# ---- lvds_rx_frame_aligner ----
**lvds_rx_frame_aligner: placement view**

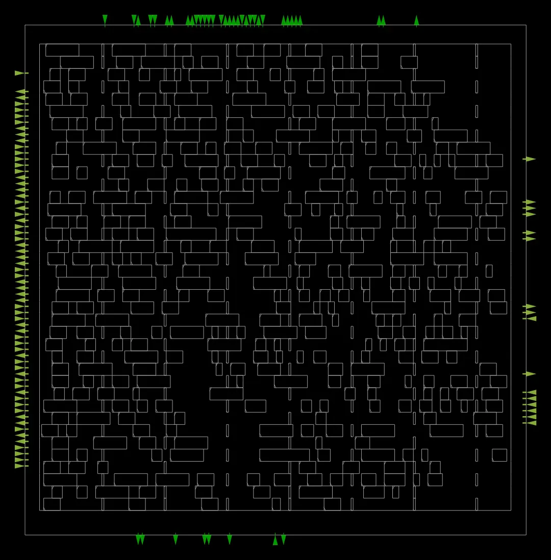

File: config.mk
export PLATFORM = sky130hd
export DESIGN_NAME = lvds_rx_frame_aligner
export DESIGN_NICKNAME = d
export VERILOG_FILES = /design/src/rtl/lvds_rx_pkg.sv /design/src/rtl/lvds_rx_word_mon.sv /design/src/rtl/lvds_rx_frame_aligner.sv
export SDC_FILE = /design/constraint.sdc
export NUM_CORES = 1
export LEC_CHECK = 0
export CAP_MARGIN = 20
export CELL_PAD_IN_SITES_DETAIL_PLACEMENT = 2
export CELL_PAD_IN_SITES_GLOBAL_PLACEMENT = 2
export CORE_AREA = 3 3 108 110
export CTS_CLUSTER_DIAMETER = 40
export DETAILED_ROUTE_END_ITERATION = 8
export DIE_AREA = 0 0 111 113
export PLACE_DENSITY_LB_ADDON = 0.1
export SLEW_MARGIN = 10
export SYNTH_ARGS = -nofsm -noshare
export SYNTH_HDL_FRONTEND = slang
export SYNTH_SLANG_ARGS = --single-unit
File: constraint.sdc
create_clock -name clk -period 4.6 [get_ports clk]
set_input_delay 0.92 -clock clk [delete_from_list [all_inputs] [get_ports clk]]
set_output_delay 0.92 -clock clk [all_outputs]
set_load 0.05 [all_outputs]
File: src/rtl/lvds_rx_pkg.sv
// Shared definitions for the LVDS receiver frame aligner: FSM state encoding and the default 6x frame pattern.
package lvds_rx_pkg;

   typedef enum logic [2:0] {
      IDLE   = 3'd0,
      CHECK  = 3'd1,
      SLIP   = 3'd2,
      WAIT   = 3'd3,
      LOCKED = 3'd4,
      FAIL   = 3'd5
   } state_e;

   localparam logic [5:0] FCLK_PATTERN_6X = 6'b111000;

endpackage

File: src/rtl/lvds_rx_word_mon.sv
// Frame-lane word monitor: pattern compare plus the consecutive match (hunting) and mismatch (locked) run counters.
module lvds_rx_word_mon
   import lvds_rx_pkg::*;
#(
   parameter int               DESER        = 6,
   parameter logic [DESER-1:0] FCLK_PATTERN = FCLK_PATTERN_6X,
   parameter int               LOCK_CNT     = 16,
   parameter int               ERR_THRESH   = 4
) (
   input  logic             clk,
   input  logic             reset,
   input  logic [DESER-1:0] fclk,
   input  logic             hunt_en,
   input  logic             mon_en,
   output logic             match,
   output logic             lock_hit,
   output logic             err_hit
);

   localparam int MW = $clog2(LOCK_CNT + 1);
   localparam int EW = $clog2(ERR_THRESH + 1);

   logic [MW-1:0] match_cnt;
   logic [EW-1:0] err_cnt;

   assign match = (fclk == FCLK_PATTERN);

   // A mismatch on the word that would complete the run never produces a hit.
   assign lock_hit = hunt_en && match && (match_cnt == MW'(LOCK_CNT - 1));
   assign err_hit  = mon_en && !match && (err_cnt == EW'(ERR_THRESH - 1));

   always_ff @(posedge clk) begin
      if (reset) begin
         match_cnt <= '0;
         err_cnt   <= '0;
      end else begin
         match_cnt <= (hunt_en && match && !lock_hit) ? match_cnt + MW'(1) : '0;
         err_cnt   <= (mon_en && !match && !err_hit) ? err_cnt + EW'(1) : '0;
      end
   end

endmodule

File: src/rtl/lvds_rx_frame_aligner.sv
// Frame-alignment controller for one ALTLVDS receiver: bit-slips until the frame lane matches, then monitors lock.
// Define LVDS_RX_OUT_REG_EN to add a second output register on sample_data/sample_valid (latency 2 instead of 1).
module lvds_rx_frame_aligner
   import lvds_rx_pkg::*;
#(
   parameter int               NR_CHAN      = 8,
   parameter int               DESER        = 6,
   parameter logic [DESER-1:0] FCLK_PATTERN = FCLK_PATTERN_6X,
   parameter int               LOCK_CNT     = 16,
   parameter int               SLIP_PULSE   = 2,
   parameter int               SLIP_WAIT    = 4,
   parameter int               ERR_THRESH   = 4
) (
   input  logic                           clk,
   input  logic                           reset,
   input  logic                           rx_locked,
   input  logic [(NR_CHAN+1)*DESER-1:0]   rx_data,
   output logic                           rx_data_align,
   output logic [NR_CHAN*DESER-1:0]       sample_data,
   output logic                           sample_valid,
   output logic                           aligned,
   output logic                           align_err,
   output logic [$clog2(DESER+1)-1:0]     slip_cnt,
   output logic [7:0]                     realign_cnt
);

   localparam int LANE_W  = NR_CHAN * DESER;
   localparam int SLIP_W  = $clog2(DESER + 1);
   localparam int TMR_MAX = (SLIP_PULSE > SLIP_WAIT) ? SLIP_PULSE : SLIP_WAIT;
   localparam int TMR_W   = $clog2(TMR_MAX + 1);

   function automatic logic [7:0] sat_inc8(input logic [7:0] v);
      return (v == 8'hFF) ? v : v + 8'd1;
   endfunction

   state_e            state_q, state_d;
   logic [TMR_W-1:0]  tmr_q;
   logic [SLIP_W-1:0] slip_q;
   logic              err_q;
   logic [7:0]        realign_q;
   logic [DESER-1:0]  fclk;
   logic              match, lock_hit, err_hit;

   assign fclk = rx_data[LANE_W +: DESER];

   lvds_rx_word_mon #(
      .DESER        (DESER),
      .FCLK_PATTERN (FCLK_PATTERN),
      .LOCK_CNT     (LOCK_CNT),
      .ERR_THRESH   (ERR_THRESH)
   ) u_word_mon (
      .clk      (clk),
      .reset    (reset),
      .fclk     (fclk),
      .hunt_en  (state_q == CHECK),
      .mon_en   (state_q == LOCKED),
      .match    (match),
      .lock_hit (lock_hit),
      .err_hit  (err_hit)
   );

   always_ff @(posedge clk) begin
      if (reset) state_q <= IDLE;
      else       state_q <= state_d;
   end

   always_comb begin
      state_d = state_q;
      if (!rx_locked) begin
         state_d = IDLE;
      end else begin
         case (state_q)
            IDLE:   state_d = CHECK;
            CHECK: begin
               if (lock_hit)   state_d = LOCKED;
               else if (!match) state_d = (slip_q == SLIP_W'(DESER)) ? FAIL : SLIP;
            end
            SLIP:   if (tmr_q == TMR_W'(SLIP_PULSE - 1)) state_d = WAIT;
            WAIT:   if (tmr_q == TMR_W'(SLIP_WAIT - 1))  state_d = CHECK;
            LOCKED: if (err_hit) state_d = CHECK;
            FAIL:   state_d = FAIL;
            default: state_d = IDLE;
         endcase
      end
   end

   always_comb begin
      rx_data_align = 1'b0;
      aligned       = 1'b0;
      case (state_q)
         SLIP:    rx_data_align = 1'b1;
         LOCKED:  aligned       = 1'b1;
         default: ;
      endcase
   end

   // Pulse/wait timer restarts on every state change; slip and realign bookkeeping.
   always_ff @(posedge clk) begin
      if (reset) begin
         tmr_q     <= '0;
         slip_q    <= '0;
         err_q     <= 1'b0;
         realign_q <= '0;
      end else begin
         tmr_q <= ((state_d == state_q) && (state_q == SLIP || state_q == WAIT)) ? tmr_q + TMR_W'(1) : '0;
         if (state_q == IDLE)
            slip_q <= '0;
         else if (state_q == CHECK && state_d == SLIP)
            slip_q <= slip_q + SLIP_W'(1);
         else if (state_q == LOCKED && state_d == CHECK)
            slip_q <= '0;
         if (state_d == FAIL)
            err_q <= 1'b1;
         if (state_q == LOCKED && state_d == CHECK)
            realign_q <= sat_inc8(realign_q);
      end
   end

   assign align_err   = err_q;
   assign slip_cnt    = slip_q;
   assign realign_cnt = realign_q;

   // Stage p0: capture data lanes and lock status
   logic [LANE_W-1:0] data_p0;
   logic              vld_p0;

   always_ff @(posedge clk) begin
      if (reset) begin
         data_p0 <= '0;
         vld_p0  <= 1'b0;
      end else begin
         data_p0 <= rx_data[LANE_W-1:0];
         vld_p0  <= (state_q == LOCKED);
      end
   end

`ifdef LVDS_RX_OUT_REG_EN
   // Stage p1: extra output register for downstream timing
   logic [LANE_W-1:0] data_p1;
   logic              vld_p1;

   always_ff @(posedge clk) begin
      if (reset) begin
         data_p1 <= '0;
         vld_p1  <= 1'b0;
      end else begin
         data_p1 <= data_p0;
         vld_p1  <= vld_p0;
      end
   end

   assign sample_data  = data_p1;
   assign sample_valid = vld_p1;
`else
   assign sample_data  = data_p0;
   assign sample_valid = vld_p0;
`endif

endmodule

# ---- dds_cfg_loader ----
`config.mk`:
```
export PLATFORM = sky130hd
export DESIGN_NAME = dds_cfg_loader
export DESIGN_NICKNAME = d
export VERILOG_FILES = /design/src/rtl/dds_cfg_loader.sv
export SDC_FILE = /design/constraint.sdc
export NUM_CORES = 1
export LEC_CHECK = 0
export CAP_MARGIN = 10
export CORE_UTILIZATION = 54
export DETAILED_ROUTE_END_ITERATION = 16
export GPL_TIMING_DRIVEN = 0
export PLACE_DENSITY = 0.87
export REMOVE_ABC_BUFFERS = 1
export SLEW_MARGIN = 20
export SYNTH_ARGS = -nofsm -noshare
export SYNTH_HDL_FRONTEND = slang
export SYNTH_SLANG_ARGS = --single-unit
```
`constraint.sdc`:
```
create_clock -name clk -period 2.45 [get_ports clk]
set_input_delay 0.245 -clock clk [delete_from_list [all_inputs] [get_ports clk]]
set_output_delay 0.245 -clock clk [all_outputs]
set_load 0.02 [all_outputs]
```
`src/rtl/dds_cfg_loader.sv`:
```
// Parses 7-byte framed writes (A5, ADDR, D3..D0, CHK) into the DDS control words; the word and cfg_update
// appear one cycle after the CHK byte. There is no backpressure: every rx_valid byte is consumed on arrival.
module dds_cfg_loader #(
    parameter int          TIMEOUT_CYC   = 50000,
    parameter logic [31:0] FREQ_DEFAULT  = 32'd85899,
    parameter logic [31:0] PHASE_DEFAULT = 32'd0,
    parameter logic [31:0] AMP_DEFAULT   = 32'h0000_00FF
) (
    input  logic        clk,
    input  logic        rst,
    input  logic [7:0]  rx_data,
    input  logic        rx_valid,
    output logic [31:0] freq_word,
    output logic [31:0] phase_word,
    output logic [31:0] amp_word,
    output logic [1:0]  wave_sel,
    output logic        cfg_update,
    output logic        frame_err,
    output logic        busy
);

    localparam int          GW       = (TIMEOUT_CYC > 2) ? $clog2(TIMEOUT_CYC) : 1;
    localparam logic [GW-1:0] GAP_LAST = GW'(TIMEOUT_CYC - 1);
    localparam logic [7:0]  HDR      = 8'hA5;

    typedef enum logic [1:0] {S_IDLE, S_ADDR, S_DATA, S_CHK} state_t;

    state_t        state_q, state_d;
    logic [7:0]    addr_q, addr_d;
    logic [7:0]    xor_q, xor_d;
    logic [31:0]   hold_q, hold_d;
    logic [1:0]    cnt_q, cnt_d;
    logic [GW-1:0] gap_q, gap_d;
    logic [31:0]   freq_q, freq_d;
    logic [31:0]   phase_q, phase_d;
    logic [31:0]   amp_q, amp_d;
    logic [1:0]    wave_q, wave_d;
    logic          upd_q, upd_d;
    logic          err_q, err_d;
    logic          busy_q, busy_d;
    logic          timeout;
    logic          frame_ok;

    // A byte landing on the final gap cycle wins over the timeout.
    assign timeout  = (state_q != S_IDLE) && !rx_valid && (gap_q == GAP_LAST);
    assign frame_ok = (rx_data == xor_q) && (addr_q >= 8'h01) && (addr_q <= 8'h04);

    always_ff @(posedge clk) begin
        if (rst) begin
            state_q <= S_IDLE;
        end else begin
            state_q <= state_d;
        end
    end

    always_comb begin
        state_d = state_q;
        if (timeout) begin
            state_d = S_IDLE;
        end else if (rx_valid) begin
            case (state_q)
                S_IDLE:  if (rx_data == HDR) state_d = S_ADDR;
                S_ADDR:  state_d = S_DATA;
                S_DATA:  if (cnt_q == 2'd3) state_d = S_CHK;
                S_CHK:   state_d = S_IDLE;
                default: state_d = S_IDLE;
            endcase
        end
    end

    always_comb begin
        addr_d  = addr_q;
        xor_d   = xor_q;
        hold_d  = hold_q;
        cnt_d   = cnt_q;
        freq_d  = freq_q;
        phase_d = phase_q;
        amp_d   = amp_q;
        wave_d  = wave_q;
        upd_d   = 1'b0;
        err_d   = 1'b0;
        gap_d   = (state_q == S_IDLE || rx_valid || timeout) ? '0 : gap_q + 1'b1;
        busy_d  = (state_d != S_IDLE);
        if (timeout) begin
            err_d = 1'b1;
        end else if (rx_valid) begin
            case (state_q)
                S_ADDR: begin
                    addr_d = rx_data;
                    xor_d  = rx_data;
                    cnt_d  = 2'd0;
                end
                S_DATA: begin
                    hold_d = {hold_q[23:0], rx_data};
                    xor_d  = xor_q ^ rx_data;
                    cnt_d  = cnt_q + 2'd1;
                end
                S_CHK: begin
                    if (frame_ok) begin
                        upd_d = 1'b1;
                        case (addr_q)
                            8'h01:   freq_d  = hold_q;
                            8'h02:   phase_d = hold_q;
                            8'h03:   amp_d   = hold_q;
                            default: wave_d  = hold_q[1:0];
                        endcase
                    end else begin
                        err_d = 1'b1;
                    end
                end
                default: ;
            endcase
        end
    end

    always_ff @(posedge clk) begin
        if (rst) begin
            addr_q  <= '0;
            xor_q   <= '0;
            hold_q  <= '0;
            cnt_q   <= '0;
            gap_q   <= '0;
            freq_q  <= FREQ_DEFAULT;
            phase_q <= PHASE_DEFAULT;
            amp_q   <= AMP_DEFAULT;
            wave_q  <= 2'd0;
            upd_q   <= 1'b0;
            err_q   <= 1'b0;
            busy_q  <= 1'b0;
        end else begin
            addr_q  <= addr_d;
            xor_q   <= xor_d;
            hold_q  <= hold_d;
            cnt_q   <= cnt_d;
            gap_q   <= gap_d;
            freq_q  <= freq_d;
            phase_q <= phase_d;
            amp_q   <= amp_d;
            wave_q  <= wave_d;
            upd_q   <= upd_d;
            err_q   <= err_d;
            busy_q  <= busy_d;
        end
    end

    assign freq_word  = freq_q;
    assign phase_word = phase_q;
    assign amp_word   = amp_q;
    assign wave_sel   = wave_q;
    assign cfg_update = upd_q;
    assign frame_err  = err_q;
    assign busy       = busy_q;

endmodule

```
# ---- laser_multi_cover ----
[config.mk]
export PLATFORM = sky130hd
export DESIGN_NAME = laser_multi_cover
export DESIGN_NICKNAME = d
export VERILOG_FILES = /design/src/rtl/laser_multi_pkg.sv /design/src/rtl/laser_cover_check.sv /design/src/rtl/laser_multi_cover.sv
export SDC_FILE = /design/constraint.sdc
export NUM_CORES = 2
export LEC_CHECK = 0
export CAP_MARGIN = 10
export CORE_UTILIZATION = 45
export CTS_BUF_LIST = sky130_fd_sc_hd__clkbuf_16
export DETAILED_ROUTE_END_ITERATION = 8
export PLACE_DENSITY = 0.71
export SYNTH_ARGS = -nofsm -noshare
export SYNTH_HDL_FRONTEND = slang
export SYNTH_SLANG_ARGS = --single-unit
[constraint.sdc]
create_clock -name CLK -period 43.5 [get_ports CLK]
set_input_delay 8.7 -clock CLK [delete_from_list [all_inputs] [get_ports CLK]]
set_output_delay 8.7 -clock CLK [all_outputs]
set_load 0.005 [all_outputs]
[src/rtl/laser_multi_pkg.sv]
// Shared state encoding and sizing helpers for the multi-circle laser placement engine.
package laser_multi_pkg;
  typedef enum logic [1:0] {LOAD, SCAN, UNION, DONE_ST} state_t;

  function automatic int f_beats(input int n_points, input int lanes);
    return n_points / lanes;
  endfunction

  function automatic int f_cnt_w(input int n);
    return $clog2(n + 1);
  endfunction

  function automatic int f_idx_w(input int n);
    return (n > 1) ? $clog2(n) : 1;
  endfunction

  // Derived constants at the default configuration (40 points, 20 lanes).
  localparam int BEATS = f_beats(40, 20);
  localparam int CNT_W = f_cnt_w(40);
  localparam int IDX_W = f_idx_w(40);
endpackage

[src/rtl/laser_cover_check.sv]
// Combinational test: is point (px,py) within squared radius R2 of candidate (cx,cy)?
module laser_cover_check #(
  parameter int COORD_W = 4,
  parameter int R2      = 16
) (
  input  logic [COORD_W-1:0] i_px,
  input  logic [COORD_W-1:0] i_py,
  input  logic [COORD_W-1:0] i_cx,
  input  logic [COORD_W-1:0] i_cy,
  output logic               o_cover
);
  localparam logic [31:0] R2_U = R2;

  logic [COORD_W-1:0]   w_dx, w_dy;
  logic [2*COORD_W-1:0] w_dx2, w_dy2;
  logic [2*COORD_W:0]   w_sum;

  assign w_dx    = (i_px >= i_cx) ? i_px - i_cx : i_cx - i_px;
  assign w_dy    = (i_py >= i_cy) ? i_py - i_cy : i_cy - i_py;
  assign w_dx2   = (2*COORD_W)'(w_dx) * (2*COORD_W)'(w_dx);
  assign w_dy2   = (2*COORD_W)'(w_dy) * (2*COORD_W)'(w_dy);
  assign w_sum   = {1'b0, w_dx2} + {1'b0, w_dy2};
  assign o_cover = 32'(w_sum) <= R2_U;
endmodule

[src/rtl/laser_multi_cover.sv]
// Places N_CIRCLES fixed-radius circles over loaded points by round-robin coordinate
// descent: each full-grid scan re-optimises one circle against the others' frozen masks.
module laser_multi_cover
  import laser_multi_pkg::*;
#(
  parameter int COORD_W    = 4,
  parameter int N_POINTS   = 40,
  parameter int N_CIRCLES  = 2,
  parameter int R2         = 16,
  parameter int LANES      = 20,
  parameter int MAX_ROUNDS = 8
) (
  input  logic                           CLK,
  input  logic                           RST,
  input  logic                           IN_VALID,
  output logic                           IN_READY,
  input  logic [COORD_W-1:0]             X,
  input  logic [COORD_W-1:0]             Y,
  output logic [N_CIRCLES*COORD_W-1:0]   C_X,
  output logic [N_CIRCLES*COORD_W-1:0]   C_Y,
  output logic [$clog2(N_POINTS+1)-1:0]  COUNT,
  output logic                           DONE
);
  localparam int BEAT_N  = f_beats(N_POINTS, LANES);
  localparam int CNT_WD  = f_cnt_w(N_POINTS);
  localparam int IDX_WD  = f_idx_w(N_POINTS);
  localparam int BEAT_WD = f_idx_w(BEAT_N);
  localparam int K_WD    = f_idx_w(N_CIRCLES);
  localparam int RND_WD  = f_cnt_w(MAX_ROUNDS);
  localparam logic [COORD_W-1:0] CMAX = '1;

  state_t r_state, w_nxt;

  logic [N_POINTS-1:0][COORD_W-1:0]  r_px, r_py;
  logic [IDX_WD-1:0]                 r_idx;
  logic [N_CIRCLES-1:0][COORD_W-1:0] r_cx, r_cy;
  logic [N_CIRCLES-1:0][N_POINTS-1:0] r_mask;
  logic [K_WD-1:0]                   r_k;
  logic [RND_WD-1:0]                 r_round;
  logic                              r_changed;
  logic [COORD_W-1:0]                r_cand_x, r_cand_y, r_best_x, r_best_y;
  logic [BEAT_WD-1:0]                r_beat;
  logic [CNT_WD-1:0]                 r_acc, r_best_cnt, r_count;
  logic [N_POINTS-1:0]               r_cur_mask, r_best_mask;

  logic                w_accept, w_last_pt, w_last_beat, w_last_cand, w_last_k;
  logic                w_take, w_chg, w_term, w_scan_end;
  logic [IDX_WD-1:0]   w_base;
  logic [N_POINTS-1:0] w_other, w_allor, w_full, w_fin_mask;
  logic [LANES-1:0]    w_cov, w_exc, w_uni, w_pc_in;
  logic [CNT_WD-1:0]   w_pc, w_tot;
  logic [COORD_W-1:0]  w_fin_x, w_fin_y;

  assign w_accept    = IN_VALID && (r_state == LOAD);
  assign w_last_pt   = r_idx == IDX_WD'(N_POINTS - 1);
  assign w_last_beat = r_beat == BEAT_WD'(BEAT_N - 1);
  assign w_last_cand = (r_cand_x == CMAX) && (r_cand_y == CMAX);
  assign w_last_k    = r_k == K_WD'(N_CIRCLES - 1);
  assign w_scan_end  = (r_state == SCAN) && w_last_beat && w_last_cand;
  assign w_base      = IDX_WD'(32'(r_beat) * LANES);

  // Masks of every circle, and of every circle except the one being re-optimised.
  always_comb begin
    w_other = '0;
    w_allor = '0;
    for (int j = 0; j < N_CIRCLES; j++) begin
      w_allor = w_allor | r_mask[j];
      if (K_WD'(j) != r_k) w_other = w_other | r_mask[j];
    end
  end

  for (genvar l = 0; l < LANES; l++) begin : g_lane
    logic [IDX_WD-1:0] w_pi;
    assign w_pi = w_base + IDX_WD'(l);
    laser_cover_check #(.COORD_W(COORD_W), .R2(R2)) u_chk (
      .i_px(r_px[w_pi]), .i_py(r_py[w_pi]),
      .i_cx(r_cand_x),   .i_cy(r_cand_y),
      .o_cover(w_cov[l])
    );
    assign w_exc[l] = w_cov[l] & ~w_other[w_pi];
    assign w_uni[l] = w_allor[w_pi];
  end

  // One popcount serves both the scan (exclusive cover) and the final union.
  assign w_pc_in = (r_state == UNION) ? w_uni : w_exc;
  always_comb begin
    w_pc = '0;
    for (int l = 0; l < LANES; l++) w_pc = w_pc + CNT_WD'(w_pc_in[l]);
  end
  assign w_tot = r_acc + w_pc;

  always_comb begin
    w_full = r_cur_mask;
    for (int l = 0; l < LANES; l++) w_full[w_base + IDX_WD'(l)] = w_cov[l];
  end

  // Best-so-far including the candidate finishing this cycle; ties favour the later one.
  assign w_take     = w_tot >= r_best_cnt;
  assign w_fin_x    = w_take ? r_cand_x : r_best_x;
  assign w_fin_y    = w_take ? r_cand_y : r_best_y;
  assign w_fin_mask = w_take ? w_full : r_best_mask;
  assign w_chg      = r_changed || (r_round == '0) ||
                      (w_fin_x != r_cx[r_k]) || (w_fin_y != r_cy[r_k]);
  assign w_term     = !w_chg || (32'(r_round) + 32'd1 == 32'(MAX_ROUNDS));

  always_comb begin
    w_nxt = r_state;
    case (r_state)
      LOAD:    if (w_accept && w_last_pt) w_nxt = SCAN;
      SCAN:    if (w_scan_end && w_last_k && w_term) w_nxt = UNION;
      UNION:   if (w_last_beat) w_nxt = DONE_ST;
      DONE_ST: w_nxt = LOAD;
      default: w_nxt = LOAD;
    endcase
  end

  always_ff @(posedge CLK) begin
    if (RST) r_state <= LOAD;
    else     r_state <= w_nxt;
  end

  // Leaving DONE_ST is the LOAD entry that clears the previous job's result.
  always_ff @(posedge CLK) begin
    if (RST || (r_state == DONE_ST)) begin
      r_idx       <= '0;
      r_cx        <= '0;
      r_cy        <= '0;
      r_mask      <= '0;
      r_k         <= '0;
      r_round     <= '0;
      r_changed   <= 1'b0;
      r_cand_x    <= '0;
      r_cand_y    <= '0;
      r_best_x    <= '0;
      r_best_y    <= '0;
      r_beat      <= '0;
      r_acc       <= '0;
      r_best_cnt  <= '0;
      r_count     <= '0;
      r_cur_mask  <= '0;
      r_best_mask <= '0;
    end else begin
      case (r_state)
        LOAD: if (w_accept) begin
          r_px[r_idx] <= X;
          r_py[r_idx] <= Y;
          r_idx       <= w_last_pt ? '0 : r_idx + 1'b1;
        end
        SCAN: begin
          r_cur_mask <= w_full;
          if (!w_last_beat) begin
            r_beat <= r_beat + 1'b1;
            r_acc  <= w_tot;
          end else begin
            r_beat   <= '0;
            r_acc    <= '0;
            r_cand_x <= r_cand_x + 1'b1;
            if (r_cand_x == CMAX) r_cand_y <= r_cand_y + 1'b1;
            if (w_last_cand) begin
              r_cx[r_k]   <= w_fin_x;
              r_cy[r_k]   <= w_fin_y;
              r_mask[r_k] <= w_fin_mask;
              r_best_cnt  <= '0;
              if (w_last_k) begin
                r_k       <= '0;
                r_round   <= r_round + 1'b1;
                r_changed <= 1'b0;
              end else begin
                r_k       <= r_k + 1'b1;
                r_changed <= w_chg;
              end
            end else if (w_take) begin
              r_best_x    <= r_cand_x;
              r_best_y    <= r_cand_y;
              r_best_cnt  <= w_tot;
              r_best_mask <= w_full;
            end
          end
        end
        UNION: begin
          if (!w_last_beat) begin
            r_beat <= r_beat + 1'b1;
            r_acc  <= w_tot;
          end else begin
            r_beat  <= '0;
            r_acc   <= '0;
            r_count <= w_tot;
          end
        end
        default: ;
      endcase
    end
  end

  assign IN_READY = (r_state == LOAD);
  assign DONE     = (r_state == DONE_ST);
  assign C_X      = r_cx;
  assign C_Y      = r_cy;
  assign COUNT    = r_count;
endmodule
# ---- updown_seq ----
### config.mk
export PLATFORM = sky130hd
export DESIGN_NAME = updown_seq
export DESIGN_NICKNAME = d
export VERILOG_FILES = /design/src/rtl/updown_seq.sv
export SDC_FILE = /design/constraint.sdc
export NUM_CORES = 1
export LEC_CHECK = 0
export ABC_AREA = 1
export ABC_CLOCK_PERIOD_IN_PS = 1700
export CAP_MARGIN = 10
export CORE_MARGIN = 4
export CORE_UTILIZATION = 40
export CTS_CLUSTER_DIAMETER = 30
export DETAILED_ROUTE_END_ITERATION = 8
export PLACE_DENSITY = 0.67
export SYNTH_ARGS = -nofsm -noshare
export SYNTH_HDL_FRONTEND = slang
export SYNTH_SLANG_ARGS = --single-unit
export TNS_END_PERCENT = 50
### constraint.sdc
create_clock -name clk -period 1.7 [get_ports clk]
set_input_delay 0.255 -clock clk [delete_from_list [all_inputs] [get_ports clk]]
set_output_delay 0.255 -clock clk [all_outputs]
set_load 0.1 [all_outputs]
### src/rtl/updown_seq.sv
`default_nettype none
// ============================================================================
// updown_seq : run/pause/direction sequencer driving the 4-bit up/down counter
//              and its direction sign segments
// Rev 1.0
// ============================================================================
module updown_seq #(
  parameter int DIV  = 50_000_000,
  parameter int WRAP = 1
) (
  input  logic       clk,
  input  logic       reset,
  input  logic       i_btn_start,
  input  logic       i_btn_stop,
  input  logic       i_btn_dir,
  input  logic       i_btn_clr,
  input  logic [3:0] i_count,
  output logic       o_step,
  output logic       o_u0d1,
  output logic       o_clr,
  output logic [1:0] o_state,
  output logic [6:0] o_sign_seg
);

  localparam logic [25:0] c_DIV_M1 = 26'(DIV - 1);
  localparam logic [6:0]  c_SEG_UP = 7'b0111110;
  localparam logic [6:0]  c_SEG_DN = 7'b1011110;

  typedef enum logic [1:0] {
    ST_IDLE  = 2'b00,
    ST_RUN   = 2'b01,
    ST_PAUSE = 2'b10,
    ST_LIMIT = 2'b11
  } state_t;

  state_t      r_state, w_state_nxt;
  logic [25:0] r_pre, w_pre_nxt;
  logic        r_u0d1, w_u0d1_nxt;
  logic        r_step, w_step_nxt;
  logic        r_clr, w_clr_nxt;
  logic [6:0]  r_seg, w_seg_nxt;
  logic [3:0]  r_btn_q, w_btn, w_edge;
  logic        w_tick, w_at_limit;

  // Bit order: [0]=clr, [1]=stop, [2]=start, [3]=dir (also the priority order)
  assign w_btn      = {i_btn_dir, i_btn_start, i_btn_stop, i_btn_clr};
  assign w_edge     = w_btn & ~r_btn_q;
  assign w_tick     = (r_state == ST_RUN) && (r_pre == c_DIV_M1);
  assign w_at_limit = (WRAP == 0) && (r_u0d1 ? (i_count == 4'h0) : (i_count == 4'hF));

  always_ff @(posedge clk or posedge reset) begin
    if (reset) begin
      r_state <= ST_IDLE;
      r_pre   <= '0;
      r_u0d1  <= 1'b0;
      r_step  <= 1'b0;
      r_clr   <= 1'b0;
      r_seg   <= '0;
      r_btn_q <= '0;
    end else begin
      r_state <= w_state_nxt;
      r_pre   <= w_pre_nxt;
      r_u0d1  <= w_u0d1_nxt;
      r_step  <= w_step_nxt;
      r_clr   <= w_clr_nxt;
      r_seg   <= w_seg_nxt;
      r_btn_q <= w_btn;
    end
  end

  always_comb begin
    w_state_nxt = r_state;
    w_pre_nxt   = r_pre;
    w_u0d1_nxt  = r_u0d1;
    w_step_nxt  = 1'b0;
    w_clr_nxt   = 1'b0;
    w_seg_nxt   = '0;

    if (w_edge[0]) begin
      w_clr_nxt   = 1'b1;
      w_state_nxt = ST_IDLE;
      w_pre_nxt   = '0;
      w_u0d1_nxt  = 1'b0;
    end else if (w_edge[1]) begin
      // Stopping out of RUN keeps pre so a resume finishes the interrupted period
      if (r_state == ST_RUN) begin
        w_state_nxt = ST_PAUSE;
      end else if (r_state != ST_IDLE) begin
        w_state_nxt = ST_IDLE;
        w_pre_nxt   = '0;
      end
    end else begin
      if (w_edge[2]) begin
        if (r_state == ST_IDLE) begin
          w_state_nxt = ST_RUN;
          w_pre_nxt   = '0;
        end else if (r_state == ST_PAUSE) begin
          w_state_nxt = ST_RUN;
        end
      end else if (w_edge[3]) begin
        w_u0d1_nxt = ~r_u0d1;
        if (r_state == ST_LIMIT) begin
          w_state_nxt = ST_RUN;
          w_pre_nxt   = '0;
        end
      end

      if (r_state == ST_RUN) begin
        if (w_tick) begin
          w_pre_nxt = '0;
          if (w_at_limit) begin
            w_state_nxt = ST_LIMIT;
          end else begin
            w_step_nxt = 1'b1;
          end
        end else begin
          w_pre_nxt = r_pre + 26'd1;
        end
      end
    end

    if (w_state_nxt != ST_IDLE) begin
      w_seg_nxt = w_u0d1_nxt ? c_SEG_DN : c_SEG_UP;
    end
  end

  assign o_step     = r_step;
  assign o_u0d1     = r_u0d1;
  assign o_clr      = r_clr;
  assign o_state    = r_state;
  assign o_sign_seg = r_seg;

endmodule
`default_nettype wire

**lvds_rx_frame_aligner: pin map**

Scale: 3 px per um. Pins as bars across the die edge, other pins in grey.
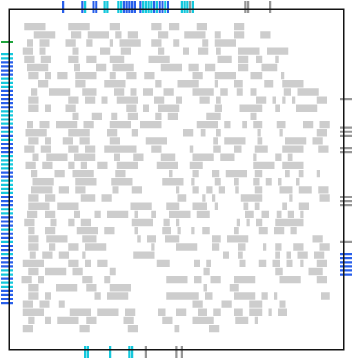
sample_data -> cyan  # pins 48, direction output, edge 28 left, 15 top, 5 bottom
rx_data -> blue  # pins 54, direction input, edge 34 left, 14 top, 6 right
clk -> green  # pins 1, direction input, edge left
all pins by edge = 63 left, 33 top, 16 right, 8 bottom
Die X-Extent: 111 um
Port-buffer cells: 119
vertical extent of the die: 113 um

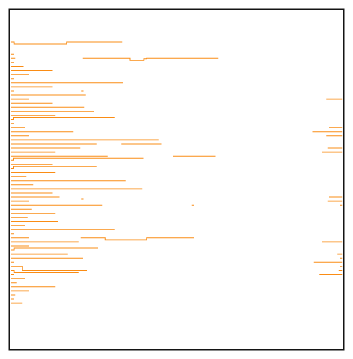
**Above:** lvds_rx_frame_aligner (met3 routing).
Scale: 3 px per um.
main direction = horizontal
longest straight run = 49.0 um
nets with wire on the layer = 80
share of all routed wire = 14%
wire length on this layer = 1150 um

Notes on 'placement view' of lvds_rx_frame_aligner above:
FFs & Latches: 75
Std-Cell Core Area: 10800 um2

==> results.toml, lvds_rx_frame_aligner <==
# generated from flow reports
[drt]
post_drt_via_cell_ratio = 4.53
met2_wirelength_from_detailed_routing_um = 3740

[grt]
grtUsageTotal_pct = 14.0
global_route.usage.met2_pct = 21.6

[worst_hold_path]
hold_class = "flop to flop"
hp-start = "u_word_mon.err_cnt[0]"

[outcome]
status = "completed"

[floorplanning]
placement_rows = 38

[final_layout]
layout_top_cells_excl_fill_tap = "sky130_fd_sc_hd__clkdlybuf4s50_1 (118), sky130_fd_sc_hd__dfxtp_1 (75), sky130_fd_sc_hd__nor2b_1 (53)"
nonClockBufferCount = 120
final.fill_count = 1157

[setup_path]
critical_path.n_buffers_inverters = 1
rrSetupSlack_ns = 2.31
critical_path.startpoint = "state_q[2]"

[logic_synthesis]
ys_cells = 270

[timing]
rsz0062_at_grt = "no"

[pwr]
clockPowerShare_pct = 38.5

[clocking]
tritoncts_num_sinks = 75
cts-hold-fix-buffers = 0
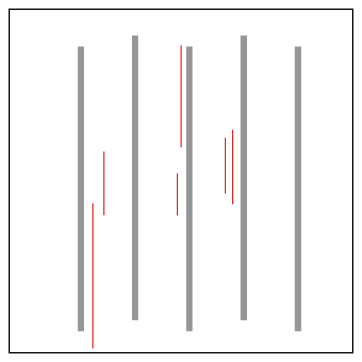
**Above:** updown_seq (signal wires on met4).
Scale: 4 px per um. Supply wires on this layer in grey.
share of all routed wire = 2.3%
main direction = vertical
wire length on this layer = 119 um
count of vias placed by the detailed router: 2106
sum of routed wire length over all layers: 5220 um

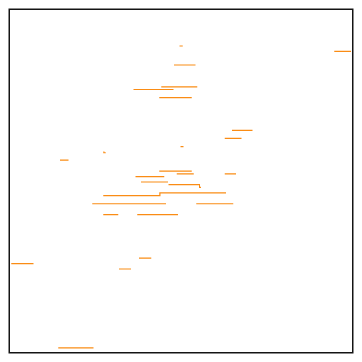
**Above:** updown_seq (met3 routing).
Scale: 4 px per um.
longest straight run = 18.2 um
wire length on this layer = 174 um
share of all routed wire = 3.3%

==> results.toml, updown_seq <==
# generated from flow reports
[logic_synthesis]
syn_area_per_cell_um2 = 7.30
xor_area_share_pct = 1.46
ys_top_logic_family = "simple AND/OR/NAND/NOR gates"
syn-instance-count = 329

[clocking]
cts-buffers-inserted = 5

[grt]
global_route.overflow_total = 0
grt.met3_usage_pct = 3.07

[outcome]
status = "completed"

[setup_path]
rr_startpoint = "r_pre[0]"
max_stage_delay_ns = 0.46

[final_layout]
sequential_cell_total = 38
lay_top_count = "sky130_fd_sc_hd__nand2_1"
final-comb-area_um2 = 1180
layout.clock_buffers = 7
n_antenna_cell = 0
layout_top_cells_excl_fill_tap = "sky130_fd_sc_hd__nand2_1 (73), sky130_fd_sc_hd__inv_1 (56), sky130_fd_sc_hd__nor2_1 (40)"

[pwr]
powerDensity_nw_per_um2 = 747
swShare_pct = 33.5

[timing]
timing.hold.ws_ns = 0.320

[drt]
drtAntennaViolNets = 0

[placed_design]
numPlacedInstances = 435
finalWeightedCongestion = 0.917

[floorplanning]
die_area_um2 = 7310
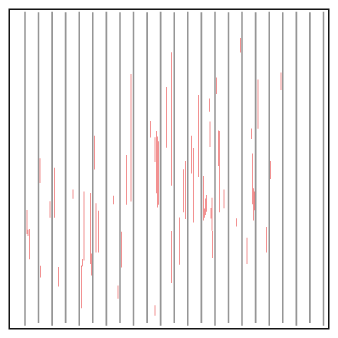
**Above:** laser_multi_cover (signal wires on met4).
Scale: 1 px per um. Supply wires on this layer in grey.
share of all routed wire = 2.1%
main direction = vertical
nets with wire on the layer = 40
longest straight run = 133 um
wire length on this layer = 2200 um

==> results.toml, laser_multi_cover <==
# generated from flow reports
[outcome]
status = "completed"

[clocking]
clock_tree.htree_level_count = 2
post_cts_repair_timing_setup_buffer_count = 0

[logic_synthesis]
yosys_warning_count = 0
syn_nets = 5387
yosys.cell_count.top_type = "sky130_fd_sc_hd__ha_1"
enable_flop_cells = 320

[setup_path]
worst_r2r_endpoint = "r_state[0]"
peak_fanout_along_the_critical_path = 61
timing.setup.critical_path_class = "flop to flop"
worst_path_dominant_cell_family = "adder cells"
critical_path.n_buffers_inverters = 9
cp_common_cell = "sky130_fd_sc_hd__fa_1"

[pwr]
comb_power_share_pct = 13.7
switching_power_mw = 0.322
powerDensity_nw_per_um2 = 25.0
max_ir_drop_vdd_uv = 39.9

[final_layout]
finished_layout_cells = 5752
clkCellAreaFrac_pct = 3.99
final-comb-area_um2 = 28500

[timing]
fin_hold_viols = 0
timing.hold.ws_ns = 0.455

[grt]
global_route.usage.met2_pct = 35.9
grtUsageTotal_pct = 20.6

[floorplanning]
fp_density_pct = 45.6

[drt]
dr_pass1_iterations = 9

[worst_hold_path]
hold_class = "flop to flop"
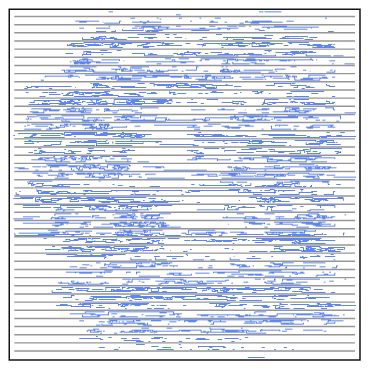
**Above:** dds_cfg_loader (M1 wires).
Scale: 3 px per um. Supply wires on this layer in grey.
main direction = horizontal
nets with wire on the layer = 766
count of vias placed by the detailed router: 5395
met1 capacity usage during global routing: 29.5%

==> results.toml, dds_cfg_loader <==
# generated from flow reports
[timing]
timing.fmax_mhz = 432
finalCritPeriodShare_pct = 94.4

[worst_hold_path]
hold_class = "primary input to flop"

[clocking]
clock_tree.htree_level_count = 4
post_cts_repair_timing_setup_buffer_count = 0
cts_tree = "yes"
cts_resized = 0

[setup_path]
worst-endpoint-arrival_ns = 2.66
cp_cell_sequence = "clkdlybuf4s50_1 -> xor2_1 -> nor4_2 -> and4_4 -> mux2i_1"
worst_r2r_endpoint = "amp_word[22]"
peak_fanout_along_the_critical_path = 32
worstRegToRegCells = 4

[pwr]
p_int_mw = 4.41

[outcome]
status = "completed"

[final_layout]
dominant-cell-class = "multi-input combinational cells"
logic_gate_count = 523
post-route-util_pct = 69.3
stdcell_area_um2 = 8780

[grt]
wire_length_of_the_first_global_routing_pass_um = 25600
globalRoute.busiestLayer = "met2"

[drt]
routed_wire_length_per_instance_um = 15.6

[logic_synthesis]
synth.cell_area_um2 = 7070
xor_area_share_pct = 2.48

[floorplanning]
die_area_um2 = 13600
die_w_um = 116

# ---- elevator_panel_input ----
**elevator_panel_input: met2 routing**

Scale: 4 px per um.
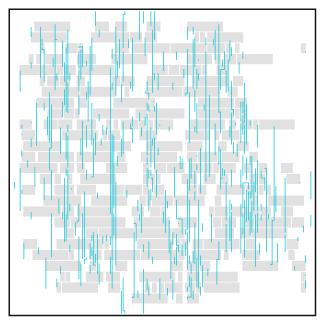

==> config.mk <==
export PLATFORM = sky130hd
export DESIGN_NAME = elevator_panel_input
export DESIGN_NICKNAME = d
export VERILOG_FILES = /design/src/rtl/elevator_panel_pkg.sv /design/src/rtl/panel_debounce.sv /design/src/rtl/elevator_panel_input.sv
export SDC_FILE = /design/constraint.sdc
export NUM_CORES = 1
export LEC_CHECK = 0
export CORE_MARGIN = 2
export CORE_UTILIZATION = 46
export CTS_BUF_LIST = sky130_fd_sc_hd__clkbuf_8 sky130_fd_sc_hd__clkbuf_16
export CTS_CLUSTER_SIZE = 12
export DETAILED_ROUTE_END_ITERATION = 7
export HOLD_SLACK_MARGIN = 0.08
export PLACE_DENSITY_LB_ADDON = 0.25
export REMOVE_ABC_BUFFERS = 1
export SLEW_MARGIN = 20
export SYNTH_ARGS = -nofsm -noshare
export SYNTH_HDL_FRONTEND = slang
export SYNTH_SLANG_ARGS = --single-unit
export TNS_END_PERCENT = 5
==> constraint.sdc <==
create_clock -name clk_50 -period 1.5 [get_ports clk_50]
set_input_delay 0.3 -clock clk_50 [delete_from_list [all_inputs] [get_ports clk_50]]
set_output_delay 0.3 -clock clk_50 [all_outputs]
set_load 0.03 [all_outputs]
==> src/rtl/elevator_panel_pkg.sv <==
// Shared constants for the elevator operator-panel input block.
package elevator_panel_pkg;
  localparam int N_FLOORS            = 3;
  localparam int FLOOR1              = 0;
  localparam int FLOOR2              = 1;
  localparam int FLOOR3              = 2;
  localparam int DEF_MAX_PEOPLE      = 6;
  localparam int DEF_DEBOUNCE_CYCLES = 8;
  // Debounce channel map: buttons occupy 0..N_FLOORS-1, switches follow.
  localparam int CH_SOS              = 3;
  localparam int CH_WFLIP            = 4;
  localparam int CH_WRST             = 5;
  localparam int N_CH                = 6;
endpackage

==> src/rtl/panel_debounce.sv <==
// One panel channel: 2-flop synchroniser, consecutive-sample debouncer and
// look-ahead edge flags that are true in the cycle before the stable value flips.
module panel_debounce #(
  parameter int   DEBOUNCE_CYCLES = 8,
  parameter logic RESET_LEVEL     = 1'b0
) (
  input  logic i_clk,
  input  logic i_rst_n,
  input  logic i_raw,
  input  logic i_arm,
  output logic o_stable,
  output logic o_stable_nxt,
  output logic o_rise_nxt,
  output logic o_fall_nxt
);
  localparam int CW = $clog2(DEBOUNCE_CYCLES + 1);

  logic [1:0]    r_sync;
  logic          r_stable;
  logic [CW-1:0] r_cnt;
  logic          w_diff;
  logic          w_done;

  assign w_diff = r_sync[1] != r_stable;
  assign w_done = !i_arm && w_diff && (r_cnt == CW'(DEBOUNCE_CYCLES - 1));

  // While armed the stable value tracks the synchroniser silently.
  assign o_stable_nxt = (i_arm || w_done) ? r_sync[1] : r_stable;
  assign o_rise_nxt   = w_done &  r_sync[1];
  assign o_fall_nxt   = w_done & ~r_sync[1];
  assign o_stable     = r_stable;

  always_ff @(posedge i_clk or negedge i_rst_n) begin
    if (!i_rst_n) begin
      r_sync   <= {2{RESET_LEVEL}};
      r_stable <= RESET_LEVEL;
      r_cnt    <= '0;
    end else begin
      r_sync   <= {r_sync[0], i_raw};
      r_stable <= o_stable_nxt;
      r_cnt    <= (i_arm || !w_diff || w_done) ? '0 : r_cnt + 1'b1;
    end
  end
endmodule

==> src/rtl/elevator_panel_input.sv <==
// Operator-panel front end: debounced call pulses/lamps, SOS level, occupancy.
// Optional stuck-button detection is enabled with PANEL_STUCK_BUTTON_EN.
module elevator_panel_input
  import elevator_panel_pkg::*;
#(
  parameter int DEBOUNCE_CYCLES = DEF_DEBOUNCE_CYCLES,
  parameter int MAX_PEOPLE      = DEF_MAX_PEOPLE,
  parameter int CNT_W           = 4,
  parameter int STUCK_CYCLES    = 1000
) (
  input  logic             clk_50,
  input  logic             button_reset_pushed,
  input  logic             button1_pushed,
  input  logic             button2_pushed,
  input  logic             button3_pushed,
  input  logic             sos_flip,
  input  logic             weight_flip,
  input  logic             weight_flip_reset,
  input  logic [2:0]       arrived_floor,
  output logic [2:0]       call_pulse,
  output logic [2:0]       call_pending,
  output logic             sos_mode,
  output logic [CNT_W-1:0] people_count,
  output logic             weight_limit_exceeded,
  output logic [2:0]       button_stuck
);
  localparam int ARM = DEBOUNCE_CYCLES + 2;
  localparam int AW  = $clog2(ARM + 1);

  logic [N_CH-1:0]     w_raw, w_stable, w_stable_nxt, w_rise_nxt, w_fall_nxt;
  logic [AW-1:0]       r_arm_cnt;
  logic                w_arm;
  logic                w_sos_nxt;
  logic [N_FLOORS-1:0] w_stuck_nxt, w_pulse_nxt;
  logic [CNT_W-1:0]    w_cnt_nxt;
  logic                w_unused;

  assign w_raw = {weight_flip_reset, weight_flip, sos_flip,
                  button3_pushed, button2_pushed, button1_pushed};
  assign w_arm = r_arm_cnt != AW'(ARM);

  for (genvar g = 0; g < N_CH; g++) begin : g_ch
    panel_debounce #(
      .DEBOUNCE_CYCLES(DEBOUNCE_CYCLES),
      .RESET_LEVEL    (g < N_FLOORS)
    ) u_db (
      .i_clk       (clk_50),
      .i_rst_n     (button_reset_pushed),
      .i_raw       (w_raw[g]),
      .i_arm       ((g >= N_FLOORS) ? w_arm : 1'b0),
      .o_stable    (w_stable[g]),
      .o_stable_nxt(w_stable_nxt[g]),
      .o_rise_nxt  (w_rise_nxt[g]),
      .o_fall_nxt  (w_fall_nxt[g])
    );
  end

  assign w_unused = ^{w_rise_nxt[N_FLOORS-1:0], w_stable[N_CH-1:CH_WFLIP],
                      w_stable_nxt[N_CH-1:CH_WFLIP], w_stable_nxt[N_FLOORS-1:0],
                      w_fall_nxt[N_CH-1:CH_SOS], w_rise_nxt[CH_SOS]};

`ifdef PANEL_STUCK_BUTTON_EN
  localparam int SW = $clog2(STUCK_CYCLES + 1);
  logic [N_FLOORS-1:0][SW-1:0] r_hold;
  logic [N_FLOORS-1:0]         r_stuck;

  always_comb begin
    w_stuck_nxt = r_stuck;
    for (int i = 0; i < N_FLOORS; i++) begin
      if (w_rise_nxt[i])
        w_stuck_nxt[i] = 1'b0;
      else if (!w_stable[i] && r_hold[i] == SW'(STUCK_CYCLES - 1))
        w_stuck_nxt[i] = 1'b1;
    end
  end

  always_ff @(posedge clk_50 or negedge button_reset_pushed) begin
    if (!button_reset_pushed) begin
      r_hold  <= '0;
      r_stuck <= '0;
    end else begin
      for (int i = 0; i < N_FLOORS; i++) begin
        if (w_stable[i])
          r_hold[i] <= '0;
        else if (r_hold[i] != SW'(STUCK_CYCLES))
          r_hold[i] <= r_hold[i] + 1'b1;
      end
      r_stuck <= w_stuck_nxt;
    end
  end
  assign button_stuck = r_stuck;
`else
  assign w_stuck_nxt  = '0;
  assign button_stuck = '0;
`endif

  // Gate on the next SOS level so pending lamps are never lit while sos_mode is 1.
  assign w_sos_nxt   = w_stable_nxt[CH_SOS];
  assign w_pulse_nxt = w_fall_nxt[N_FLOORS-1:0] & ~w_stuck_nxt & {N_FLOORS{~w_sos_nxt}};
  assign sos_mode    = w_stable[CH_SOS];

  always_comb begin
    w_cnt_nxt = people_count;
    if (w_rise_nxt[CH_WRST])
      w_cnt_nxt = '0;
    else if (w_rise_nxt[CH_WFLIP] && people_count != {CNT_W{1'b1}})
      w_cnt_nxt = people_count + 1'b1;
  end

  always_ff @(posedge clk_50 or negedge button_reset_pushed) begin
    if (!button_reset_pushed) begin
      r_arm_cnt             <= '0;
      call_pulse            <= '0;
      call_pending          <= '0;
      people_count          <= '0;
      weight_limit_exceeded <= 1'b0;
    end else begin
      if (w_arm) r_arm_cnt <= r_arm_cnt + 1'b1;
      call_pulse            <= w_pulse_nxt;
      call_pending          <= w_sos_nxt ? '0
                             : (call_pending | w_pulse_nxt) & ~arrived_floor & ~w_stuck_nxt;
      people_count          <= w_cnt_nxt;
      weight_limit_exceeded <= int'(w_cnt_nxt) > MAX_PEOPLE;
    end
  end
endmodule

# ---- mem_arbiter ----
`src/rtl/cpu_pkg.sv`:
```
// Shared types and default widths for the memory arbiter slice.
package cpu_pkg;

  typedef enum logic [0:0] {
    IDLE    = 1'b0,
    RD_WAIT = 1'b1
  } arb_state_t;

  localparam int ADDR_W_DEF = 8;
  localparam int DATA_W_DEF = 8;

endpackage

```
`src/rtl/rr_pick.sv`:
```
// Two-way combinational round-robin picker: a lone requester always wins,
// a tie goes to the port named by prio (0 = r0, 1 = r1).
module rr_pick (
  input  logic [1:0] req,
  input  logic       prio,
  output logic [1:0] gnt
);

  assign gnt[0] = req[0] & (~req[1] | ~prio);
  assign gnt[1] = req[1] & (~req[0] |  prio);

endmodule

```
`src/rtl/mem_arbiter.sv`:
```
// Two-port arbiter in front of a single-port memory: writes at one per cycle,
// reads take a grant cycle plus one read-data cycle.
//
// state   | meaning
// IDLE    | arbitrate; a grant drives the memory strobe this cycle
// RD_WAIT | memory returns read data; route it to the reading port, no grant
module mem_arbiter
  import cpu_pkg::*;
#(
  parameter int ADDR_W = ADDR_W_DEF,
  parameter int DATA_W = DATA_W_DEF
) (
  input  logic              clk,
  input  logic              reset,
  input  logic              r0_req,
  input  logic              r0_we,
  input  logic [ADDR_W-1:0] r0_addr,
  input  logic [DATA_W-1:0] r0_wdata,
  output logic              r0_gnt,
  output logic              r0_rvalid,
  output logic [DATA_W-1:0] r0_rdata,
  input  logic              r1_req,
  input  logic              r1_we,
  input  logic [ADDR_W-1:0] r1_addr,
  input  logic [DATA_W-1:0] r1_wdata,
  output logic              r1_gnt,
  output logic              r1_rvalid,
  output logic [DATA_W-1:0] r1_rdata,
  output logic              mem_en,
  output logic              mem_we,
  output logic [ADDR_W-1:0] mem_addr,
  output logic [DATA_W-1:0] mem_wdata,
  input  logic [DATA_W-1:0] mem_rdata
);

  arb_state_t        state_q, state_d;
  logic              prio_q, prio_d;
  logic              rd_port_q, rd_port_d;
  logic [1:0]        pick;
  logic [1:0]        gnt_vec;
  logic              win;
  logic              sel_we;
  logic [ADDR_W-1:0] sel_addr;
  logic [DATA_W-1:0] sel_wdata;

  rr_pick u_pick (
    .req  ({r1_req, r0_req}),
    .prio (prio_q),
    .gnt  (pick)
  );

  // Gating with reset keeps every output low while reset is held, even
  // though the grant path is combinational from the request inputs.
  assign gnt_vec   = (state_q == IDLE && reset) ? pick : 2'b00;
  assign win       = gnt_vec[1];
  assign sel_we    = win ? r1_we    : r0_we;
  assign sel_addr  = win ? r1_addr  : r0_addr;
  assign sel_wdata = win ? r1_wdata : r0_wdata;

  always_ff @(posedge clk or negedge reset) begin
    if (!reset) begin
      state_q   <= IDLE;
      prio_q    <= 1'b0;
      rd_port_q <= 1'b0;
    end else begin
      state_q   <= state_d;
      prio_q    <= prio_d;
      rd_port_q <= rd_port_d;
    end
  end

  always_comb begin
    state_d   = state_q;
    prio_d    = prio_q;
    rd_port_d = rd_port_q;
    case (state_q)
      IDLE: begin
        if (|gnt_vec) begin
          prio_d = ~win;
          if (!sel_we) begin
            state_d   = RD_WAIT;
            rd_port_d = win;
          end
        end
      end
      RD_WAIT: state_d = IDLE;
      default: state_d = IDLE;
    endcase
  end

  always_comb begin
    r0_gnt    = gnt_vec[0];
    r1_gnt    = gnt_vec[1];
    r0_rvalid = 1'b0;
    r1_rvalid = 1'b0;
    r0_rdata  = '0;
    r1_rdata  = '0;
    mem_en    = 1'b0;
    mem_we    = 1'b0;
    mem_addr  = '0;
    mem_wdata = '0;
    if (|gnt_vec) begin
      mem_en    = 1'b1;
      mem_we    = sel_we;
      mem_addr  = sel_addr;
      mem_wdata = sel_wdata;
    end
    if (state_q == RD_WAIT && reset) begin
      if (rd_port_q) begin
        r1_rvalid = 1'b1;
        r1_rdata  = mem_rdata;
      end else begin
        r0_rvalid = 1'b1;
        r0_rdata  = mem_rdata;
      end
    end
  end

endmodule

```
`config.mk`:
```
export PLATFORM = sky130hd
export DESIGN_NAME = mem_arbiter
export DESIGN_NICKNAME = d
export VERILOG_FILES = /design/src/rtl/cpu_pkg.sv /design/src/rtl/rr_pick.sv /design/src/rtl/mem_arbiter.sv
export SDC_FILE = /design/constraint.sdc
export NUM_CORES = 1
export LEC_CHECK = 0
export CAP_MARGIN = 20
export CORE_MARGIN = 5
export CORE_UTILIZATION = 22
export DETAILED_ROUTE_END_ITERATION = 7
export GPL_TIMING_DRIVEN = 0
export HOLD_SLACK_MARGIN = 0.1
export PLACE_DENSITY = 0.86
export SLEW_MARGIN = 25
export SYNTH_ARGS = -nofsm -noshare
export SYNTH_HDL_FRONTEND = slang
export SYNTH_SLANG_ARGS = --single-unit
```
`constraint.sdc`:
```
create_clock -name clk -period 1.65 [get_ports clk]
set_clock_uncertainty 0.2 [all_clocks]
set_input_delay 0.33 -clock clk [delete_from_list [all_inputs] [get_ports clk]]
set_output_delay 0.33 -clock clk [all_outputs]
set_load 0.005 [all_outputs]
```
# ---- frequency_meter ----
--- config.mk ---
export PLATFORM = sky130hd
export DESIGN_NAME = frequency_meter
export DESIGN_NICKNAME = d
export VERILOG_FILES = /design/src/rtl/freq_meter_pkg.sv /design/src/rtl/sync_edge_detect.sv /design/src/rtl/frequency_meter.sv
export SDC_FILE = /design/constraint.sdc
export NUM_CORES = 1
export LEC_CHECK = 0
export ABC_AREA = 0
export ABC_CLOCK_PERIOD_IN_PS = 6800
export CAP_MARGIN = 20
export CORE_MARGIN = 8
export CORE_UTILIZATION = 50
export DETAILED_ROUTE_END_ITERATION = 8
export PLACE_DENSITY = 0.8
export SLEW_MARGIN = 20
export SYNTH_ARGS = -nofsm -noshare
export SYNTH_HDL_FRONTEND = slang
export SYNTH_SLANG_ARGS = --single-unit
--- constraint.sdc ---
create_clock -name clk -period 6.8 [get_ports clk]
set_input_delay 1.36 -clock clk [delete_from_list [all_inputs] [get_ports clk]]
set_output_delay 1.36 -clock clk [all_outputs]
set_load 0.01 [all_outputs]
--- src/rtl/freq_meter_pkg.sv ---
// Shared types and constants for the frequency meter: FSM states, result width, saturation helper.
// Pure declarations; no latency, no backpressure.
package freq_meter_pkg;

    localparam int              FREQ_W   = 15;
    localparam logic [FREQ_W-1:0] FREQ_MAX = 15'h7FFF;

    typedef enum logic {
        IDLE    = 1'b0,
        MEASURE = 1'b1
    } state_t;

    function automatic logic [FREQ_W-1:0] sat_inc(input logic [FREQ_W-1:0] cnt, input logic inc);
        sat_inc = (inc && (cnt != FREQ_MAX)) ? cnt + FREQ_W'(1) : cnt;
    endfunction

endpackage

--- src/rtl/sync_edge_detect.sv ---
// Two-flop synchronizer plus registered previous sample; one-cycle pulse per rising edge of din.
// din to edge_pulse is 3 clk edges (pulse counted on the third); no backpressure.
module sync_edge_detect (
    input  logic clk,
    input  logic rst,
    input  logic din,
    output logic edge_pulse
);

    logic [1:0] sync_q, sync_d;
    logic       prev_q, prev_d;

    always_comb begin
        sync_d = {sync_q[0], din};
        prev_d = sync_q[1];
    end

    // Zero reset means a level already high at release reads as one edge.
    always_ff @(posedge clk or negedge rst) begin
        if (!rst) begin
            sync_q <= 2'b00;
            prev_q <= 1'b0;
        end else begin
            sync_q <= sync_d;
            prev_q <= prev_d;
        end
    end

    assign edge_pulse = sync_q[1] & ~prev_q;

endmodule

--- src/rtl/frequency_meter.sv ---
// Counts signal_in rising edges over GATE_CYCLES clocks; result valid 1 cycle after the window, held until accepted.
// Overwrites are flagged by the sticky overrun only when FREQ_METER_OVERRUN_EN is defined.
module frequency_meter
    import freq_meter_pkg::*;
#(
    parameter int CPU_CLOCK_FREQ = 50_000_000,
    parameter int GATE_CYCLES    = CPU_CLOCK_FREQ
) (
    input  logic              clk,
    input  logic              rst,
    input  logic              enable,
    input  logic              signal_in,
    output logic [FREQ_W-1:0] freq,
    output logic              freq_valid,
    input  logic              freq_ready,
    output logic              overrun,
    input  logic              overrun_clr
);

    // A gate shorter than the pipeline is meaningless; fall back to a one-second window.
    localparam int             GATE_LEN  = (GATE_CYCLES >= 4) ? GATE_CYCLES : CPU_CLOCK_FREQ;
    localparam int             GW        = $clog2(GATE_LEN);
    localparam logic [GW-1:0]  GATE_LAST = GW'(GATE_LEN - 1);

    logic              edge_pulse;
    state_t            state_q, state_d;
    logic [GW-1:0]     gate_cnt_q, gate_cnt_d;
    logic [FREQ_W-1:0] edge_cnt_q, edge_cnt_d;
    logic [FREQ_W-1:0] freq_q, freq_d;
    logic              freq_valid_q, freq_valid_d;
    logic [FREQ_W-1:0] edge_sum;
    logic              new_result;

    sync_edge_detect u_sync (
        .clk        (clk),
        .rst        (rst),
        .din        (signal_in),
        .edge_pulse (edge_pulse)
    );

    always_comb begin
        state_d    = state_q;
        gate_cnt_d = gate_cnt_q;
        edge_cnt_d = edge_cnt_q;
        freq_d     = freq_q;
        new_result = 1'b0;
        edge_sum   = sat_inc(edge_cnt_q, edge_pulse);
        case (state_q)
            IDLE: begin
                if (enable) begin
                    state_d    = MEASURE;
                    gate_cnt_d = GATE_LAST;
                    edge_cnt_d = '0;
                end
            end
            MEASURE: begin
                // The last window cycle still contributes its own edge.
                if (gate_cnt_q == '0) begin
                    new_result = 1'b1;
                    freq_d     = edge_sum;
                    if (enable) begin
                        gate_cnt_d = GATE_LAST;
                        edge_cnt_d = '0;
                    end else begin
                        state_d = IDLE;
                    end
                end else if (!enable) begin
                    state_d = IDLE;
                end else begin
                    gate_cnt_d = gate_cnt_q - GW'(1);
                    edge_cnt_d = edge_sum;
                end
            end
            default: state_d = IDLE;
        endcase
        freq_valid_d = new_result | (freq_valid_q & ~freq_ready);
    end

    always_ff @(posedge clk or negedge rst) begin
        if (!rst) begin
            state_q      <= IDLE;
            gate_cnt_q   <= '0;
            edge_cnt_q   <= '0;
            freq_q       <= '0;
            freq_valid_q <= 1'b0;
        end else begin
            state_q      <= state_d;
            gate_cnt_q   <= gate_cnt_d;
            edge_cnt_q   <= edge_cnt_d;
            freq_q       <= freq_d;
            freq_valid_q <= freq_valid_d;
        end
    end

    assign freq       = freq_q;
    assign freq_valid = freq_valid_q;

`ifdef FREQ_METER_OVERRUN_EN
    logic overrun_q, overrun_d;

    // A new overwrite in the same cycle as a clear keeps the flag set.
    always_comb begin
        overrun_d = (new_result & freq_valid_q & ~freq_ready) | (overrun_q & ~overrun_clr);
    end

    always_ff @(posedge clk or negedge rst) begin
        if (!rst) begin
            overrun_q <= 1'b0;
        end else begin
            overrun_q <= overrun_d;
        end
    end

    assign overrun = overrun_q;
`else
    logic unused_overrun_clr;
    assign unused_overrun_clr = overrun_clr;
    assign overrun            = 1'b0;
`endif

endmodule

# ---- mod14_down_counter ----
<file path="config.mk">
export PLATFORM = sky130hd
export DESIGN_NAME = mod14_down_counter
export DESIGN_NICKNAME = d
export VERILOG_FILES = /design/src/rtl/mod14_down_counter.sv
export SDC_FILE = /design/constraint.sdc
export NUM_CORES = 1
export LEC_CHECK = 0
export ABC_AREA = 0
export ABC_CLOCK_PERIOD_IN_PS = 2200
export CAP_MARGIN = 20
export CORE_AREA = 2 2 39 41
export CTS_BUF_LIST = sky130_fd_sc_hd__clkbuf_2
export DETAILED_ROUTE_END_ITERATION = 10
export DIE_AREA = 0 0 41 43
export GPL_ROUTABILITY_DRIVEN = 0
export GPL_TIMING_DRIVEN = 0
export SYNTH_ARGS = -nofsm -noshare
export SYNTH_HDL_FRONTEND = slang
export SYNTH_SLANG_ARGS = --single-unit
</file>
<file path="constraint.sdc">
create_clock -name clk -period 2.2 [get_ports clk]
set_clock_uncertainty 0.2 [all_clocks]
set_input_delay 0.44 -clock clk [delete_from_list [all_inputs] [get_ports clk]]
set_output_delay 0.44 -clock clk [all_outputs]
set_load 0.03 [all_outputs]
</file>
<file path="src/rtl/mod14_down_counter.sv">
// mod14_down_counter: synchronous modulo-MODULUS down counter with parallel load,
// terminal-count decode and a cascadable borrow output. Counts MODULUS-1 down to 0,
// then wraps back to MODULUS-1 and pulses 'wrapped' for one cycle.

module mod14_down_counter_chk #(
    parameter int MODULUS = 14,
    parameter int WIDTH   = 4
) (
    input logic             clk,
    input logic             rst,
    input logic [WIDTH-1:0] Q,
    input logic             tc,
    input logic             wrapped
);

    localparam logic [WIDTH-1:0] MAX_CNT = WIDTH'(MODULUS - 1);

    // Count never leaves the legal range, even right after a clamped load.
    a_range: assert property (@(posedge clk) disable iff (rst) Q <= MAX_CNT);

    // Terminal count is an exact decode of zero.
    a_tc: assert property (@(posedge clk) disable iff (rst) tc == (Q == {WIDTH{1'b0}}));

    // A wrap pulse is only ever seen alongside the top count value.
    a_wrap: assert property (@(posedge clk) disable iff (rst) wrapped |-> (Q == MAX_CNT));

endmodule

module mod14_down_counter #(
    parameter int MODULUS = 14,
    parameter int WIDTH   = 4
) (
    input  logic             clk,
    input  logic             rst,
    input  logic             en,
    input  logic             load,
    input  logic [WIDTH-1:0] load_val,
    output logic [WIDTH-1:0] Q,
    output logic             tc,
    output logic             borrow,
    output logic             wrapped
);

    localparam logic [WIDTH-1:0] MAX_CNT  = WIDTH'(MODULUS - 1);
    localparam logic [WIDTH-1:0] ZERO_CNT = {WIDTH{1'b0}};
    localparam logic [WIDTH-1:0] ONE_CNT  = {{(WIDTH-1){1'b0}}, 1'b1};

    logic [WIDTH-1:0] q_r;
    logic             wrapped_r;
    logic [WIDTH-1:0] q_next_s;
    logic             wrap_next_s;
    logic             is_zero_s;

    // Out-of-range load values saturate to the top count so Q stays legal.
    function automatic logic [WIDTH-1:0] clamp_load(input logic [WIDTH-1:0] v);
        logic [WIDTH-1:0] r;
        if (v > MAX_CNT) begin
            r = MAX_CNT;
        end else begin
            r = v;
        end
        return r;
    endfunction

    // Zero decode shared by tc, borrow and the wrap decision.
    always_comb begin
        is_zero_s = (q_r == ZERO_CNT);
    end

    // Next count and wrap flag for the load / count / hold cases (reset handled in the register).
    always_comb begin
        q_next_s    = q_r;
        wrap_next_s = 1'b0;
        if (load) begin
            q_next_s    = clamp_load(load_val);
            wrap_next_s = 1'b0;
        end else if (en) begin
            if (is_zero_s) begin
                q_next_s    = MAX_CNT;
                wrap_next_s = 1'b1;
            end else begin
                q_next_s    = q_r - ONE_CNT;
                wrap_next_s = 1'b0;
            end
        end else begin
            q_next_s    = q_r;
            wrap_next_s = 1'b0;
        end
    end

    // State register with synchronous reset taking priority over everything.
    always_ff @(posedge clk) begin
        if (rst) begin
            q_r       <= ZERO_CNT;
            wrapped_r <= 1'b0;
        end else begin
            q_r       <= q_next_s;
            wrapped_r <= wrap_next_s;
        end
    end

    // Output decode: tc and borrow are purely combinational on the registered count.
    always_comb begin
        Q       = q_r;
        wrapped = wrapped_r;
        tc      = is_zero_s;
        borrow  = is_zero_s & en & ~load & ~rst;
    end

    mod14_down_counter_chk #(
        .MODULUS(MODULUS),
        .WIDTH  (WIDTH)
    ) u_chk (
        .clk    (clk),
        .rst    (rst),
        .Q      (Q),
        .tc     (tc),
        .wrapped(wrapped)
    );

endmodule

</file>
# ---- adder_share_arbiter ----
[src/rtl/adder_share_arbiter.sv]
// adder_share_arbiter: shares one external pipelined 8-bit adder between NREQ
// requesters. A round-robin arbiter issues at most one operand pair per cycle.
// A valid/id tag pipe follows each issued operation through the adder latency.
// The registered result is then returned to the requester that issued it.
//
// Optional build macro: ADD_ARB_PERF_CNT_EN adds perf_clr and perf_grant_cnt.
// These implement saturating 16-bit grant counters, one per requester.
module adder_share_arbiter #(
    parameter int NREQ      = 4,
    parameter int ADDER_LAT = 2,
    parameter int IDW       = 2
) (
    input  logic              enable,
    input  logic              rst,
    input  logic [NREQ-1:0]   req_valid,
    input  logic [NREQ*8-1:0] req_a,
    input  logic [NREQ*8-1:0] req_b,
    input  logic [NREQ-1:0]   req_cin,
    output logic [NREQ-1:0]   req_ready,
    output logic [7:0]        adder_a,
    output logic [7:0]        adder_b,
    output logic              adder_cin,
    input  logic [7:0]        adder_sum,
    input  logic              adder_cout,
`ifdef ADD_ARB_PERF_CNT_EN
    input  logic               perf_clr,
    output logic [NREQ*16-1:0] perf_grant_cnt,
`endif
    output logic [NREQ-1:0]   resp_valid,
    output logic [7:0]        resp_sum,
    output logic              resp_cout,
    output logic              busy
);

    logic [IDW-1:0]       r_rr_ptr;
    logic [ADDER_LAT-1:0] r_tag_vld;
    logic [IDW-1:0]       r_tag_id [ADDER_LAT];
    logic [NREQ-1:0]      r_resp_valid;
    logic [7:0]           r_resp_sum;
    logic                 r_resp_cout;

    logic                 w_grant_found;
    logic [IDW-1:0]       w_grant_idx;
    logic [IDW-1:0]       w_cand;
    logic [NREQ-1:0]      w_grant;

    // Round-robin search from r_rr_ptr, wrapping; suppressed while reset is held.
    always_comb begin
        // NOTE: every always_comb output gets a default first so no path leaves it unassigned (no latch).
        w_grant_found = 1'b0;
        w_grant_idx   = '0;
        w_cand        = '0;
        for (int k = 0; k < NREQ; k++) begin
            w_cand = IDW'((int'(r_rr_ptr) + k) % NREQ);
            if (!w_grant_found && req_valid[w_cand]) begin
                w_grant_found = 1'b1;
                w_grant_idx   = w_cand;
            end
        end
        if (!rst) begin
            w_grant_found = 1'b0;
        end
    end

    // One-hot grant and operand mux onto the shared adder bus (zeros when idle).
    always_comb begin
        w_grant   = '0;
        adder_a   = '0;
        adder_b   = '0;
        adder_cin = 1'b0;
        for (int i = 0; i < NREQ; i++) begin
            if (w_grant_found && (w_grant_idx == IDW'(i))) begin
                w_grant[i] = 1'b1;
                adder_a    = req_a[i*8 +: 8];
                adder_b    = req_b[i*8 +: 8];
                adder_cin  = req_cin[i];
            end
        end
    end

    assign req_ready = w_grant;

    // Round-robin pointer advances past the requester just served.
    always_ff @(posedge enable or negedge rst) begin
        if (!rst) begin
            // NOTE: sequential state uses non-blocking assignments so all registers update from pre-edge values.
            r_rr_ptr <= '0;
        end else if (w_grant_found) begin
            r_rr_ptr <= (w_grant_idx == IDW'(NREQ - 1)) ? '0 : w_grant_idx + 1'b1;
        end
    end

    // Tag pipe: one stage per adder latency edge, loaded with {1, id} on a handshake.
    always_ff @(posedge enable or negedge rst) begin
        if (!rst) begin
            r_tag_vld <= '0;
            // NOTE: the id fields are only meaningful under their valid bit, but
            // they are cleared too so the pipe never carries X after reset.
            for (int s = 0; s < ADDER_LAT; s++) begin
                r_tag_id[s] <= '0;
            end
        end else begin
            for (int s = ADDER_LAT - 1; s > 0; s--) begin
                r_tag_vld[s] <= r_tag_vld[s-1];
                r_tag_id[s]  <= r_tag_id[s-1];
            end
            r_tag_vld[0] <= w_grant_found;
            r_tag_id[0]  <= w_grant_idx;
        end
    end

    // Capture the adder result when the matching tag leaves the pipe; hold it otherwise.
    always_ff @(posedge enable or negedge rst) begin
        if (!rst) begin
            r_resp_valid <= '0;
            r_resp_sum   <= '0;
            r_resp_cout  <= 1'b0;
        end else begin
            for (int i = 0; i < NREQ; i++) begin
                r_resp_valid[i] <= r_tag_vld[ADDER_LAT-1] &&
                                   (r_tag_id[ADDER_LAT-1] == IDW'(i));
            end
            if (r_tag_vld[ADDER_LAT-1]) begin
                r_resp_sum  <= adder_sum;
                r_resp_cout <= adder_cout;
            end
        end
    end

    assign resp_valid = r_resp_valid;
    assign resp_sum   = r_resp_sum;
    assign resp_cout  = r_resp_cout;
    assign busy       = (|r_tag_vld) | (|r_resp_valid);

`ifdef ADD_ARB_PERF_CNT_EN
    logic [15:0] r_perf_cnt [NREQ];

    // Per-requester saturating grant counters; a clear beats a coincident grant.
    always_ff @(posedge enable or negedge rst) begin
        if (!rst) begin
            for (int i = 0; i < NREQ; i++) begin
                r_perf_cnt[i] <= '0;
            end
        end else begin
            for (int i = 0; i < NREQ; i++) begin
                if (perf_clr) begin
                    r_perf_cnt[i] <= '0;
                end else if (w_grant[i] && (r_perf_cnt[i] != 16'hFFFF)) begin
                    r_perf_cnt[i] <= r_perf_cnt[i] + 16'd1;
                end
            end
        end
    end

    for (genvar g = 0; g < NREQ; g++) begin : g_perf_out
        assign perf_grant_cnt[g*16 +: 16] = r_perf_cnt[g];
    end
`endif

endmodule
[config.mk]
export PLATFORM = sky130hd
export DESIGN_NAME = adder_share_arbiter
export DESIGN_NICKNAME = d
export VERILOG_FILES = /design/src/rtl/adder_share_arbiter.sv
export SDC_FILE = /design/constraint.sdc
export NUM_CORES = 1
export LEC_CHECK = 0
export CORE_MARGIN = 2
export CORE_UTILIZATION = 35
export CTS_BUF_LIST = sky130_fd_sc_hd__clkbuf_2
export DETAILED_ROUTE_END_ITERATION = 8
export PLACE_DENSITY = 0.83
export REMOVE_ABC_BUFFERS = 1
export SLEW_MARGIN = 5
export SYNTH_ARGS = -nofsm -noshare
export SYNTH_HDL_FRONTEND = slang
export SYNTH_SLANG_ARGS = --single-unit
export TNS_END_PERCENT = 20
[constraint.sdc]
create_clock -name enable -period 3.1 [get_ports enable]
set_clock_uncertainty 0.1 [all_clocks]
set_input_delay 0.31 -clock enable [delete_from_list [all_inputs] [get_ports enable]]
set_output_delay 0.31 -clock enable [all_outputs]
set_load 0.03 [all_outputs]
**mem_arbiter: met2 routing**

Scale: 4 px per um.
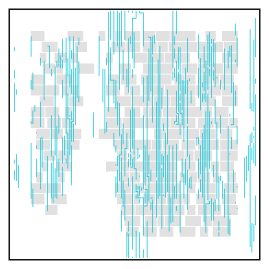
main direction = vertical
nets with wire on the layer = 207
longest straight run = 37.4 um
wire length on this layer = 1960 um
share of all routed wire = 51%
met2 Usage GRT: 35.5%
sum of routed wire length over all layers: 3840 um
count of vias placed by the detailed router: 1101

==> results.toml, mem_arbiter <==
# generated from flow reports
[floorplanning]
fp_density_pct = 22.4
die_area_um2 = 3880

[run]
warnings = 29
timing.max_cap.violations = 0

[timing]
finalSetupViolations = 38
finalCritPeriodShare_pct = 133
period_minus_slack_ns = 2.19
post-route-worst-setup-slack_ns = -0.537

[pwr]
share_seq_of_total_power_pct = 14.7
power_combinational_mw = 0.543
power_sequential_mw = 0.118
max_ir_drop_vdd_uv = 313

[logic_synthesis]
ys_sh_adder_pct = 0
synth_cell_type_count = 23
yosys_warning_count = 0

[drt]
drc_errors = 0
dr_pass1_iterations = 4
met3_wl_post_dr_um = 444

[grt]
global_route.overflow_total = 0

[outcome]
status = "finished with violations"
violations = "setup timing"

[setup_path]
cp_cell_sequence = "and3b_2 -> buf_6 -> nand2_4 -> buf_8 -> buf_12 -> a31o_4 -> buf_6"

[worst_hold_path]
number_of_cells_traversed_by_the_worst_hold_path = 2

[placed_design]
place_hpwl_um = 2610

[clocking]
cts_resized = 140

[final_layout]
stdcell_area_um2 = 1830
area.growth.synth_to_final_pct = 205
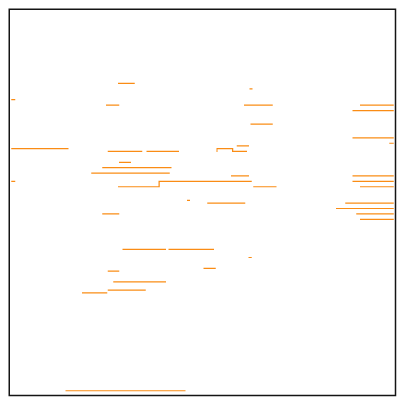
**Above:** frequency_meter (met3 routing).
Scale: 4 px per um.
longest straight run = 29.7 um
share of all routed wire = 5.2%

==> results.toml, frequency_meter <==
# generated from flow reports
[logic_synthesis]
post-synth-top-area-fraction_pct = 47.5
yosys-mux-area-fraction_pct = 1.98
yosys_most_used_dff = "sky130_fd_sc_hd__dfrtp_1"
enable_flop_cells = 0

[final_layout]
stdcell_area_um2 = 3590
nonClockBufferCount = 22
post_route_cells_drive_above_1_share_pct = 10.9
sequential_cell_total = 61
final.fill_count = 543

[grt]
global_route.usage.met2_pct = 25.5
globalRoute.busiestLayer = "met2"

[timing]
timing.fmax_mhz = 262

[outcome]
status = "completed"

[pwr]
clockPowerShare_pct = 38.9
power_sequential_mw = 0.386

[placed_design]
finalWeightedCongestion = 0.860
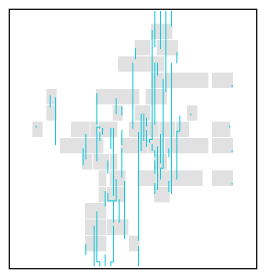
**Above:** mod14_down_counter (met2 routing).
Scale: 6 px per um.
share of all routed wire = 47%
wire length on this layer = 291 um

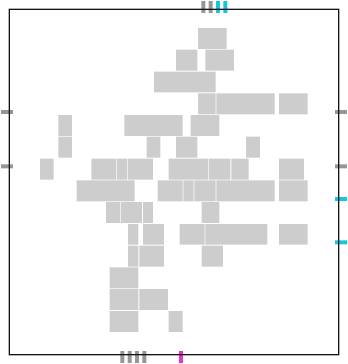
**Above:** mod14_down_counter (pin map).
Scale: 8 px per um. Pins as bars across the die edge, other pins in grey.
Q -> cyan  # pins 4, direction output, edge 2 right, 2 top
en -> magenta  # pins 1, direction input, edge bottom
all pins by edge = 5 bottom, 4 right, 4 top, 2 left

==> results.toml, mod14_down_counter <==
# generated from flow reports
[placed_design]
detailed_place.area_um2 = 427

[pwr]
clockPowerShare_pct = 31.4
powerDensity_nw_per_um2 = 632
power_sequential_mw = 0.111
switching_power_mw = 0.0906

[setup_path]
cell_count_along_the_critical_path = 3
timing.setup.critical_path_class = "flop to output port"
rr_startpoint = "Q[0]"
end_kind = "output port"
critical_path.startpoint = "Q[0]"

[logic_synthesis]
ys_top_logic_family = "AND-OR/OR-AND gates"
post_synth_most_frequent_cells = "sky130_fd_sc_hd__dfxtp_1 (5), sky130_fd_sc_hd__inv_1 (4), sky130_fd_sc_hd__nor4_1 (3)"
post-synth-top-area-fraction_pct = 39.8
synth-seq-area-share_pct = 39.8
synth_cell_type_count = 16

[timing]
post-route-worst-setup-slack_ns = 0.0849
timing.hold.ws_ns = 0.316

[final_layout]
final.fill_count = 154
sequential_cell_area_um2 = 101
layout.buffer.nonclock.area_share_pct = 29.1
stdcell_area_um2 = 434
seqAreaFraction_pct = 23.3

[floorplanning]
placeableCoreArea_um2 = 1380

[run]
timing.max_cap.violations = 0

[clocking]
clkLatencyLatePin_ns = 0.22
clk_pin_slew_ns = 0.06
clock_tree.buffer_depth = 2

[grt]
global_route.usage.met2_pct = 13.1

[outcome]
status = "completed"
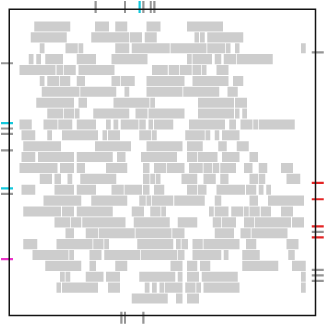
**Above:** elevator_panel_input (pin map).
Scale: 4 px per um. Pins as bars across the die edge, other pins in grey.
call_pending -> cyan  # pins 3, direction output, edge 2 left, 1 top
people_count -> red  # pins 4, direction output, edge right
sos_flip -> magenta  # pins 1, direction input, edge left
Port-buffer cells: 22
vertical extent of the die: 76.2 um

Notes on 'met2 routing' of elevator_panel_input above:
longest straight run = 38.4 um
wire length on this layer = 1780 um
share of all routed wire = 48%
main direction = vertical
nets with wire on the layer = 223
met2 Usage GRT: 21.9%
sum of routed wire length over all layers: 3690 um
count of vias placed by the detailed router: 1469

==> results.toml, elevator_panel_input <==
# generated from flow reports
[pwr]
powerDensity_nw_per_um2 = 1380
max_ir_drop_vdd_uv = 723
overall_power_consumption_mw = 4.11

[timing]
fin_hold_viols = 0
finalSetupViolations = 3
post-route-worst-setup-slack_ns = -0.0347
timing.final.max_slew_violations = 0

[logic_synthesis]
post_synth_most_frequent_cells = "sky130_fd_sc_hd__dfrtp_1 (48), sky130_fd_sc_hd__nor2_1 (30), sky130_fd_sc_hd__nand3_1 (10), sky130_fd_sc_hd__xnor2_1 (10), sky130_fd_sc_hd__xor2_1 (10)"
synth-seq-cells = 57
synthAoiAreaFrac_pct = 3.23
synth-simple-area-share_pct = 18.5
syn_area_per_cell_um2 = 12.2
async_flop_share_pct = 100
synthDominantAreaCellType = "sky130_fd_sc_hd__dfrtp_1"
ys_sh_adder_pct = 4.69

[clocking]
cts-buffers-inserted = 9

[worst_hold_path]
number_of_cells_traversed_by_the_worst_hold_path = 0

[outcome]
violations = "setup timing"
status = "finished with violations"

[grt]
global_route.overflow_total = 0

[setup_path]
critical_path.n_buffers_inverters = 2
worst_r2r_endpoint = "weight_limit_exceeded"

[final_layout]
clkCellAreaFrac_pct = 6.33
stdcell_area_um2 = 2990
finished_layout_cells = 315
comb_area_share_pct = 30.8

[floorplanning]
die_area_um2 = 5810

[drt]
met3_wl_post_dr_um = 125
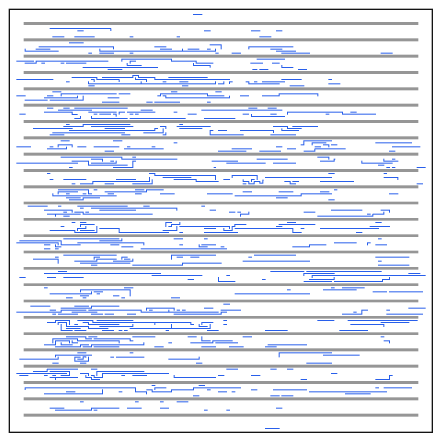
**Above:** adder_share_arbiter (M1 wires).
Scale: 6 px per um. Supply wires on this layer in grey.
longest straight run = 21.2 um
wire length on this layer = 1940 um
share of all routed wire = 39%
main direction = horizontal

==> results.toml, adder_share_arbiter <==
# generated from flow reports
[outcome]
status = "completed"

[worst_hold_path]
hp-start = "r_tag_id[3]"

[drt]
dr_pass1_iterations = 4

[timing]
period_minus_slack_ns = 2.93
headroom_to_the_max_slew_limit_pct = 68.4

[pwr]
switching_power_mw = 0.626
power.clock.total_mw = 0.107
overall_power_consumption_mw = 1.46
cellLeakagePower_nw = 1.33
power_top_consumer = "combinational logic"

[placed_design]
numPortBuffers = 117

[grt]
global_route.usage.met2_pct = 36.9

[logic_synthesis]
synth-simple-area-share_pct = 19.2
xor_area_share_pct = 0

[final_layout]
design.final.nets = 377
finished_layout_cells = 341

[setup_path]
peak_fanout_along_the_critical_path = 8
cpMaxStageDelayCell = "sky130_fd_sc_hd__clkdlybuf4s50_1"
cell_count_along_the_critical_path = 9

==> notes/layouts.md <==
Pictures saved along the way, in no particular order.

Placement view.
panel A
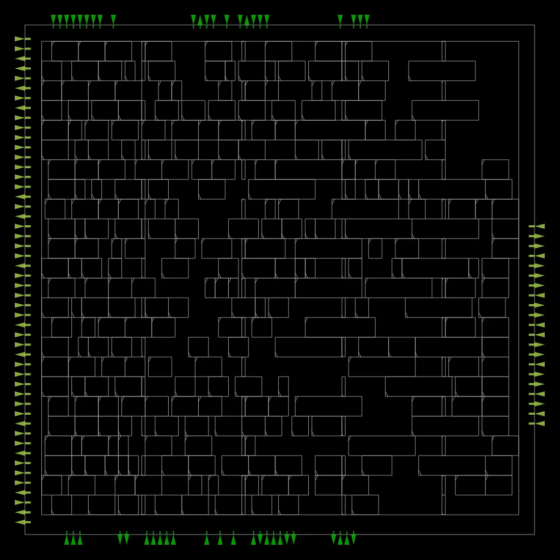
panel B
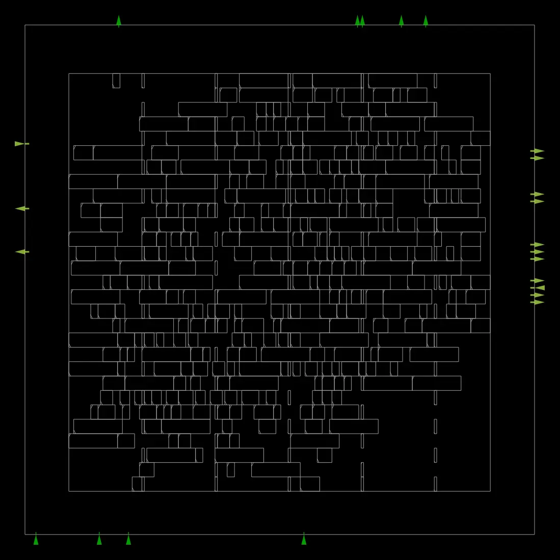
panel C
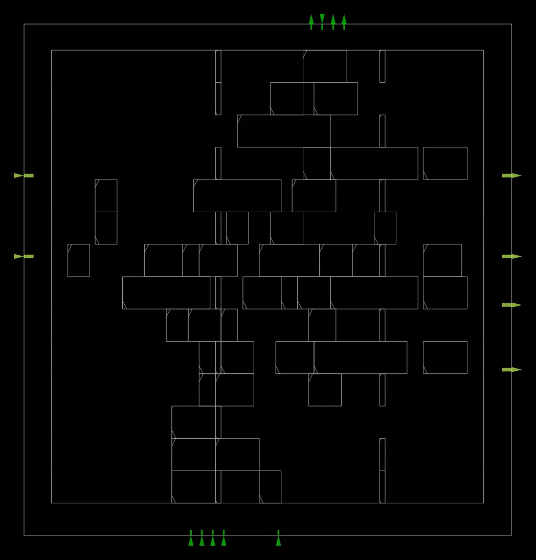
panel D
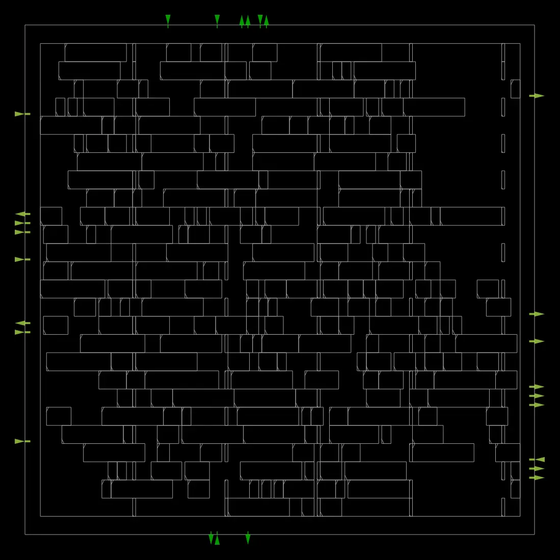
panel E
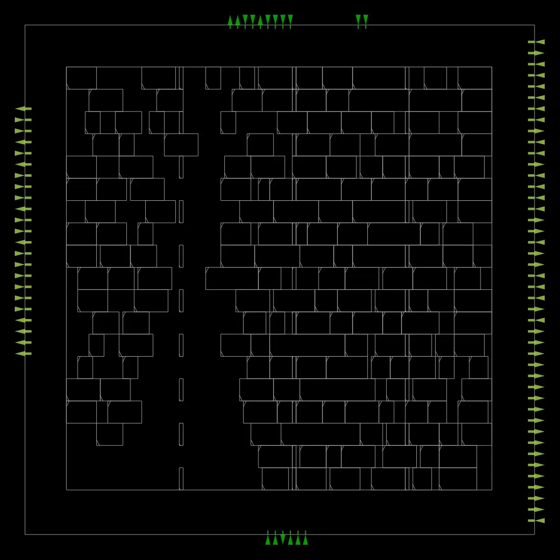
Of these, most cells: panel B
adder_share_arbiter is panel A.
mem_arbiter is panel E.
elevator_panel_input is panel D.
frequency_meter is panel B.
mod14_down_counter is panel C.


# ---- pipeline_hazard_ctl ----
==> src/rtl/pipeline_hazard_ctl.sv <==
// Pipeline hazard and sequencing controller.
// Detects load-use hazards, sequences branch flushes and halt/resume, and
// keeps saturating stall/flush event counters.
//
//   state   | meaning
//   --------+------------------------------------------------------------
//   S_RUN   | normal issue; reacts to halt_req, br_taken, load-use hazard
//   S_FLUSH | trailing flush cycles after a taken branch (r_frem left)
//   S_HALT  | pipeline frozen until resume
module pipeline_hazard_ctl #(
  parameter int unsigned FLUSH_CYCLES = 2,
  parameter int unsigned CNT_W        = 16
) (
  input  logic             clk,
  input  logic             rst_n,
  input  logic             id_rs_valid,
  input  logic [2:0]       id_rs,
  input  logic             id_rt_valid,
  input  logic [2:0]       id_rt,
  input  logic             ex_memread,
  input  logic [2:0]       ex_rd,
  input  logic             br_taken,
  input  logic             halt_req,
  input  logic             resume,
  output logic             pc_we,
  output logic             p1_we,
  output logic             p2_bubble,
  output logic             flush,
  output logic             halted,
  output logic [CNT_W-1:0] stall_cnt,
  output logic [CNT_W-1:0] flush_cnt
);

  typedef enum logic [1:0] {
    S_RUN   = 2'd0,
    S_FLUSH = 2'd1,
    S_HALT  = 2'd2
  } state_t;

  // Remaining flush cycles loaded on a taken branch (the branch cycle itself
  // is the first flush cycle).
  localparam logic [2:0] FREM_INIT = 3'(FLUSH_CYCLES - 1);

  state_t           r_state;
  logic [2:0]       r_frem;
  logic [CNT_W-1:0] r_stall_cnt;
  logic [CNT_W-1:0] r_flush_cnt;

  logic w_luh;
  logic w_stall_max;
  logic w_flush_max;

  // Load-use hazard: phase-2 reads a register the phase-3 load writes (r0 included).
  always_comb begin
    w_luh = ex_memread &
            ((id_rs_valid & (id_rs == ex_rd)) | (id_rt_valid & (id_rt == ex_rd)));
    w_stall_max = &r_stall_cnt;
    w_flush_max = &r_flush_cnt;
  end

  // State, flush down-counter and saturating event counters.
  always_ff @(posedge clk) begin
    if (!rst_n) begin
      r_state     <= S_RUN;
      r_frem      <= 3'd0;
      r_stall_cnt <= '0;
      r_flush_cnt <= '0;
    end else begin
      unique case (r_state)
        S_RUN: begin
          if (halt_req) begin
            r_state <= S_HALT;
          end else if (br_taken) begin
            if (!w_flush_max) r_flush_cnt <= r_flush_cnt + 1'b1;
            if (FLUSH_CYCLES > 1) begin
              r_state <= S_FLUSH;
              r_frem  <= FREM_INIT;
            end
          end else if (w_luh) begin
            if (!w_stall_max) r_stall_cnt <= r_stall_cnt + 1'b1;
          end
        end
        S_FLUSH: begin
          if (halt_req) begin
            r_state <= S_HALT;
            r_frem  <= 3'd0;
          end else if (r_frem <= 3'd1) begin
            r_state <= S_RUN;
            r_frem  <= 3'd0;
          end else begin
            r_frem <= r_frem - 3'd1;
          end
        end
        S_HALT: begin
          if (resume) r_state <= S_RUN;
        end
        default: begin
          r_state <= S_RUN;
          r_frem  <= 3'd0;
        end
      endcase
    end
  end

  // Control outputs respond in the same cycle as the triggering input.
  always_comb begin
    pc_we     = 1'b1;
    p1_we     = 1'b1;
    p2_bubble = 1'b0;
    flush     = 1'b0;
    halted    = 1'b0;
    if (!rst_n) begin
      pc_we     = 1'b0;
      p1_we     = 1'b0;
      p2_bubble = 1'b1;
      flush     = 1'b1;
    end else begin
      unique case (r_state)
        S_RUN: begin
          if (halt_req || (!br_taken && w_luh)) begin
            pc_we     = 1'b0;
            p1_we     = 1'b0;
            p2_bubble = 1'b1;
          end else if (br_taken) begin
            flush = 1'b1;
          end
        end
        S_FLUSH: begin
          if (halt_req) begin
            pc_we     = 1'b0;
            p1_we     = 1'b0;
            p2_bubble = 1'b1;
          end else begin
            flush = 1'b1;
          end
        end
        default: begin
          pc_we     = 1'b0;
          p1_we     = 1'b0;
          p2_bubble = 1'b1;
          halted    = 1'b1;
        end
      endcase
    end
  end

  assign stall_cnt = r_stall_cnt;
  assign flush_cnt = r_flush_cnt;

endmodule
==> config.mk <==
export PLATFORM = sky130hd
export DESIGN_NAME = pipeline_hazard_ctl
export DESIGN_NICKNAME = d
export VERILOG_FILES = /design/src/rtl/pipeline_hazard_ctl.sv
export SDC_FILE = /design/constraint.sdc
export NUM_CORES = 1
export LEC_CHECK = 0
export CORE_MARGIN = 2
export CORE_UTILIZATION = 55
export CTS_BUF_LIST = sky130_fd_sc_hd__clkbuf_4 sky130_fd_sc_hd__clkbuf_8
export DETAILED_ROUTE_END_ITERATION = 10
export PLACE_DENSITY = 0.95
export SLEW_MARGIN = 20
export SYNTH_ARGS = -nofsm -noshare
export SYNTH_HDL_FRONTEND = slang
export SYNTH_SLANG_ARGS = --single-unit
==> constraint.sdc <==
create_clock -name clk -period 3.95 [get_ports clk]
set_clock_uncertainty 0.1 [all_clocks]
set_input_delay 0.5925 -clock clk [delete_from_list [all_inputs] [get_ports clk]]
set_output_delay 0.5925 -clock clk [all_outputs]
set_load 0.1 [all_outputs]
# ---- cfg_chain_driver ----
--- src/rtl/cfg_chain_driver.sv ---
// Transmitter end of the configuration chain: frames host words as an ID header
// plus MSB-first payload bits, with a one-word prefetch buffer and underrun fill.
module cfg_chain_driver #(
    parameter int ID_WIDTH = 3,
    parameter int WORD_W   = 16,
    parameter int LEN_W    = 8
) (
    input  logic                clk,
    input  logic                crst_n,
    input  logic                cmd_valid,
    output logic                cmd_ready,
    input  logic [ID_WIDTH-1:0] cmd_id,
    input  logic [LEN_W-1:0]    cmd_len,
    input  logic                data_valid,
    output logic                data_ready,
    input  logic [WORD_W-1:0]   data,
    output logic                cfg_out_start,
    output logic                cfg_bit_out,
    output logic                busy,
    output logic                done,
    output logic                err,
    output logic [2:0]          dbg_state
);

    localparam int HDR_W = $clog2(ID_WIDTH + 1);
    localparam int BIT_W = (WORD_W > 1) ? $clog2(WORD_W) : 1;
    localparam int PAY_W = LEN_W + BIT_W;

    typedef enum logic [2:0] {
        IDLE = 3'd0,
        FILL = 3'd1,
        HDR  = 3'd2,
        PAY  = 3'd3,
        DONE = 3'd4
    } state_t;

    state_t              state_q, state_n;
    logic [ID_WIDTH-1:0] hdr_sr_q, hdr_sr_n;
    logic [HDR_W-1:0]    hdr_idx_q, hdr_idx_n;
    logic [LEN_W-1:0]    len_q, len_n;
    logic [LEN_W-1:0]    fetched_q, fetched_n;
    logic [WORD_W-1:0]   sh_q, sh_n;
    logic [WORD_W-1:0]   pf_q, pf_n;
    logic                pf_full_q, pf_full_n;
    logic [BIT_W-1:0]    bit_idx_q, bit_idx_n;
    logic [PAY_W-1:0]    pay_rem_q, pay_rem_n;
    logic                underrun_q, underrun_n;
    logic                err_q, err_n;
    logic                start_n, bit_n;
    logic                pf_rdy, data_fire;

    // Both ports use plain valid/ready: a transfer happens on a rising clk edge
    // where valid and ready are both high; ready never depends on valid.
    assign cmd_ready  = crst_n && (state_q == IDLE);
    assign pf_rdy     = ((state_q == HDR) || (state_q == PAY)) && !pf_full_q &&
                        !underrun_q && (fetched_q < len_q);
    assign data_ready = crst_n && ((state_q == FILL) || pf_rdy);
    assign data_fire  = data_valid && data_ready;

    assign busy      = (state_q != IDLE);
    assign done      = (state_q == DONE);
    assign err       = err_q;
    assign dbg_state = state_q;

    // Wire bits are computed one cycle ahead so the registered outputs line up with the state.
    always_comb begin
        state_n    = state_q;
        hdr_sr_n   = hdr_sr_q;
        hdr_idx_n  = hdr_idx_q;
        len_n      = len_q;
        fetched_n  = fetched_q;
        sh_n       = sh_q;
        pf_n       = pf_q;
        pf_full_n  = pf_full_q;
        bit_idx_n  = bit_idx_q;
        pay_rem_n  = pay_rem_q;
        underrun_n = underrun_q;
        err_n      = err_q;
        start_n    = 1'b0;
        bit_n      = 1'b0;

        case (state_q)
            IDLE: begin
                if (cmd_valid && cmd_ready) begin
                    len_n      = cmd_len;
                    err_n      = 1'b0;
                    underrun_n = 1'b0;
                    fetched_n  = '0;
                    pf_full_n  = 1'b0;
                    hdr_idx_n  = '0;
                    bit_idx_n  = '0;
                    if (cmd_len != '0) begin
                        state_n  = FILL;
                        hdr_sr_n = cmd_id;
                    end else begin
                        state_n  = HDR;
                        start_n  = 1'b1;
                        bit_n    = cmd_id[ID_WIDTH-1];
                        hdr_sr_n = cmd_id << 1;
                    end
                end
            end
            FILL: begin
                if (data_fire) begin
                    sh_n      = data;
                    fetched_n = fetched_q + LEN_W'(1);
                    state_n   = HDR;
                    start_n   = 1'b1;
                    bit_n     = hdr_sr_q[ID_WIDTH-1];
                    hdr_sr_n  = hdr_sr_q << 1;
                end
            end
            HDR: begin
                if (data_fire) begin
                    pf_n      = data;
                    pf_full_n = 1'b1;
                    fetched_n = fetched_q + LEN_W'(1);
                end
                if (hdr_idx_q == HDR_W'(ID_WIDTH - 1)) begin
                    if (len_q != '0) begin
                        state_n   = PAY;
                        bit_n     = sh_q[WORD_W-1];
                        sh_n      = sh_q << 1;
                        bit_idx_n = '0;
                        pay_rem_n = PAY_W'(len_q) * PAY_W'(WORD_W) - PAY_W'(1);
                    end else begin
                        state_n = DONE;
                    end
                end else begin
                    hdr_idx_n = hdr_idx_q + HDR_W'(1);
                    bit_n     = hdr_sr_q[ID_WIDTH-1];
                    hdr_sr_n  = hdr_sr_q << 1;
                end
            end
            PAY: begin
                if (data_fire) begin
                    pf_n      = data;
                    pf_full_n = 1'b1;
                    fetched_n = fetched_q + LEN_W'(1);
                end
                if (pay_rem_q == '0) begin
                    state_n = DONE;
                end else begin
                    pay_rem_n = pay_rem_q - PAY_W'(1);
                    if (bit_idx_q == BIT_W'(WORD_W - 1)) begin
                        bit_idx_n = '0;
                        pf_full_n = 1'b0;
                        if (pf_full_q) begin
                            bit_n = pf_q[WORD_W-1];
                            sh_n  = pf_q << 1;
                        end else if (data_fire) begin
                            // A word arriving exactly at the boundary goes straight out.
                            bit_n = data[WORD_W-1];
                            sh_n  = data << 1;
                        end else begin
                            // Underrun: keep the frame length, zero-fill the rest.
                            underrun_n = 1'b1;
                            err_n      = 1'b1;
                            sh_n       = '0;
                        end
                    end else begin
                        bit_idx_n = bit_idx_q + BIT_W'(1);
                        bit_n     = sh_q[WORD_W-1];
                        sh_n      = sh_q << 1;
                    end
                end
            end
            DONE: begin
                state_n = IDLE;
            end
            default: begin
                state_n = IDLE;
            end
        endcase
    end

    always_ff @(posedge clk) begin
        if (!crst_n) begin
            state_q       <= IDLE;
            hdr_sr_q      <= '0;
            hdr_idx_q     <= '0;
            len_q         <= '0;
            fetched_q     <= '0;
            sh_q          <= '0;
            pf_q          <= '0;
            pf_full_q     <= 1'b0;
            bit_idx_q     <= '0;
            pay_rem_q     <= '0;
            underrun_q    <= 1'b0;
            err_q         <= 1'b0;
            cfg_out_start <= 1'b0;
            cfg_bit_out   <= 1'b0;
        end else begin
            state_q       <= state_n;
            hdr_sr_q      <= hdr_sr_n;
            hdr_idx_q     <= hdr_idx_n;
            len_q         <= len_n;
            fetched_q     <= fetched_n;
            sh_q          <= sh_n;
            pf_q          <= pf_n;
            pf_full_q     <= pf_full_n;
            bit_idx_q     <= bit_idx_n;
            pay_rem_q     <= pay_rem_n;
            underrun_q    <= underrun_n;
            err_q         <= err_n;
            cfg_out_start <= start_n;
            cfg_bit_out   <= bit_n;
        end
    end

endmodule
--- config.mk ---
export PLATFORM = sky130hd
export DESIGN_NAME = cfg_chain_driver
export DESIGN_NICKNAME = d
export VERILOG_FILES = /design/src/rtl/cfg_chain_driver.sv
export SDC_FILE = /design/constraint.sdc
export NUM_CORES = 1
export LEC_CHECK = 0
export CORE_MARGIN = 2
export CORE_UTILIZATION = 45
export DETAILED_ROUTE_END_ITERATION = 8
export MAX_ROUTING_LAYER = met4
export PLACE_DENSITY = 0.8
export SLEW_MARGIN = 20
export SYNTH_ARGS = -nofsm -noshare
export SYNTH_HDL_FRONTEND = slang
export SYNTH_SLANG_ARGS = --single-unit
--- constraint.sdc ---
create_clock -name clk -period 2.35 [get_ports clk]
set_input_delay 0.47 -clock clk [delete_from_list [all_inputs] [get_ports clk]]
set_output_delay 0.47 -clock clk [all_outputs]
set_load 0.01 [all_outputs]
**pipeline_hazard_ctl: M1 wires**

Scale: 6 px per um. Supply wires on this layer in grey.
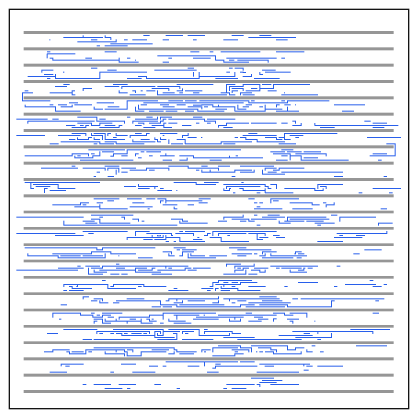
nets with wire on the layer = 280
share of all routed wire = 42%
longest straight run = 18.9 um
main direction = horizontal
sum of routed wire length over all layers: 5180 um
met1 capacity usage during global routing: 28.5%
count of vias placed by the detailed router: 2079

==> results.toml, pipeline_hazard_ctl <==
# generated from flow reports
[setup_path]
worst-endpoint-arrival_ns = 2.96
crit_end = "stall_cnt[4]"
critical_path.startpoint = "ex_rd[0]"
timing.setup.critical_path_class = "primary input to flop"
rr_startpoint = "stall_cnt[2]"

[clocking]
tritoncts_num_sinks = 37
clock_tree.htree_level_count = 2
cts-hold-fix-buffers = 0
post_cts_repair_timing_setup_buffer_count = 0

[pwr]
overall_power_consumption_mw = 0.835
p_int_mw = 0.629

[final_layout]
layout_top_cells_excl_fill_tap = "sky130_fd_sc_hd__clkdlybuf4s50_1 (48), sky130_fd_sc_hd__dfxtp_1 (37), sky130_fd_sc_hd__nor2_1 (30)"
area.growth.synth_to_final_pct = 31.5

[worst_hold_path]
hp-start = "stall_cnt[9]"

[placed_design]
detailed_place.area_um2 = 2690
numPortBuffers = 53

[logic_synthesis]
ys_cells = 249
enable_flop_cells = 0

[grt]
via_count_of_the_first_global_routing_pass = 1960

[outcome]
status = "completed"

[timing]
post-route-worst-setup-slack_ns = 1.11
rsz0062_at_grt = "no"

[floorplanning]
num_tap_cells = 48
floorplan.io_pins = 54
die_w_um = 66.3
vertical_extent_of_the_die_um = 66.3

[drt]
routed_wire_length_per_instance_um = 14.8
post_drt_via_cell_ratio = 5.96
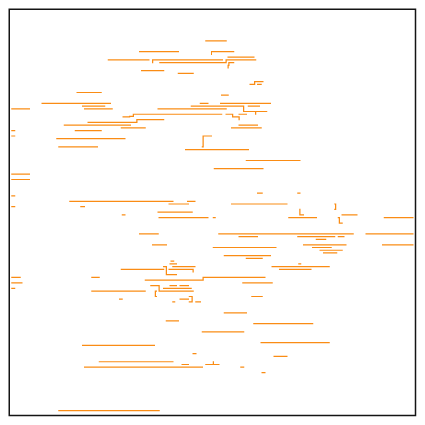
**Above:** cfg_chain_driver (met3 routing).
Scale: 4 px per um.
longest straight run = 33.6 um
wire length on this layer = 895 um
nets with wire on the layer = 82
main direction = horizontal

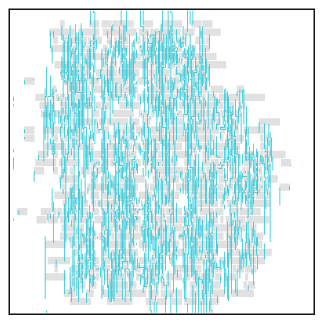
**Above:** cfg_chain_driver (met2 routing).
Scale: 3 px per um.
share of all routed wire = 48%
wire length on this layer = 6030 um
longest straight run = 38.4 um

==> results.toml, cfg_chain_driver <==
# generated from flow reports
[outcome]
status = "finished with violations"
violations = "setup timing"

[setup_path]
peak_fanout_along_the_critical_path = 11
rr_startpoint = "len_q[7]"

[clocking]
clk_pin_slew_ns = 0.08
cts_resized = 10
clock_tree.htree_level_count = 3

[final_layout]
final-comb-area_um2 = 2610
area.growth.synth_to_final_pct = 27.7
clkCellAreaFrac_pct = 3.34
post-route-util_pct = 59.0

[floorplanning]
num_tap_cells = 111
die_area_um2 = 10200

[worst_hold_path]
number_of_cells_traversed_by_the_worst_hold_path = 2

[logic_synthesis]
synth-seq-cells = 76
ys_sh_adder_pct = 3.83

[grt]
grtUsageTotal_pct = 25.1

[pwr]
powerDensity_nw_per_um2 = 565

[timing]
post-route-worst-setup-slack_ns = -0.00388
finalSetupViolations = 1

[drt]
dr.max_layer_used = "met4"
met2_wirelength_from_detailed_routing_um = 6030
met3_wl_post_dr_um = 894

# ---- ram_march_bist_flat ----
$ cat src/rtl/ram_bist_pkg.sv
// Shared definitions for the march-test BIST controller: state encoding,
// default geometry/pattern and the per-run operation count.
package ram_bist_pkg;

  localparam int         ADDR_W_DEF  = 6;
  localparam int         DATA_W_DEF  = 8;
  localparam logic [7:0] PATTERN_DEF = 8'h55;

  typedef enum logic [2:0] {
    ST_IDLE  = 3'd0,
    ST_M0    = 3'd1,
    ST_M1    = 3'd2,
    ST_M2    = 3'd3,
    ST_M3    = 3'd4,
    ST_DRAIN = 3'd5,
    ST_DONE  = 3'd6
  } state_t;

  function automatic int op_count(input int addr_w);
    return 6 * (2 ** addr_w);
  endfunction

  localparam int OP_COUNT = op_count(ADDR_W_DEF);

endpackage

$ cat src/rtl/ram_march_bist_if.sv
// RAM-side bus of the BIST controller. rw/addr/din are valid every cycle from the
// posedge that drives them; the RAM acts on the following negedge and dout is stable by the next posedge.
interface ram_march_bist_if #(
  parameter int ADDR_W = 6,
  parameter int DATA_W = 8
);
  logic              rw;
  logic [ADDR_W-1:0] addr;
  logic [DATA_W-1:0] din;
  logic [DATA_W-1:0] dout;

  modport master (output rw, output addr, output din, input dout);
  modport slave  (input rw, input addr, input din, output dout);
endinterface

$ cat src/rtl/ram_bist_checker.sv
// Read-compare pipeline: captures each issued read's address/expected value and checks
// dout one posedge later, keeping a saturating error count and the first failing read.
module ram_bist_checker #(
  parameter int ADDR_W = 6,
  parameter int DATA_W = 8
) (
  input  logic              i_clk,
  input  logic              i_rst_n,
  input  logic              i_clear,
  input  logic              i_rd_issue,
  input  logic [DATA_W-1:0] i_exp,
  input  logic [ADDR_W-1:0] i_addr,
  input  logic [DATA_W-1:0] i_dout,
  output logic [7:0]        o_err_count,
  output logic [ADDR_W-1:0] o_fail_addr,
  output logic [DATA_W-1:0] o_fail_data
);

  logic              r_cmp_vld;
  logic [ADDR_W-1:0] r_cmp_addr;
  logic [DATA_W-1:0] r_cmp_exp;
  logic [7:0]        r_err_count;
  logic [ADDR_W-1:0] r_fail_addr;
  logic [DATA_W-1:0] r_fail_data;
  logic              w_mismatch;

  assign w_mismatch = r_cmp_vld && (i_dout != r_cmp_exp);

  always_ff @(posedge i_clk or negedge i_rst_n) begin
    if (!i_rst_n) begin
      r_cmp_vld   <= 1'b0;
      r_cmp_addr  <= '0;
      r_cmp_exp   <= '0;
      r_err_count <= 8'h00;
      r_fail_addr <= '0;
      r_fail_data <= '0;
    end else begin
      r_cmp_vld <= i_rd_issue;
      if (i_rd_issue) begin
        r_cmp_addr <= i_addr;
        r_cmp_exp  <= i_exp;
      end
      if (i_clear) begin
        r_err_count <= 8'h00;
        r_fail_addr <= '0;
        r_fail_data <= '0;
      end else if (w_mismatch) begin
        if (r_err_count != 8'hFF) r_err_count <= r_err_count + 8'h01;
        // Only the first failure of a run is recorded.
        if (r_err_count == 8'h00) begin
          r_fail_addr <= r_cmp_addr;
          r_fail_data <= i_dout;
        end
      end
    end
  end

  assign o_err_count = r_err_count;
  assign o_fail_addr = r_fail_addr;
  assign o_fail_data = r_fail_data;

endmodule

$ cat src/rtl/ram_march_bist.sv
// March-test BIST controller (w P asc; r P,w ~P asc; r ~P,w P desc; r P asc) for a
// negedge-clocked RAM, with pass/fail status and first-failure capture.
module ram_march_bist
  import ram_bist_pkg::*;
#(
  parameter int                ADDR_W  = ADDR_W_DEF,
  parameter int                DATA_W  = DATA_W_DEF,
  parameter logic [DATA_W-1:0] PATTERN = DATA_W'(PATTERN_DEF)
) (
  input  logic              i_clk,
  input  logic              i_rst_n,
  input  logic              i_start,
  ram_march_bist_if.master  ram,
  output logic              o_busy,
  output logic              o_done,
  output logic              o_pass,
  output logic [7:0]        o_err_count,
  output logic [ADDR_W-1:0] o_fail_addr,
  output logic [DATA_W-1:0] o_fail_data,
  output state_t            o_state
);

  localparam logic [ADDR_W-1:0] ADDR_LAST = '1;
  localparam logic [ADDR_W-1:0] ADDR_PEN  = ADDR_LAST - ADDR_W'(1);

  state_t            r_state, w_state_nxt;
  logic [ADDR_W-1:0] r_addr, w_addr_nxt;
  logic              r_phase, w_phase_nxt;
  logic              r_rw, w_rw_nxt;
  logic [DATA_W-1:0] r_din, w_din_nxt;
  logic              r_busy, w_busy_nxt;
  logic              r_done, w_done_nxt;
  logic              w_clear, w_rd_issue;
  logic [DATA_W-1:0] w_exp;

  always_ff @(posedge i_clk or negedge i_rst_n) begin
    if (!i_rst_n) begin
      r_state <= ST_IDLE;
      r_addr  <= '0;
      r_phase <= 1'b0;
      r_rw    <= 1'b0;
      r_din   <= '0;
      r_busy  <= 1'b0;
      r_done  <= 1'b0;
    end else begin
      r_state <= w_state_nxt;
      r_addr  <= w_addr_nxt;
      r_phase <= w_phase_nxt;
      r_rw    <= w_rw_nxt;
      r_din   <= w_din_nxt;
      r_busy  <= w_busy_nxt;
      r_done  <= w_done_nxt;
    end
  end

  // Sequencing: r_state/r_addr/r_phase describe the op currently on the bus.
  // DRAIN is entered together with the final M3 read, so done lands on the
  // edge that compares that read.
  always_comb begin
    w_state_nxt = r_state;
    w_addr_nxt  = '0;
    w_phase_nxt = 1'b0;
    w_busy_nxt  = r_busy;
    w_done_nxt  = r_done;
    w_clear     = 1'b0;
    case (r_state)
      ST_IDLE, ST_DONE: begin
        if (i_start) begin
          w_state_nxt = ST_M0;
          w_busy_nxt  = 1'b1;
          w_done_nxt  = 1'b0;
          w_clear     = 1'b1;
        end
      end
      ST_M0: begin
        if (r_addr == ADDR_LAST) w_state_nxt = ST_M1;
        else                     w_addr_nxt  = r_addr + ADDR_W'(1);
      end
      ST_M1: begin
        if (!r_phase) begin
          w_phase_nxt = 1'b1;
          w_addr_nxt  = r_addr;
        end else if (r_addr == ADDR_LAST) begin
          w_state_nxt = ST_M2;
          w_addr_nxt  = ADDR_LAST;
        end else begin
          w_addr_nxt  = r_addr + ADDR_W'(1);
        end
      end
      ST_M2: begin
        if (!r_phase) begin
          w_phase_nxt = 1'b1;
          w_addr_nxt  = r_addr;
        end else if (r_addr == '0) begin
          w_state_nxt = ST_M3;
        end else begin
          w_addr_nxt  = r_addr - ADDR_W'(1);
        end
      end
      ST_M3: begin
        if (r_addr == ADDR_PEN) w_state_nxt = ST_DRAIN;
        w_addr_nxt = r_addr + ADDR_W'(1);
      end
      ST_DRAIN: begin
        w_state_nxt = ST_DONE;
        w_busy_nxt  = 1'b0;
        w_done_nxt  = 1'b1;
      end
      default: w_state_nxt = ST_IDLE;
    endcase
  end

  // Bus op decode for the op being issued on this edge; reads drive din=0.
  always_comb begin
    w_rw_nxt   = 1'b0;
    w_din_nxt  = '0;
    w_rd_issue = 1'b0;
    w_exp      = '0;
    case (w_state_nxt)
      ST_M0: begin
        w_rw_nxt  = 1'b1;
        w_din_nxt = PATTERN;
      end
      ST_M1: begin
        if (w_phase_nxt) begin
          w_rw_nxt  = 1'b1;
          w_din_nxt = ~PATTERN;
        end else begin
          w_rd_issue = 1'b1;
          w_exp      = PATTERN;
        end
      end
      ST_M2: begin
        if (w_phase_nxt) begin
          w_rw_nxt  = 1'b1;
          w_din_nxt = PATTERN;
        end else begin
          w_rd_issue = 1'b1;
          w_exp      = ~PATTERN;
        end
      end
      ST_M3, ST_DRAIN: begin
        w_rd_issue = 1'b1;
        w_exp      = PATTERN;
      end
      default: ;
    endcase
  end

  ram_bist_checker #(
    .ADDR_W (ADDR_W),
    .DATA_W (DATA_W)
  ) u_checker (
    .i_clk       (i_clk),
    .i_rst_n     (i_rst_n),
    .i_clear     (w_clear),
    .i_rd_issue  (w_rd_issue),
    .i_exp       (w_exp),
    .i_addr      (w_addr_nxt),
    .i_dout      (ram.dout),
    .o_err_count (o_err_count),
    .o_fail_addr (o_fail_addr),
    .o_fail_data (o_fail_data)
  );

  assign ram.rw   = r_rw;
  assign ram.addr = r_addr;
  assign ram.din  = r_din;
  assign o_busy   = r_busy;
  assign o_done   = r_done;
  assign o_pass   = r_done && (o_err_count == 8'h00);
  assign o_state  = r_state;

endmodule
$ cat src/flat_wrapper.sv
// flat-port wrapper written by rule: the top's interface ports become plain ports
module ram_march_bist_flat import ram_bist_pkg::*;
#(
  parameter int                ADDR_W  = ADDR_W_DEF,
  parameter int                DATA_W  = DATA_W_DEF,
  parameter logic [DATA_W-1:0] PATTERN = DATA_W'(PATTERN_DEF)
)
  (i_clk, i_rst_n, i_start, o_busy, o_done, o_pass, o_err_count, o_fail_addr, o_fail_data, o_state, ram_rw, ram_addr, ram_din, ram_dout);
  ram_march_bist_if #(.ADDR_W(ADDR_W), .DATA_W(DATA_W)) ram_i ();
  input  logic i_clk;
  input  logic i_rst_n;
  input  logic i_start;
  output logic o_busy;
  output logic o_done;
  output logic o_pass;
  output logic [7:0] o_err_count;
  output logic [ADDR_W-1:0] o_fail_addr;
  output logic [DATA_W-1:0] o_fail_data;
  output state_t o_state;
  output wire logic [$bits(ram_i.rw)-1:0] ram_rw;
  output wire logic [$bits(ram_i.addr)-1:0] ram_addr;
  output wire logic [$bits(ram_i.din)-1:0] ram_din;
  input wire logic [$bits(ram_i.dout)-1:0] ram_dout;
  assign ram_rw = ram_i.rw;
  assign ram_addr = ram_i.addr;
  assign ram_din = ram_i.din;
  assign ram_i.dout = ram_dout;
  ram_march_bist #(.ADDR_W(ADDR_W), .DATA_W(DATA_W), .PATTERN(PATTERN)) u_core (.i_clk(i_clk), .i_rst_n(i_rst_n), .i_start(i_start), .ram(ram_i), .o_busy(o_busy), .o_done(o_done), .o_pass(o_pass), .o_err_count(o_err_count), .o_fail_addr(o_fail_addr), .o_fail_data(o_fail_data), .o_state(o_state));
endmodule
$ cat config.mk
export PLATFORM = sky130hd
export DESIGN_NAME = ram_march_bist_flat
export DESIGN_NICKNAME = d
export VERILOG_FILES = /design/src/rtl/ram_bist_pkg.sv /design/src/rtl/ram_march_bist_if.sv /design/src/rtl/ram_bist_checker.sv /design/src/rtl/ram_march_bist.sv /design/src/flat_wrapper.sv
export SDC_FILE = /design/constraint.sdc
export NUM_CORES = 1
export LEC_CHECK = 0
export ABC_AREA = 0
export CAP_MARGIN = 20
export CORE_MARGIN = 4
export CORE_UTILIZATION = 40
export CTS_CLUSTER_SIZE = 24
export DETAILED_ROUTE_END_ITERATION = 12
export PLACE_DENSITY = 0.7
export REMOVE_ABC_BUFFERS = 1
export SLEW_MARGIN = 0
export SYNTH_ARGS = -nofsm -noshare
export SYNTH_HDL_FRONTEND = slang
export SYNTH_SLANG_ARGS = --single-unit
$ cat constraint.sdc
create_clock -name i_clk -period 2 [get_ports i_clk]
set_clock_uncertainty 0.05 [all_clocks]
set_input_delay 0.2 -clock i_clk [delete_from_list [all_inputs] [get_ports i_clk]]
set_output_delay 0.2 -clock i_clk [all_outputs]
set_load 0.05 [all_outputs]
# ---- line_mem_arbiter ----
<file path="src/rtl/mem_arb_pkg.sv">
// ----------------------------------------------------------------------------
// mem_arb_pkg
// Shared types and default widths for the I/D line-request arbiter.
//   state_t : arbiter FSM states (IDLE, SERVE_I, SERVE_D)
//   grant_t : identity of a granted requester (GRANT_I, GRANT_D)
//   DEF_ADDR_W / DEF_LINE_W : default address and cache-line widths
// ----------------------------------------------------------------------------
package mem_arb_pkg;

    localparam int DEF_ADDR_W = 32;
    localparam int DEF_LINE_W = 256;

    typedef enum logic [1:0] {
        IDLE    = 2'd0,
        SERVE_I = 2'd1,
        SERVE_D = 2'd2
    } state_t;

    typedef enum logic {
        GRANT_I = 1'b0,
        GRANT_D = 1'b1
    } grant_t;

endpackage

</file>
<file path="src/rtl/rr_pick2.sv">
// ----------------------------------------------------------------------------
// rr_pick2
// Two-way round-robin picker, purely combinational.
//   req[1:0] : in  request vector, bit 0 = I-cache, bit 1 = D-cache
//   last     : in  requester granted most recently
//   gnt[1:0] : out one-hot grant (all zero when nobody requests)
// On a tie the requester that was not granted last time wins.
// ----------------------------------------------------------------------------
module rr_pick2
    import mem_arb_pkg::*;
(
    input  logic [1:0] req,
    input  grant_t     last,
    output logic [1:0] gnt
);

    always_comb begin
        if (req == 2'b11) begin
            gnt = (last == GRANT_I) ? 2'b10 : 2'b01;
        end else begin
            gnt = req;
        end
    end

endmodule

</file>
<file path="src/rtl/line_mem_arbiter.sv">
// ----------------------------------------------------------------------------
// line_mem_arbiter
// Arbitrates 256-bit line traffic from the I-cache and D-cache onto the single
// memory-side cacheline adaptor. One requester is served at a time; its
// request is latched at grant so upstream changes mid-transaction are ignored.
//
// Ports
//   clk, reset_n                  : clock, synchronous active-low reset
//   i_address_i, i_read_i         : I-cache line read request (level)
//   i_line_o, i_resp_o            : read line / completion pulse to I-cache
//   d_address_i, d_read_i,
//   d_write_i, d_line_i           : D-cache line read / writeback request
//   d_line_o, d_resp_o            : read line / completion pulse to D-cache
//   adp_address_o, adp_line_o,
//   adp_read_o, adp_write_o       : request to the cacheline adaptor
//   adp_line_i, adp_resp_i        : read line / completion from the adaptor
// ----------------------------------------------------------------------------
module line_mem_arbiter
    import mem_arb_pkg::*;
#(
    parameter int ADDR_W = DEF_ADDR_W,
    parameter int LINE_W = DEF_LINE_W
) (
    input  logic              clk,
    input  logic              reset_n,

    input  logic [ADDR_W-1:0] i_address_i,
    input  logic              i_read_i,
    output logic [LINE_W-1:0] i_line_o,
    output logic              i_resp_o,

    input  logic [ADDR_W-1:0] d_address_i,
    input  logic              d_read_i,
    input  logic              d_write_i,
    input  logic [LINE_W-1:0] d_line_i,
    output logic [LINE_W-1:0] d_line_o,
    output logic              d_resp_o,

    output logic [ADDR_W-1:0] adp_address_o,
    output logic [LINE_W-1:0] adp_line_o,
    output logic              adp_read_o,
    output logic              adp_write_o,
    input  logic [LINE_W-1:0] adp_line_i,
    input  logic              adp_resp_i
);

    state_t              state, state_next;
    grant_t              last_grant, last_grant_next;
    logic [ADDR_W-1:0]   addr_q, addr_next;
    logic [LINE_W-1:0]   line_q, line_next;
    logic                op_write_q, op_write_next;
    logic [1:0]          gnt;

    rr_pick2 u_pick (
        .req  ({d_read_i | d_write_i, i_read_i}),
        .last (last_grant),
        .gnt  (gnt)
    );

    // NOTE: reset is sampled on the clock edge only (synchronous), matching the
    // adaptor which shares reset_n; non-blocking assignments keep every
    // register update consistent within the edge.
    always_ff @(posedge clk) begin
        if (!reset_n) begin
            state      <= IDLE;
            last_grant <= GRANT_I;
            addr_q     <= '0;
            line_q     <= '0;
            op_write_q <= 1'b0;
        end else begin
            state      <= state_next;
            last_grant <= last_grant_next;
            addr_q     <= addr_next;
            line_q     <= line_next;
            op_write_q <= op_write_next;
        end
    end

    // NOTE: every signal written here gets a default first, so no path through
    // the case statement can leave one unassigned and infer a latch.
    always_comb begin
        state_next      = state;
        last_grant_next = last_grant;
        addr_next       = addr_q;
        line_next       = line_q;
        op_write_next   = op_write_q;
        i_resp_o        = 1'b0;
        d_resp_o        = 1'b0;

        case (state)
            IDLE: begin
                // adp_resp_i is deliberately ignored here: a stray pulse has no owner.
                if (gnt[1]) begin
                    state_next      = SERVE_D;
                    last_grant_next = GRANT_D;
                    addr_next       = d_address_i;
                    line_next       = d_line_i;
                    // A write wins when both read and write are raised.
                    op_write_next   = d_write_i;
                end else if (gnt[0]) begin
                    state_next      = SERVE_I;
                    last_grant_next = GRANT_I;
                    addr_next       = i_address_i;
                    line_next       = '0;
                    op_write_next   = 1'b0;
                end
            end
            SERVE_I: begin
                if (adp_resp_i) begin
                    i_resp_o   = 1'b1;
                    state_next = IDLE;
                end
            end
            SERVE_D: begin
                if (adp_resp_i) begin
                    d_resp_o   = 1'b1;
                    state_next = IDLE;
                end
            end
            default: state_next = IDLE;
        endcase
    end

    // Requests are qualified by state, so they drop in the IDLE cycle that
    // follows the adaptor's response and the adaptor never sees a stale one.
    assign adp_read_o    = (state != IDLE) && !op_write_q;
    assign adp_write_o   = (state != IDLE) &&  op_write_q;
    assign adp_address_o = addr_q;
    assign adp_line_o    = line_q;

    // Read lines are mirrored to both caches; only the resp pulses qualify them.
    assign i_line_o = adp_line_i;
    assign d_line_o = adp_line_i;

endmodule

</file>
<file path="config.mk">
export PLATFORM = sky130hd
export DESIGN_NAME = line_mem_arbiter
export DESIGN_NICKNAME = d
export VERILOG_FILES = /design/src/rtl/mem_arb_pkg.sv /design/src/rtl/rr_pick2.sv /design/src/rtl/line_mem_arbiter.sv
export SDC_FILE = /design/constraint.sdc
export NUM_CORES = 1
export LEC_CHECK = 0
export ABC_AREA = 1
export ABC_CLOCK_PERIOD_IN_PS = 1500
export CORE_AREA = 2 2 539 541
export DETAILED_ROUTE_END_ITERATION = 10
export DIE_AREA = 0 0 541 543
export PLACE_DENSITY = 0.31
export REMOVE_ABC_BUFFERS = 1
export SYNTH_ARGS = -nofsm -noshare
export SYNTH_HDL_FRONTEND = slang
export SYNTH_SLANG_ARGS = --single-unit
</file>
<file path="constraint.sdc">
create_clock -name clk -period 1.5 [get_ports clk]
set_input_delay 0.15 -clock clk [delete_from_list [all_inputs] [get_ports clk]]
set_output_delay 0.15 -clock clk [all_outputs]
set_load 0.1 [all_outputs]
</file>
# ---- rt_32b_dcnt_flat ----
### src/rtl/rt_pkg.sv
// Shared definitions for the rt_32b_dcnt countdown timer: state encoding and
// default widths.
package rt_pkg;

  localparam int CNT_W   = 32;
  localparam int PRESC_W = 8;

  typedef enum logic [1:0] {
    ST_IDLE = 2'd0,
    ST_RUN  = 2'd1,
    ST_DONE = 2'd2
  } rt_state_e;

endpackage

### src/rtl/rt_32b_dcnt_if.sv
// Control/status bundle of the rt_32b_dcnt countdown timer.
// master: the side driving load/stop/ce; slave: the timer itself.
interface rt_32b_dcnt_if #(
  parameter int CNT_W   = rt_pkg::CNT_W,
  parameter int PRESC_W = rt_pkg::PRESC_W
);
  logic               rt_i_ce;
  logic               rt_i_load;
  logic [CNT_W-1:0]   rt_i_load_val;
  logic [PRESC_W-1:0] rt_i_presc;
  logic               rt_i_stop;
  logic [CNT_W-1:0]   rt_o_cnt;
  logic               rt_o_busy;
  logic               rt_o_tc;
  logic               rt_o_done;

  modport master (
    output rt_i_ce, rt_i_load, rt_i_load_val, rt_i_presc, rt_i_stop,
    input  rt_o_cnt, rt_o_busy, rt_o_tc, rt_o_done
  );

  modport slave (
    input  rt_i_ce, rt_i_load, rt_i_load_val, rt_i_presc, rt_i_stop,
    output rt_o_cnt, rt_o_busy, rt_o_tc, rt_o_done
  );
endinterface

### src/rtl/rt_presc_tick.sv
// Prescaler for rt_32b_dcnt: counts enabled cycles and emits a single-cycle
// tick every (presc_i+1) of them. clear_i restarts the phase at zero.
module rt_presc_tick #(
  parameter int PRESC_W = rt_pkg::PRESC_W
) (
  input  logic               clk_i,
  input  logic               rst_i,
  input  logic               clear_i,
  input  logic               ce_i,
  input  logic [PRESC_W-1:0] presc_i,
  output logic               tick_o
);

  logic [PRESC_W-1:0] cnt_q, cnt_d;

  assign tick_o = ce_i && (cnt_q == presc_i);

  // Next phase: clear wins, wrap on tick, otherwise advance on enable.
  always_comb begin
    cnt_d = cnt_q;
    if (clear_i) begin
      cnt_d = '0;
    end else if (tick_o) begin
      cnt_d = '0;
    end else if (ce_i) begin
      cnt_d = cnt_q + PRESC_W'(1);
    end
  end

  // Phase register with synchronous reset.
  always_ff @(posedge clk_i) begin
    if (rst_i) begin
      cnt_q <= '0;
    end else begin
      cnt_q <= cnt_d;
    end
  end

endmodule

### src/rtl/rt_32b_dcnt.sv
// rt_32b_dcnt: loadable down-counter with prescaled ticks and a one-cycle
// terminal-count pulse.
// Optional feature macro: RT_DCNT_AUTORELOAD_EN -- on terminal count the
// counter reloads the last loaded value and keeps running (periodic tc).
//
// state | meaning
// IDLE  | not counting; count held (after reset or stop)
// RUN   | decrementing on prescaled ticks; busy=1
// DONE  | reached zero (or loaded zero); done=1 until next load
module rt_32b_dcnt
  import rt_pkg::*;
#(
  parameter int CNT_W   = rt_pkg::CNT_W,
  parameter int PRESC_W = rt_pkg::PRESC_W
) (
  input  logic          rt_i_clk,
  input  logic          rt_i_rst,
  rt_32b_dcnt_if.slave  bus
);

  rt_state_e          state_q, state_d;
  logic [CNT_W-1:0]   cnt_q, cnt_d;
  logic [PRESC_W-1:0] presc_q, presc_d;
  logic               tc_q, tc_d;
  logic               run;
  logic               tick;
  logic               presc_clear;
`ifdef RT_DCNT_AUTORELOAD_EN
  logic [CNT_W-1:0]   reload_q, reload_d;
`endif

  assign run         = (state_q == ST_RUN);
  // Stop outside RUN must leave everything untouched, so only clear there.
  assign presc_clear = bus.rt_i_load || (bus.rt_i_stop && run);

  rt_presc_tick #(
    .PRESC_W (PRESC_W)
  ) u_presc (
    .clk_i   (rt_i_clk),
    .rst_i   (rt_i_rst),
    .clear_i (presc_clear),
    .ce_i    (bus.rt_i_ce && run),
    .presc_i (presc_q),
    .tick_o  (tick)
  );

  // Next-state and count update; priority load > stop > count.
  always_comb begin
    state_d  = state_q;
    cnt_d    = cnt_q;
    presc_d  = presc_q;
    tc_d     = 1'b0;
`ifdef RT_DCNT_AUTORELOAD_EN
    reload_d = reload_q;
`endif
    if (bus.rt_i_load) begin
      cnt_d   = bus.rt_i_load_val;
      presc_d = bus.rt_i_presc;
`ifdef RT_DCNT_AUTORELOAD_EN
      reload_d = bus.rt_i_load_val;
`endif
      if (bus.rt_i_load_val == '0) begin
        state_d = ST_DONE;
        tc_d    = 1'b1;
      end else begin
        state_d = ST_RUN;
      end
    end else if (bus.rt_i_stop && run) begin
      state_d = ST_IDLE;
    end else if (run && tick) begin
      // RUN never holds zero, but guard the compare so it cannot wrap.
      if (cnt_q <= CNT_W'(1)) begin
        tc_d = 1'b1;
`ifdef RT_DCNT_AUTORELOAD_EN
        cnt_d = reload_q;
`else
        cnt_d   = '0;
        state_d = ST_DONE;
`endif
      end else begin
        cnt_d = cnt_q - CNT_W'(1);
      end
    end
  end

  // State and output registers with synchronous reset.
  always_ff @(posedge rt_i_clk) begin
    if (rt_i_rst) begin
      state_q <= ST_IDLE;
      cnt_q   <= '0;
      presc_q <= '0;
      tc_q    <= 1'b0;
    end else begin
      state_q <= state_d;
      cnt_q   <= cnt_d;
      presc_q <= presc_d;
      tc_q    <= tc_d;
    end
  end

`ifdef RT_DCNT_AUTORELOAD_EN
  // Reload value captured on every load.
  always_ff @(posedge rt_i_clk) begin
    if (rt_i_rst) begin
      reload_q <= '0;
    end else begin
      reload_q <= reload_d;
    end
  end
`endif

  assign bus.rt_o_cnt  = cnt_q;
  assign bus.rt_o_tc   = tc_q;
  assign bus.rt_o_busy = (state_q == ST_RUN);
  assign bus.rt_o_done = (state_q == ST_DONE);

endmodule
### src/flat_wrapper.sv
// flat-port wrapper written by rule: the top's interface ports become plain ports
module rt_32b_dcnt_flat import rt_pkg::*;
#(
  parameter int CNT_W   = rt_pkg::CNT_W,
  parameter int PRESC_W = rt_pkg::PRESC_W
)
  (rt_i_clk, rt_i_rst, bus_rt_i_ce, bus_rt_i_load, bus_rt_i_load_val, bus_rt_i_presc, bus_rt_i_stop, bus_rt_o_cnt, bus_rt_o_busy, bus_rt_o_tc, bus_rt_o_done);
  rt_32b_dcnt_if #(.CNT_W(CNT_W), .PRESC_W(PRESC_W)) bus_i ();
  input  logic rt_i_clk;
  input  logic rt_i_rst;
  input wire logic [$bits(bus_i.rt_i_ce)-1:0] bus_rt_i_ce;
  input wire logic [$bits(bus_i.rt_i_load)-1:0] bus_rt_i_load;
  input wire logic [$bits(bus_i.rt_i_load_val)-1:0] bus_rt_i_load_val;
  input wire logic [$bits(bus_i.rt_i_presc)-1:0] bus_rt_i_presc;
  input wire logic [$bits(bus_i.rt_i_stop)-1:0] bus_rt_i_stop;
  output wire logic [$bits(bus_i.rt_o_cnt)-1:0] bus_rt_o_cnt;
  output wire logic [$bits(bus_i.rt_o_busy)-1:0] bus_rt_o_busy;
  output wire logic [$bits(bus_i.rt_o_tc)-1:0] bus_rt_o_tc;
  output wire logic [$bits(bus_i.rt_o_done)-1:0] bus_rt_o_done;
  assign bus_i.rt_i_ce = bus_rt_i_ce;
  assign bus_i.rt_i_load = bus_rt_i_load;
  assign bus_i.rt_i_load_val = bus_rt_i_load_val;
  assign bus_i.rt_i_presc = bus_rt_i_presc;
  assign bus_i.rt_i_stop = bus_rt_i_stop;
  assign bus_rt_o_cnt = bus_i.rt_o_cnt;
  assign bus_rt_o_busy = bus_i.rt_o_busy;
  assign bus_rt_o_tc = bus_i.rt_o_tc;
  assign bus_rt_o_done = bus_i.rt_o_done;
  rt_32b_dcnt #(.CNT_W(CNT_W), .PRESC_W(PRESC_W)) u_core (.rt_i_clk(rt_i_clk), .rt_i_rst(rt_i_rst), .bus(bus_i));
endmodule
### config.mk
export PLATFORM = sky130hd
export DESIGN_NAME = rt_32b_dcnt_flat
export DESIGN_NICKNAME = d
export VERILOG_FILES = /design/src/rtl/rt_pkg.sv /design/src/rtl/rt_32b_dcnt_if.sv /design/src/rtl/rt_presc_tick.sv /design/src/rtl/rt_32b_dcnt.sv /design/src/flat_wrapper.sv
export SDC_FILE = /design/constraint.sdc
export NUM_CORES = 1
export LEC_CHECK = 0
export CORE_MARGIN = 4
export CORE_UTILIZATION = 48
export DETAILED_ROUTE_END_ITERATION = 7
export HOLD_SLACK_MARGIN = 0.05
export PLACE_DENSITY = 0.77
export SLEW_MARGIN = 10
export SYNTH_ARGS = -nofsm -noshare
export SYNTH_HDL_FRONTEND = slang
export SYNTH_SLANG_ARGS = --single-unit
### constraint.sdc
create_clock -name rt_i_clk -period 2.68 [get_ports rt_i_clk]
set_input_delay 0.536 -clock rt_i_clk [delete_from_list [all_inputs] [get_ports rt_i_clk]]
set_output_delay 0.536 -clock rt_i_clk [all_outputs]
set_load 0.01 [all_outputs]
# ---- nanorv32_mem_arb ----
**src/rtl/nanorv32_mem_arb.sv**
```systemverilog
// Two-port arbiter for nanorv32: instruction fetch and data ports share one
// single-ported 32-bit memory. Grants are combinational and round-robin on
// conflict. Responses come back one cycle after the grant through a one-deep
// response register, so the arbiter can issue one access every cycle.
//
// Response FSM (tracks who owns the data returning this cycle):
//   state    | meaning
//   OWN_NONE | no access was granted last cycle; both rvalid low
//   OWN_IF   | fetch was granted last cycle; fetch port gets the response
//   OWN_D    | data was granted last cycle; data port gets the response
module nanorv32_mem_arb #(
  parameter int AW        = 32,
  parameter int MEM_WORDS = 16384,
  parameter bit D_FIRST   = 1'b1
) (
  input  logic                         clk,
  input  logic                         reset,

  input  logic                         i_req,
  input  logic [AW-1:0]                i_addr,
  output logic                         i_gnt,
  output logic                         i_rvalid,
  output logic [31:0]                  i_rdata,
  output logic                         i_err,

  input  logic                         d_req,
  input  logic                         d_we,
  input  logic [3:0]                   d_be,
  input  logic [AW-1:0]                d_addr,
  input  logic [31:0]                  d_wdata,
  output logic                         d_gnt,
  output logic                         d_rvalid,
  output logic [31:0]                  d_rdata,
  output logic                         d_err,

  output logic                         mem_en,
  output logic [3:0]                   mem_we,
  output logic [$clog2(MEM_WORDS)-1:0] mem_addr,
  output logic [31:0]                  mem_wdata,
  input  logic [31:0]                  mem_rdata
);

  localparam int MA = $clog2(MEM_WORDS);
  // Word-index limit, sized to the word-index field so the compare is exact
  // even when MEM_WORDS is not a power of two.
  localparam logic [AW-3:0] WORD_LIMIT = (AW-2)'(MEM_WORDS);

  typedef enum logic [1:0] {
    OWN_NONE = 2'd0,
    OWN_IF   = 2'd1,
    OWN_D    = 2'd2
  } owner_t;

  // ptr_q = 1 means the data port wins the next conflict.
  logic   ptr_q;
  logic   conflict;
  logic   i_in_range;
  logic   d_in_range;

  owner_t own_q, own_d;
  logic   err_q, err_d;
  logic   wr_q, wr_d;
  logic   rd_ok;

  // Byte-offset bits never select anything in a word-wide memory.
  logic   unused_addr_lsb;
  assign unused_addr_lsb = ^{i_addr[1:0], d_addr[1:0]};

  assign conflict   = i_req & d_req;
  assign i_in_range = (i_addr[AW-1:2] < WORD_LIMIT);
  assign d_in_range = (d_addr[AW-1:2] < WORD_LIMIT);

  // Arbitration: solo requester always wins; on conflict the pointer decides.
  // Reset blocks all grants so nothing reaches memory while held.
  always_comb begin
    i_gnt = 1'b0;
    d_gnt = 1'b0;
    if (!reset) begin
      if (conflict) begin
        d_gnt = ptr_q;
        i_gnt = ~ptr_q;
      end else begin
        i_gnt = i_req;
        d_gnt = d_req;
      end
    end
  end

  // Round-robin pointer: only a conflict hands priority to the loser.
  always_ff @(posedge clk or posedge reset) begin
    if (reset) begin
      ptr_q <= D_FIRST;
    end else if (conflict) begin
      ptr_q <= ~ptr_q;
    end
  end

  // Memory command for the granted port; out-of-range accesses are granted
  // but never strobe the memory.
  always_comb begin
    mem_en    = 1'b0;
    mem_we    = 4'b0000;
    mem_addr  = '0;
    mem_wdata = 32'h0;
    if (d_gnt) begin
      mem_en    = d_in_range;
      mem_we    = (d_in_range && d_we) ? d_be : 4'b0000;
      mem_addr  = d_addr[MA+1:2];
      mem_wdata = d_wdata;
    end else if (i_gnt) begin
      mem_en    = i_in_range;
      mem_addr  = i_addr[MA+1:2];
    end
  end

  // Response FSM state register; reset drops any pending response.
  always_ff @(posedge clk or posedge reset) begin
    if (reset) begin
      own_q <= OWN_NONE;
      err_q <= 1'b0;
      wr_q  <= 1'b0;
    end else begin
      own_q <= own_d;
      err_q <= err_d;
      wr_q  <= wr_d;
    end
  end

  // Response FSM next state: reloaded every cycle from this cycle's grant.
  always_comb begin
    own_d = OWN_NONE;
    err_d = 1'b0;
    wr_d  = 1'b0;
    if (d_gnt) begin
      own_d = OWN_D;
      err_d = ~d_in_range;
      wr_d  = d_we;
    end else if (i_gnt) begin
      own_d = OWN_IF;
      err_d = ~i_in_range;
    end
  end

  // Response FSM outputs: only the owner sees valid/data/err; memory data
  // passes through only for in-range reads.
  assign rd_ok = ~err_q & ~wr_q;

  always_comb begin
    i_rvalid = 1'b0;
    i_rdata  = 32'h0;
    i_err    = 1'b0;
    d_rvalid = 1'b0;
    d_rdata  = 32'h0;
    d_err    = 1'b0;
    case (own_q)
      OWN_IF: begin
        i_rvalid = 1'b1;
        i_err    = err_q;
        i_rdata  = rd_ok ? mem_rdata : 32'h0;
      end
      OWN_D: begin
        d_rvalid = 1'b1;
        d_err    = err_q;
        d_rdata  = rd_ok ? mem_rdata : 32'h0;
      end
      default: begin
      end
    endcase
  end

endmodule

```
**config.mk**
```make
export PLATFORM = sky130hd
export DESIGN_NAME = nanorv32_mem_arb
export DESIGN_NICKNAME = d
export VERILOG_FILES = /design/src/rtl/nanorv32_mem_arb.sv
export SDC_FILE = /design/constraint.sdc
export NUM_CORES = 1
export LEC_CHECK = 0
export CORE_AREA = 2 2 99 101
export CTS_BUF_LIST = sky130_fd_sc_hd__clkbuf_8
export DETAILED_ROUTE_END_ITERATION = 10
export DIE_AREA = 0 0 101 103
export PLACE_DENSITY = 0.58
export SYNTH_ARGS = -nofsm -noshare
export SYNTH_HDL_FRONTEND = slang
export SYNTH_SLANG_ARGS = --single-unit
export TNS_END_PERCENT = 5
```
**constraint.sdc**
```tcl
create_clock -name clk -period 2.1 [get_ports clk]
set_clock_uncertainty 0.2 [all_clocks]
set_input_delay 0.21 -clock clk [delete_from_list [all_inputs] [get_ports clk]]
set_output_delay 0.21 -clock clk [all_outputs]
set_load 0.005 [all_outputs]
```

==> layout pictures side by side <==
Met3 routing.
Plate I
Scale: 1 px per um.
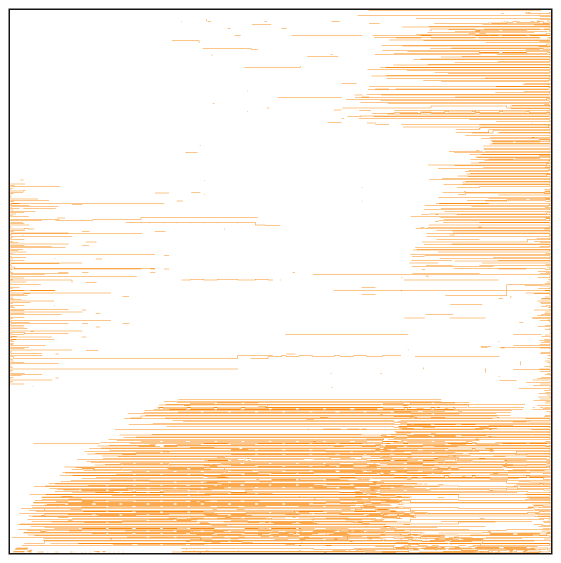
Plate II
Scale: 4 px per um.
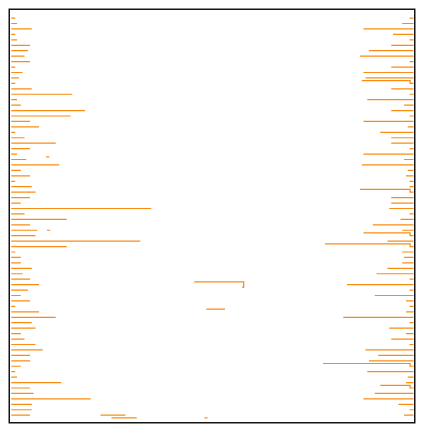
Plate III
Scale: 4 px per um.
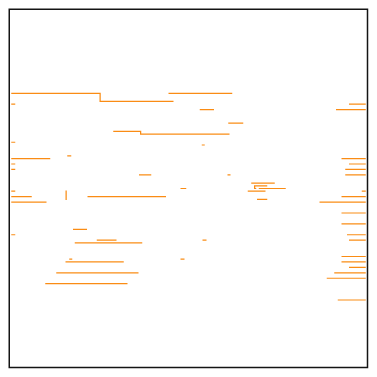
Plate IV
Scale: 4 px per um.
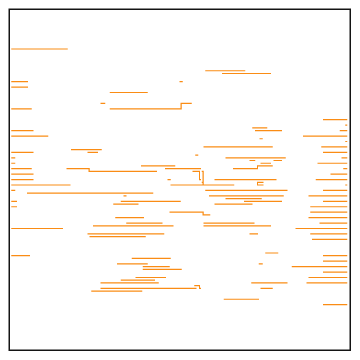
- largest die: Plate I
Plate I: line_mem_arbiter
Plate II: nanorv32_mem_arb
Plate IV: rt_32b_dcnt_flat
Plate III: ram_march_bist_flat

Key to Plate IV:
main direction = horizontal
nets with wire on the layer = 90
longest straight run = 31.3 um
wire length on this layer = 844 um
share of all routed wire = 9.5%

**rt_32b_dcnt_flat: signal wires on met4**

Scale: 4 px per um. Supply wires on this layer in grey.
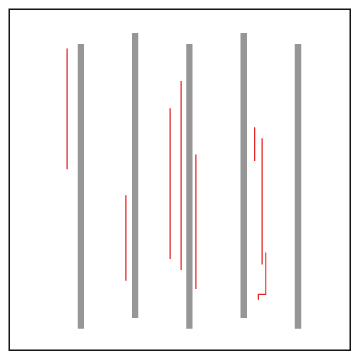
share of all routed wire = 2.5%
nets with wire on the layer = 8
wire length on this layer = 222 um
longest straight run = 46.9 um
count of vias placed by the detailed router: 3060
sum of routed wire length over all layers: 8850 um

==> results.toml, rt_32b_dcnt_flat <==
# generated from flow reports
[pwr]
power_combinational_mw = 0.477
powerDensity_nw_per_um2 = 454

[final_layout]
clkCellAreaFrac_pct = 2.11
dominant-cell-class = "multi-input combinational cells"

[drt]
dr_pass1_iterations = 5
post_drt_via_cell_ratio = 6.00
met3_wl_post_dr_um = 844

[grt]
via_count_of_the_first_global_routing_pass = 2987
global_route.overflow_total = 0

[logic_synthesis]
enable_flop_cells = 0
yosys_synthesis_chip_area_um2 = 2840
syn-instance-count = 341
post-synth-top-area-fraction_pct = 36.0
synth-seq-cells = 51

[floorplanning]
num_tap_cells = 72
floorplan.io_pins = 80

[outcome]
status = "completed"

[timing]
clock_skew_ns = 0.0139
rsz0062_at_grt = "no"
post-route-worst-setup-slack_ns = 0.149

[setup_path]
cell_count_along_the_critical_path = 7
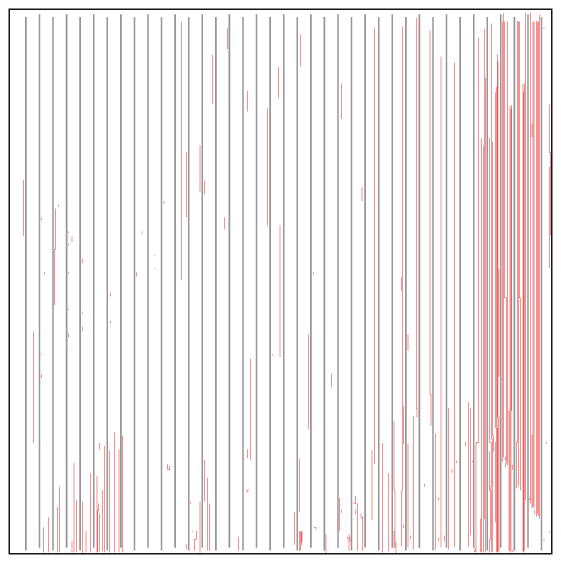
**Above:** line_mem_arbiter (signal wires on met4).
Scale: 1 px per um. Supply wires on this layer in grey.
main direction = vertical
share of all routed wire = 7.0%
wire length on this layer = 23.2 mm
nets with wire on the layer = 136
longest straight run = 504 um
count of vias placed by the detailed router: 16800
sum of routed wire length over all layers: 330000 um

==> results.toml, line_mem_arbiter <==
# generated from flow reports
[logic_synthesis]
ys_cells = 1938
post_synth_main_area_contributors = "sky130_fd_sc_hd__dfxtp_1 (40%), sky130_fd_sc_hd__buf_4 (27%), sky130_fd_sc_hd__nand2_1 (15%)"
xor_area_share_pct = 0
synth-simple-area-share_pct = 18.0

[final_layout]
comb_area_share_pct = 16.5
sequential_cell_total = 292
layout.buffer.nonclock.area_share_pct = 44.0
clkCellAreaFrac_pct = 5.18

[timing]
post-route-worst-setup-slack_ns = -0.286
timing.final.max_slew_violations = 0
finalSetupViolations = 292
worst_slew_pin_slew_ns = 0.555

[outcome]
violations = "setup timing"
status = "finished with violations"

[clocking]
clock_tree.htree_level_count = 2
cts_resized = 153

[pwr]
power_top_consumer = "combinational logic"

[setup_path]
cpMaxStageDelayCell = "sky130_fd_sc_hd__dfxtp_2"
cp_data_required_time_ns = 2.08
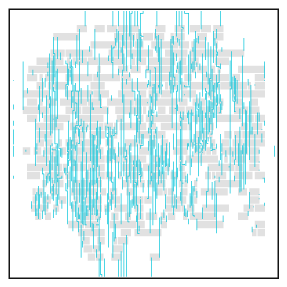
**Above:** ram_march_bist_flat (met2 routing).
Scale: 3 px per um.
share of all routed wire = 49%
longest straight run = 35.4 um
wire length on this layer = 3520 um
main direction = vertical
nets with wire on the layer = 340

==> results.toml, ram_march_bist_flat <==
# generated from flow reports
[floorplanning]
fp_density_pct = 41.3
floorplan.io_pins = 54

[clocking]
cts-hold-fix-buffers = 1
clk_pin_slew_ns = 0.08
tritoncts_num_sinks = 46

[timing]
setup_total_negative_slack_ns = -1.71
finalCritPeriodShare_pct = 108
post-route-worst-setup-slack_ns = -0.155
finalSetupViolations = 21

[logic_synthesis]
yosys_most_used_dff = "sky130_fd_sc_hd__dfrtp_1"
ys_cells = 267
synth-seq-cells = 46
synth-simple-area-share_pct = 19.1
synth_cell_type_count = 54

[outcome]
status = "finished with violations"
violations = "setup timing"

[setup_path]
worstRegToRegCells = 10
worst-endpoint-arrival_ns = 1.90
rrSetupSlack_ns = -0.13
worstSetupStartpointType = "flop"

[pwr]
switching_power_mw = 3.27

[final_layout]
clkCellAreaFrac_pct = 2.04
seqAreaFraction_pct = 29.9

[drt]
sum_of_routed_wire_length_over_all_layers_um = 7260

[grt]
grt.met3_usage_pct = 3.50
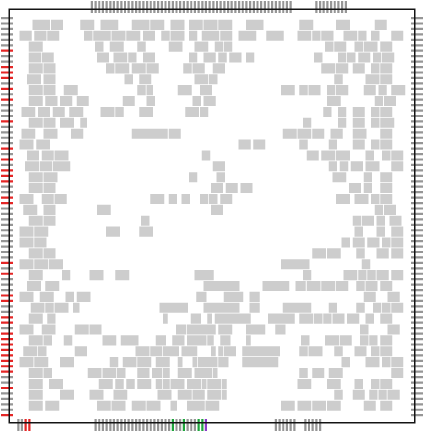
**Above:** nanorv32_mem_arb (pin map).
Scale: 4 px per um. Pins as bars across the die edge, other pins in grey.
i_addr -> red  # pins 32, direction input, edge 30 left, 2 bottom
d_be -> green  # pins 4, direction input, edge bottom
clk -> purple  # pins 1, direction input, edge bottom

==> results.toml, nanorv32_mem_arb <==
# generated from flow reports
[outcome]
violations = "setup timing"
status = "finished with violations"

[placed_design]
numPlacedInstances = 532
preCtsSetupSlack_ns = -0.271

[logic_synthesis]
synth_cell_type_count = 21
enable_flop_cells = 0
ys_sh_adder_pct = 0
ys_cells = 165
xor_area_share_pct = 0.756
synth-simple-area-share_pct = 68.3

[pwr]
comb_power_share_pct = 71.3
overall_power_consumption_mw = 1.11
switching_power_mw = 0.333
power_combinational_mw = 0.790
share_seq_of_total_power_pct = 13.5

[setup_path]
worstSetupStartpointType = "flop"
worstRegToRegCells = 6
cp_data_required_time_ns = 1.69
rr_startpoint = "ptr_q"

[final_layout]
comb_area_share_pct = 25.3
post_route_cells_drive_above_1_share_pct = 8.94

[floorplanning]
floorplan.io_pins = 258
fp_density_pct = 12.2
die_area_um2 = 10400

[worst_hold_path]
hold_class = "primary input to flop"

[timing]
post-route-worst-setup-slack_ns = -0.112
finalSetupViolations = 1

# ---- execute_muldiv ----
**execute_muldiv: met3 routing**

Scale: 1.5 px per um.
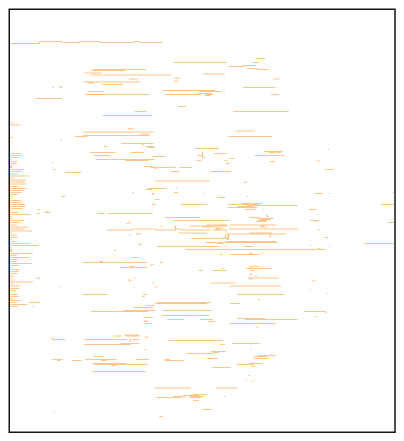

`src/rtl/execute_muldiv.sv`:
```
// Iterative RV32M/RV64M multiply-divide unit for the execute stage.
// Shift-add multiply and restoring divide, one bit per cycle, with stall handshake.
module execute_muldiv #(
  parameter int XLEN = 32
) (
  input  logic            clk,
  input  logic            rst,
  input  logic            valid_i,
  input  logic [2:0]      md_op_i,
  input  logic [XLEN-1:0] operand_a_i,
  input  logic [XLEN-1:0] operand_b_i,
  input  logic            flush_i,
  output logic            stall_o,
  output logic            busy_o,
  output logic            done_o,
  output logic [XLEN-1:0] result_o
);

  localparam int CW = $clog2(XLEN);

  localparam logic [2:0] OP_MUL    = 3'b000;
  localparam logic [2:0] OP_MULH   = 3'b001;
  localparam logic [2:0] OP_MULHSU = 3'b010;
  localparam logic [2:0] OP_MULHU  = 3'b011;
  localparam logic [2:0] OP_DIV    = 3'b100;
  localparam logic [2:0] OP_DIVU   = 3'b101;
  localparam logic [2:0] OP_REM    = 3'b110;
  localparam logic [2:0] OP_REMU   = 3'b111;

  typedef enum logic [1:0] {IDLE, CALC, DONE} state_t;

  state_t          state_q;
  logic [2:0]      op_q;
  logic            sign_a_q, sign_b_q;
  logic [XLEN-1:0] acc_q;     // product high half, or partial remainder
  logic [XLEN-1:0] lo_q;      // product low half / multiplier, or quotient
  logic [XLEN-1:0] opb_q;     // multiplicand, or divisor
  logic [CW-1:0]   count_q;
  logic            busy_q;
  logic [XLEN-1:0] result_q;

  // Operand conditioning at capture time
  logic            is_div_d, signed_a_d, signed_b_d, neg_a_d, neg_b_d;
  logic [XLEN-1:0] mag_a_d, mag_b_d;
  logic            div_zero_d, div_ovf_d;
  logic [XLEN-1:0] special_res_d;

  always_comb begin
    is_div_d   = md_op_i[2];
    signed_a_d = (md_op_i == OP_MULH) || (md_op_i == OP_MULHSU) ||
                 (md_op_i == OP_DIV)  || (md_op_i == OP_REM);
    signed_b_d = (md_op_i == OP_MULH) || (md_op_i == OP_DIV) || (md_op_i == OP_REM);
    neg_a_d    = signed_a_d & operand_a_i[XLEN-1];
    neg_b_d    = signed_b_d & operand_b_i[XLEN-1];
    mag_a_d    = neg_a_d ? -operand_a_i : operand_a_i;
    mag_b_d    = neg_b_d ? -operand_b_i : operand_b_i;
    div_zero_d = is_div_d && (operand_b_i == '0);
    div_ovf_d  = ((md_op_i == OP_DIV) || (md_op_i == OP_REM)) &&
                 (operand_a_i == {1'b1, {(XLEN-1){1'b0}}}) && (operand_b_i == '1);
    special_res_d = '0;
    if (div_zero_d)
      special_res_d = md_op_i[1] ? operand_a_i : '1;
    else if (div_ovf_d)
      special_res_d = md_op_i[1] ? '0 : operand_a_i;
  end

  // One iteration of both algorithms; op_q[2] selects which one is kept
  logic [XLEN:0]     mul_sum, rem_sh;
  logic [XLEN-1:0]   mul_hi_n, mul_lo_n, rem_n, quot_n;
  logic              div_ge;
  logic [2*XLEN-1:0] prod_n, prod_fix;
  logic [XLEN-1:0]   quot_fix, rem_fix, final_res;

  always_comb begin
    mul_sum  = {1'b0, acc_q} + (lo_q[0] ? {1'b0, opb_q} : '0);
    mul_hi_n = mul_sum[XLEN:1];
    mul_lo_n = {mul_sum[0], lo_q[XLEN-1:1]};

    rem_sh = {acc_q, lo_q[XLEN-1]};
    div_ge = rem_sh >= {1'b0, opb_q};
    rem_n  = div_ge ? (rem_sh[XLEN-1:0] - opb_q) : rem_sh[XLEN-1:0];
    quot_n = {lo_q[XLEN-2:0], div_ge};

    prod_n   = {mul_hi_n, mul_lo_n};
    prod_fix = (sign_a_q ^ sign_b_q) ? -prod_n : prod_n;
    quot_fix = (sign_a_q ^ sign_b_q) ? -quot_n : quot_n;
    rem_fix  = sign_a_q ? -rem_n : rem_n;

    unique case (op_q)
      OP_MUL:                       final_res = prod_fix[XLEN-1:0];
      OP_MULH, OP_MULHSU, OP_MULHU: final_res = prod_fix[2*XLEN-1:XLEN];
      OP_DIV, OP_DIVU:              final_res = quot_fix;
      default:                      final_res = rem_fix;
    endcase
  end

  always_ff @(posedge clk) begin
    if (rst) begin
      state_q  <= IDLE;
      op_q     <= '0;
      sign_a_q <= 1'b0;
      sign_b_q <= 1'b0;
      acc_q    <= '0;
      lo_q     <= '0;
      opb_q    <= '0;
      count_q  <= '0;
      busy_q   <= 1'b0;
      result_q <= '0;
    end else if (flush_i) begin
      state_q <= IDLE;
      busy_q  <= 1'b0;
    end else begin
      unique case (state_q)
        IDLE: begin
          if (valid_i) begin
            op_q     <= md_op_i;
            sign_a_q <= neg_a_d;
            sign_b_q <= neg_b_d;
            acc_q    <= '0;
            lo_q     <= is_div_d ? mag_a_d : mag_b_d;
            opb_q    <= is_div_d ? mag_b_d : mag_a_d;
            count_q  <= CW'(XLEN - 1);
            busy_q   <= 1'b1;
            if (div_zero_d || div_ovf_d) begin
              result_q <= special_res_d;
              state_q  <= DONE;
            end else begin
              state_q  <= CALC;
            end
          end
        end
        CALC: begin
          acc_q   <= op_q[2] ? rem_n  : mul_hi_n;
          lo_q    <= op_q[2] ? quot_n : mul_lo_n;
          count_q <= count_q - 1'b1;
          // Sign correction is folded into the final step so result_o is ready in DONE
          if (count_q == '0) begin
            result_q <= final_res;
            state_q  <= DONE;
          end
        end
        DONE: begin
          state_q <= IDLE;
          busy_q  <= 1'b0;
        end
        default: begin
          state_q <= IDLE;
          busy_q  <= 1'b0;
        end
      endcase
    end
  end

  assign done_o   = (state_q == DONE) & ~flush_i;
  assign busy_o   = busy_q;
  assign stall_o  = valid_i & ~done_o & ~flush_i;
  assign result_o = result_q;

endmodule

```
`config.mk`:
```
export PLATFORM = sky130hd
export DESIGN_NAME = execute_muldiv
export DESIGN_NICKNAME = d
export VERILOG_FILES = /design/src/rtl/execute_muldiv.sv
export SDC_FILE = /design/constraint.sdc
export NUM_CORES = 1
export LEC_CHECK = 0
export CORE_ASPECT_RATIO = 1.1
export CORE_MARGIN = 4
export CORE_UTILIZATION = 25
export DETAILED_ROUTE_END_ITERATION = 16
export PLACE_DENSITY = 0.4
export SLEW_MARGIN = 20
export SYNTH_ARGS = -nofsm -noshare
export SYNTH_HDL_FRONTEND = slang
export SYNTH_SLANG_ARGS = --single-unit
```
`constraint.sdc`:
```
create_clock -name clk -period 4.4 [get_ports clk]
set_input_delay 0.88 -clock clk [delete_from_list [all_inputs] [get_ports clk]]
set_output_delay 0.88 -clock clk [all_outputs]
set_load 0.02 [all_outputs]
```
# ---- neuron_mac_seq ----
===== src/rtl/neuron_mac_seq.sv =====
// neuron_mac_seq: sequential saturating multiply-accumulate front end of a neuron.
// Ports:
//    clk, rst                  clock (rising edge), asynchronous active-high reset
//    start, bias               begin a job in IDLE; bias captured on that start
//    in_valid, in_ready        x_in/w_in pair handshake, one pair per cycle at most
//    x_in, w_in                signed 8-bit activation and weight
//    acc_out, bias_out         registered saturated sum and captured bias
//    out_valid, out_ready      result handshake towards the bias adder
//    overflow                  sticky saturation flag for the current job
//    busy                      high while a job is accumulating or waiting to be taken
module neuron_mac_seq #(
   parameter int N_INPUTS = 4,
   localparam int CNT_W = $clog2(N_INPUTS + 1)
) (
   input  logic               clk,
   input  logic               rst,
   input  logic               start,
   input  logic signed [7:0]  bias,
   input  logic               in_valid,
   output logic               in_ready,
   input  logic signed [7:0]  x_in,
   input  logic signed [7:0]  w_in,
   output logic signed [15:0] acc_out,
   output logic signed [7:0]  bias_out,
   output logic               out_valid,
   input  logic               out_ready,
   output logic               overflow,
   output logic               busy
);
   typedef enum logic [1:0] {IDLE, ACCUM, DONE} state_t;
   state_t state;
   logic [CNT_W-1:0] cnt;
   logic signed [15:0] prod;
   logic [16:0] sum;
   logic pos_ov, neg_ov;
   logic signed [15:0] sat;
   always_comb begin
      prod = x_in * w_in;
      sum = {acc_out[15], acc_out} + {prod[15], prod};
      // top two bits of the 17-bit sum disagree only when it left the 16-bit range
      pos_ov = sum[16:15] == 2'b01;
      neg_ov = sum[16:15] == 2'b10;
      sat = pos_ov ? 16'sh7fff : neg_ov ? -16'sh8000 : sum[15:0];
   end
   always_ff @(posedge clk or posedge rst) begin
      if (rst) begin
         state <= IDLE;
         cnt <= '0;
         acc_out <= '0;
         bias_out <= '0;
         overflow <= 1'b0;
         in_ready <= 1'b0;
         out_valid <= 1'b0;
         busy <= 1'b0;
      end else begin
         case (state)
            IDLE: if (start) begin
               state <= ACCUM;
               cnt <= '0;
               acc_out <= '0;
               overflow <= 1'b0;
               bias_out <= bias;
               in_ready <= 1'b1;
               busy <= 1'b1;
            end
            ACCUM: if (in_valid) begin
               acc_out <= sat;
               overflow <= overflow | pos_ov | neg_ov;
               cnt <= cnt + 1'b1;
               if (cnt == CNT_W'(N_INPUTS - 1)) begin
                  state <= DONE;
                  in_ready <= 1'b0;
                  out_valid <= 1'b1;
               end
            end
            DONE: if (out_ready) begin
               state <= IDLE;
               out_valid <= 1'b0;
               busy <= 1'b0;
            end
            default: begin
               state <= IDLE;
               in_ready <= 1'b0;
               out_valid <= 1'b0;
               busy <= 1'b0;
            end
         endcase
      end
   end
endmodule


===== config.mk =====
export PLATFORM = sky130hd
export DESIGN_NAME = neuron_mac_seq
export DESIGN_NICKNAME = d
export VERILOG_FILES = /design/src/rtl/neuron_mac_seq.sv
export SDC_FILE = /design/constraint.sdc
export NUM_CORES = 1
export LEC_CHECK = 0
export CORE_MARGIN = 1.5
export CORE_UTILIZATION = 60
export CTS_CLUSTER_DIAMETER = 150
export CTS_CLUSTER_SIZE = 30
export DETAILED_ROUTE_END_ITERATION = 8
export GPL_ROUTABILITY_DRIVEN = 0
export HOLD_SLACK_MARGIN = 0.02
export PLACE_DENSITY = 0.85
export SYNTH_ARGS = -nofsm -noshare
export SYNTH_HDL_FRONTEND = slang
export SYNTH_SLANG_ARGS = --single-unit

===== constraint.sdc =====
create_clock -name clk -period 12.6 [get_ports clk]
set_input_delay 1.89 -clock clk [delete_from_list [all_inputs] [get_ports clk]]
set_output_delay 1.89 -clock clk [all_outputs]
set_load 0.05 [all_outputs]

# ---- fifo_uart_tx ----
## config.mk

```make
export PLATFORM = sky130hd
export DESIGN_NAME = fifo_uart_tx
export DESIGN_NICKNAME = d
export VERILOG_FILES = /design/src/rtl/fifo_uart_tx.sv
export SDC_FILE = /design/constraint.sdc
export NUM_CORES = 1
export LEC_CHECK = 0
export ABC_CLOCK_PERIOD_IN_PS = 2360
export CORE_ASPECT_RATIO = 0.9
export CORE_MARGIN = 3
export CORE_UTILIZATION = 55
export CTS_BUF_LIST = sky130_fd_sc_hd__clkbuf_16
export CTS_CLUSTER_DIAMETER = 120
export DETAILED_ROUTE_END_ITERATION = 10
export HOLD_SLACK_MARGIN = 0.06
export PLACE_DENSITY = 0.85
export SETUP_SLACK_MARGIN = 0.15
export SYNTH_ARGS = -nofsm -noshare
export SYNTH_HDL_FRONTEND = slang
export SYNTH_SLANG_ARGS = --single-unit
```

## constraint.sdc

```tcl
create_clock -name iCLK -period 2.36 [get_ports iCLK]
set_input_delay 0.236 -clock iCLK [delete_from_list [all_inputs] [get_ports iCLK]]
set_output_delay 0.236 -clock iCLK [all_outputs]
set_load 0.01 [all_outputs]
```

## src/rtl/fifo_uart_tx.sv

```systemverilog
// fifo_uart_tx: drains a Fifo through its active-low read strobe and sends
// each word as a UART frame: start bit, WIDTH data bits LSB-first, stop bit.
// Optional feature macro: UART_TX_PARITY_EN inserts an even-parity bit
// between the last data bit and the stop bit (frame becomes WIDTH+3 bits).
module fifo_uart_tx #(
  parameter int unsigned CLKS_PER_BIT  = 434,
  parameter int unsigned WIDTH         = 8,
  parameter int unsigned RD_LOW_CYCLES = 2
) (
  input  logic             iCLK,
  input  logic             iRSTN,
  input  logic [WIDTH-1:0] iData,
  input  logic             iEmpty,
  input  logic             iEnable,
  output logic             oRdClkN,
  output logic             oTx,
  output logic             oBusy,
  output logic             oFrameDone
);

  localparam int unsigned BAUD_W = (CLKS_PER_BIT > 1)  ? $clog2(CLKS_PER_BIT)  : 1;
  localparam int unsigned RD_W   = (RD_LOW_CYCLES > 1) ? $clog2(RD_LOW_CYCLES) : 1;
  localparam int unsigned BIT_W  = (WIDTH > 1)         ? $clog2(WIDTH)         : 1;

  localparam logic [BAUD_W-1:0] BAUD_LAST = BAUD_W'(CLKS_PER_BIT - 1);
  localparam logic [BAUD_W-1:0] BAUD_PEN  = BAUD_W'(CLKS_PER_BIT - 2);
  localparam logic [RD_W-1:0]   RD_LAST   = RD_W'(RD_LOW_CYCLES - 1);
  localparam logic [BIT_W-1:0]  BIT_LAST  = BIT_W'(WIDTH - 1);

  typedef enum logic [2:0] {
    ST_IDLE,
    ST_POP,
    ST_START,
    ST_DATA,
`ifdef UART_TX_PARITY_EN
    ST_PARITY,
`endif
    ST_STOP
  } state_e;

  state_e            state_q;
  logic              empty_meta_q;
  logic              empty_s_q;
  logic [BAUD_W-1:0] baud_q;
  logic [RD_W-1:0]   rd_q;
  logic [BIT_W-1:0]  bit_q;
  logic [WIDTH-1:0]  shift_q;
`ifdef UART_TX_PARITY_EN
  logic              parity_q;
`endif

  logic baud_last_c;
  logic baud_pen_c;
  logic rd_last_c;
  logic bit_last_c;

  assign baud_last_c = (baud_q == BAUD_LAST);
  assign baud_pen_c  = (baud_q == BAUD_PEN);
  assign rd_last_c   = (rd_q == RD_LAST);
  assign bit_last_c  = (bit_q == BIT_LAST);

  // Two-flop synchroniser for the Fifo empty flag; resets to "empty" so
  // nothing is popped before the flag has been sampled.
  always_ff @(posedge iCLK or negedge iRSTN) begin
    if (!iRSTN) begin
      empty_meta_q <= 1'b1;
      empty_s_q    <= 1'b1;
    end else begin
      empty_meta_q <= iEmpty;
      empty_s_q    <= empty_meta_q;
    end
  end

  // Frame sequencer: pop strobe, baud timing, shifting and registered outputs.
  always_ff @(posedge iCLK or negedge iRSTN) begin
    if (!iRSTN) begin
      state_q    <= ST_IDLE;
      oRdClkN    <= 1'b1;
      oTx        <= 1'b1;
      oBusy      <= 1'b0;
      oFrameDone <= 1'b0;
      baud_q     <= '0;
      rd_q       <= '0;
      bit_q      <= '0;
      shift_q    <= '0;
`ifdef UART_TX_PARITY_EN
      parity_q   <= 1'b0;
`endif
    end else begin
      oFrameDone <= 1'b0;
      case (state_q)
        ST_IDLE: begin
          if (iEnable && !empty_s_q) begin
            state_q <= ST_POP;
            oRdClkN <= 1'b0;
            oBusy   <= 1'b1;
            rd_q    <= '0;
          end
        end

        ST_POP: begin
          if (rd_last_c) begin
            shift_q <= iData;
`ifdef UART_TX_PARITY_EN
            parity_q <= ^iData;
`endif
            state_q <= ST_START;
            oRdClkN <= 1'b1;
            oTx     <= 1'b0;
            baud_q  <= '0;
            rd_q    <= '0;
          end else begin
            rd_q <= rd_q + RD_W'(1);
          end
        end

        ST_START: begin
          if (baud_last_c) begin
            state_q <= ST_DATA;
            baud_q  <= '0;
            bit_q   <= '0;
            oTx     <= shift_q[0];
            shift_q <= shift_q >> 1;
          end else begin
            baud_q <= baud_q + BAUD_W'(1);
          end
        end

        // shift_q always holds the bits not yet placed on the line
        ST_DATA: begin
          if (baud_last_c) begin
            baud_q <= '0;
            if (bit_last_c) begin
`ifdef UART_TX_PARITY_EN
              state_q <= ST_PARITY;
              oTx     <= parity_q;
`else
              state_q <= ST_STOP;
              oTx     <= 1'b1;
`endif
            end else begin
              bit_q   <= bit_q + BIT_W'(1);
              oTx     <= shift_q[0];
              shift_q <= shift_q >> 1;
            end
          end else begin
            baud_q <= baud_q + BAUD_W'(1);
          end
        end

`ifdef UART_TX_PARITY_EN
        ST_PARITY: begin
          if (baud_last_c) begin
            state_q <= ST_STOP;
            baud_q  <= '0;
            oTx     <= 1'b1;
          end else begin
            baud_q <= baud_q + BAUD_W'(1);
          end
        end
`endif

        // Done pulse is registered one cycle early so it lands on the last stop cycle
        ST_STOP: begin
          if (baud_last_c) begin
            state_q <= ST_IDLE;
            baud_q  <= '0;
            oBusy   <= 1'b0;
          end else begin
            baud_q <= baud_q + BAUD_W'(1);
            if (baud_pen_c) begin
              oFrameDone <= 1'b1;
            end
          end
        end

        default: begin
          state_q <= ST_IDLE;
        end
      endcase
    end
  end

endmodule
```

# ---- pipe_hazard_ctrl ----
--- src/rtl/pipe_hazard_ctrl.sv ---
// rtl/pipe_hazard_ctrl.sv - in-flight write scoreboard, forwarding selects, stall/bubble and DMA bus hold
module pipe_hazard_ctrl #(
  parameter int STAGES     = 3,
  parameter int REG_AW     = 5,
  parameter int ALU_READY  = 1,
  parameter int LOAD_READY = 2,
  parameter int SEL_W      = $clog2(STAGES + 1)
) (
  input  logic              clk,
  input  logic              rst_n,
  input  logic              id_valid,
  input  logic [REG_AW-1:0] id_rs,
  input  logic [REG_AW-1:0] id_rt,
  input  logic              id_use_rs,
  input  logic              id_use_rt,
  input  logic              id_writes,
  input  logic [REG_AW-1:0] id_dest,
  input  logic              id_is_load,
  input  logic              flush,
  input  logic              dma_hold_req,
  output logic              stall,
  output logic              bubble,
  output logic [SEL_W-1:0]  fwd_sel_rs,
  output logic [SEL_W-1:0]  fwd_sel_rt,
  output logic              dma_hold_ack
);

  typedef enum logic [1:0] {RUN, DRAIN, GRANT} bus_state_t;

  bus_state_t state, state_next;

  // Position k holds the write that left ID k cycles ago (1=EX, 2=MEM, 3=WB).
  logic              sb_valid [1:STAGES];
  logic [REG_AW-1:0] sb_dest  [1:STAGES];
  logic              sb_load  [1:STAGES];

  logic             rs_hit, rs_rdy, rt_hit, rt_rdy;
  logic [SEL_W-1:0] rs_pos, rt_pos;
  logic             any_valid;
  logic             data_stall;
  logic             bus_hold;
  logic             insert;

  // Scanning oldest to youngest lets the youngest match overwrite older ones.
  always_comb begin
    rs_hit    = 1'b0;
    rs_rdy    = 1'b0;
    rs_pos    = '0;
    rt_hit    = 1'b0;
    rt_rdy    = 1'b0;
    rt_pos    = '0;
    any_valid = 1'b0;
    for (int k = STAGES; k >= 1; k--) begin
      any_valid = any_valid | sb_valid[k];
      if (id_use_rs && (id_rs != '0) && sb_valid[k] && (sb_dest[k] == id_rs)) begin
        rs_hit = 1'b1;
        rs_pos = SEL_W'(k);
        rs_rdy = (k >= (sb_load[k] ? LOAD_READY : ALU_READY));
      end
      if (id_use_rt && (id_rt != '0) && sb_valid[k] && (sb_dest[k] == id_rt)) begin
        rt_hit = 1'b1;
        rt_pos = SEL_W'(k);
        rt_rdy = (k >= (sb_load[k] ? LOAD_READY : ALU_READY));
      end
    end
  end

  always_comb begin
    bus_hold   = (state != RUN);
    data_stall = id_valid & ~flush & ((rs_hit & ~rs_rdy) | (rt_hit & ~rt_rdy));
    stall      = bus_hold | data_stall;
    bubble     = bus_hold | data_stall | flush;
    fwd_sel_rs = (rs_hit && rs_rdy) ? rs_pos : '0;
    fwd_sel_rt = (rt_hit && rt_rdy) ? rt_pos : '0;
    insert     = id_valid & id_writes & ~flush & ~stall & ~bubble;
  end

  // A dropped request during DRAIN wins over an empty pipeline.
  always_comb begin
    state_next = state;
    case (state)
      RUN:     if (dma_hold_req) state_next = DRAIN;
      DRAIN: begin
        if (!dma_hold_req)   state_next = RUN;
        else if (!any_valid) state_next = GRANT;
      end
      GRANT:   if (!dma_hold_req) state_next = RUN;
      default: state_next = RUN;
    endcase
  end

  always_ff @(posedge clk or negedge rst_n) begin
    if (!rst_n) begin
      state        <= RUN;
      dma_hold_ack <= 1'b0;
    end else begin
      state        <= state_next;
      dma_hold_ack <= (state_next == GRANT);
    end
  end

  always_ff @(posedge clk or negedge rst_n) begin
    if (!rst_n) begin
      for (int k = 1; k <= STAGES; k++) begin
        sb_valid[k] <= 1'b0;
        sb_dest[k]  <= '0;
        sb_load[k]  <= 1'b0;
      end
    end else begin
      for (int k = STAGES; k >= 2; k--) begin
        sb_valid[k] <= sb_valid[k-1];
        sb_dest[k]  <= sb_dest[k-1];
        sb_load[k]  <= sb_load[k-1];
      end
      sb_valid[1] <= insert;
      sb_dest[1]  <= id_dest;
      sb_load[1]  <= id_is_load;
    end
  end

endmodule

--- config.mk ---
export PLATFORM = sky130hd
export DESIGN_NAME = pipe_hazard_ctrl
export DESIGN_NICKNAME = d
export VERILOG_FILES = /design/src/rtl/pipe_hazard_ctrl.sv
export SDC_FILE = /design/constraint.sdc
export NUM_CORES = 1
export LEC_CHECK = 0
export CAP_MARGIN = 15
export CORE_UTILIZATION = 44
export CTS_BUF_LIST = sky130_fd_sc_hd__clkbuf_8
export CTS_CLUSTER_DIAMETER = 60
export DETAILED_ROUTE_END_ITERATION = 8
export GPL_ROUTABILITY_DRIVEN = 0
export HOLD_SLACK_MARGIN = 0.08
export PLACE_DENSITY = 0.78
export SLEW_MARGIN = 20
export SYNTH_ARGS = -nofsm -noshare
export SYNTH_HDL_FRONTEND = slang
export SYNTH_SLANG_ARGS = --single-unit
--- constraint.sdc ---
create_clock -name clk -period 1.83 [get_ports clk]
set_input_delay 0.366 -clock clk [delete_from_list [all_inputs] [get_ports clk]]
set_output_delay 0.366 -clock clk [all_outputs]
set_load 0.01 [all_outputs]
# ---- load_store_unit ----
[src/rtl/load_store_unit.sv]
// Memory-stage load/store unit: turns an ALU effective address into one
// data-memory transaction, stalls the pipeline meanwhile, and returns extended load data.
module load_store_unit #(
    parameter int DATA_WIDTH = 32
) (
    input  logic                  clk,
    input  logic                  rst_n,
    input  logic [DATA_WIDTH-1:0] ALUResult,
    input  logic [DATA_WIDTH-1:0] WriteData,
    input  logic                  MemRead,
    input  logic                  MemWrite,
    input  logic [2:0]            Funct3,
    output logic                  Stall,
    output logic [DATA_WIDTH-1:0] ReadData,
    output logic                  LoadValid,
    output logic                  MisalignedErr,
    output logic                  MemReq,
    output logic                  MemWe,
    output logic [DATA_WIDTH-1:0] MemAddr,
    output logic [DATA_WIDTH-1:0] MemWData,
    output logic [3:0]            MemBe,
    input  logic                  MemReady,
    input  logic [DATA_WIDTH-1:0] MemRData,
    output logic [1:0]            state_dbg
);

    // Bus handshake: MemReq stays high with MemAddr/MemWe/MemBe/MemWData frozen
    // until a rising edge samples MemReady=1; that edge completes the transfer.
    typedef enum logic [1:0] {IDLE = 2'd0, ACCESS = 2'd1, DONE = 2'd2} state_t;

    state_t                  state_q, state_d;
    logic                    req;
    logic                    bad;
    logic [3:0]              be_d;
    logic [DATA_WIDTH-1:0]   wdata_d;
    logic [1:0]              off_q;
    logic [2:0]              f3_q;
    logic                    load_q;
    logic                    err_q;
    logic [DATA_WIDTH-1:0]   lane;
    logic [DATA_WIDTH-1:0]   ext;

    assign req       = MemRead | MemWrite;
    assign state_dbg = state_q;

    always_comb begin
        bad     = 1'b0;
        be_d    = 4'b0000;
        wdata_d = '0;
        case (Funct3)
            3'b000, 3'b100: begin
                be_d    = 4'b0001 << ALUResult[1:0];
                wdata_d = {4{WriteData[7:0]}};
            end
            3'b001, 3'b101: begin
                bad     = ALUResult[0];
                be_d    = 4'b0011 << ALUResult[1:0];
                wdata_d = {2{WriteData[15:0]}};
            end
            3'b010: begin
                bad     = (ALUResult[1:0] != 2'b00);
                be_d    = 4'b1111;
                wdata_d = WriteData;
            end
            default: bad = 1'b1;
        endcase
    end

    always_comb begin
        lane = MemRData >> {off_q, 3'b000};
        case (f3_q)
            3'b000:  ext = {{24{lane[7]}}, lane[7:0]};
            3'b001:  ext = {{16{lane[15]}}, lane[15:0]};
            3'b100:  ext = {24'd0, lane[7:0]};
            3'b101:  ext = {16'd0, lane[15:0]};
            default: ext = lane;
        endcase
    end

    always_ff @(posedge clk or negedge rst_n) begin
        if (!rst_n) state_q <= IDLE;
        else        state_q <= state_d;
    end

    always_comb begin
        state_d = state_q;
        case (state_q)
            IDLE:    if (req) state_d = bad ? DONE : ACCESS;
            ACCESS:  if (MemReady) state_d = DONE;
            DONE:    state_d = IDLE;
            default: state_d = IDLE;
        endcase
    end

    // Stall is gated by reset so an abandoned request cannot hold the pipeline.
    always_comb begin
        Stall         = rst_n && ((state_q == IDLE && req) || state_q == ACCESS);
        MemReq        = (state_q == ACCESS);
        LoadValid     = (state_q == DONE) && load_q && !err_q;
        MisalignedErr = (state_q == DONE) && err_q;
    end

    always_ff @(posedge clk or negedge rst_n) begin
        if (!rst_n) begin
            MemAddr  <= '0;
            MemWData <= '0;
            MemBe    <= 4'b0000;
            MemWe    <= 1'b0;
            off_q    <= 2'b00;
            f3_q     <= 3'b000;
            load_q   <= 1'b0;
            err_q    <= 1'b0;
            ReadData <= '0;
        end else begin
            if (state_q == IDLE && req) begin
                if (bad) begin
                    err_q  <= 1'b1;
                    load_q <= 1'b0;
                end else begin
                    err_q    <= 1'b0;
                    load_q   <= !MemWrite;
                    MemWe    <= MemWrite;
                    MemAddr  <= {ALUResult[DATA_WIDTH-1:2], 2'b00};
                    off_q    <= ALUResult[1:0];
                    f3_q     <= Funct3;
                    MemBe    <= be_d;
                    MemWData <= wdata_d;
                end
            end
            if (state_q == ACCESS && MemReady && load_q)
                ReadData <= ext;
        end
    end

endmodule
[config.mk]
export PLATFORM = sky130hd
export DESIGN_NAME = load_store_unit
export DESIGN_NICKNAME = d
export VERILOG_FILES = /design/src/rtl/load_store_unit.sv
export SDC_FILE = /design/constraint.sdc
export NUM_CORES = 1
export LEC_CHECK = 0
export ABC_AREA = 1
export CORE_MARGIN = 2
export CORE_UTILIZATION = 38
export CTS_CLUSTER_DIAMETER = 60
export DETAILED_ROUTE_END_ITERATION = 8
export GPL_TIMING_DRIVEN = 1
export PLACE_DENSITY = 0.8
export SYNTH_ARGS = -nofsm -noshare
export SYNTH_HDL_FRONTEND = slang
export SYNTH_SLANG_ARGS = --single-unit
[constraint.sdc]
create_clock -name clk -period 3.7 [get_ports clk]
set_input_delay 0.555 -clock clk [delete_from_list [all_inputs] [get_ports clk]]
set_output_delay 0.555 -clock clk [all_outputs]
set_load 0.05 [all_outputs]

==> screenshots <==
Signal wires on met4.
image #1
Scale: 3 px per um. Supply wires on this layer in grey.
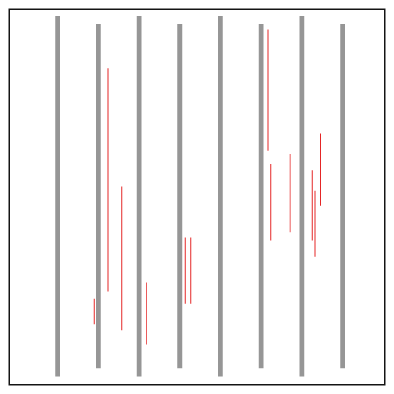
image #2
Scale: 4 px per um. Supply wires on this layer in grey.
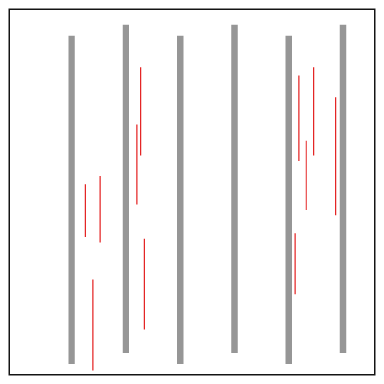
image #3
Scale: 1.5 px per um. Supply wires on this layer in grey.
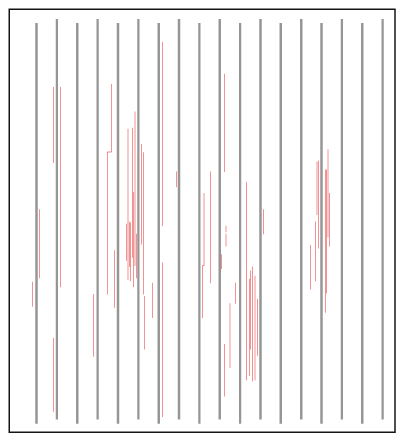
load_store_unit is image #1.
neuron_mac_seq is image #2.
execute_muldiv is image #3.

**pipe_hazard_ctrl: placement view**

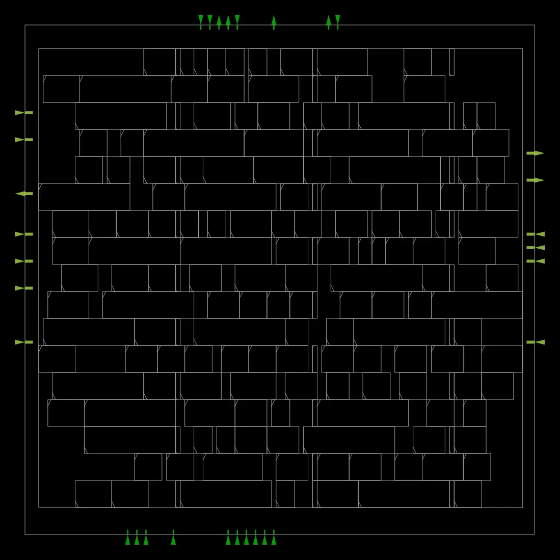
Std-Cell Core Area: 2250 um2
Layout fillers: 168
number of standard-cell rows in the floorplan: 17
FFs & Latches: 22

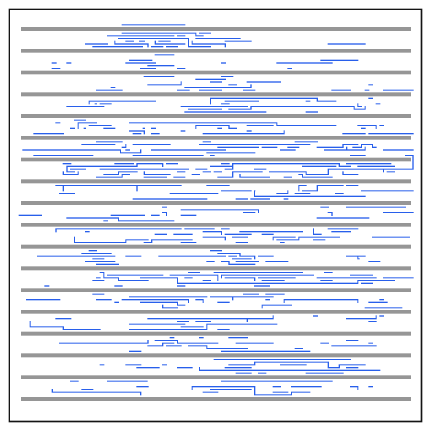
**Above:** pipe_hazard_ctrl (M1 wires).
Scale: 8 px per um. Supply wires on this layer in grey.
longest straight run = 22.5 um
nets with wire on the layer = 167
main direction = horizontal
wire length on this layer = 1300 um
share of all routed wire = 43%
met1 capacity usage during global routing: 31.7%
sum of routed wire length over all layers: 3050 um

==> results.toml, pipe_hazard_ctrl <==
# generated from flow reports
[logic_synthesis]
synth-seq-cells = 22

[final_layout]
nonClockBufferCount = 58
seqAreaFraction_pct = 31.8

[drt]
dr_pass1_iterations = 4

[floorplanning]
die_area_um2 = 2640
floorplan.io_pins = 31

[timing]
finalSetupViolations = 6
post-route-worst-setup-slack_ns = -0.353

[placed_design]
preCtsSetupSlack_ns = -1.12

[run]
warnings = 29

[outcome]
violations = "setup timing"
status = "finished with violations"
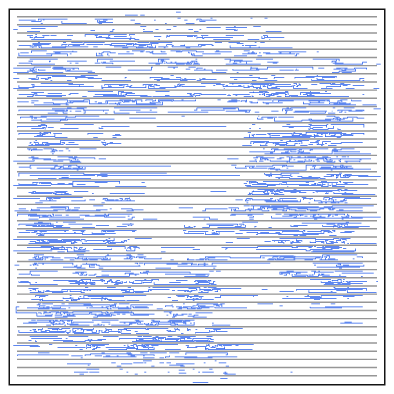
**Above:** load_store_unit (M1 wires).
Scale: 3 px per um. Supply wires on this layer in grey.
main direction = horizontal
share of all routed wire = 42%
longest straight run = 47.4 um
wire length on this layer = 7310 um
nets with wire on the layer = 887

==> results.toml, load_store_unit <==
# generated from flow reports
[grt]
via_count_of_the_first_global_routing_pass = 5356

[final_layout]
area.growth.synth_to_final_pct = 45.3
finished_layout_cells = 1137
n_all_inverters = 51
design.final.nets = 1052

[outcome]
status = "completed"

[floorplanning]
fp_density_pct = 38.5

[clocking]
post_cts_repair_timing_setup_buffer_count = 0
cts-hold-fix-buffers = 0
cts_tree = "yes"

[setup_path]
end_kind = "output port"
cpMaxStageDelayCell = "sky130_fd_sc_hd__clkdlybuf4s50_1"

[timing]
fin_hold_viols = 0
timing.final.max_slew_violations = 0

[logic_synthesis]
async_flop_share_pct = 100

[run]
warnings = 26

[drt]
route.layer.met1.wl_um = 7310
drc_errors = 0

[pwr]
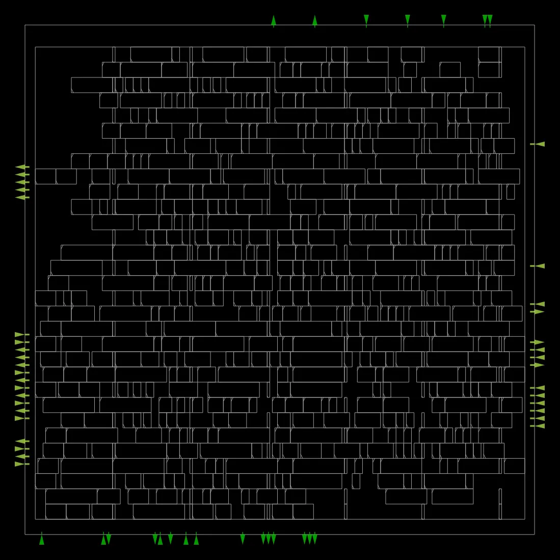
**Above:** neuron_mac_seq (placement view).
number of standard-cell rows in the floorplan: 31
FFs & Latches: 33

==> results.toml, neuron_mac_seq <==
# generated from flow reports
[clocking]
cts_resized = 0
cts-buffers-inserted = 5
clkLatencyLatePin_ns = 0.28
post_cts_repair_timing_setup_buffer_count = 0

[placed_design]
place_hpwl_um = 7980
numPortBuffers = 56

[final_layout]
layout.clock_buffers = 7
seqAreaFraction_pct = 15.3
stdcell_area_um2 = 5380
n_all_inverters = 90
logic_gate_count = 340

[setup_path]
worst_r2r_endpoint = "acc_out[8]"
worst_path_dominant_cell_family = "adder cells"

[logic_synthesis]
synth.cell_area_um2 = 4640
yosys-mux-area-fraction_pct = 2.16

[floorplanning]
fp_density_pct = 63.0
num_tap_cells = 99
placeableCoreArea_um2 = 7370

[timing]
clock_skew_ns = 0.00455

[outcome]
status = "completed"

[pwr]
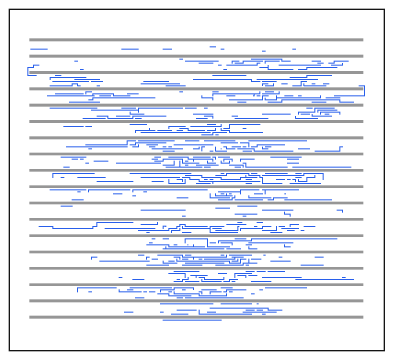
**Above:** fifo_uart_tx (M1 wires).
Scale: 6 px per um. Supply wires on this layer in grey.
nets with wire on the layer = 155
share of all routed wire = 44%

==> results.toml, fifo_uart_tx <==
# generated from flow reports
[grt]
global_route.usage.met2_pct = 29.9
wire_length_of_the_first_global_routing_pass_um = 5170
globalRoute.busiestLayer = "met2"

[drt]
violation_count_after_the_first_detailed_route_iteration = 63

[timing]
timing.final.max_slew_violations = 0
headroom_to_the_max_slew_limit_pct = 66.1
post-route-worst-setup-slack_ns = 0.415
timing.hold.ws_ns = 0.342
setup_total_negative_slack_ns = 0

[outcome]
status = "completed"

[logic_synthesis]
synthDominantAreaCellType = "sky130_fd_sc_hd__dfrtp_1"
syn_area_per_cell_um2 = 10.7
post_synth_main_area_contributors = "sky130_fd_sc_hd__dfrtp_1 (42%), sky130_fd_sc_hd__mux2_2 (11%), sky130_fd_sc_hd__dfstp_2 (6.7%)"
ys_cells = 147
enable_flop_cells = 0

[floorplanning]
placement_rows = 17

[final_layout]
n_antenna_cell = 0
layout.clock_buffers = 5

[setup_path]
rrSetupSlack_ns = 0.42

[clocking]
clkLatencyLatePin_ns = 0.27
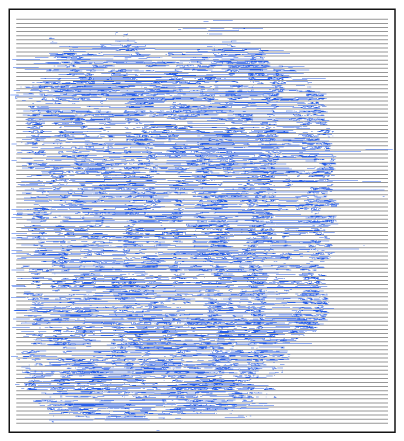
**Above:** execute_muldiv (M1 wires).
Scale: 1.5 px per um. Supply wires on this layer in grey.
longest straight run = 138 um
wire length on this layer = 37.4 mm
main direction = horizontal
nets with wire on the layer = 2695
share of all routed wire = 46%
count of vias placed by the detailed router: 19500
met1 capacity usage during global routing: 29.3%

## Picture notes: 'met3 routing' of execute_muldiv
longest straight run = 93.4 um
wire length on this layer = 3700 um
main direction = horizontal
nets with wire on the layer = 283
share of all routed wire = 4.5%
GR Util met3: 1.89%
sum of routed wire length over all layers: 82100 um

==> results.toml, execute_muldiv <==
# generated from flow reports
[run]
warnings = 30

[setup_path]
cp_data_required_time_ns = 4.78
crit_end = "result_o[16]"
critical_path.n_buffers_inverters = 5
timing.setup.critical_path_class = "flop to flop"
cp_common_cell = "sky130_fd_sc_hd__buf_4"

[final_layout]
sequential_cell_area_um2 = 2840
comb_area_share_pct = 62.1
post-route-util_pct = 33.4
post_route_cells_drive_above_1_share_pct = 19.6

[timing]
finalCritPeriodShare_pct = 98.3

[floorplanning]
floorplan.io_pins = 106

[grt]
grtUsageTotal_pct = 21.9

[logic_synthesis]
post_synth_most_frequent_cells = "sky130_fd_sc_hd__nor2_1 (347), sky130_fd_sc_hd__a21oi_1 (223), sky130_fd_sc_hd__nand2_1 (189)"
yosys-mux-area-fraction_pct = 6.04

[drt]
drc_errors = 0

[outcome]
status = "completed"

# ---- switch_allocator_flat ----
**switch_allocator_flat: met2 routing**

Scale: 1.5 px per um.
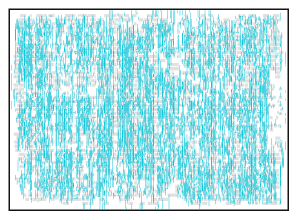

$ cat config.mk
export PLATFORM = sky130hd
export DESIGN_NAME = switch_allocator_flat
export DESIGN_NICKNAME = d
export VERILOG_FILES = /design/src/rtl/switch_allocator_if.sv /design/src/rtl/switch_allocator.sv /design/src/flat_wrapper.sv
export SDC_FILE = /design/constraint.sdc
export NUM_CORES = 1
export LEC_CHECK = 0
export CORE_AREA = 2 2 183 131
export DETAILED_ROUTE_END_ITERATION = 16
export DIE_AREA = 0 0 185 133
export PLACE_DENSITY = 0.81
export SYNTH_ARGS = -nofsm -noshare
export SYNTH_HDL_FRONTEND = slang
export SYNTH_SLANG_ARGS = --single-unit
$ cat constraint.sdc
create_clock -name clk -period 9.8 [get_ports clk]
set_input_delay 1.96 -clock clk [delete_from_list [all_inputs] [get_ports clk]]
set_output_delay 1.96 -clock clk [all_outputs]
set_load 0.03 [all_outputs]
$ cat src/rtl/switch_allocator_if.sv
// Request/grant bundle between the router input stage and the switch allocator.
// The router side uses master; the allocator uses slave.
interface switch_allocator_if #(
    parameter int NUM_PORTS = 5,
    parameter int CREDIT_W  = 3
);
    logic [NUM_PORTS-1:0]           req_valid_i;
    logic [NUM_PORTS*NUM_PORTS-1:0] req_dir_i;
    logic [NUM_PORTS-1:0]           req_tail_i;
    logic [NUM_PORTS*CREDIT_W-1:0]  credit_all_i;
    logic [NUM_PORTS*NUM_PORTS-1:0] grant_o;
    logic [NUM_PORTS-1:0]           send_data_o;
    logic [NUM_PORTS-1:0]           counter_minus_o;
    logic [NUM_PORTS-1:0]           out_busy_o;
    logic                           proto_err_o;

    modport master (
        output req_valid_i, req_dir_i, req_tail_i, credit_all_i,
        input  grant_o, send_data_o, counter_minus_o, out_busy_o,
        input  proto_err_o
    );

    modport slave (
        input  req_valid_i, req_dir_i, req_tail_i, credit_all_i,
        output grant_o, send_data_o, counter_minus_o, out_busy_o,
        output proto_err_o
    );
endinterface

$ cat src/rtl/switch_allocator.sv
// Per-output wormhole switch allocator: round-robin among heads, lock
// from head to tail, credit-gated transfers, sticky protocol error.
module switch_allocator #(
    parameter int NUM_PORTS = 5,
    parameter int CREDIT_W  = 3
) (
    input logic               clk,
    input logic               rst,
    switch_allocator_if.slave bus
);
    localparam int IW = $clog2(NUM_PORTS);

    typedef enum logic {IDLE, LOCKED} state_t;

    state_t              fsm       [NUM_PORTS];
    state_t              fsm_nxt   [NUM_PORTS];
    logic [IW-1:0]       owner     [NUM_PORTS];
    logic [IW-1:0]       owner_nxt [NUM_PORTS];
    logic [IW-1:0]       ptr       [NUM_PORTS];
    logic [IW-1:0]       ptr_nxt   [NUM_PORTS];
    logic                err;
    logic                err_nxt;

    logic [NUM_PORTS-1:0] req [NUM_PORTS];
    logic [NUM_PORTS-1:0] bad_dir;

    logic [NUM_PORTS*NUM_PORTS-1:0] grant;
    logic [NUM_PORTS-1:0]           send;
    logic [NUM_PORTS-1:0]           cminus;
    logic [NUM_PORTS-1:0]           busy;

    // Decode each input's head into a per-output request; flag bad dirs.
    always_comb begin
        for (int i = 0; i < NUM_PORTS; i++) begin
            bad_dir[i] = bus.req_valid_i[i] &&
                !$onehot(bus.req_dir_i[NUM_PORTS*i +: NUM_PORTS]);
            for (int o = 0; o < NUM_PORTS; o++) begin
                req[i][o] = bus.req_valid_i[i] && !bad_dir[i] &&
                    bus.req_dir_i[NUM_PORTS*i + o];
            end
        end
    end

    // Arbitration, credit gating and next-state for every output.
    always_comb begin
        logic found;
        int   g;
        int   idx;
        grant   = '0;
        send    = '0;
        cminus  = '0;
        err_nxt = err | (|bad_dir);
        found   = 1'b0;
        g       = 0;
        idx     = 0;
        for (int o = 0; o < NUM_PORTS; o++) begin
            fsm_nxt[o]   = fsm[o];
            owner_nxt[o] = owner[o];
            ptr_nxt[o]   = ptr[o];
        end
        for (int o = 0; o < NUM_PORTS; o++) begin
            found = 1'b0;
            g     = 0;
            if (fsm[o] == IDLE) begin
                for (int k = 0; k < NUM_PORTS; k++) begin
                    idx = int'(ptr[o]) + k;
                    if (idx >= NUM_PORTS) idx -= NUM_PORTS;
                    if (!found && req[idx][o]) begin
                        found = 1'b1;
                        g     = idx;
                    end
                end
            end else begin
                g     = int'(owner[o]);
                found = req[g][o];
                // A locked owner pointing elsewhere breaks the packet.
                if (bus.req_valid_i[g] && !req[g][o]) err_nxt = 1'b1;
            end
            if (found && bus.credit_all_i[CREDIT_W*o +: CREDIT_W] != '0) begin
                grant[NUM_PORTS*o + g] = 1'b1;
                send[g]                = 1'b1;
                cminus[o]              = 1'b1;
                if (fsm[o] == IDLE) begin
                    ptr_nxt[o] = (g == NUM_PORTS-1) ? '0 : IW'(g + 1);
                    if (!bus.req_tail_i[g]) begin
                        fsm_nxt[o]   = LOCKED;
                        owner_nxt[o] = IW'(g);
                    end
                end else if (bus.req_tail_i[g]) begin
                    fsm_nxt[o] = IDLE;
                end
            end
        end
    end

    // State registers; reset drops every lock at once.
    always_ff @(posedge clk or negedge rst) begin
        if (!rst) begin
            for (int o = 0; o < NUM_PORTS; o++) begin
                fsm[o]   <= IDLE;
                owner[o] <= '0;
                ptr[o]   <= '0;
            end
            err <= 1'b0;
        end else begin
            for (int o = 0; o < NUM_PORTS; o++) begin
                fsm[o]   <= fsm_nxt[o];
                owner[o] <= owner_nxt[o];
                ptr[o]   <= ptr_nxt[o];
            end
            err <= err_nxt;
        end
    end

    // Busy comes from the registered lock state only.
    always_comb begin
        for (int o = 0; o < NUM_PORTS; o++) begin
            busy[o] = (fsm[o] == LOCKED);
        end
    end

    assign bus.grant_o         = rst ? grant  : '0;
    assign bus.send_data_o     = rst ? send   : '0;
    assign bus.counter_minus_o = rst ? cminus : '0;
    assign bus.out_busy_o      = rst ? busy   : '0;
    assign bus.proto_err_o     = rst ? err    : 1'b0;
endmodule

$ cat src/flat_wrapper.sv
// flat-port wrapper written by rule: the top's interface ports become plain ports
module switch_allocator_flat 
#(
    parameter int NUM_PORTS = 5,
    parameter int CREDIT_W  = 3
)
  (clk, rst, bus_req_valid_i, bus_req_dir_i, bus_req_tail_i, bus_credit_all_i, bus_grant_o, bus_send_data_o, bus_counter_minus_o, bus_out_busy_o, bus_proto_err_o);
  switch_allocator_if #(.NUM_PORTS(NUM_PORTS), .CREDIT_W(CREDIT_W)) bus_i ();
  input logic clk;
  input logic rst;
  input wire logic [$bits(bus_i.req_valid_i)-1:0] bus_req_valid_i;
  input wire logic [$bits(bus_i.req_dir_i)-1:0] bus_req_dir_i;
  input wire logic [$bits(bus_i.req_tail_i)-1:0] bus_req_tail_i;
  input wire logic [$bits(bus_i.credit_all_i)-1:0] bus_credit_all_i;
  output wire logic [$bits(bus_i.grant_o)-1:0] bus_grant_o;
  output wire logic [$bits(bus_i.send_data_o)-1:0] bus_send_data_o;
  output wire logic [$bits(bus_i.counter_minus_o)-1:0] bus_counter_minus_o;
  output wire logic [$bits(bus_i.out_busy_o)-1:0] bus_out_busy_o;
  output wire logic [$bits(bus_i.proto_err_o)-1:0] bus_proto_err_o;
  assign bus_i.req_valid_i = bus_req_valid_i;
  assign bus_i.req_dir_i = bus_req_dir_i;
  assign bus_i.req_tail_i = bus_req_tail_i;
  assign bus_i.credit_all_i = bus_credit_all_i;
  assign bus_grant_o = bus_i.grant_o;
  assign bus_send_data_o = bus_i.send_data_o;
  assign bus_counter_minus_o = bus_i.counter_minus_o;
  assign bus_out_busy_o = bus_i.out_busy_o;
  assign bus_proto_err_o = bus_i.proto_err_o;
  switch_allocator #(.NUM_PORTS(NUM_PORTS), .CREDIT_W(CREDIT_W)) u_core (.clk(clk), .rst(rst), .bus(bus_i));
endmodule
# ---- iex_mc ----
File: src/rtl/iex_mc_pkg.sv
// Shared definitions for the iex_mc execute stage: control-word bit positions
// and the multiply/divide sequencer state encoding.
package ex_pkg;

    localparam int CTL_UNSIGNED = 0;
    localparam int CTL_ADD      = 1;
    localparam int CTL_SUB      = 2;
    localparam int CTL_MULT     = 3;
    localparam int CTL_DIV      = 4;
    localparam int CTL_AND      = 5;
    localparam int CTL_OR       = 6;
    localparam int CTL_NOR      = 7;
    localparam int CTL_XOR      = 8;
    localparam int CTL_SLL      = 9;
    localparam int CTL_SRL      = 10;
    localparam int CTL_ARITH    = 11;
    localparam int CTL_MEMREAD  = 13;
    localparam int CTL_MEMWRITE = 14;
    localparam int CTL_BRANCH   = 15;
    localparam int CTL_CMPEQ    = 16;
    localparam int CTL_INVERT   = 17;
    localparam int CTL_JUMP     = 18;
    localparam int CTL_TESTNEG  = 19;
    localparam int CTL_TESTPOS  = 20;
    localparam int CTL_TESTZ    = 21;
    localparam int CTL_TESTNZ   = 22;
    localparam int CTL_WB       = 31;

    typedef enum logic [1:0] {
        IDLE = 2'd0,
        RUN  = 2'd1,
        FIX  = 2'd2
    } ex_state_t;

endpackage

File: src/rtl/iex_mc_iter_muldiv.sv
// Iterative radix-2 multiply / restoring divide on operand magnitudes, with a
// final sign fix. Occupies W cycles in RUN plus one cycle in FIX.
module iter_muldiv
    import ex_pkg::*;
#(
    parameter int W = 32
) (
    input  logic         Clk,
    input  logic         Reset,
    input  logic         start,
    input  logic         is_div,
    input  logic         is_unsigned,
    input  logic [W-1:0] op_a,
    input  logic [W-1:0] op_b,
    output logic         busy,
    output logic         done,
    output logic [W-1:0] result
);

    localparam int CW = $clog2(W + 1);
    localparam logic [CW-1:0] LAST_STEP = CW'(W - 1);

    ex_state_t     state;
    logic [CW-1:0] count;
    logic [W-1:0]  acc;
    logic [W-1:0]  opa;
    logic [W-1:0]  opb;
    logic          neg_res;
    logic          div_mode;
    logic          div_zero;

    logic          a_neg;
    logic          b_neg;
    logic [W-1:0]  a_mag;
    logic [W-1:0]  b_mag;
    logic [W:0]    rem_sh;
    logic [W+1:0]  diff;
    logic [W-1:0]  rem_next;
    logic [W-1:0]  quot_next;
    logic [W-1:0]  raw;

    assign a_neg = !is_unsigned && op_a[W-1];
    assign b_neg = !is_unsigned && op_b[W-1];
    assign a_mag = a_neg ? (~op_a + W'(1)) : op_a;
    assign b_mag = b_neg ? (~op_b + W'(1)) : op_b;

    // Divide: acc holds the partial remainder, opa shifts the dividend out
    // and the quotient bits in; opb is the divisor.
    always_comb begin
        rem_sh    = {acc, opa[W-1]};
        diff      = {1'b0, rem_sh} - {2'b00, opb};
        rem_next  = rem_sh[W-1:0];
        quot_next = {opa[W-2:0], 1'b0};
        if (!diff[W+1]) begin
            rem_next     = diff[W-1:0];
            quot_next[0] = 1'b1;
        end
    end

    always_ff @(posedge Clk) begin
        if (Reset) begin
            state    <= IDLE;
            count    <= '0;
            acc      <= '0;
            opa      <= '0;
            opb      <= '0;
            neg_res  <= 1'b0;
            div_mode <= 1'b0;
            div_zero <= 1'b0;
        end else begin
            case (state)
                IDLE: begin
                    if (start) begin
                        opa      <= a_mag;
                        opb      <= b_mag;
                        acc      <= '0;
                        count    <= '0;
                        neg_res  <= a_neg ^ b_neg;
                        div_mode <= is_div;
                        div_zero <= is_div && (op_b == '0);
                        state    <= RUN;
                    end
                end
                RUN: begin
                    if (div_mode) begin
                        acc <= rem_next;
                        opa <= quot_next;
                    end else begin
                        if (opb[0]) acc <= acc + opa;
                        opa <= opa << 1;
                        opb <= opb >> 1;
                    end
                    count <= count + CW'(1);
                    if (count == LAST_STEP) state <= FIX;
                end
                FIX:     state <= IDLE;
                default: state <= IDLE;
            endcase
        end
    end

    // Divide-by-zero keeps the all-ones quotient regardless of operand signs.
    assign raw    = div_mode ? opa : acc;
    assign result = (neg_res && !div_zero) ? (~raw + W'(1)) : raw;
    assign busy   = (state != IDLE);
    assign done   = (state == FIX);

endmodule

File: src/rtl/iex_mc.sv
// Execute stage: single-cycle ALU, branch resolution and output registers,
// with multiply/divide delegated to the iterative iter_muldiv unit.
module iex_mc
    import ex_pkg::*;
#(
    parameter int W   = 32,
    parameter int SAW = $clog2(W)
) (
    input  logic           Clk,
    input  logic           Reset,
    input  logic           InValid,
    input  logic [W-1:0]   Op1,
    input  logic [W-1:0]   Op2,
    input  logic [W-1:0]   Op3,
    input  logic [SAW-1:0] SA,
    input  logic [4:0]     DstIn,
    input  logic [31:0]    Control,
    input  logic [W-1:0]   NextPCIn,
    output logic           Busy,
    output logic           OutValid,
    output logic [W-1:0]   Result,
    output logic [W-1:0]   ExStoreValOut,
    output logic [4:0]     DstOut,
    output logic           WriteBack,
    output logic           isMemRead,
    output logic           isMemWrite,
    output logic           BranchTaken,
    output logic [W-1:0]   BranchTarget
);

    logic         accept;
    logic         is_muldiv;
    logic         md_start;
    logic         md_done;
    logic [W-1:0] md_result;
    logic [W-1:0] sext_imm;
    logic [W-1:0] alu_res;
    logic         cond;
    logic [4:0]   lat_dst;
    logic         lat_wb;
    logic [W-1:0] lat_store;
    logic         unused_ctl;

    assign accept    = InValid && !Busy;
    assign is_muldiv = Control[CTL_MULT] || Control[CTL_DIV];
    assign md_start  = accept && is_muldiv;
    assign sext_imm  = {{(W-16){Op2[15]}}, Op2[15:0]};
    assign unused_ctl = ^{Control[30:23], Control[12]};

    iter_muldiv #(.W(W)) u_muldiv (
        .Clk         (Clk),
        .Reset       (Reset),
        .start       (md_start),
        .is_div      (Control[CTL_DIV]),
        .is_unsigned (Control[CTL_UNSIGNED]),
        .op_a        (Op1),
        .op_b        (Op2),
        .busy        (Busy),
        .done        (md_done),
        .result      (md_result)
    );

    // Every enabled unit contributes; decode normally enables exactly one.
    always_comb begin
        alu_res = '0;
        if (Control[CTL_ADD]) alu_res |= Op1 + Op2;
        if (Control[CTL_SUB]) alu_res |= Op1 - Op2;
        if (Control[CTL_AND]) alu_res |= Op1 & Op2;
        if (Control[CTL_OR])  alu_res |= Op1 | Op2;
        if (Control[CTL_NOR]) alu_res |= ~(Op1 | Op2);
        if (Control[CTL_XOR]) alu_res |= Op1 ^ Op2;
        if (Control[CTL_SLL]) alu_res |= Op1 << SA;
        if (Control[CTL_SRL]) begin
            if (Control[CTL_ARITH]) alu_res |= W'($signed(Op1) >>> SA);
            else                    alu_res |= Op1 >> SA;
        end
        if (Control[CTL_MEMREAD] || Control[CTL_MEMWRITE]) alu_res |= Op1 + sext_imm;
    end

    always_comb begin
        cond = (Control[CTL_CMPEQ]   && (Op1 == Op3))
            || (Control[CTL_TESTNEG] &&  Op1[W-1])
            || (Control[CTL_TESTPOS] && !Op1[W-1])
            || (Control[CTL_TESTZ]   && (Op1 == '0))
            || (Control[CTL_TESTNZ]  && (Op1 != '0));
    end

    assign BranchTaken  = accept && (Control[CTL_JUMP] ||
                          (Control[CTL_BRANCH] && (Control[CTL_INVERT] ^ cond)));
    assign BranchTarget = Control[CTL_JUMP] ? Op2 : (NextPCIn + (sext_imm << 2));

    // Writeback attributes of a mult/div are held until its FIX cycle.
    always_ff @(posedge Clk) begin
        if (Reset) begin
            lat_dst   <= '0;
            lat_wb    <= 1'b0;
            lat_store <= '0;
        end else if (md_start) begin
            lat_dst   <= DstIn;
            lat_wb    <= Control[CTL_WB];
            lat_store <= Op3;
        end
    end

    always_ff @(posedge Clk) begin
        if (Reset) begin
            OutValid      <= 1'b0;
            Result        <= '0;
            ExStoreValOut <= '0;
            DstOut        <= '0;
            WriteBack     <= 1'b0;
            isMemRead     <= 1'b0;
            isMemWrite    <= 1'b0;
        end else begin
            OutValid   <= 1'b0;
            WriteBack  <= 1'b0;
            isMemRead  <= 1'b0;
            isMemWrite <= 1'b0;
            if (md_done) begin
                OutValid      <= 1'b1;
                Result        <= md_result;
                DstOut        <= lat_dst;
                WriteBack     <= lat_wb;
                ExStoreValOut <= lat_store;
            end else if (accept && !is_muldiv) begin
                OutValid      <= 1'b1;
                Result        <= alu_res;
                DstOut        <= DstIn;
                WriteBack     <= Control[CTL_WB];
                isMemRead     <= Control[CTL_MEMREAD];
                isMemWrite    <= Control[CTL_MEMWRITE];
                ExStoreValOut <= Op3;
            end
        end
    end

endmodule

File: config.mk
export PLATFORM = sky130hd
export DESIGN_NAME = iex_mc
export DESIGN_NICKNAME = d
export VERILOG_FILES = /design/src/rtl/iex_mc_pkg.sv /design/src/rtl/iex_mc_iter_muldiv.sv /design/src/rtl/iex_mc.sv
export SDC_FILE = /design/constraint.sdc
export NUM_CORES = 2
export LEC_CHECK = 0
export CAP_MARGIN = 40
export CORE_MARGIN = 2
export CORE_UTILIZATION = 59
export CTS_CLUSTER_DIAMETER = 200
export DETAILED_ROUTE_END_ITERATION = 7
export PLACE_DENSITY_LB_ADDON = 0.12
export SYNTH_ARGS = -nofsm -noshare
export SYNTH_HDL_FRONTEND = slang
export SYNTH_SLANG_ARGS = --single-unit
File: constraint.sdc
create_clock -name Clk -period 4.25 [get_ports Clk]
set_input_delay 0.6375 -clock Clk [delete_from_list [all_inputs] [get_ports Clk]]
set_output_delay 0.6375 -clock Clk [all_outputs]
set_load 0.02 [all_outputs]
# ---- fc_layer_link ----
<file path="src/rtl/fc_layer_link.sv">
// Inter-layer link: ping-pong staging of layer N activations and
// block copy into layer N+1's input buffer followed by a start pulse.
module fc_layer_link #(
    parameter int datatype_size = 2,
    parameter int vector_size   = 500,
    parameter int addr_width    = $clog2(vector_size)
) (
    input  logic                     clk,
    input  logic                     rst,
    input  logic                     i_valid,
    input  logic [datatype_size-1:0] i_data,
    output logic                     o_busy,
    output logic                     o_overflow,
    output logic                     o_ibuf_we,
    output logic [addr_width-1:0]    o_ibuf_addr,
    output logic [datatype_size-1:0] o_ibuf_wr_data,
    output logic                     o_start,
    input  logic                     i_next_busy
);

    typedef enum logic [1:0] {IDLE, COPY, START, WAIT_ACK} state_t;

    localparam logic [addr_width-1:0] last = addr_width'(vector_size - 1);

    logic [datatype_size-1:0] mem [2][vector_size];
    logic [1:0]               full;
    logic [1:0]               set_mask;
    logic [1:0]               clr_mask;
    logic                     fill_bank;
    logic                     rd_bank;
    logic [addr_width-1:0]    wr_cnt;
    logic [addr_width-1:0]    rd_cnt;
    logic                     accept;
    state_t                   state;

    assign o_busy = full[fill_bank];
    assign accept = i_valid && !full[fill_bank];

    // The bank is released with the start pulse, so o_busy drops
    // in the same cycle o_start is high.
    always_comb begin
        set_mask = '0;
        clr_mask = '0;
        set_mask[fill_bank] = accept && (wr_cnt == last);
        clr_mask[rd_bank] = (state == START);
    end

    always_ff @(posedge clk) begin
        if (accept) begin
            mem[fill_bank][wr_cnt] <= i_data;
        end
    end

    always_ff @(posedge clk or posedge rst) begin
        if (rst) begin
            full       <= '0;
            fill_bank  <= 1'b0;
            wr_cnt     <= '0;
            o_overflow <= 1'b0;
        end else begin
            if (i_valid && full[fill_bank]) begin
                o_overflow <= 1'b1;
            end
            if (accept) begin
                if (wr_cnt == last) begin
                    wr_cnt    <= '0;
                    fill_bank <= ~fill_bank;
                end else begin
                    wr_cnt <= wr_cnt + 1'b1;
                end
            end
            full <= (full | set_mask) & ~clr_mask;
        end
    end

    always_ff @(posedge clk or posedge rst) begin
        if (rst) begin
            state          <= IDLE;
            rd_bank        <= 1'b0;
            rd_cnt         <= '0;
            o_ibuf_we      <= 1'b0;
            o_ibuf_addr    <= '0;
            o_ibuf_wr_data <= '0;
            o_start        <= 1'b0;
        end else begin
            o_ibuf_we <= 1'b0;
            o_start   <= 1'b0;
            unique case (state)
                IDLE: begin
                    if (full[rd_bank] && !i_next_busy) begin
                        state  <= COPY;
                        rd_cnt <= '0;
                    end
                end
                COPY: begin
                    o_ibuf_we      <= 1'b1;
                    o_ibuf_addr    <= rd_cnt;
                    o_ibuf_wr_data <= mem[rd_bank][rd_cnt];
                    if (rd_cnt == last) begin
                        rd_cnt <= '0;
                        state  <= START;
                    end else begin
                        rd_cnt <= rd_cnt + 1'b1;
                    end
                end
                START: begin
                    o_start <= 1'b1;
                    state   <= WAIT_ACK;
                end
                WAIT_ACK: begin
                    if (i_next_busy) begin
                        rd_bank <= ~rd_bank;
                        state   <= IDLE;
                    end
                end
                default: state <= IDLE;
            endcase
        end
    end

endmodule

</file>
<file path="config.mk">
export PLATFORM = sky130hd
export DESIGN_NAME = fc_layer_link
export DESIGN_NICKNAME = d
export VERILOG_FILES = /design/src/rtl/fc_layer_link.sv
export SDC_FILE = /design/constraint.sdc
export NUM_CORES = 2
export LEC_CHECK = 0
export ABC_AREA = 1
export ABC_CLOCK_PERIOD_IN_PS = 2550
export CAP_MARGIN = 20
export CORE_MARGIN = 8
export CORE_UTILIZATION = 55
export CTS_CLUSTER_DIAMETER = 150
export DETAILED_ROUTE_END_ITERATION = 12
export PLACE_DENSITY = 0.71
export SLEW_MARGIN = 20
export SYNTH_ARGS = -nofsm -noshare
export SYNTH_HDL_FRONTEND = slang
export SYNTH_SLANG_ARGS = --single-unit
</file>
<file path="constraint.sdc">
create_clock -name clk -period 2.55 [get_ports clk]
set_input_delay 0.3825 -clock clk [delete_from_list [all_inputs] [get_ports clk]]
set_output_delay 0.3825 -clock clk [all_outputs]
set_load 0.03 [all_outputs]
</file>
# ---- seq_alu_unit ----
===== config.mk =====
export PLATFORM = sky130hd
export DESIGN_NAME = seq_alu_unit
export DESIGN_NICKNAME = d
export VERILOG_FILES = /design/src/rtl/seq_alu_unit.sv
export SDC_FILE = /design/constraint.sdc
export NUM_CORES = 1
export LEC_CHECK = 0
export ABC_AREA = 1
export CELL_PAD_IN_SITES_DETAIL_PLACEMENT = 0
export CELL_PAD_IN_SITES_GLOBAL_PLACEMENT = 2
export CORE_ASPECT_RATIO = 0.7
export CORE_UTILIZATION = 28
export DETAILED_ROUTE_END_ITERATION = 12
export HOLD_SLACK_MARGIN = 0.06
export PLACE_DENSITY_LB_ADDON = 0.1
export REMOVE_ABC_BUFFERS = 1
export SLEW_MARGIN = 20
export SYNTH_ARGS = -nofsm -noshare
export SYNTH_HDL_FRONTEND = slang
export SYNTH_SLANG_ARGS = --single-unit
export TNS_END_PERCENT = 5

===== constraint.sdc =====
create_clock -name clk -period 2.5 [get_ports clk]
set_input_delay 0.375 -clock clk [delete_from_list [all_inputs] [get_ports clk]]
set_output_delay 0.375 -clock clk [all_outputs]
set_load 0.01 [all_outputs]

===== src/rtl/seq_alu_unit.sv =====
// seq_alu_unit: multi-cycle ALU (IDLE/EXEC/SHIFT/DONE) with registered result, flags and a bit-serial SLL
module seq_alu_unit (
  input  logic        clk,
  input  logic        reset,
  input  logic        Start,
  input  logic [3:0]  AluControl,
  input  logic [31:0] A,
  input  logic [31:0] B,
  input  logic [4:0]  Shamt,
  output logic [31:0] AluResult,
  output logic        Zero,
  output logic        Overflow,
  output logic        Busy,
  output logic        Done,
  output logic        Error
);
  typedef enum logic [1:0] {IDLE, EXEC, SHIFT, DONE} state_t;
  state_t      r_state, w_next;
  logic [31:0] r_a, r_b, r_work, r_result;
  logic [3:0]  r_op;
  logic [4:0]  r_sh, r_cnt;
  logic        r_err, r_zero, r_ovf;
  logic [31:0] w_sum, w_diff, w_res, w_shl;
  logic        w_ovf, w_ill;
  assign w_sum  = r_a + r_b;
  assign w_diff = r_a - r_b;
  assign w_shl  = r_work << 1;
  always_comb begin
    w_res = '0;
    w_ovf = 1'b0;
    w_ill = 1'b0;
    case (r_op)
      4'd0:    w_res = r_a & r_b;
      4'd1:    w_res = r_a | r_b;
      4'd2:    begin
                 w_res = w_sum;
                 w_ovf = (r_a[31] == r_b[31]) && (w_sum[31] != r_a[31]);
               end
      4'd6:    begin
                 w_res = w_diff;
                 w_ovf = (r_a[31] != r_b[31]) && (w_diff[31] != r_a[31]);
               end
      4'd7:    w_res = {31'd0, $signed(r_a) < $signed(r_b)};
      4'd12:   w_res = ~(r_a | r_b);
      4'd13:   w_res = r_a;
      default: w_ill = 1'b1;
    endcase
  end
  always_ff @(posedge clk) begin
    if (reset) begin
      r_state  <= IDLE;
      r_a      <= '0;
      r_b      <= '0;
      r_op     <= '0;
      r_sh     <= '0;
      r_work   <= '0;
      r_cnt    <= '0;
      r_err    <= 1'b0;
      r_result <= '0;
      r_zero   <= 1'b1;
      r_ovf    <= 1'b0;
    end else begin
      r_state <= w_next;
      case (r_state)
        IDLE: if (Start) begin
          r_a  <= A;
          r_b  <= B;
          r_op <= AluControl;
          r_sh <= Shamt;
        end
        EXEC: begin
          r_work <= r_a;
          r_cnt  <= r_sh;
          r_err  <= w_ill;
          if (w_next == DONE) begin
            r_result <= w_res;
            r_zero   <= w_res == '0;
            r_ovf    <= w_ovf;
          end
        end
        SHIFT: begin
          r_work <= w_shl;
          r_cnt  <= r_cnt - 5'd1;
          if (w_next == DONE) begin
            r_result <= w_shl;
            r_zero   <= w_shl == '0;
            r_ovf    <= 1'b0;
          end
        end
        default: ;
      endcase
    end
  end
  always_comb begin
    w_next = r_state;
    case (r_state)
      IDLE:    w_next = Start ? EXEC : IDLE;
      EXEC:    w_next = (r_op == 4'd13 && r_sh != 5'd0) ? SHIFT : DONE;
      SHIFT:   w_next = (r_cnt == 5'd1) ? DONE : SHIFT;
      default: w_next = IDLE;
    endcase
  end
  always_comb begin
    Busy  = r_state != IDLE;
    Done  = r_state == DONE;
    Error = (r_state == DONE) && r_err;
  end
  assign AluResult = r_result;
  assign Zero      = r_zero;
  assign Overflow  = r_ovf;
endmodule


**iex_mc: signal wires on met4**

Scale: 1.5 px per um. Supply wires on this layer in grey.
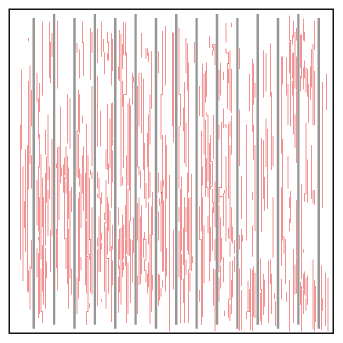
nets with wire on the layer = 346
longest straight run = 104 um
wire length on this layer = 13000 um
share of all routed wire = 10%
main direction = vertical
sum of routed wire length over all layers: 130000 um
count of vias placed by the detailed router: 33900

==> results.toml, iex_mc <==
# generated from flow reports
[setup_path]
worst_path_dominant_cell_family = "AND-OR/OR-AND gates"
cp_data_required_time_ns = 3.61

[grt]
global_route.overflow_total = 0
grt_max_degree = 116
grtUsageTotal_pct = 52.7
number_of_antenna_violations_at_the_first_check_in_global_routing = 8

[final_layout]
sequential_cell_total = 218

[clocking]
clock_tree.buffer_depth = 3
cts-buffers-inserted = 24
clkLatencyLatePin_ns = 0.56

[floorplanning]
floorplan.io_pins = 280
die_area_um2 = 46200
fp_density_pct = 59.5
placeableCoreArea_um2 = 44100

[drt]
drc_errors = 24
route.layer.met1.wl_um = 44100

[timing]
post-route-worst-setup-slack_ns = 0.0662
headroom_to_the_max_slew_limit_pct = 30.4

[outcome]
violations = "DRC"
status = "finished with violations"

[logic_synthesis]
syn-instance-count = 3656
enable_flop_cells = 0
synthDominantAreaCellType = "sky130_fd_sc_hd__dfxtp_1"
yosys-mux-area-fraction_pct = 7.81
xor_area_share_pct = 7.03

[run]
timing.max_cap.violations = 0
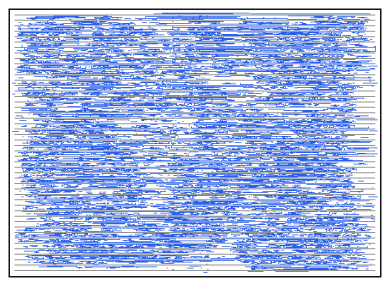
**Above:** switch_allocator_flat (M1 wires).
Scale: 2 px per um. Supply wires on this layer in grey.
longest straight run = 59.8 um
share of all routed wire = 43%
wire length on this layer = 23.9 mm
sum of routed wire length over all layers: 55500 um
met1 capacity usage during global routing: 65.5%
count of vias placed by the detailed router: 16700

Notes on 'met2 routing' of switch_allocator_flat above:
longest straight run = 45.2 um
wire length on this layer = 21.6 mm
nets with wire on the layer = 1962
share of all routed wire = 39%
main direction = vertical

==> results.toml, switch_allocator_flat <==
# generated from flow reports
[final_layout]
sequential_cell_total = 36
layout.clock_buffers = 6
final.fill_count = 1895

[drt]
routed_wire_length_per_instance_um = 22.9
met3_wl_post_dr_um = 8160
dr.max_layer_used = "met4"

[grt]
global_route.usage.met2_pct = 58.8

[clocking]
cts_tree = "yes"
clock_tree.buffer_depth = 2
tritoncts_num_sinks = 36
clkLatencyLatePin_ns = 0.30

[logic_synthesis]
yosys-mux-area-fraction_pct = 8.39
post_synth_most_frequent_cells = "sky130_fd_sc_hd__nand2_1 (152), sky130_fd_sc_hd__ha_1 (127), sky130_fd_sc_hd__nor2_1 (122)"

[outcome]
status = "completed"
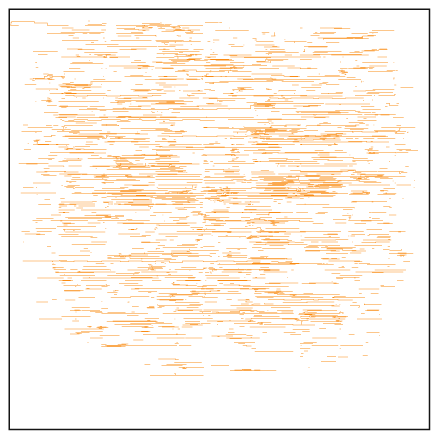
**Above:** fc_layer_link (met3 routing).
Scale: 1 px per um.
wire length on this layer = 28.4 mm
main direction = horizontal
nets with wire on the layer = 743
share of all routed wire = 11%
longest straight run = 147 um

==> results.toml, fc_layer_link <==
# generated from flow reports
[grt]
grtUsageTotal_pct = 28.3
grt_max_degree = 155

[logic_synthesis]
yosys_most_used_dff = "sky130_fd_sc_hd__edfxtp_1"
enable_flop_cells = 2000
post_synth_most_frequent_cells = "sky130_fd_sc_hd__edfxtp_1 (2000), sky130_fd_sc_hd__nand2_1 (1882), sky130_fd_sc_hd__nor3_1 (1022)"
ys_cells = 8222
syn_nets = 8238
yosys_warning_count = 0

[outcome]
violations = "setup timing"
status = "finished with violations"

[clocking]
clkLatencyLatePin_ns = 0.83
cts_root_buffer = "sky130_fd_sc_hd__clkbuf_16"
tritoncts_num_sinks = 2038

[final_layout]
sequential_cell_total = 2038
layout_top_cells_excl_fill_tap = "sky130_fd_sc_hd__edfxtp_1 (2000), sky130_fd_sc_hd__nand2_1 (1855), sky130_fd_sc_hd__nor3_1 (957)"
final-comb-area_um2 = 24500
stdcell_area_um2 = 103000
area.growth.synth_to_final_pct = 15.4
n_all_inverters = 250

[setup_path]
cp_data_required_time_ns = 3.26
critical_path.startpoint = "rd_bank"

[timing]
headroom_to_the_max_slew_limit_pct = 17.2
finalSetupViolations = 2
post-route-worst-setup-slack_ns = -0.173

[floorplanning]
placeableCoreArea_um2 = 162000
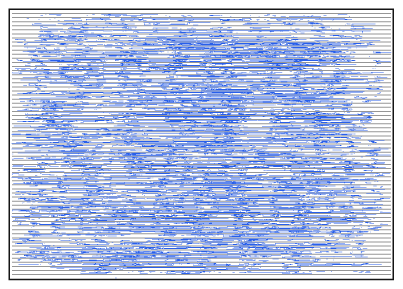
**Above:** seq_alu_unit (M1 wires).
Scale: 1.5 px per um. Supply wires on this layer in grey.
wire length on this layer = 34.2 mm
share of all routed wire = 53%
longest straight run = 85.6 um

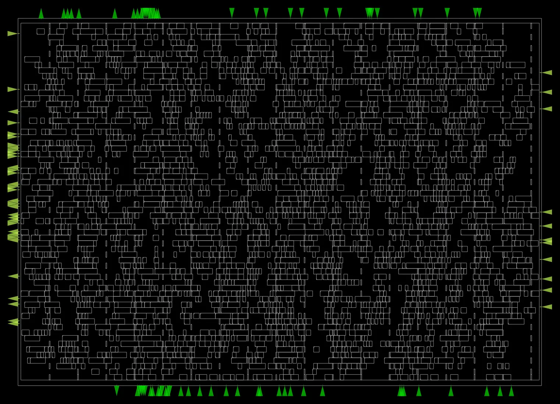
**Above:** seq_alu_unit (placement view).
Layout fillers: 4679
Well-Tap Cells: 594
sequential share of cell area: 14.8%

==> results.toml, seq_alu_unit <==
# generated from flow reports
[clocking]
clock_tree.buffer_depth = 2
cts_resized = 241
cts_tree = "yes"
cts-buffers-inserted = 17
tritoncts_num_sinks = 146

[setup_path]
critical_path.n_buffers_inverters = 2
end_kind = "flop"
rr_startpoint = "r_b[0]"

[timing]
clock_skew_ns = 0.0131
finalSetupViolations = 8
worst_slew_pin_slew_ns = 0.616
post-route-worst-setup-slack_ns = -0.159

[grt]
wire_length_of_the_first_global_routing_pass_um = 93400
grtUsageTotal_pct = 28.3

[outcome]
violations = "setup timing"
status = "finished with violations"

[drt]
met2_wirelength_from_detailed_routing_um = 24300
dr_total_vias = 15900
drc_errors = 0

[worst_hold_path]
hold_class = "primary input to flop"

==> screenshots <==
Met2 routing.
Scale: 1 px per um.
picture 1
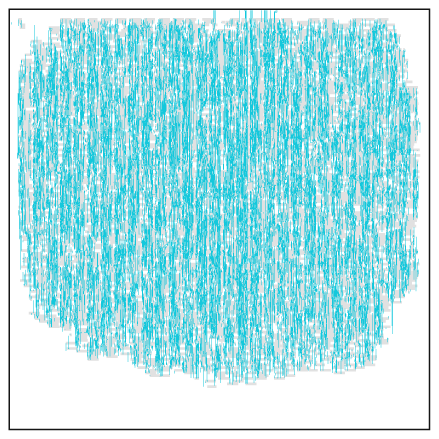
picture 2
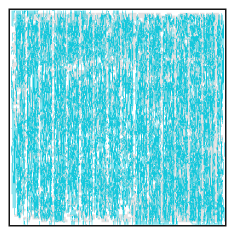
picture 3
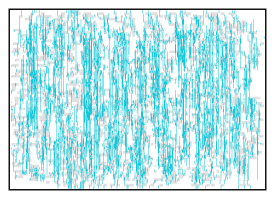
The one with the largest die is picture 1.
picture 1 -> fc_layer_link
picture 2 -> iex_mc
picture 3 -> seq_alu_unit


# ---- regfile_wb_arbiter ----
**regfile_wb_arbiter: placement view**

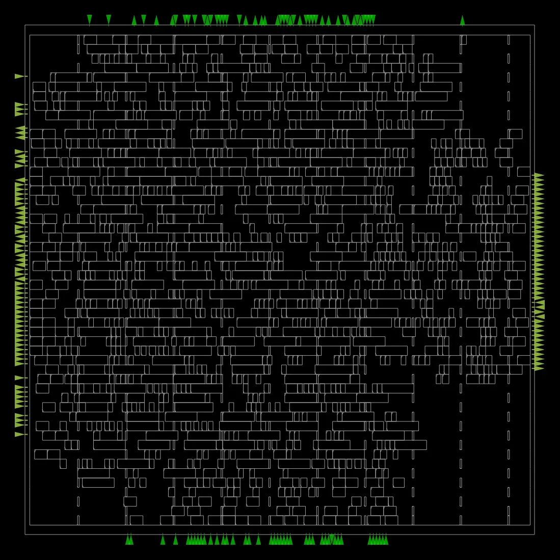

**config.mk**
```make
export PLATFORM = sky130hd
export DESIGN_NAME = regfile_wb_arbiter
export DESIGN_NICKNAME = d
export VERILOG_FILES = /design/src/rtl/regfile_pkg.sv /design/src/rtl/rr_arbiter.sv /design/src/rtl/regfile_wb_arbiter.sv
export SDC_FILE = /design/constraint.sdc
export NUM_CORES = 1
export LEC_CHECK = 0
export ABC_AREA = 1
export CORE_UTILIZATION = 35
export CTS_CLUSTER_SIZE = 8
export DETAILED_ROUTE_END_ITERATION = 12
export PLACE_DENSITY = 0.59
export SLEW_MARGIN = 20
export SYNTH_ARGS = -nofsm -noshare
export SYNTH_HDL_FRONTEND = slang
export SYNTH_SLANG_ARGS = --single-unit
```
**constraint.sdc**
```tcl
create_clock -name CLK -period 10.2 [get_ports CLK]
set_clock_uncertainty 0.2 [all_clocks]
set_input_delay 2.04 -clock CLK [delete_from_list [all_inputs] [get_ports CLK]]
set_output_delay 2.04 -clock CLK [all_outputs]
set_load 0.05 [all_outputs]
```
**src/rtl/regfile_pkg.sv**
```systemverilog
// Shared constants and types for the register-file writeback path.
package regfile_pkg;

    localparam int XLEN  = 32;
    localparam int AW    = 5;
    localparam int NREGS = 32;

    typedef struct packed {
        logic            full;
        logic [AW-1:0]   addr;
        logic [XLEN-1:0] data;
    } wb_slot_t;

    typedef enum logic [1:0] {
        WB_ALU  = 2'd0,
        WB_LOAD = 2'd1,
        WB_CSR  = 2'd2
    } wb_src_e;

endpackage

```
**src/rtl/rr_arbiter.sv**
```systemverilog
// One-hot grant over the full writeback slots. RR_ARB_EN selects round-robin
// starting at ptr; without it the lowest requesting index always wins.
module rr_arbiter #(
    parameter int NREQ = 3
) (
    input  logic [NREQ-1:0]         req,
`ifdef RR_ARB_EN
    input  logic [$clog2(NREQ)-1:0] ptr,
`endif
    output logic [NREQ-1:0]         grant
);

`ifdef RR_ARB_EN
    int unsigned idx;

    always_comb begin
        grant = '0;
        idx   = 0;
        for (int unsigned off = 0; off < NREQ; off++) begin
            idx = (32'(ptr) + off) % NREQ;
            if (req[idx] && grant == '0) grant[idx] = 1'b1;
        end
    end
`else
    always_comb begin
        grant = '0;
        for (int unsigned i = 0; i < NREQ; i++) begin
            if (req[i] && grant == '0) grant[i] = 1'b1;
        end
    end
`endif

endmodule

```
**src/rtl/regfile_wb_arbiter.sv**
```systemverilog
// Single-write-port arbiter for the 32x32 register file: one buffered write per
// source, at most one commit per cycle, x0 writes dropped. RR_ARB_EN = round-robin.
module regfile_wb_arbiter #(
    parameter int NREQ = 3,
    parameter int XLEN = regfile_pkg::XLEN,
    parameter int AW   = regfile_pkg::AW
) (
    input  logic                 CLK,
    input  logic                 RST,
    input  logic [NREQ-1:0]      REQ_VLD,
    output logic [NREQ-1:0]      REQ_RDY,
    input  logic [NREQ*AW-1:0]   REQ_ADDR,
    input  logic [NREQ*XLEN-1:0] REQ_DATA,
    output logic                 EN,
    output logic [AW-1:0]        WA,
    output logic [XLEN-1:0]      WD,
    output logic [31:0]          PEND,
    output logic                 BUSY
);
    import regfile_pkg::*;

    wb_slot_t [NREQ-1:0] slot_q, slot_d;
    logic [NREQ-1:0]     full, grant;
    logic [AW-1:0]       wa_q, wa_d;
    logic [XLEN-1:0]     wd_q, wd_d;
    logic [NREGS-1:0]    pend;

    always_comb begin
        for (int unsigned i = 0; i < NREQ; i++) full[i] = slot_q[i].full;
    end

`ifdef RR_ARB_EN
    localparam int PW = $clog2(NREQ);
    logic [PW-1:0] ptr_q, ptr_d;

    rr_arbiter #(.NREQ(NREQ)) u_arb (.req(full), .ptr(ptr_q), .grant(grant));

    always_comb begin
        ptr_d = ptr_q;
        for (int unsigned i = 0; i < NREQ; i++) begin
            if (grant[i]) ptr_d = PW'((i + 1) % NREQ);
        end
    end

    always_ff @(posedge CLK or posedge RST) begin
        if (RST) ptr_q <= '0;
        else     ptr_q <= ptr_d;
    end
`else
    rr_arbiter #(.NREQ(NREQ)) u_arb (.req(full), .grant(grant));
`endif

    assign REQ_RDY = ~full | grant;
    assign BUSY    = |full;
    assign EN      = |grant;

    // A granted slot may be refilled on the same edge it drains.
    always_comb begin
        slot_d = slot_q;
        for (int unsigned i = 0; i < NREQ; i++) begin
            if (grant[i]) slot_d[i].full = 1'b0;
            if (REQ_VLD[i] && REQ_RDY[i] && REQ_ADDR[i*AW +: AW] != '0) begin
                slot_d[i].full = 1'b1;
                slot_d[i].addr = REQ_ADDR[i*AW +: AW];
                slot_d[i].data = REQ_DATA[i*XLEN +: XLEN];
            end
        end
    end

    // WA/WD hold the last granted values while idle.
    always_comb begin
        wa_d = wa_q;
        wd_d = wd_q;
        pend = '0;
        for (int unsigned i = 0; i < NREQ; i++) begin
            if (grant[i]) begin
                wa_d = slot_q[i].addr;
                wd_d = slot_q[i].data;
            end
            if (slot_q[i].full) pend[slot_q[i].addr] = 1'b1;
        end
    end

    assign WA   = wa_d;
    assign WD   = wd_d;
    assign PEND = pend;

    always_ff @(posedge CLK or posedge RST) begin
        if (RST) begin
            slot_q <= '0;
            wa_q   <= '0;
            wd_q   <= '0;
        end else begin
            slot_q <= slot_d;
            wa_q   <= wa_d;
            wd_q   <= wd_d;
        end
    end

endmodule

```
# ---- instruction_fetch_flat ----
===== src/rtl/instruction_fetch_if.sv =====
// Fetch-unit signal bundle: instruction-memory read port, execute redirect and decoder handoff.
// master = fetch unit, slave = memory/execute/decoder environment.
interface instruction_fetch_if;
   logic        mem_req;
   logic [15:0] mem_addr;
   logic        mem_ack;
   logic [15:0] mem_rdata;
   logic        br_taken;
   logic [15:0] br_target;
   logic [15:0] instr;
   logic [15:0] instr_pc;
   logic        instr_valid;
   logic        dec_ready;

   modport master (
      output mem_req, mem_addr, instr, instr_pc, instr_valid,
      input  mem_ack, mem_rdata, br_taken, br_target, dec_ready
   );

   modport slave (
      input  mem_req, mem_addr, instr, instr_pc, instr_valid,
      output mem_ack, mem_rdata, br_taken, br_target, dec_ready
   );
endinterface


===== src/rtl/instruction_fetch.sv =====
// Instruction fetch: one outstanding memory read at a time, feeding a 2-entry {instr, pc} buffer.
// A branch redirect flushes the buffer and turns any in-flight read into one whose data is dropped.
module instruction_fetch #(
   parameter logic [15:0] RESET_PC = 16'h0000
) (
   input logic            clk,
   input logic            rst_n,
   instruction_fetch_if.master bus
);

   typedef enum logic [1:0] {IDLE, WAIT, DROP} state_t;

   state_t      state;
   state_t      state_nxt;
   logic [15:0] fetch_pc;
   logic [15:0] mem_addr_q;
   logic [15:0] fifo_instr [2];
   logic [15:0] fifo_pc    [2];
   logic [1:0]  count;
   logic        issue;
   logic        push;
   logic        pop;

   always_comb begin
      issue = (state == IDLE) && !bus.br_taken && (count < 2'd2);
      push  = (state == WAIT) && bus.mem_ack && !bus.br_taken;
      pop   = bus.dec_ready && (count != 2'd0);
   end

   always_ff @(posedge clk or negedge rst_n) begin
      if (!rst_n) state <= IDLE;
      else        state <= state_nxt;
   end

   always_comb begin
      state_nxt = state;
      case (state)
         IDLE:    if (issue) state_nxt = WAIT;
         WAIT: begin
            if (bus.mem_ack)       state_nxt = IDLE;
            else if (bus.br_taken) state_nxt = DROP;
         end
         DROP:    if (bus.mem_ack) state_nxt = IDLE;
         default: state_nxt = IDLE;
      endcase
   end

   always_comb begin
      bus.mem_req     = (state != IDLE);
      bus.mem_addr    = mem_addr_q;
      bus.instr_valid = (count != 2'd0);
      bus.instr       = (count != 2'd0) ? fifo_instr[0] : '0;
      bus.instr_pc    = (count != 2'd0) ? fifo_pc[0]    : '0;
   end

   always_ff @(posedge clk or negedge rst_n) begin
      if (!rst_n) begin
         fetch_pc   <= RESET_PC;
         mem_addr_q <= '0;
      end else begin
         if (bus.br_taken) fetch_pc <= bus.br_target;
         else if (issue)   fetch_pc <= fetch_pc + 16'd1;
         if (issue) mem_addr_q <= fetch_pc;
      end
   end

   // Entry 0 is always the head; a pop shifts entry 1 down, a push fills slot count[0].
   always_ff @(posedge clk or negedge rst_n) begin
      if (!rst_n) begin
         count <= '0;
         for (int unsigned i = 0; i < 2; i++) begin
            fifo_instr[i] <= '0;
            fifo_pc[i]    <= '0;
         end
      end else if (bus.br_taken) begin
         count <= '0;
      end else begin
         case ({push, pop})
            2'b10: begin
               fifo_instr[count[0]] <= bus.mem_rdata;
               fifo_pc[count[0]]    <= mem_addr_q;
               count                <= count + 2'd1;
            end
            2'b01: begin
               fifo_instr[0] <= fifo_instr[1];
               fifo_pc[0]    <= fifo_pc[1];
               count         <= count - 2'd1;
            end
            2'b11: begin
               fifo_instr[0] <= bus.mem_rdata;
               fifo_pc[0]    <= mem_addr_q;
            end
            default: ;
         endcase
      end
   end

endmodule


===== src/flat_wrapper.sv =====
// flat-port wrapper written by rule: the top's interface ports become plain ports
module instruction_fetch_flat 
#(
   parameter logic [15:0] RESET_PC = 16'h0000
)
  (clk, rst_n, bus_mem_req, bus_mem_addr, bus_instr, bus_instr_pc, bus_instr_valid, bus_mem_ack, bus_mem_rdata, bus_br_taken, bus_br_target, bus_dec_ready);
  instruction_fetch_if bus_i ();
  input logic clk;
  input logic rst_n;
  output wire logic [$bits(bus_i.mem_req)-1:0] bus_mem_req;
  output wire logic [$bits(bus_i.mem_addr)-1:0] bus_mem_addr;
  output wire logic [$bits(bus_i.instr)-1:0] bus_instr;
  output wire logic [$bits(bus_i.instr_pc)-1:0] bus_instr_pc;
  output wire logic [$bits(bus_i.instr_valid)-1:0] bus_instr_valid;
  input wire logic [$bits(bus_i.mem_ack)-1:0] bus_mem_ack;
  input wire logic [$bits(bus_i.mem_rdata)-1:0] bus_mem_rdata;
  input wire logic [$bits(bus_i.br_taken)-1:0] bus_br_taken;
  input wire logic [$bits(bus_i.br_target)-1:0] bus_br_target;
  input wire logic [$bits(bus_i.dec_ready)-1:0] bus_dec_ready;
  assign bus_mem_req = bus_i.mem_req;
  assign bus_mem_addr = bus_i.mem_addr;
  assign bus_instr = bus_i.instr;
  assign bus_instr_pc = bus_i.instr_pc;
  assign bus_instr_valid = bus_i.instr_valid;
  assign bus_i.mem_ack = bus_mem_ack;
  assign bus_i.mem_rdata = bus_mem_rdata;
  assign bus_i.br_taken = bus_br_taken;
  assign bus_i.br_target = bus_br_target;
  assign bus_i.dec_ready = bus_dec_ready;
  instruction_fetch #(.RESET_PC(RESET_PC)) u_core (.clk(clk), .rst_n(rst_n), .bus(bus_i));
endmodule

===== config.mk =====
export PLATFORM = sky130hd
export DESIGN_NAME = instruction_fetch_flat
export DESIGN_NICKNAME = d
export VERILOG_FILES = /design/src/rtl/instruction_fetch_if.sv /design/src/rtl/instruction_fetch.sv /design/src/flat_wrapper.sv
export SDC_FILE = /design/constraint.sdc
export NUM_CORES = 1
export LEC_CHECK = 0
export CORE_MARGIN = 5
export CORE_UTILIZATION = 40
export DETAILED_ROUTE_END_ITERATION = 10
export GPL_TIMING_DRIVEN = 0
export PLACE_DENSITY = 0.62
export SLEW_MARGIN = 10
export SYNTH_ARGS = -nofsm -noshare
export SYNTH_HDL_FRONTEND = slang
export SYNTH_SLANG_ARGS = --single-unit

===== constraint.sdc =====
create_clock -name clk -period 2 [get_ports clk]
set_clock_uncertainty 0.1 [all_clocks]
set_input_delay 0.3 -clock clk [delete_from_list [all_inputs] [get_ports clk]]
set_output_delay 0.3 -clock clk [all_outputs]
set_load 0.03 [all_outputs]

# ---- demux4_scheduler ----
File: src/rtl/demux4_scheduler.sv
// demux4_scheduler: registered 1-to-4 demux with valid/ready flow control,
// directed or round-robin destination selection, and a saturating drop counter.
module demux4_scheduler #(
    parameter int W    = 1,
    parameter int CNTW = 8
) (
    input  logic            clk,
    input  logic            rst,
    input  logic [W-1:0]    I,
    input  logic            i_valid,
    output logic            i_ready,
    input  logic            mode,
    input  logic            s1,
    input  logic            s0,
    input  logic [3:0]      en,
    output logic [W-1:0]    y0,
    output logic [W-1:0]    y1,
    output logic [W-1:0]    y2,
    output logic [W-1:0]    y3,
    output logic [3:0]      v,
    input  logic [3:0]      rdy,
    output logic [1:0]      sel_q,
    output logic            busy,
    output logic [CNTW-1:0] drop_cnt
);
    typedef enum logic {IDLE, HOLD} state_t;
    state_t state, state_n;
    logic [W-1:0] data_q;
    logic [1:0]   last_q, base, rr_dest, dest;
    logic         acc, dlv, drop, take;
    assign busy    = state == HOLD;
    assign dlv     = busy & rdy[sel_q];
    assign i_ready = !busy | rdy[sel_q];
    assign acc     = i_valid & i_ready;
    // A same-cycle delivery advances the rotation before the new word picks its channel
    assign base    = dlv ? sel_q : last_q;
    assign rr_dest = en[base + 2'd1] ? base + 2'd1 :
                     en[base + 2'd2] ? base + 2'd2 :
                     en[base + 2'd3] ? base + 2'd3 : base;
    assign dest    = mode ? rr_dest : {s1, s0};
    assign drop    = acc & (mode ? en == 4'b0000 : !en[{s1, s0}]);
    assign take    = acc & !drop;
    assign v       = busy ? 4'b0001 << sel_q : 4'b0000;
    assign y0      = v[0] ? data_q : '0;
    assign y1      = v[1] ? data_q : '0;
    assign y2      = v[2] ? data_q : '0;
    assign y3      = v[3] ? data_q : '0;
    always_comb begin
        state_n = take ? HOLD : dlv ? IDLE : state;
    end
    always_ff @(posedge clk or posedge rst) begin
        if (rst) begin
            state    <= IDLE;
            data_q   <= '0;
            sel_q    <= 2'd0;
            last_q   <= 2'd3;
            drop_cnt <= '0;
        end else begin
            state <= state_n;
            if (dlv) last_q <= sel_q;
            if (take) begin
                data_q <= I;
                sel_q  <= dest;
            end
            if (drop && drop_cnt != '1) drop_cnt <= drop_cnt + 1'b1;
        end
    end
endmodule

File: config.mk
export PLATFORM = sky130hd
export DESIGN_NAME = demux4_scheduler
export DESIGN_NICKNAME = d
export VERILOG_FILES = /design/src/rtl/demux4_scheduler.sv
export SDC_FILE = /design/constraint.sdc
export NUM_CORES = 1
export LEC_CHECK = 0
export ABC_CLOCK_PERIOD_IN_PS = 2400
export CORE_MARGIN = 2
export CORE_UTILIZATION = 35
export DETAILED_ROUTE_END_ITERATION = 8
export PLACE_DENSITY_LB_ADDON = 0.05
export SLEW_MARGIN = 20
export SYNTH_ARGS = -nofsm -noshare
export SYNTH_HDL_FRONTEND = slang
export SYNTH_SLANG_ARGS = --single-unit
File: constraint.sdc
create_clock -name clk -period 2.4 [get_ports clk]
set_input_delay 0.48 -clock clk [delete_from_list [all_inputs] [get_ports clk]]
set_output_delay 0.48 -clock clk [all_outputs]
set_load 0.005 [all_outputs]
**demux4_scheduler: M1 wires**

Scale: 6 px per um. Supply wires on this layer in grey.
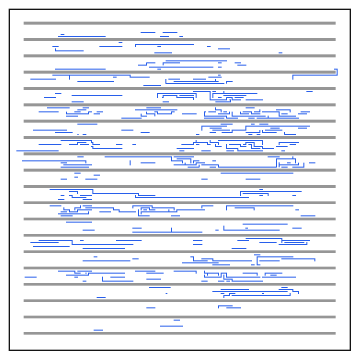
wire length on this layer = 962 um
longest straight run = 18.9 um
sum of routed wire length over all layers: 2300 um
count of vias placed by the detailed router: 884
met1 capacity usage during global routing: 18.0%

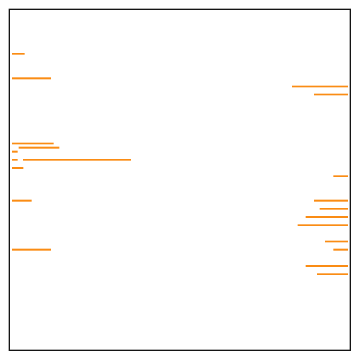
**Above:** demux4_scheduler (met3 routing).
Scale: 6 px per um.
main direction = horizontal
longest straight run = 17.7 um
nets with wire on the layer = 19
wire length on this layer = 110 um

==> results.toml, demux4_scheduler <==
# generated from flow reports
[outcome]
status = "completed"

[logic_synthesis]
synth-simple-area-share_pct = 21.6
synth-seq-cells = 14
synthAoiAreaFrac_pct = 17.6
xor_area_share_pct = 6.33

[grt]
wire_length_of_the_first_global_routing_pass_um = 3870
grtUsageTotal_pct = 15.6

[final_layout]
dominant-cell-class = "multi-input combinational cells"
post_route_cells_drive_above_1_share_pct = 18.8
stdcell_area_um2 = 1440
layout.clock_buffers = 4

[clocking]
cts-buffers-inserted = 3

[run]
warnings = 26

[setup_path]
critical_path.n_buffers_inverters = 2
worst-endpoint-arrival_ns = 1.83
rr_startpoint = "sel_q[0]"
cp_common_cell = "sky130_fd_sc_hd__clkdlybuf4s50_1"

[timing]
finalCritPeriodShare_pct = 96.1

[drt]
met3_wl_post_dr_um = 109
met2_wirelength_from_detailed_routing_um = 1210

[pwr]
switching_power_mw = 0.547
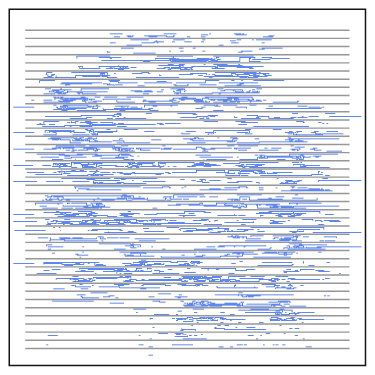
**Above:** instruction_fetch_flat (M1 wires).
Scale: 3 px per um. Supply wires on this layer in grey.
share of all routed wire = 47%
longest straight run = 27.4 um

==> results.toml, instruction_fetch_flat <==
# generated from flow reports
[outcome]
status = "completed"

[pwr]
cellLeakagePower_nw = 2.72
power_combinational_mw = 1.46
share_seq_of_total_power_pct = 45.1
switching_power_mw = 1.85

[drt]
drtAntennaViolNets = 0

[clocking]
clock_tree.buffer_depth = 2
cts_root_buffer = "sky130_fd_sc_hd__clkbuf_16"
cts_tree = "yes"

[logic_synthesis]
post-synth-top-area-fraction_pct = 53.4
ys_sh_adder_pct = 0.267
yosys.cell_count.top_type = "sky130_fd_sc_hd__dfrtp_1"
synth-seq-area-share_pct = 53.4
synth_cell_type_count = 51
syn-instance-count = 444

[grt]
grt.met3_usage_pct = 4.01
global_route.usage.met2_pct = 25.5

[floorplanning]
die_w_um = 118

[worst_hold_path]
min_delay_worst_endpoint = "u_core.fifo_pc[7]"

[setup_path]
end_kind = "output port"
peak_fanout_along_the_critical_path = 10
worstSetupStartpointType = "flop"

[final_layout]
design.final.nets = 583
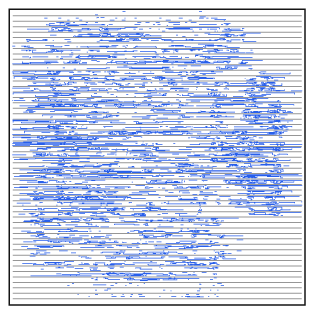
**Above:** regfile_wb_arbiter (M1 wires).
Scale: 2 px per um. Supply wires on this layer in grey.
wire length on this layer = 9870 um
nets with wire on the layer = 1121
main direction = horizontal
longest straight run = 55.7 um

About 'placement view' of regfile_wb_arbiter:
Final Core Density: 49.3%
number of standard-cell rows in the floorplan: 52
Layout fillers: 2053
Std-Cell Core Area: 20400 um2
Well-Tap Cells: 270

==> results.toml, regfile_wb_arbiter <==
# generated from flow reports
[outcome]
status = "completed"

[setup_path]
peak_fanout_along_the_critical_path = 42
end_kind = "output port"
worst_r2r_endpoint = "slot_q[74]"
critical_path.startpoint = "full[0]"
worst_path_dominant_cell_family = "buffers and inverters"

[timing]
headroom_to_the_max_slew_limit_pct = 28.9
setup_total_negative_slack_ns = 0
finalSetupViolations = 0

[final_layout]
n_all_inverters = 60
n_antenna_cell = 0
design.final.nets = 1287
final-comb-area_um2 = 3120
clkCellAreaFrac_pct = 6.13

[pwr]
power_sequential_mw = 0.793
cellLeakagePower_nw = 4.92
power_top_consumer = "registers"

[placed_design]
finalWeightedCongestion = 0.856

[floorplanning]
vertical_extent_of_the_die_um = 147
fp_density_pct = 36.1

[logic_synthesis]
post-synth-top-area-fraction_pct = 51.3
yosys-mux-area-fraction_pct = 0
ys_sh_adder_pct = 0

[worst_hold_path]
min_delay_worst_endpoint = "slot_q[57]"

[grt]
grt_max_degree = 89
number_of_antenna_violations_at_the_first_check_in_global_routing = 0

[drt]
met2_wirelength_from_detailed_routing_um = 12000

==> gallery <==
Met2 routing.
(a)
Scale: 4 px per um.
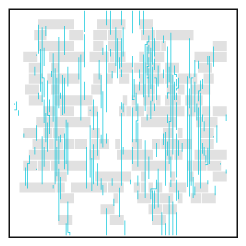
(b)
Scale: 2 px per um.
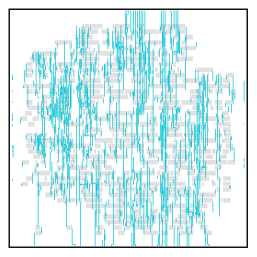
(c)
Scale: 2 px per um.
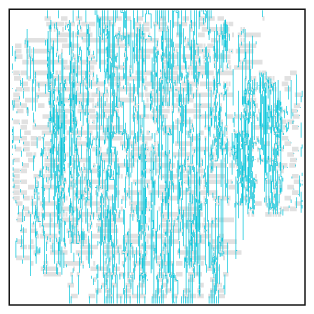
(b): instruction_fetch_flat
(c): regfile_wb_arbiter
(a): demux4_scheduler

Key to (c):
nets with wire on the layer = 982
share of all routed wire = 51%
main direction = vertical
wire length on this layer = 12000 um


# ---- ext_mem_responder ----
**ext_mem_responder: met2 routing**

Scale: 1.5 px per um.
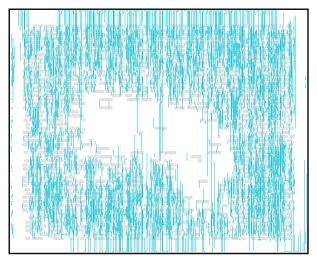

<file path="src/rtl/ext_mem_pkg.sv">
// Shared types and constants for the external memory responder:
// FSM state encoding, memory region codes and channel indices.
package ext_mem_pkg;

   typedef enum logic [1:0] {
      IDLE = 2'd0,
      REQ  = 2'd1,
      WAIT = 2'd2,
      RESP = 2'd3
   } state_e;

   localparam logic [1:0] REG_INSTR  = 2'd0;
   localparam logic [1:0] REG_WEIGHT = 2'd1;
   localparam logic [1:0] REG_FEAT   = 2'd2;

   localparam logic [1:0] CH_INSTR  = 2'd0;
   localparam logic [1:0] CH_WEIGHT = 2'd1;
   localparam logic [1:0] CH_FEAT   = 2'd2;

   // Round-robin pick: search starts at the channel after the last one served.
   function automatic logic [1:0] rr_pick(input logic [2:0] pend, input logic [1:0] last);
      logic [1:0] pick;
      unique case (last)
         CH_INSTR:  pick = pend[1] ? CH_WEIGHT : (pend[2] ? CH_FEAT : CH_INSTR);
         CH_WEIGHT: pick = pend[2] ? CH_FEAT : (pend[0] ? CH_INSTR : CH_WEIGHT);
         default:   pick = pend[0] ? CH_INSTR : (pend[1] ? CH_WEIGHT : CH_FEAT);
      endcase
      return pick;
   endfunction

endpackage

</file>
<file path="src/rtl/rd_req_slot.sv">
// One-deep pending request slot for a single read channel, with a sticky
// overrun flag for requests that arrive while the slot is still occupied.
module rd_req_slot #(
   parameter int ADDR_W = 16
) (
   input  logic              clk,
   input  logic              rst,
   input  logic              rd_en,
   input  logic [ADDR_W-1:0] rd_addr,
   input  logic              clr,
   output logic              pending,
   output logic [ADDR_W-1:0] addr,
   output logic              overrun
);

   logic              pending_q, pending_d;
   logic [ADDR_W-1:0] addr_q, addr_d;
   logic              overrun_q, overrun_d;

   // A request landing in the same cycle the slot is released is kept (set wins).
   always_comb begin
      pending_d = pending_q;
      addr_d    = addr_q;
      overrun_d = overrun_q;
      if (clr) begin
         pending_d = 1'b0;
      end
      if (rd_en) begin
         if (!pending_q || clr) begin
            pending_d = 1'b1;
            addr_d    = rd_addr;
         end else begin
            overrun_d = 1'b1;
         end
      end
   end

   always_ff @(posedge clk) begin
      if (!rst) begin
         pending_q <= 1'b0;
         addr_q    <= '0;
         overrun_q <= 1'b0;
      end else begin
         pending_q <= pending_d;
         addr_q    <= addr_d;
         overrun_q <= overrun_d;
      end
   end

   assign pending = pending_q;
   assign addr    = addr_q;
   assign overrun = overrun_q;

endmodule

</file>
<file path="src/rtl/ext_mem_responder.sv">
// Serialises instruction/weight/feature read requests round-robin onto one
// external memory read channel and returns each word with a one-cycle strobe.
module ext_mem_responder
   import ext_mem_pkg::*;
#(
   parameter int ADDR_W  = 16,
   parameter int FEAT_W  = 128,
   parameter int WT_W    = 64,
   parameter int INSTR_W = 64,
   parameter int MEM_DW  = 128
) (
   input  logic                clk,
   input  logic                rst,
   input  logic                instr_rd_en,
   input  logic [ADDR_W-1:0]   instr_fetch_addr,
   output logic [INSTR_W-1:0]  instr_port,
   output logic                instr_valid,
   input  logic                i_w_enable,
   input  logic [ADDR_W-1:0]   i_w_addr,
   output logic [WT_W-1:0]     i_w_bus_port,
   output logic                i_w_valid,
   input  logic                i_feature_rd_en,
   input  logic [ADDR_W-1:0]   i_feature_addr,
   output logic [FEAT_W-1:0]   i_data_bus_port,
   output logic                i_feature_valid,
   output logic                mem_req,
   output logic [ADDR_W+1:0]   mem_addr,
   input  logic                mem_gnt,
   input  logic                mem_rvalid,
   input  logic [MEM_DW-1:0]   mem_rdata,
   output logic [2:0]          overrun,
   output logic                busy
);

   logic [2:0]        pend;
   logic [2:0]        clr;
   logic [ADDR_W-1:0] slot_addr_i, slot_addr_w, slot_addr_f;

   state_e            state_q, state_d;
   logic [1:0]        sel_q, sel_d;
   logic [1:0]        last_q, last_d;
   logic              mem_req_q, mem_req_d;
   logic [ADDR_W+1:0] mem_addr_q, mem_addr_d;
   logic [INSTR_W-1:0] instr_port_q, instr_port_d;
   logic [WT_W-1:0]   w_port_q, w_port_d;
   logic [FEAT_W-1:0] f_port_q, f_port_d;
   logic              instr_valid_q, instr_valid_d;
   logic              w_valid_q, w_valid_d;
   logic              f_valid_q, f_valid_d;

   logic [1:0]        pick;
   logic [ADDR_W-1:0] pick_addr;

   rd_req_slot #(.ADDR_W(ADDR_W)) u_slot_instr (
      .clk(clk), .rst(rst), .rd_en(instr_rd_en), .rd_addr(instr_fetch_addr),
      .clr(clr[CH_INSTR]), .pending(pend[CH_INSTR]), .addr(slot_addr_i),
      .overrun(overrun[CH_INSTR])
   );

   rd_req_slot #(.ADDR_W(ADDR_W)) u_slot_weight (
      .clk(clk), .rst(rst), .rd_en(i_w_enable), .rd_addr(i_w_addr),
      .clr(clr[CH_WEIGHT]), .pending(pend[CH_WEIGHT]), .addr(slot_addr_w),
      .overrun(overrun[CH_WEIGHT])
   );

   rd_req_slot #(.ADDR_W(ADDR_W)) u_slot_feat (
      .clk(clk), .rst(rst), .rd_en(i_feature_rd_en), .rd_addr(i_feature_addr),
      .clr(clr[CH_FEAT]), .pending(pend[CH_FEAT]), .addr(slot_addr_f),
      .overrun(overrun[CH_FEAT])
   );

   // A slot is released only in the response cycle of its own channel.
   always_comb begin
      clr = 3'b000;
      if (state_q == RESP) begin
         clr[sel_q] = 1'b1;
      end
   end

   always_comb begin
      pick = rr_pick(pend, last_q);
      unique case (pick)
         CH_INSTR:  pick_addr = slot_addr_i;
         CH_WEIGHT: pick_addr = slot_addr_w;
         default:   pick_addr = slot_addr_f;
      endcase
   end

   always_comb begin
      state_d       = state_q;
      sel_d         = sel_q;
      last_d        = last_q;
      mem_req_d     = mem_req_q;
      mem_addr_d    = mem_addr_q;
      instr_port_d  = instr_port_q;
      w_port_d      = w_port_q;
      f_port_d      = f_port_q;
      instr_valid_d = 1'b0;
      w_valid_d     = 1'b0;
      f_valid_d     = 1'b0;
      unique case (state_q)
         IDLE: begin
            if (|pend) begin
               sel_d      = pick;
               last_d     = pick;
               // Channel index doubles as the region code in the upper address bits.
               mem_addr_d = {pick, pick_addr};
               mem_req_d  = 1'b1;
               state_d    = REQ;
            end
         end
         REQ: begin
            if (mem_gnt) begin
               mem_req_d = 1'b0;
               state_d   = WAIT;
            end
         end
         WAIT: begin
            if (mem_rvalid) begin
               unique case (sel_q)
                  CH_INSTR: begin
                     instr_port_d  = mem_rdata[INSTR_W-1:0];
                     instr_valid_d = 1'b1;
                  end
                  CH_WEIGHT: begin
                     w_port_d  = mem_rdata[WT_W-1:0];
                     w_valid_d = 1'b1;
                  end
                  default: begin
                     f_port_d  = mem_rdata[FEAT_W-1:0];
                     f_valid_d = 1'b1;
                  end
               endcase
               state_d = RESP;
            end
         end
         default: begin
            state_d = IDLE;
         end
      endcase
   end

   // The pointer resets to the feature channel so instr is searched first.
   always_ff @(posedge clk) begin
      if (!rst) begin
         state_q       <= IDLE;
         sel_q         <= CH_INSTR;
         last_q        <= CH_FEAT;
         mem_req_q     <= 1'b0;
         mem_addr_q    <= '0;
         instr_port_q  <= '0;
         w_port_q      <= '0;
         f_port_q      <= '0;
         instr_valid_q <= 1'b0;
         w_valid_q     <= 1'b0;
         f_valid_q     <= 1'b0;
      end else begin
         state_q       <= state_d;
         sel_q         <= sel_d;
         last_q        <= last_d;
         mem_req_q     <= mem_req_d;
         mem_addr_q    <= mem_addr_d;
         instr_port_q  <= instr_port_d;
         w_port_q      <= w_port_d;
         f_port_q      <= f_port_d;
         instr_valid_q <= instr_valid_d;
         w_valid_q     <= w_valid_d;
         f_valid_q     <= f_valid_d;
      end
   end

   assign instr_port      = instr_port_q;
   assign instr_valid     = instr_valid_q;
   assign i_w_bus_port    = w_port_q;
   assign i_w_valid       = w_valid_q;
   assign i_data_bus_port = f_port_q;
   assign i_feature_valid = f_valid_q;
   assign mem_req         = mem_req_q;
   assign mem_addr        = mem_addr_q;
   assign busy            = (state_q != IDLE) || (|pend);

endmodule

</file>
<file path="config.mk">
export PLATFORM = sky130hd
export DESIGN_NAME = ext_mem_responder
export DESIGN_NICKNAME = d
export VERILOG_FILES = /design/src/rtl/ext_mem_pkg.sv /design/src/rtl/rd_req_slot.sv /design/src/rtl/ext_mem_responder.sv
export SDC_FILE = /design/constraint.sdc
export NUM_CORES = 1
export LEC_CHECK = 0
export ABC_CLOCK_PERIOD_IN_PS = 4880
export CAP_MARGIN = 20
export CORE_ASPECT_RATIO = 0.8
export CORE_MARGIN = 8
export CORE_UTILIZATION = 48
export DETAILED_ROUTE_END_ITERATION = 12
export PLACE_DENSITY = 0.91
export SKIP_LAST_GASP = 1
export SYNTH_ARGS = -nofsm -noshare
export SYNTH_HDL_FRONTEND = slang
export SYNTH_SLANG_ARGS = --single-unit
export TNS_END_PERCENT = 30
</file>
<file path="constraint.sdc">
create_clock -name clk -period 4.88 [get_ports clk]
set_input_delay 0.976 -clock clk [delete_from_list [all_inputs] [get_ports clk]]
set_output_delay 0.976 -clock clk [all_outputs]
set_load 0.01 [all_outputs]
</file>
# ---- decoder8_rr_arbiter_flat ----
File: src/rtl/decoder8_rr_arbiter_if.sv
// ============================================================================
// Module      : decoder8_rr_arbiter_if
// Description : Request/grant bus between eight requesters and the arbiter.
// Revision    : 1.0 - initial release
// ============================================================================
`default_nettype none

interface decoder8_rr_arbiter_if;
    logic [7:0] req;
    logic       done;
    logic [2:0] gnt_idx;
    logic [7:0] gnt;
    logic       gnt_vld;
    logic       timeout;

    // Requester side
    modport master (
        output req,
        output done,
        input  gnt_idx,
        input  gnt,
        input  gnt_vld,
        input  timeout
    );

    // Arbiter side
    modport slave (
        input  req,
        input  done,
        output gnt_idx,
        output gnt,
        output gnt_vld,
        output timeout
    );
endinterface

`default_nettype wire

File: src/rtl/decoder8_rr_arbiter.sv
// ============================================================================
// Module      : decoder8_rr_arbiter
// Description : 8-way round-robin arbiter driving a 3-to-8 decoder select,
//               with a one-cycle dead time between grants. Define
//               DECODER8_ARB_TIMEOUT_EN to build the grant watchdog.
// Revision    : 1.0 - initial release
// ============================================================================
`default_nettype none

module decoder8_rr_arbiter #(
    parameter int TIMEOUT_CYCLES = 16
) (
    input  wire logic             clk,
    input  wire logic             rst_n,
    decoder8_rr_arbiter_if.slave  bus
);

    localparam logic [1:0] S_IDLE    = 2'd0;
    localparam logic [1:0] S_GRANT   = 2'd1;
    localparam logic [1:0] S_RELEASE = 2'd2;

    if (TIMEOUT_CYCLES < 2 || TIMEOUT_CYCLES > 255) begin : g_bad_timeout
        $error("TIMEOUT_CYCLES must be in 2..255");
    end

    logic [1:0] r_state;
    logic [2:0] r_last;
    logic [2:0] r_gnt_idx;
    logic [7:0] r_gnt;
    logic       r_gnt_vld;

    logic [2:0] w_win;
    logic [2:0] w_cand;
    logic       w_any_req;
    logic       w_release;
    logic       w_expire;

    // Walk downward from the farthest candidate so the nearest set bit
    // after r_last is the one left standing.
    always_comb begin
        w_win  = r_last;
        w_cand = 3'd0;
        for (int k = 8; k >= 1; k--) begin
            w_cand = r_last + 3'(k);
            if (bus.req[w_cand]) begin
                w_win = w_cand;
            end
        end
    end

    assign w_any_req = |bus.req;
    assign w_release = bus.done | ~bus.req[r_gnt_idx];

`ifdef DECODER8_ARB_TIMEOUT_EN
    logic [7:0] r_cnt;
    logic       r_timeout;

    // A natural release in the final cycle wins over the watchdog.
    assign w_expire = (r_cnt == 8'(TIMEOUT_CYCLES - 1)) & ~w_release;

    always_ff @(posedge clk or negedge rst_n) begin
        if (!rst_n) begin
            r_cnt     <= 8'd0;
            r_timeout <= 1'b0;
        end else begin
            r_timeout <= (r_state == S_GRANT) & w_expire;
            if (r_state == S_GRANT) begin
                r_cnt <= r_cnt + 8'd1;
            end else begin
                r_cnt <= 8'd0;
            end
        end
    end

    assign bus.timeout = r_timeout;
`else
    assign w_expire    = 1'b0;
    assign bus.timeout = 1'b0;
`endif

    always_ff @(posedge clk or negedge rst_n) begin
        if (!rst_n) begin
            r_state   <= S_IDLE;
            r_last    <= 3'b111;
            r_gnt_idx <= 3'b000;
            r_gnt     <= 8'h00;
            r_gnt_vld <= 1'b0;
        end else begin
            case (r_state)
                S_IDLE, S_RELEASE: begin
                    if (w_any_req) begin
                        r_state   <= S_GRANT;
                        r_gnt_idx <= w_win;
                        r_gnt     <= 8'h01 << w_win;
                        r_gnt_vld <= 1'b1;
                    end else begin
                        r_state   <= S_IDLE;
                    end
                end
                S_GRANT: begin
                    if (w_release | w_expire) begin
                        r_state   <= S_RELEASE;
                        r_last    <= r_gnt_idx;
                        r_gnt     <= 8'h00;
                        r_gnt_vld <= 1'b0;
                    end
                end
                default: begin
                    r_state   <= S_IDLE;
                    r_gnt     <= 8'h00;
                    r_gnt_vld <= 1'b0;
                end
            endcase
        end
    end

    assign bus.gnt_idx = r_gnt_idx;
    assign bus.gnt     = r_gnt;
    assign bus.gnt_vld = r_gnt_vld;

endmodule

`default_nettype wire

File: src/flat_wrapper.sv
// flat-port wrapper written by rule: the top's interface ports become plain ports
module decoder8_rr_arbiter_flat 
#(
    parameter int TIMEOUT_CYCLES = 16
)
  (clk, rst_n, bus_req, bus_done, bus_gnt_idx, bus_gnt, bus_gnt_vld, bus_timeout);
  decoder8_rr_arbiter_if bus_i ();
  input  wire logic clk;
  input  wire logic rst_n;
  input wire logic [$bits(bus_i.req)-1:0] bus_req;
  input wire logic [$bits(bus_i.done)-1:0] bus_done;
  output wire logic [$bits(bus_i.gnt_idx)-1:0] bus_gnt_idx;
  output wire logic [$bits(bus_i.gnt)-1:0] bus_gnt;
  output wire logic [$bits(bus_i.gnt_vld)-1:0] bus_gnt_vld;
  output wire logic [$bits(bus_i.timeout)-1:0] bus_timeout;
  assign bus_i.req = bus_req;
  assign bus_i.done = bus_done;
  assign bus_gnt_idx = bus_i.gnt_idx;
  assign bus_gnt = bus_i.gnt;
  assign bus_gnt_vld = bus_i.gnt_vld;
  assign bus_timeout = bus_i.timeout;
  decoder8_rr_arbiter #(.TIMEOUT_CYCLES(TIMEOUT_CYCLES)) u_core (.clk(clk), .rst_n(rst_n), .bus(bus_i));
endmodule
File: config.mk
export PLATFORM = sky130hd
export DESIGN_NAME = decoder8_rr_arbiter_flat
export DESIGN_NICKNAME = d
export VERILOG_FILES = /design/src/rtl/decoder8_rr_arbiter_if.sv /design/src/rtl/decoder8_rr_arbiter.sv /design/src/flat_wrapper.sv
export SDC_FILE = /design/constraint.sdc
export NUM_CORES = 1
export LEC_CHECK = 0
export ABC_AREA = 1
export ABC_CLOCK_PERIOD_IN_PS = 3900
export CELL_PAD_IN_SITES_DETAIL_PLACEMENT = 2
export CELL_PAD_IN_SITES_GLOBAL_PLACEMENT = 2
export CORE_MARGIN = 2
export CORE_UTILIZATION = 31
export DETAILED_ROUTE_END_ITERATION = 8
export GPL_TIMING_DRIVEN = 0
export MAX_ROUTING_LAYER = met4
export PLACE_DENSITY_LB_ADDON = 0.1
export SETUP_SLACK_MARGIN = 0.4
export SYNTH_ARGS = -nofsm -noshare
export SYNTH_HDL_FRONTEND = slang
export SYNTH_SLANG_ARGS = --single-unit
export TNS_END_PERCENT = 100
File: constraint.sdc
create_clock -name clk -period 3.9 [get_ports clk]
set_input_delay 0.585 -clock clk [delete_from_list [all_inputs] [get_ports clk]]
set_output_delay 0.585 -clock clk [all_outputs]
set_load 0.005 [all_outputs]

==> gallery <==
M1 wires.
shot_01.png
Scale: 4 px per um. Supply wires on this layer in grey.
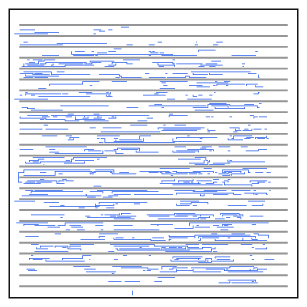
shot_02.png
Scale: 2 px per um. Supply wires on this layer in grey.
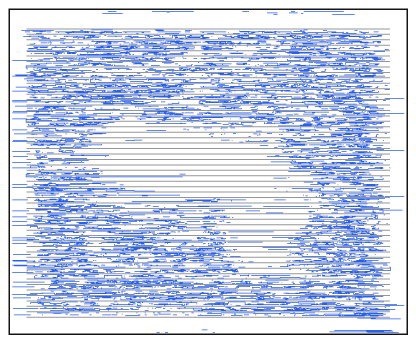
shot_01.png comes from decoder8_rr_arbiter_flat.
shot_02.png comes from ext_mem_responder.
- largest die: shot_02.png

**decoder8_rr_arbiter_flat: met3 routing**

Scale: 4 px per um.
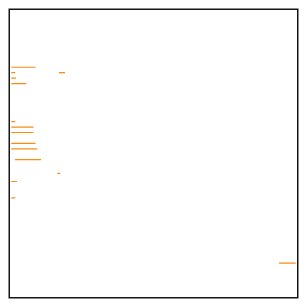
longest straight run = 6.20 um
wire length on this layer = 47.4 um
main direction = horizontal
sum of routed wire length over all layers: 4790 um
count of vias placed by the detailed router: 1489
GR Util met3: 0.422%

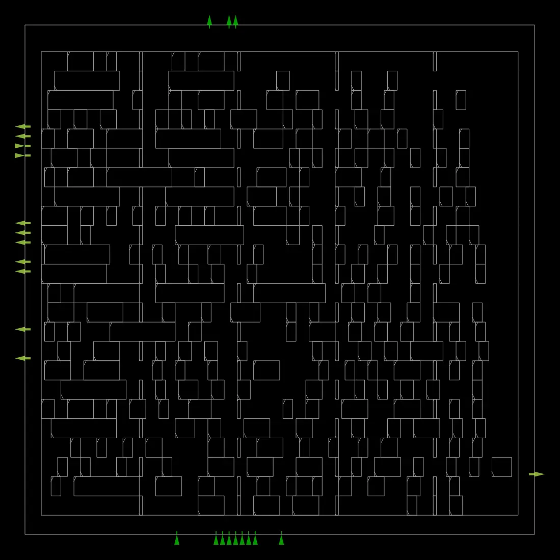
**Above:** decoder8_rr_arbiter_flat (placement view).
Final Core Density: 40.0%
Layout fillers: 545

==> results.toml, decoder8_rr_arbiter_flat <==
# generated from flow reports
[setup_path]
cp_data_required_time_ns = 4.02
crit_end = "u_core.bus.gnt_idx[2]"

[final_layout]
sequential_cell_total = 17
dominant-cell-class = "multi-input combinational cells"
post_route_cells_drive_above_1_share_pct = 18.2
clkCellAreaFrac_pct = 2.64
lay_top_count = "sky130_fd_sc_hd__nand2_1"
stdcell_area_um2 = 1760

[grt]
global_route.usage.met2_pct = 39.4

[outcome]
status = "completed"

[clocking]
cts_tree = "yes"
post_cts_repair_timing_setup_buffer_count = 0
tritoncts_num_sinks = 17

[drt]
met2_wirelength_from_detailed_routing_um = 2590

[placed_design]
preCtsSetupSlack_ns = 1.32

[timing]
timing.fmax_mhz = 384

[floorplanning]
num_tap_cells = 52
floorplan.io_pins = 24
placeableCoreArea_um2 = 4380

[logic_synthesis]
synth-simple-area-share_pct = 45.7
synth-seq-area-share_pct = 30.1
post-synth-top-area-fraction_pct = 24.6
ys_cells = 216
synth-seq-cells = 17
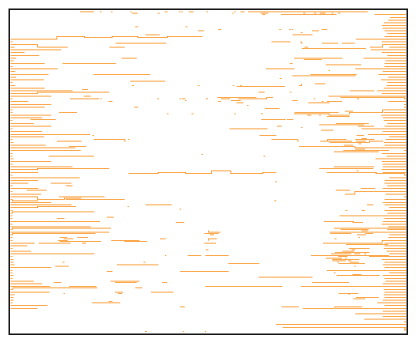
**Above:** ext_mem_responder (met3 routing).
Scale: 2 px per um.
nets with wire on the layer = 332
wire length on this layer = 5150 um
count of vias placed by the detailed router: 11900
sum of routed wire length over all layers: 46100 um
GR Util met3: 9.08%

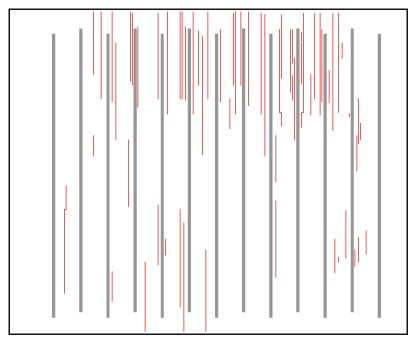
**Above:** ext_mem_responder (signal wires on met4).
Scale: 2 px per um. Supply wires on this layer in grey.
longest straight run = 70.7 um
share of all routed wire = 4.5%
nets with wire on the layer = 58
main direction = vertical

Notes on 'met2 routing' of ext_mem_responder above:
nets with wire on the layer = 1804
share of all routed wire = 48%
longest straight run = 79.2 um
wire length on this layer = 22.2 mm
main direction = vertical

==> results.toml, ext_mem_responder <==
# generated from flow reports
[placed_design]
numPortBuffers = 464
preCtsSetupSlack_ns = 1.63

[logic_synthesis]
syn-instance-count = 1461
xor_area_share_pct = 0
ys_top_logic_family = "simple AND/OR/NAND/NOR gates"
synthAoiAreaFrac_pct = 18.6

[drt]
met2_wirelength_from_detailed_routing_um = 22200
route.layer.met1.wl_um = 16700

[outcome]
status = "completed"

[setup_path]
worst_r2r_endpoint = "i_data_bus_port[68]"

[run]
warnings = 33

[timing]
clock_skew_ns = 0.00863

[grt]
number_of_antenna_violations_at_the_first_check_in_global_routing = 3
met1_capacity_usage_during_global_routing_pct = 30.2

[clocking]
clock_tree.buffer_depth = 3


==> notes/layouts.md <==
Pictures saved along the way, in no particular order.

M1 wires.
shot_01.png
Scale: 4 px per um. Supply wires on this layer in grey.
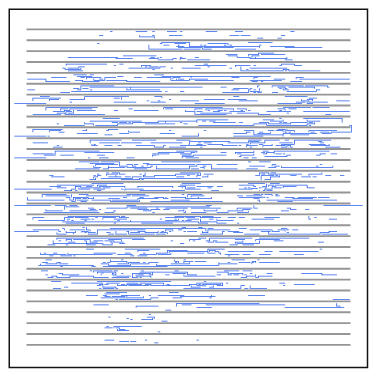
shot_02.png
Scale: 1 px per um. Supply wires on this layer in grey.
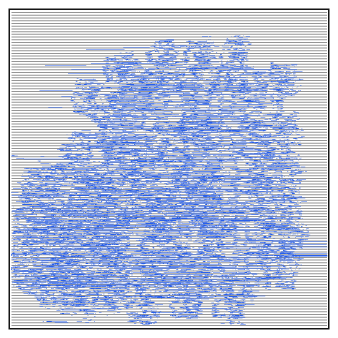
shot_03.png
Scale: 4 px per um. Supply wires on this layer in grey.
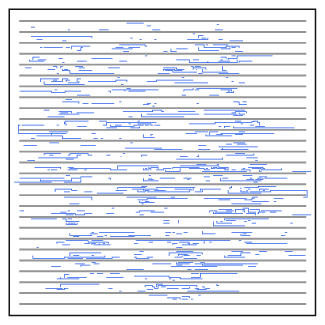
shot_04.png
Scale: 6 px per um. Supply wires on this layer in grey.
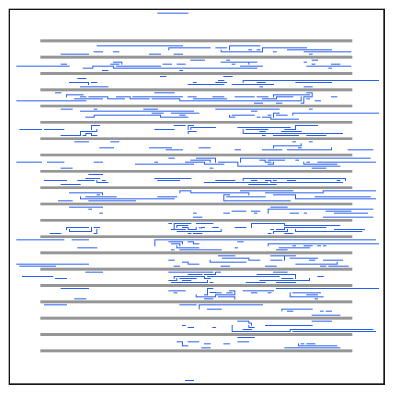
shot_05.png
Scale: 4 px per um. Supply wires on this layer in grey.
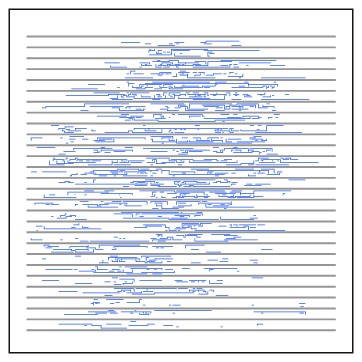
shot_06.png
Scale: 4 px per um. Supply wires on this layer in grey.
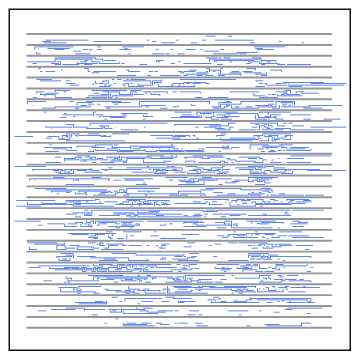
shot_03.png comes from elevator_panel_input.
shot_04.png comes from mem_arbiter.
shot_05.png comes from updown_seq.
shot_01.png comes from ram_march_bist_flat.
shot_02.png comes from laser_multi_cover.
shot_06.png comes from rt_32b_dcnt_flat.
Of these, smallest die: shot_04.png
Of these, largest die: shot_02.png

Key to shot_01.png:
wire length on this layer = 3300 um
longest straight run = 34.0 um
main direction = horizontal
nets with wire on the layer = 350


==> screenshots <==
Met3 routing.
Plate I
Scale: 8 px per um.
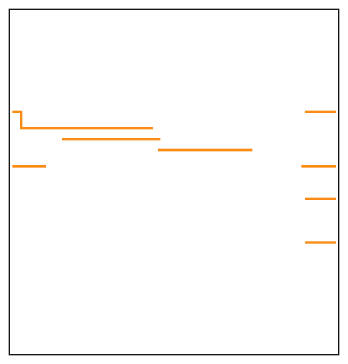
Plate II
Scale: 6 px per um.
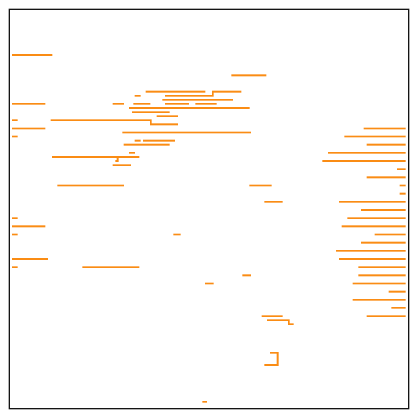
Plate III
Scale: 3 px per um.
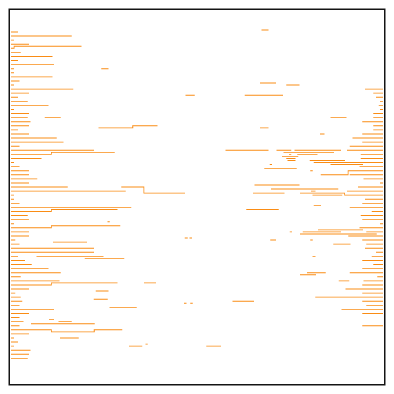
Plate IV
Scale: 8 px per um.
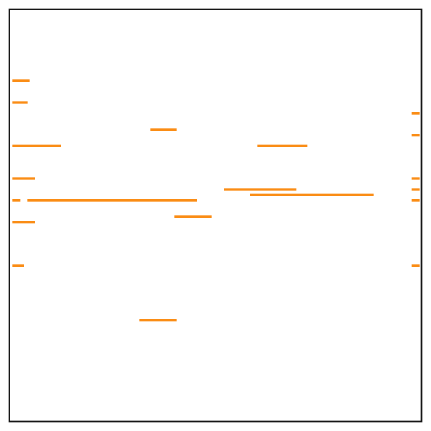
Plate V
Scale: 1.5 px per um.
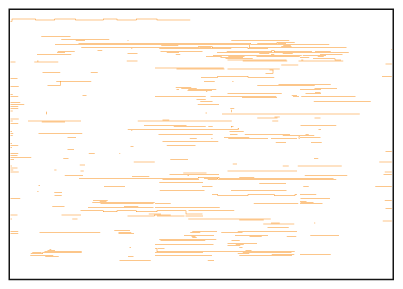
Plate VI
Scale: 1.5 px per um.
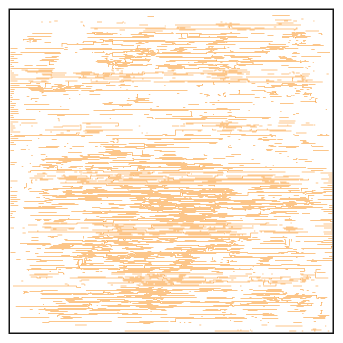
- Plate III = load_store_unit
- Plate V = seq_alu_unit
- Plate I = mod14_down_counter
- Plate VI = iex_mc
- Plate II = pipeline_hazard_ctl
- Plate IV = pipe_hazard_ctrl

Key to Plate V:
share of all routed wire = 7.8%
wire length on this layer = 5020 um
longest straight run = 130 um
nets with wire on the layer = 220

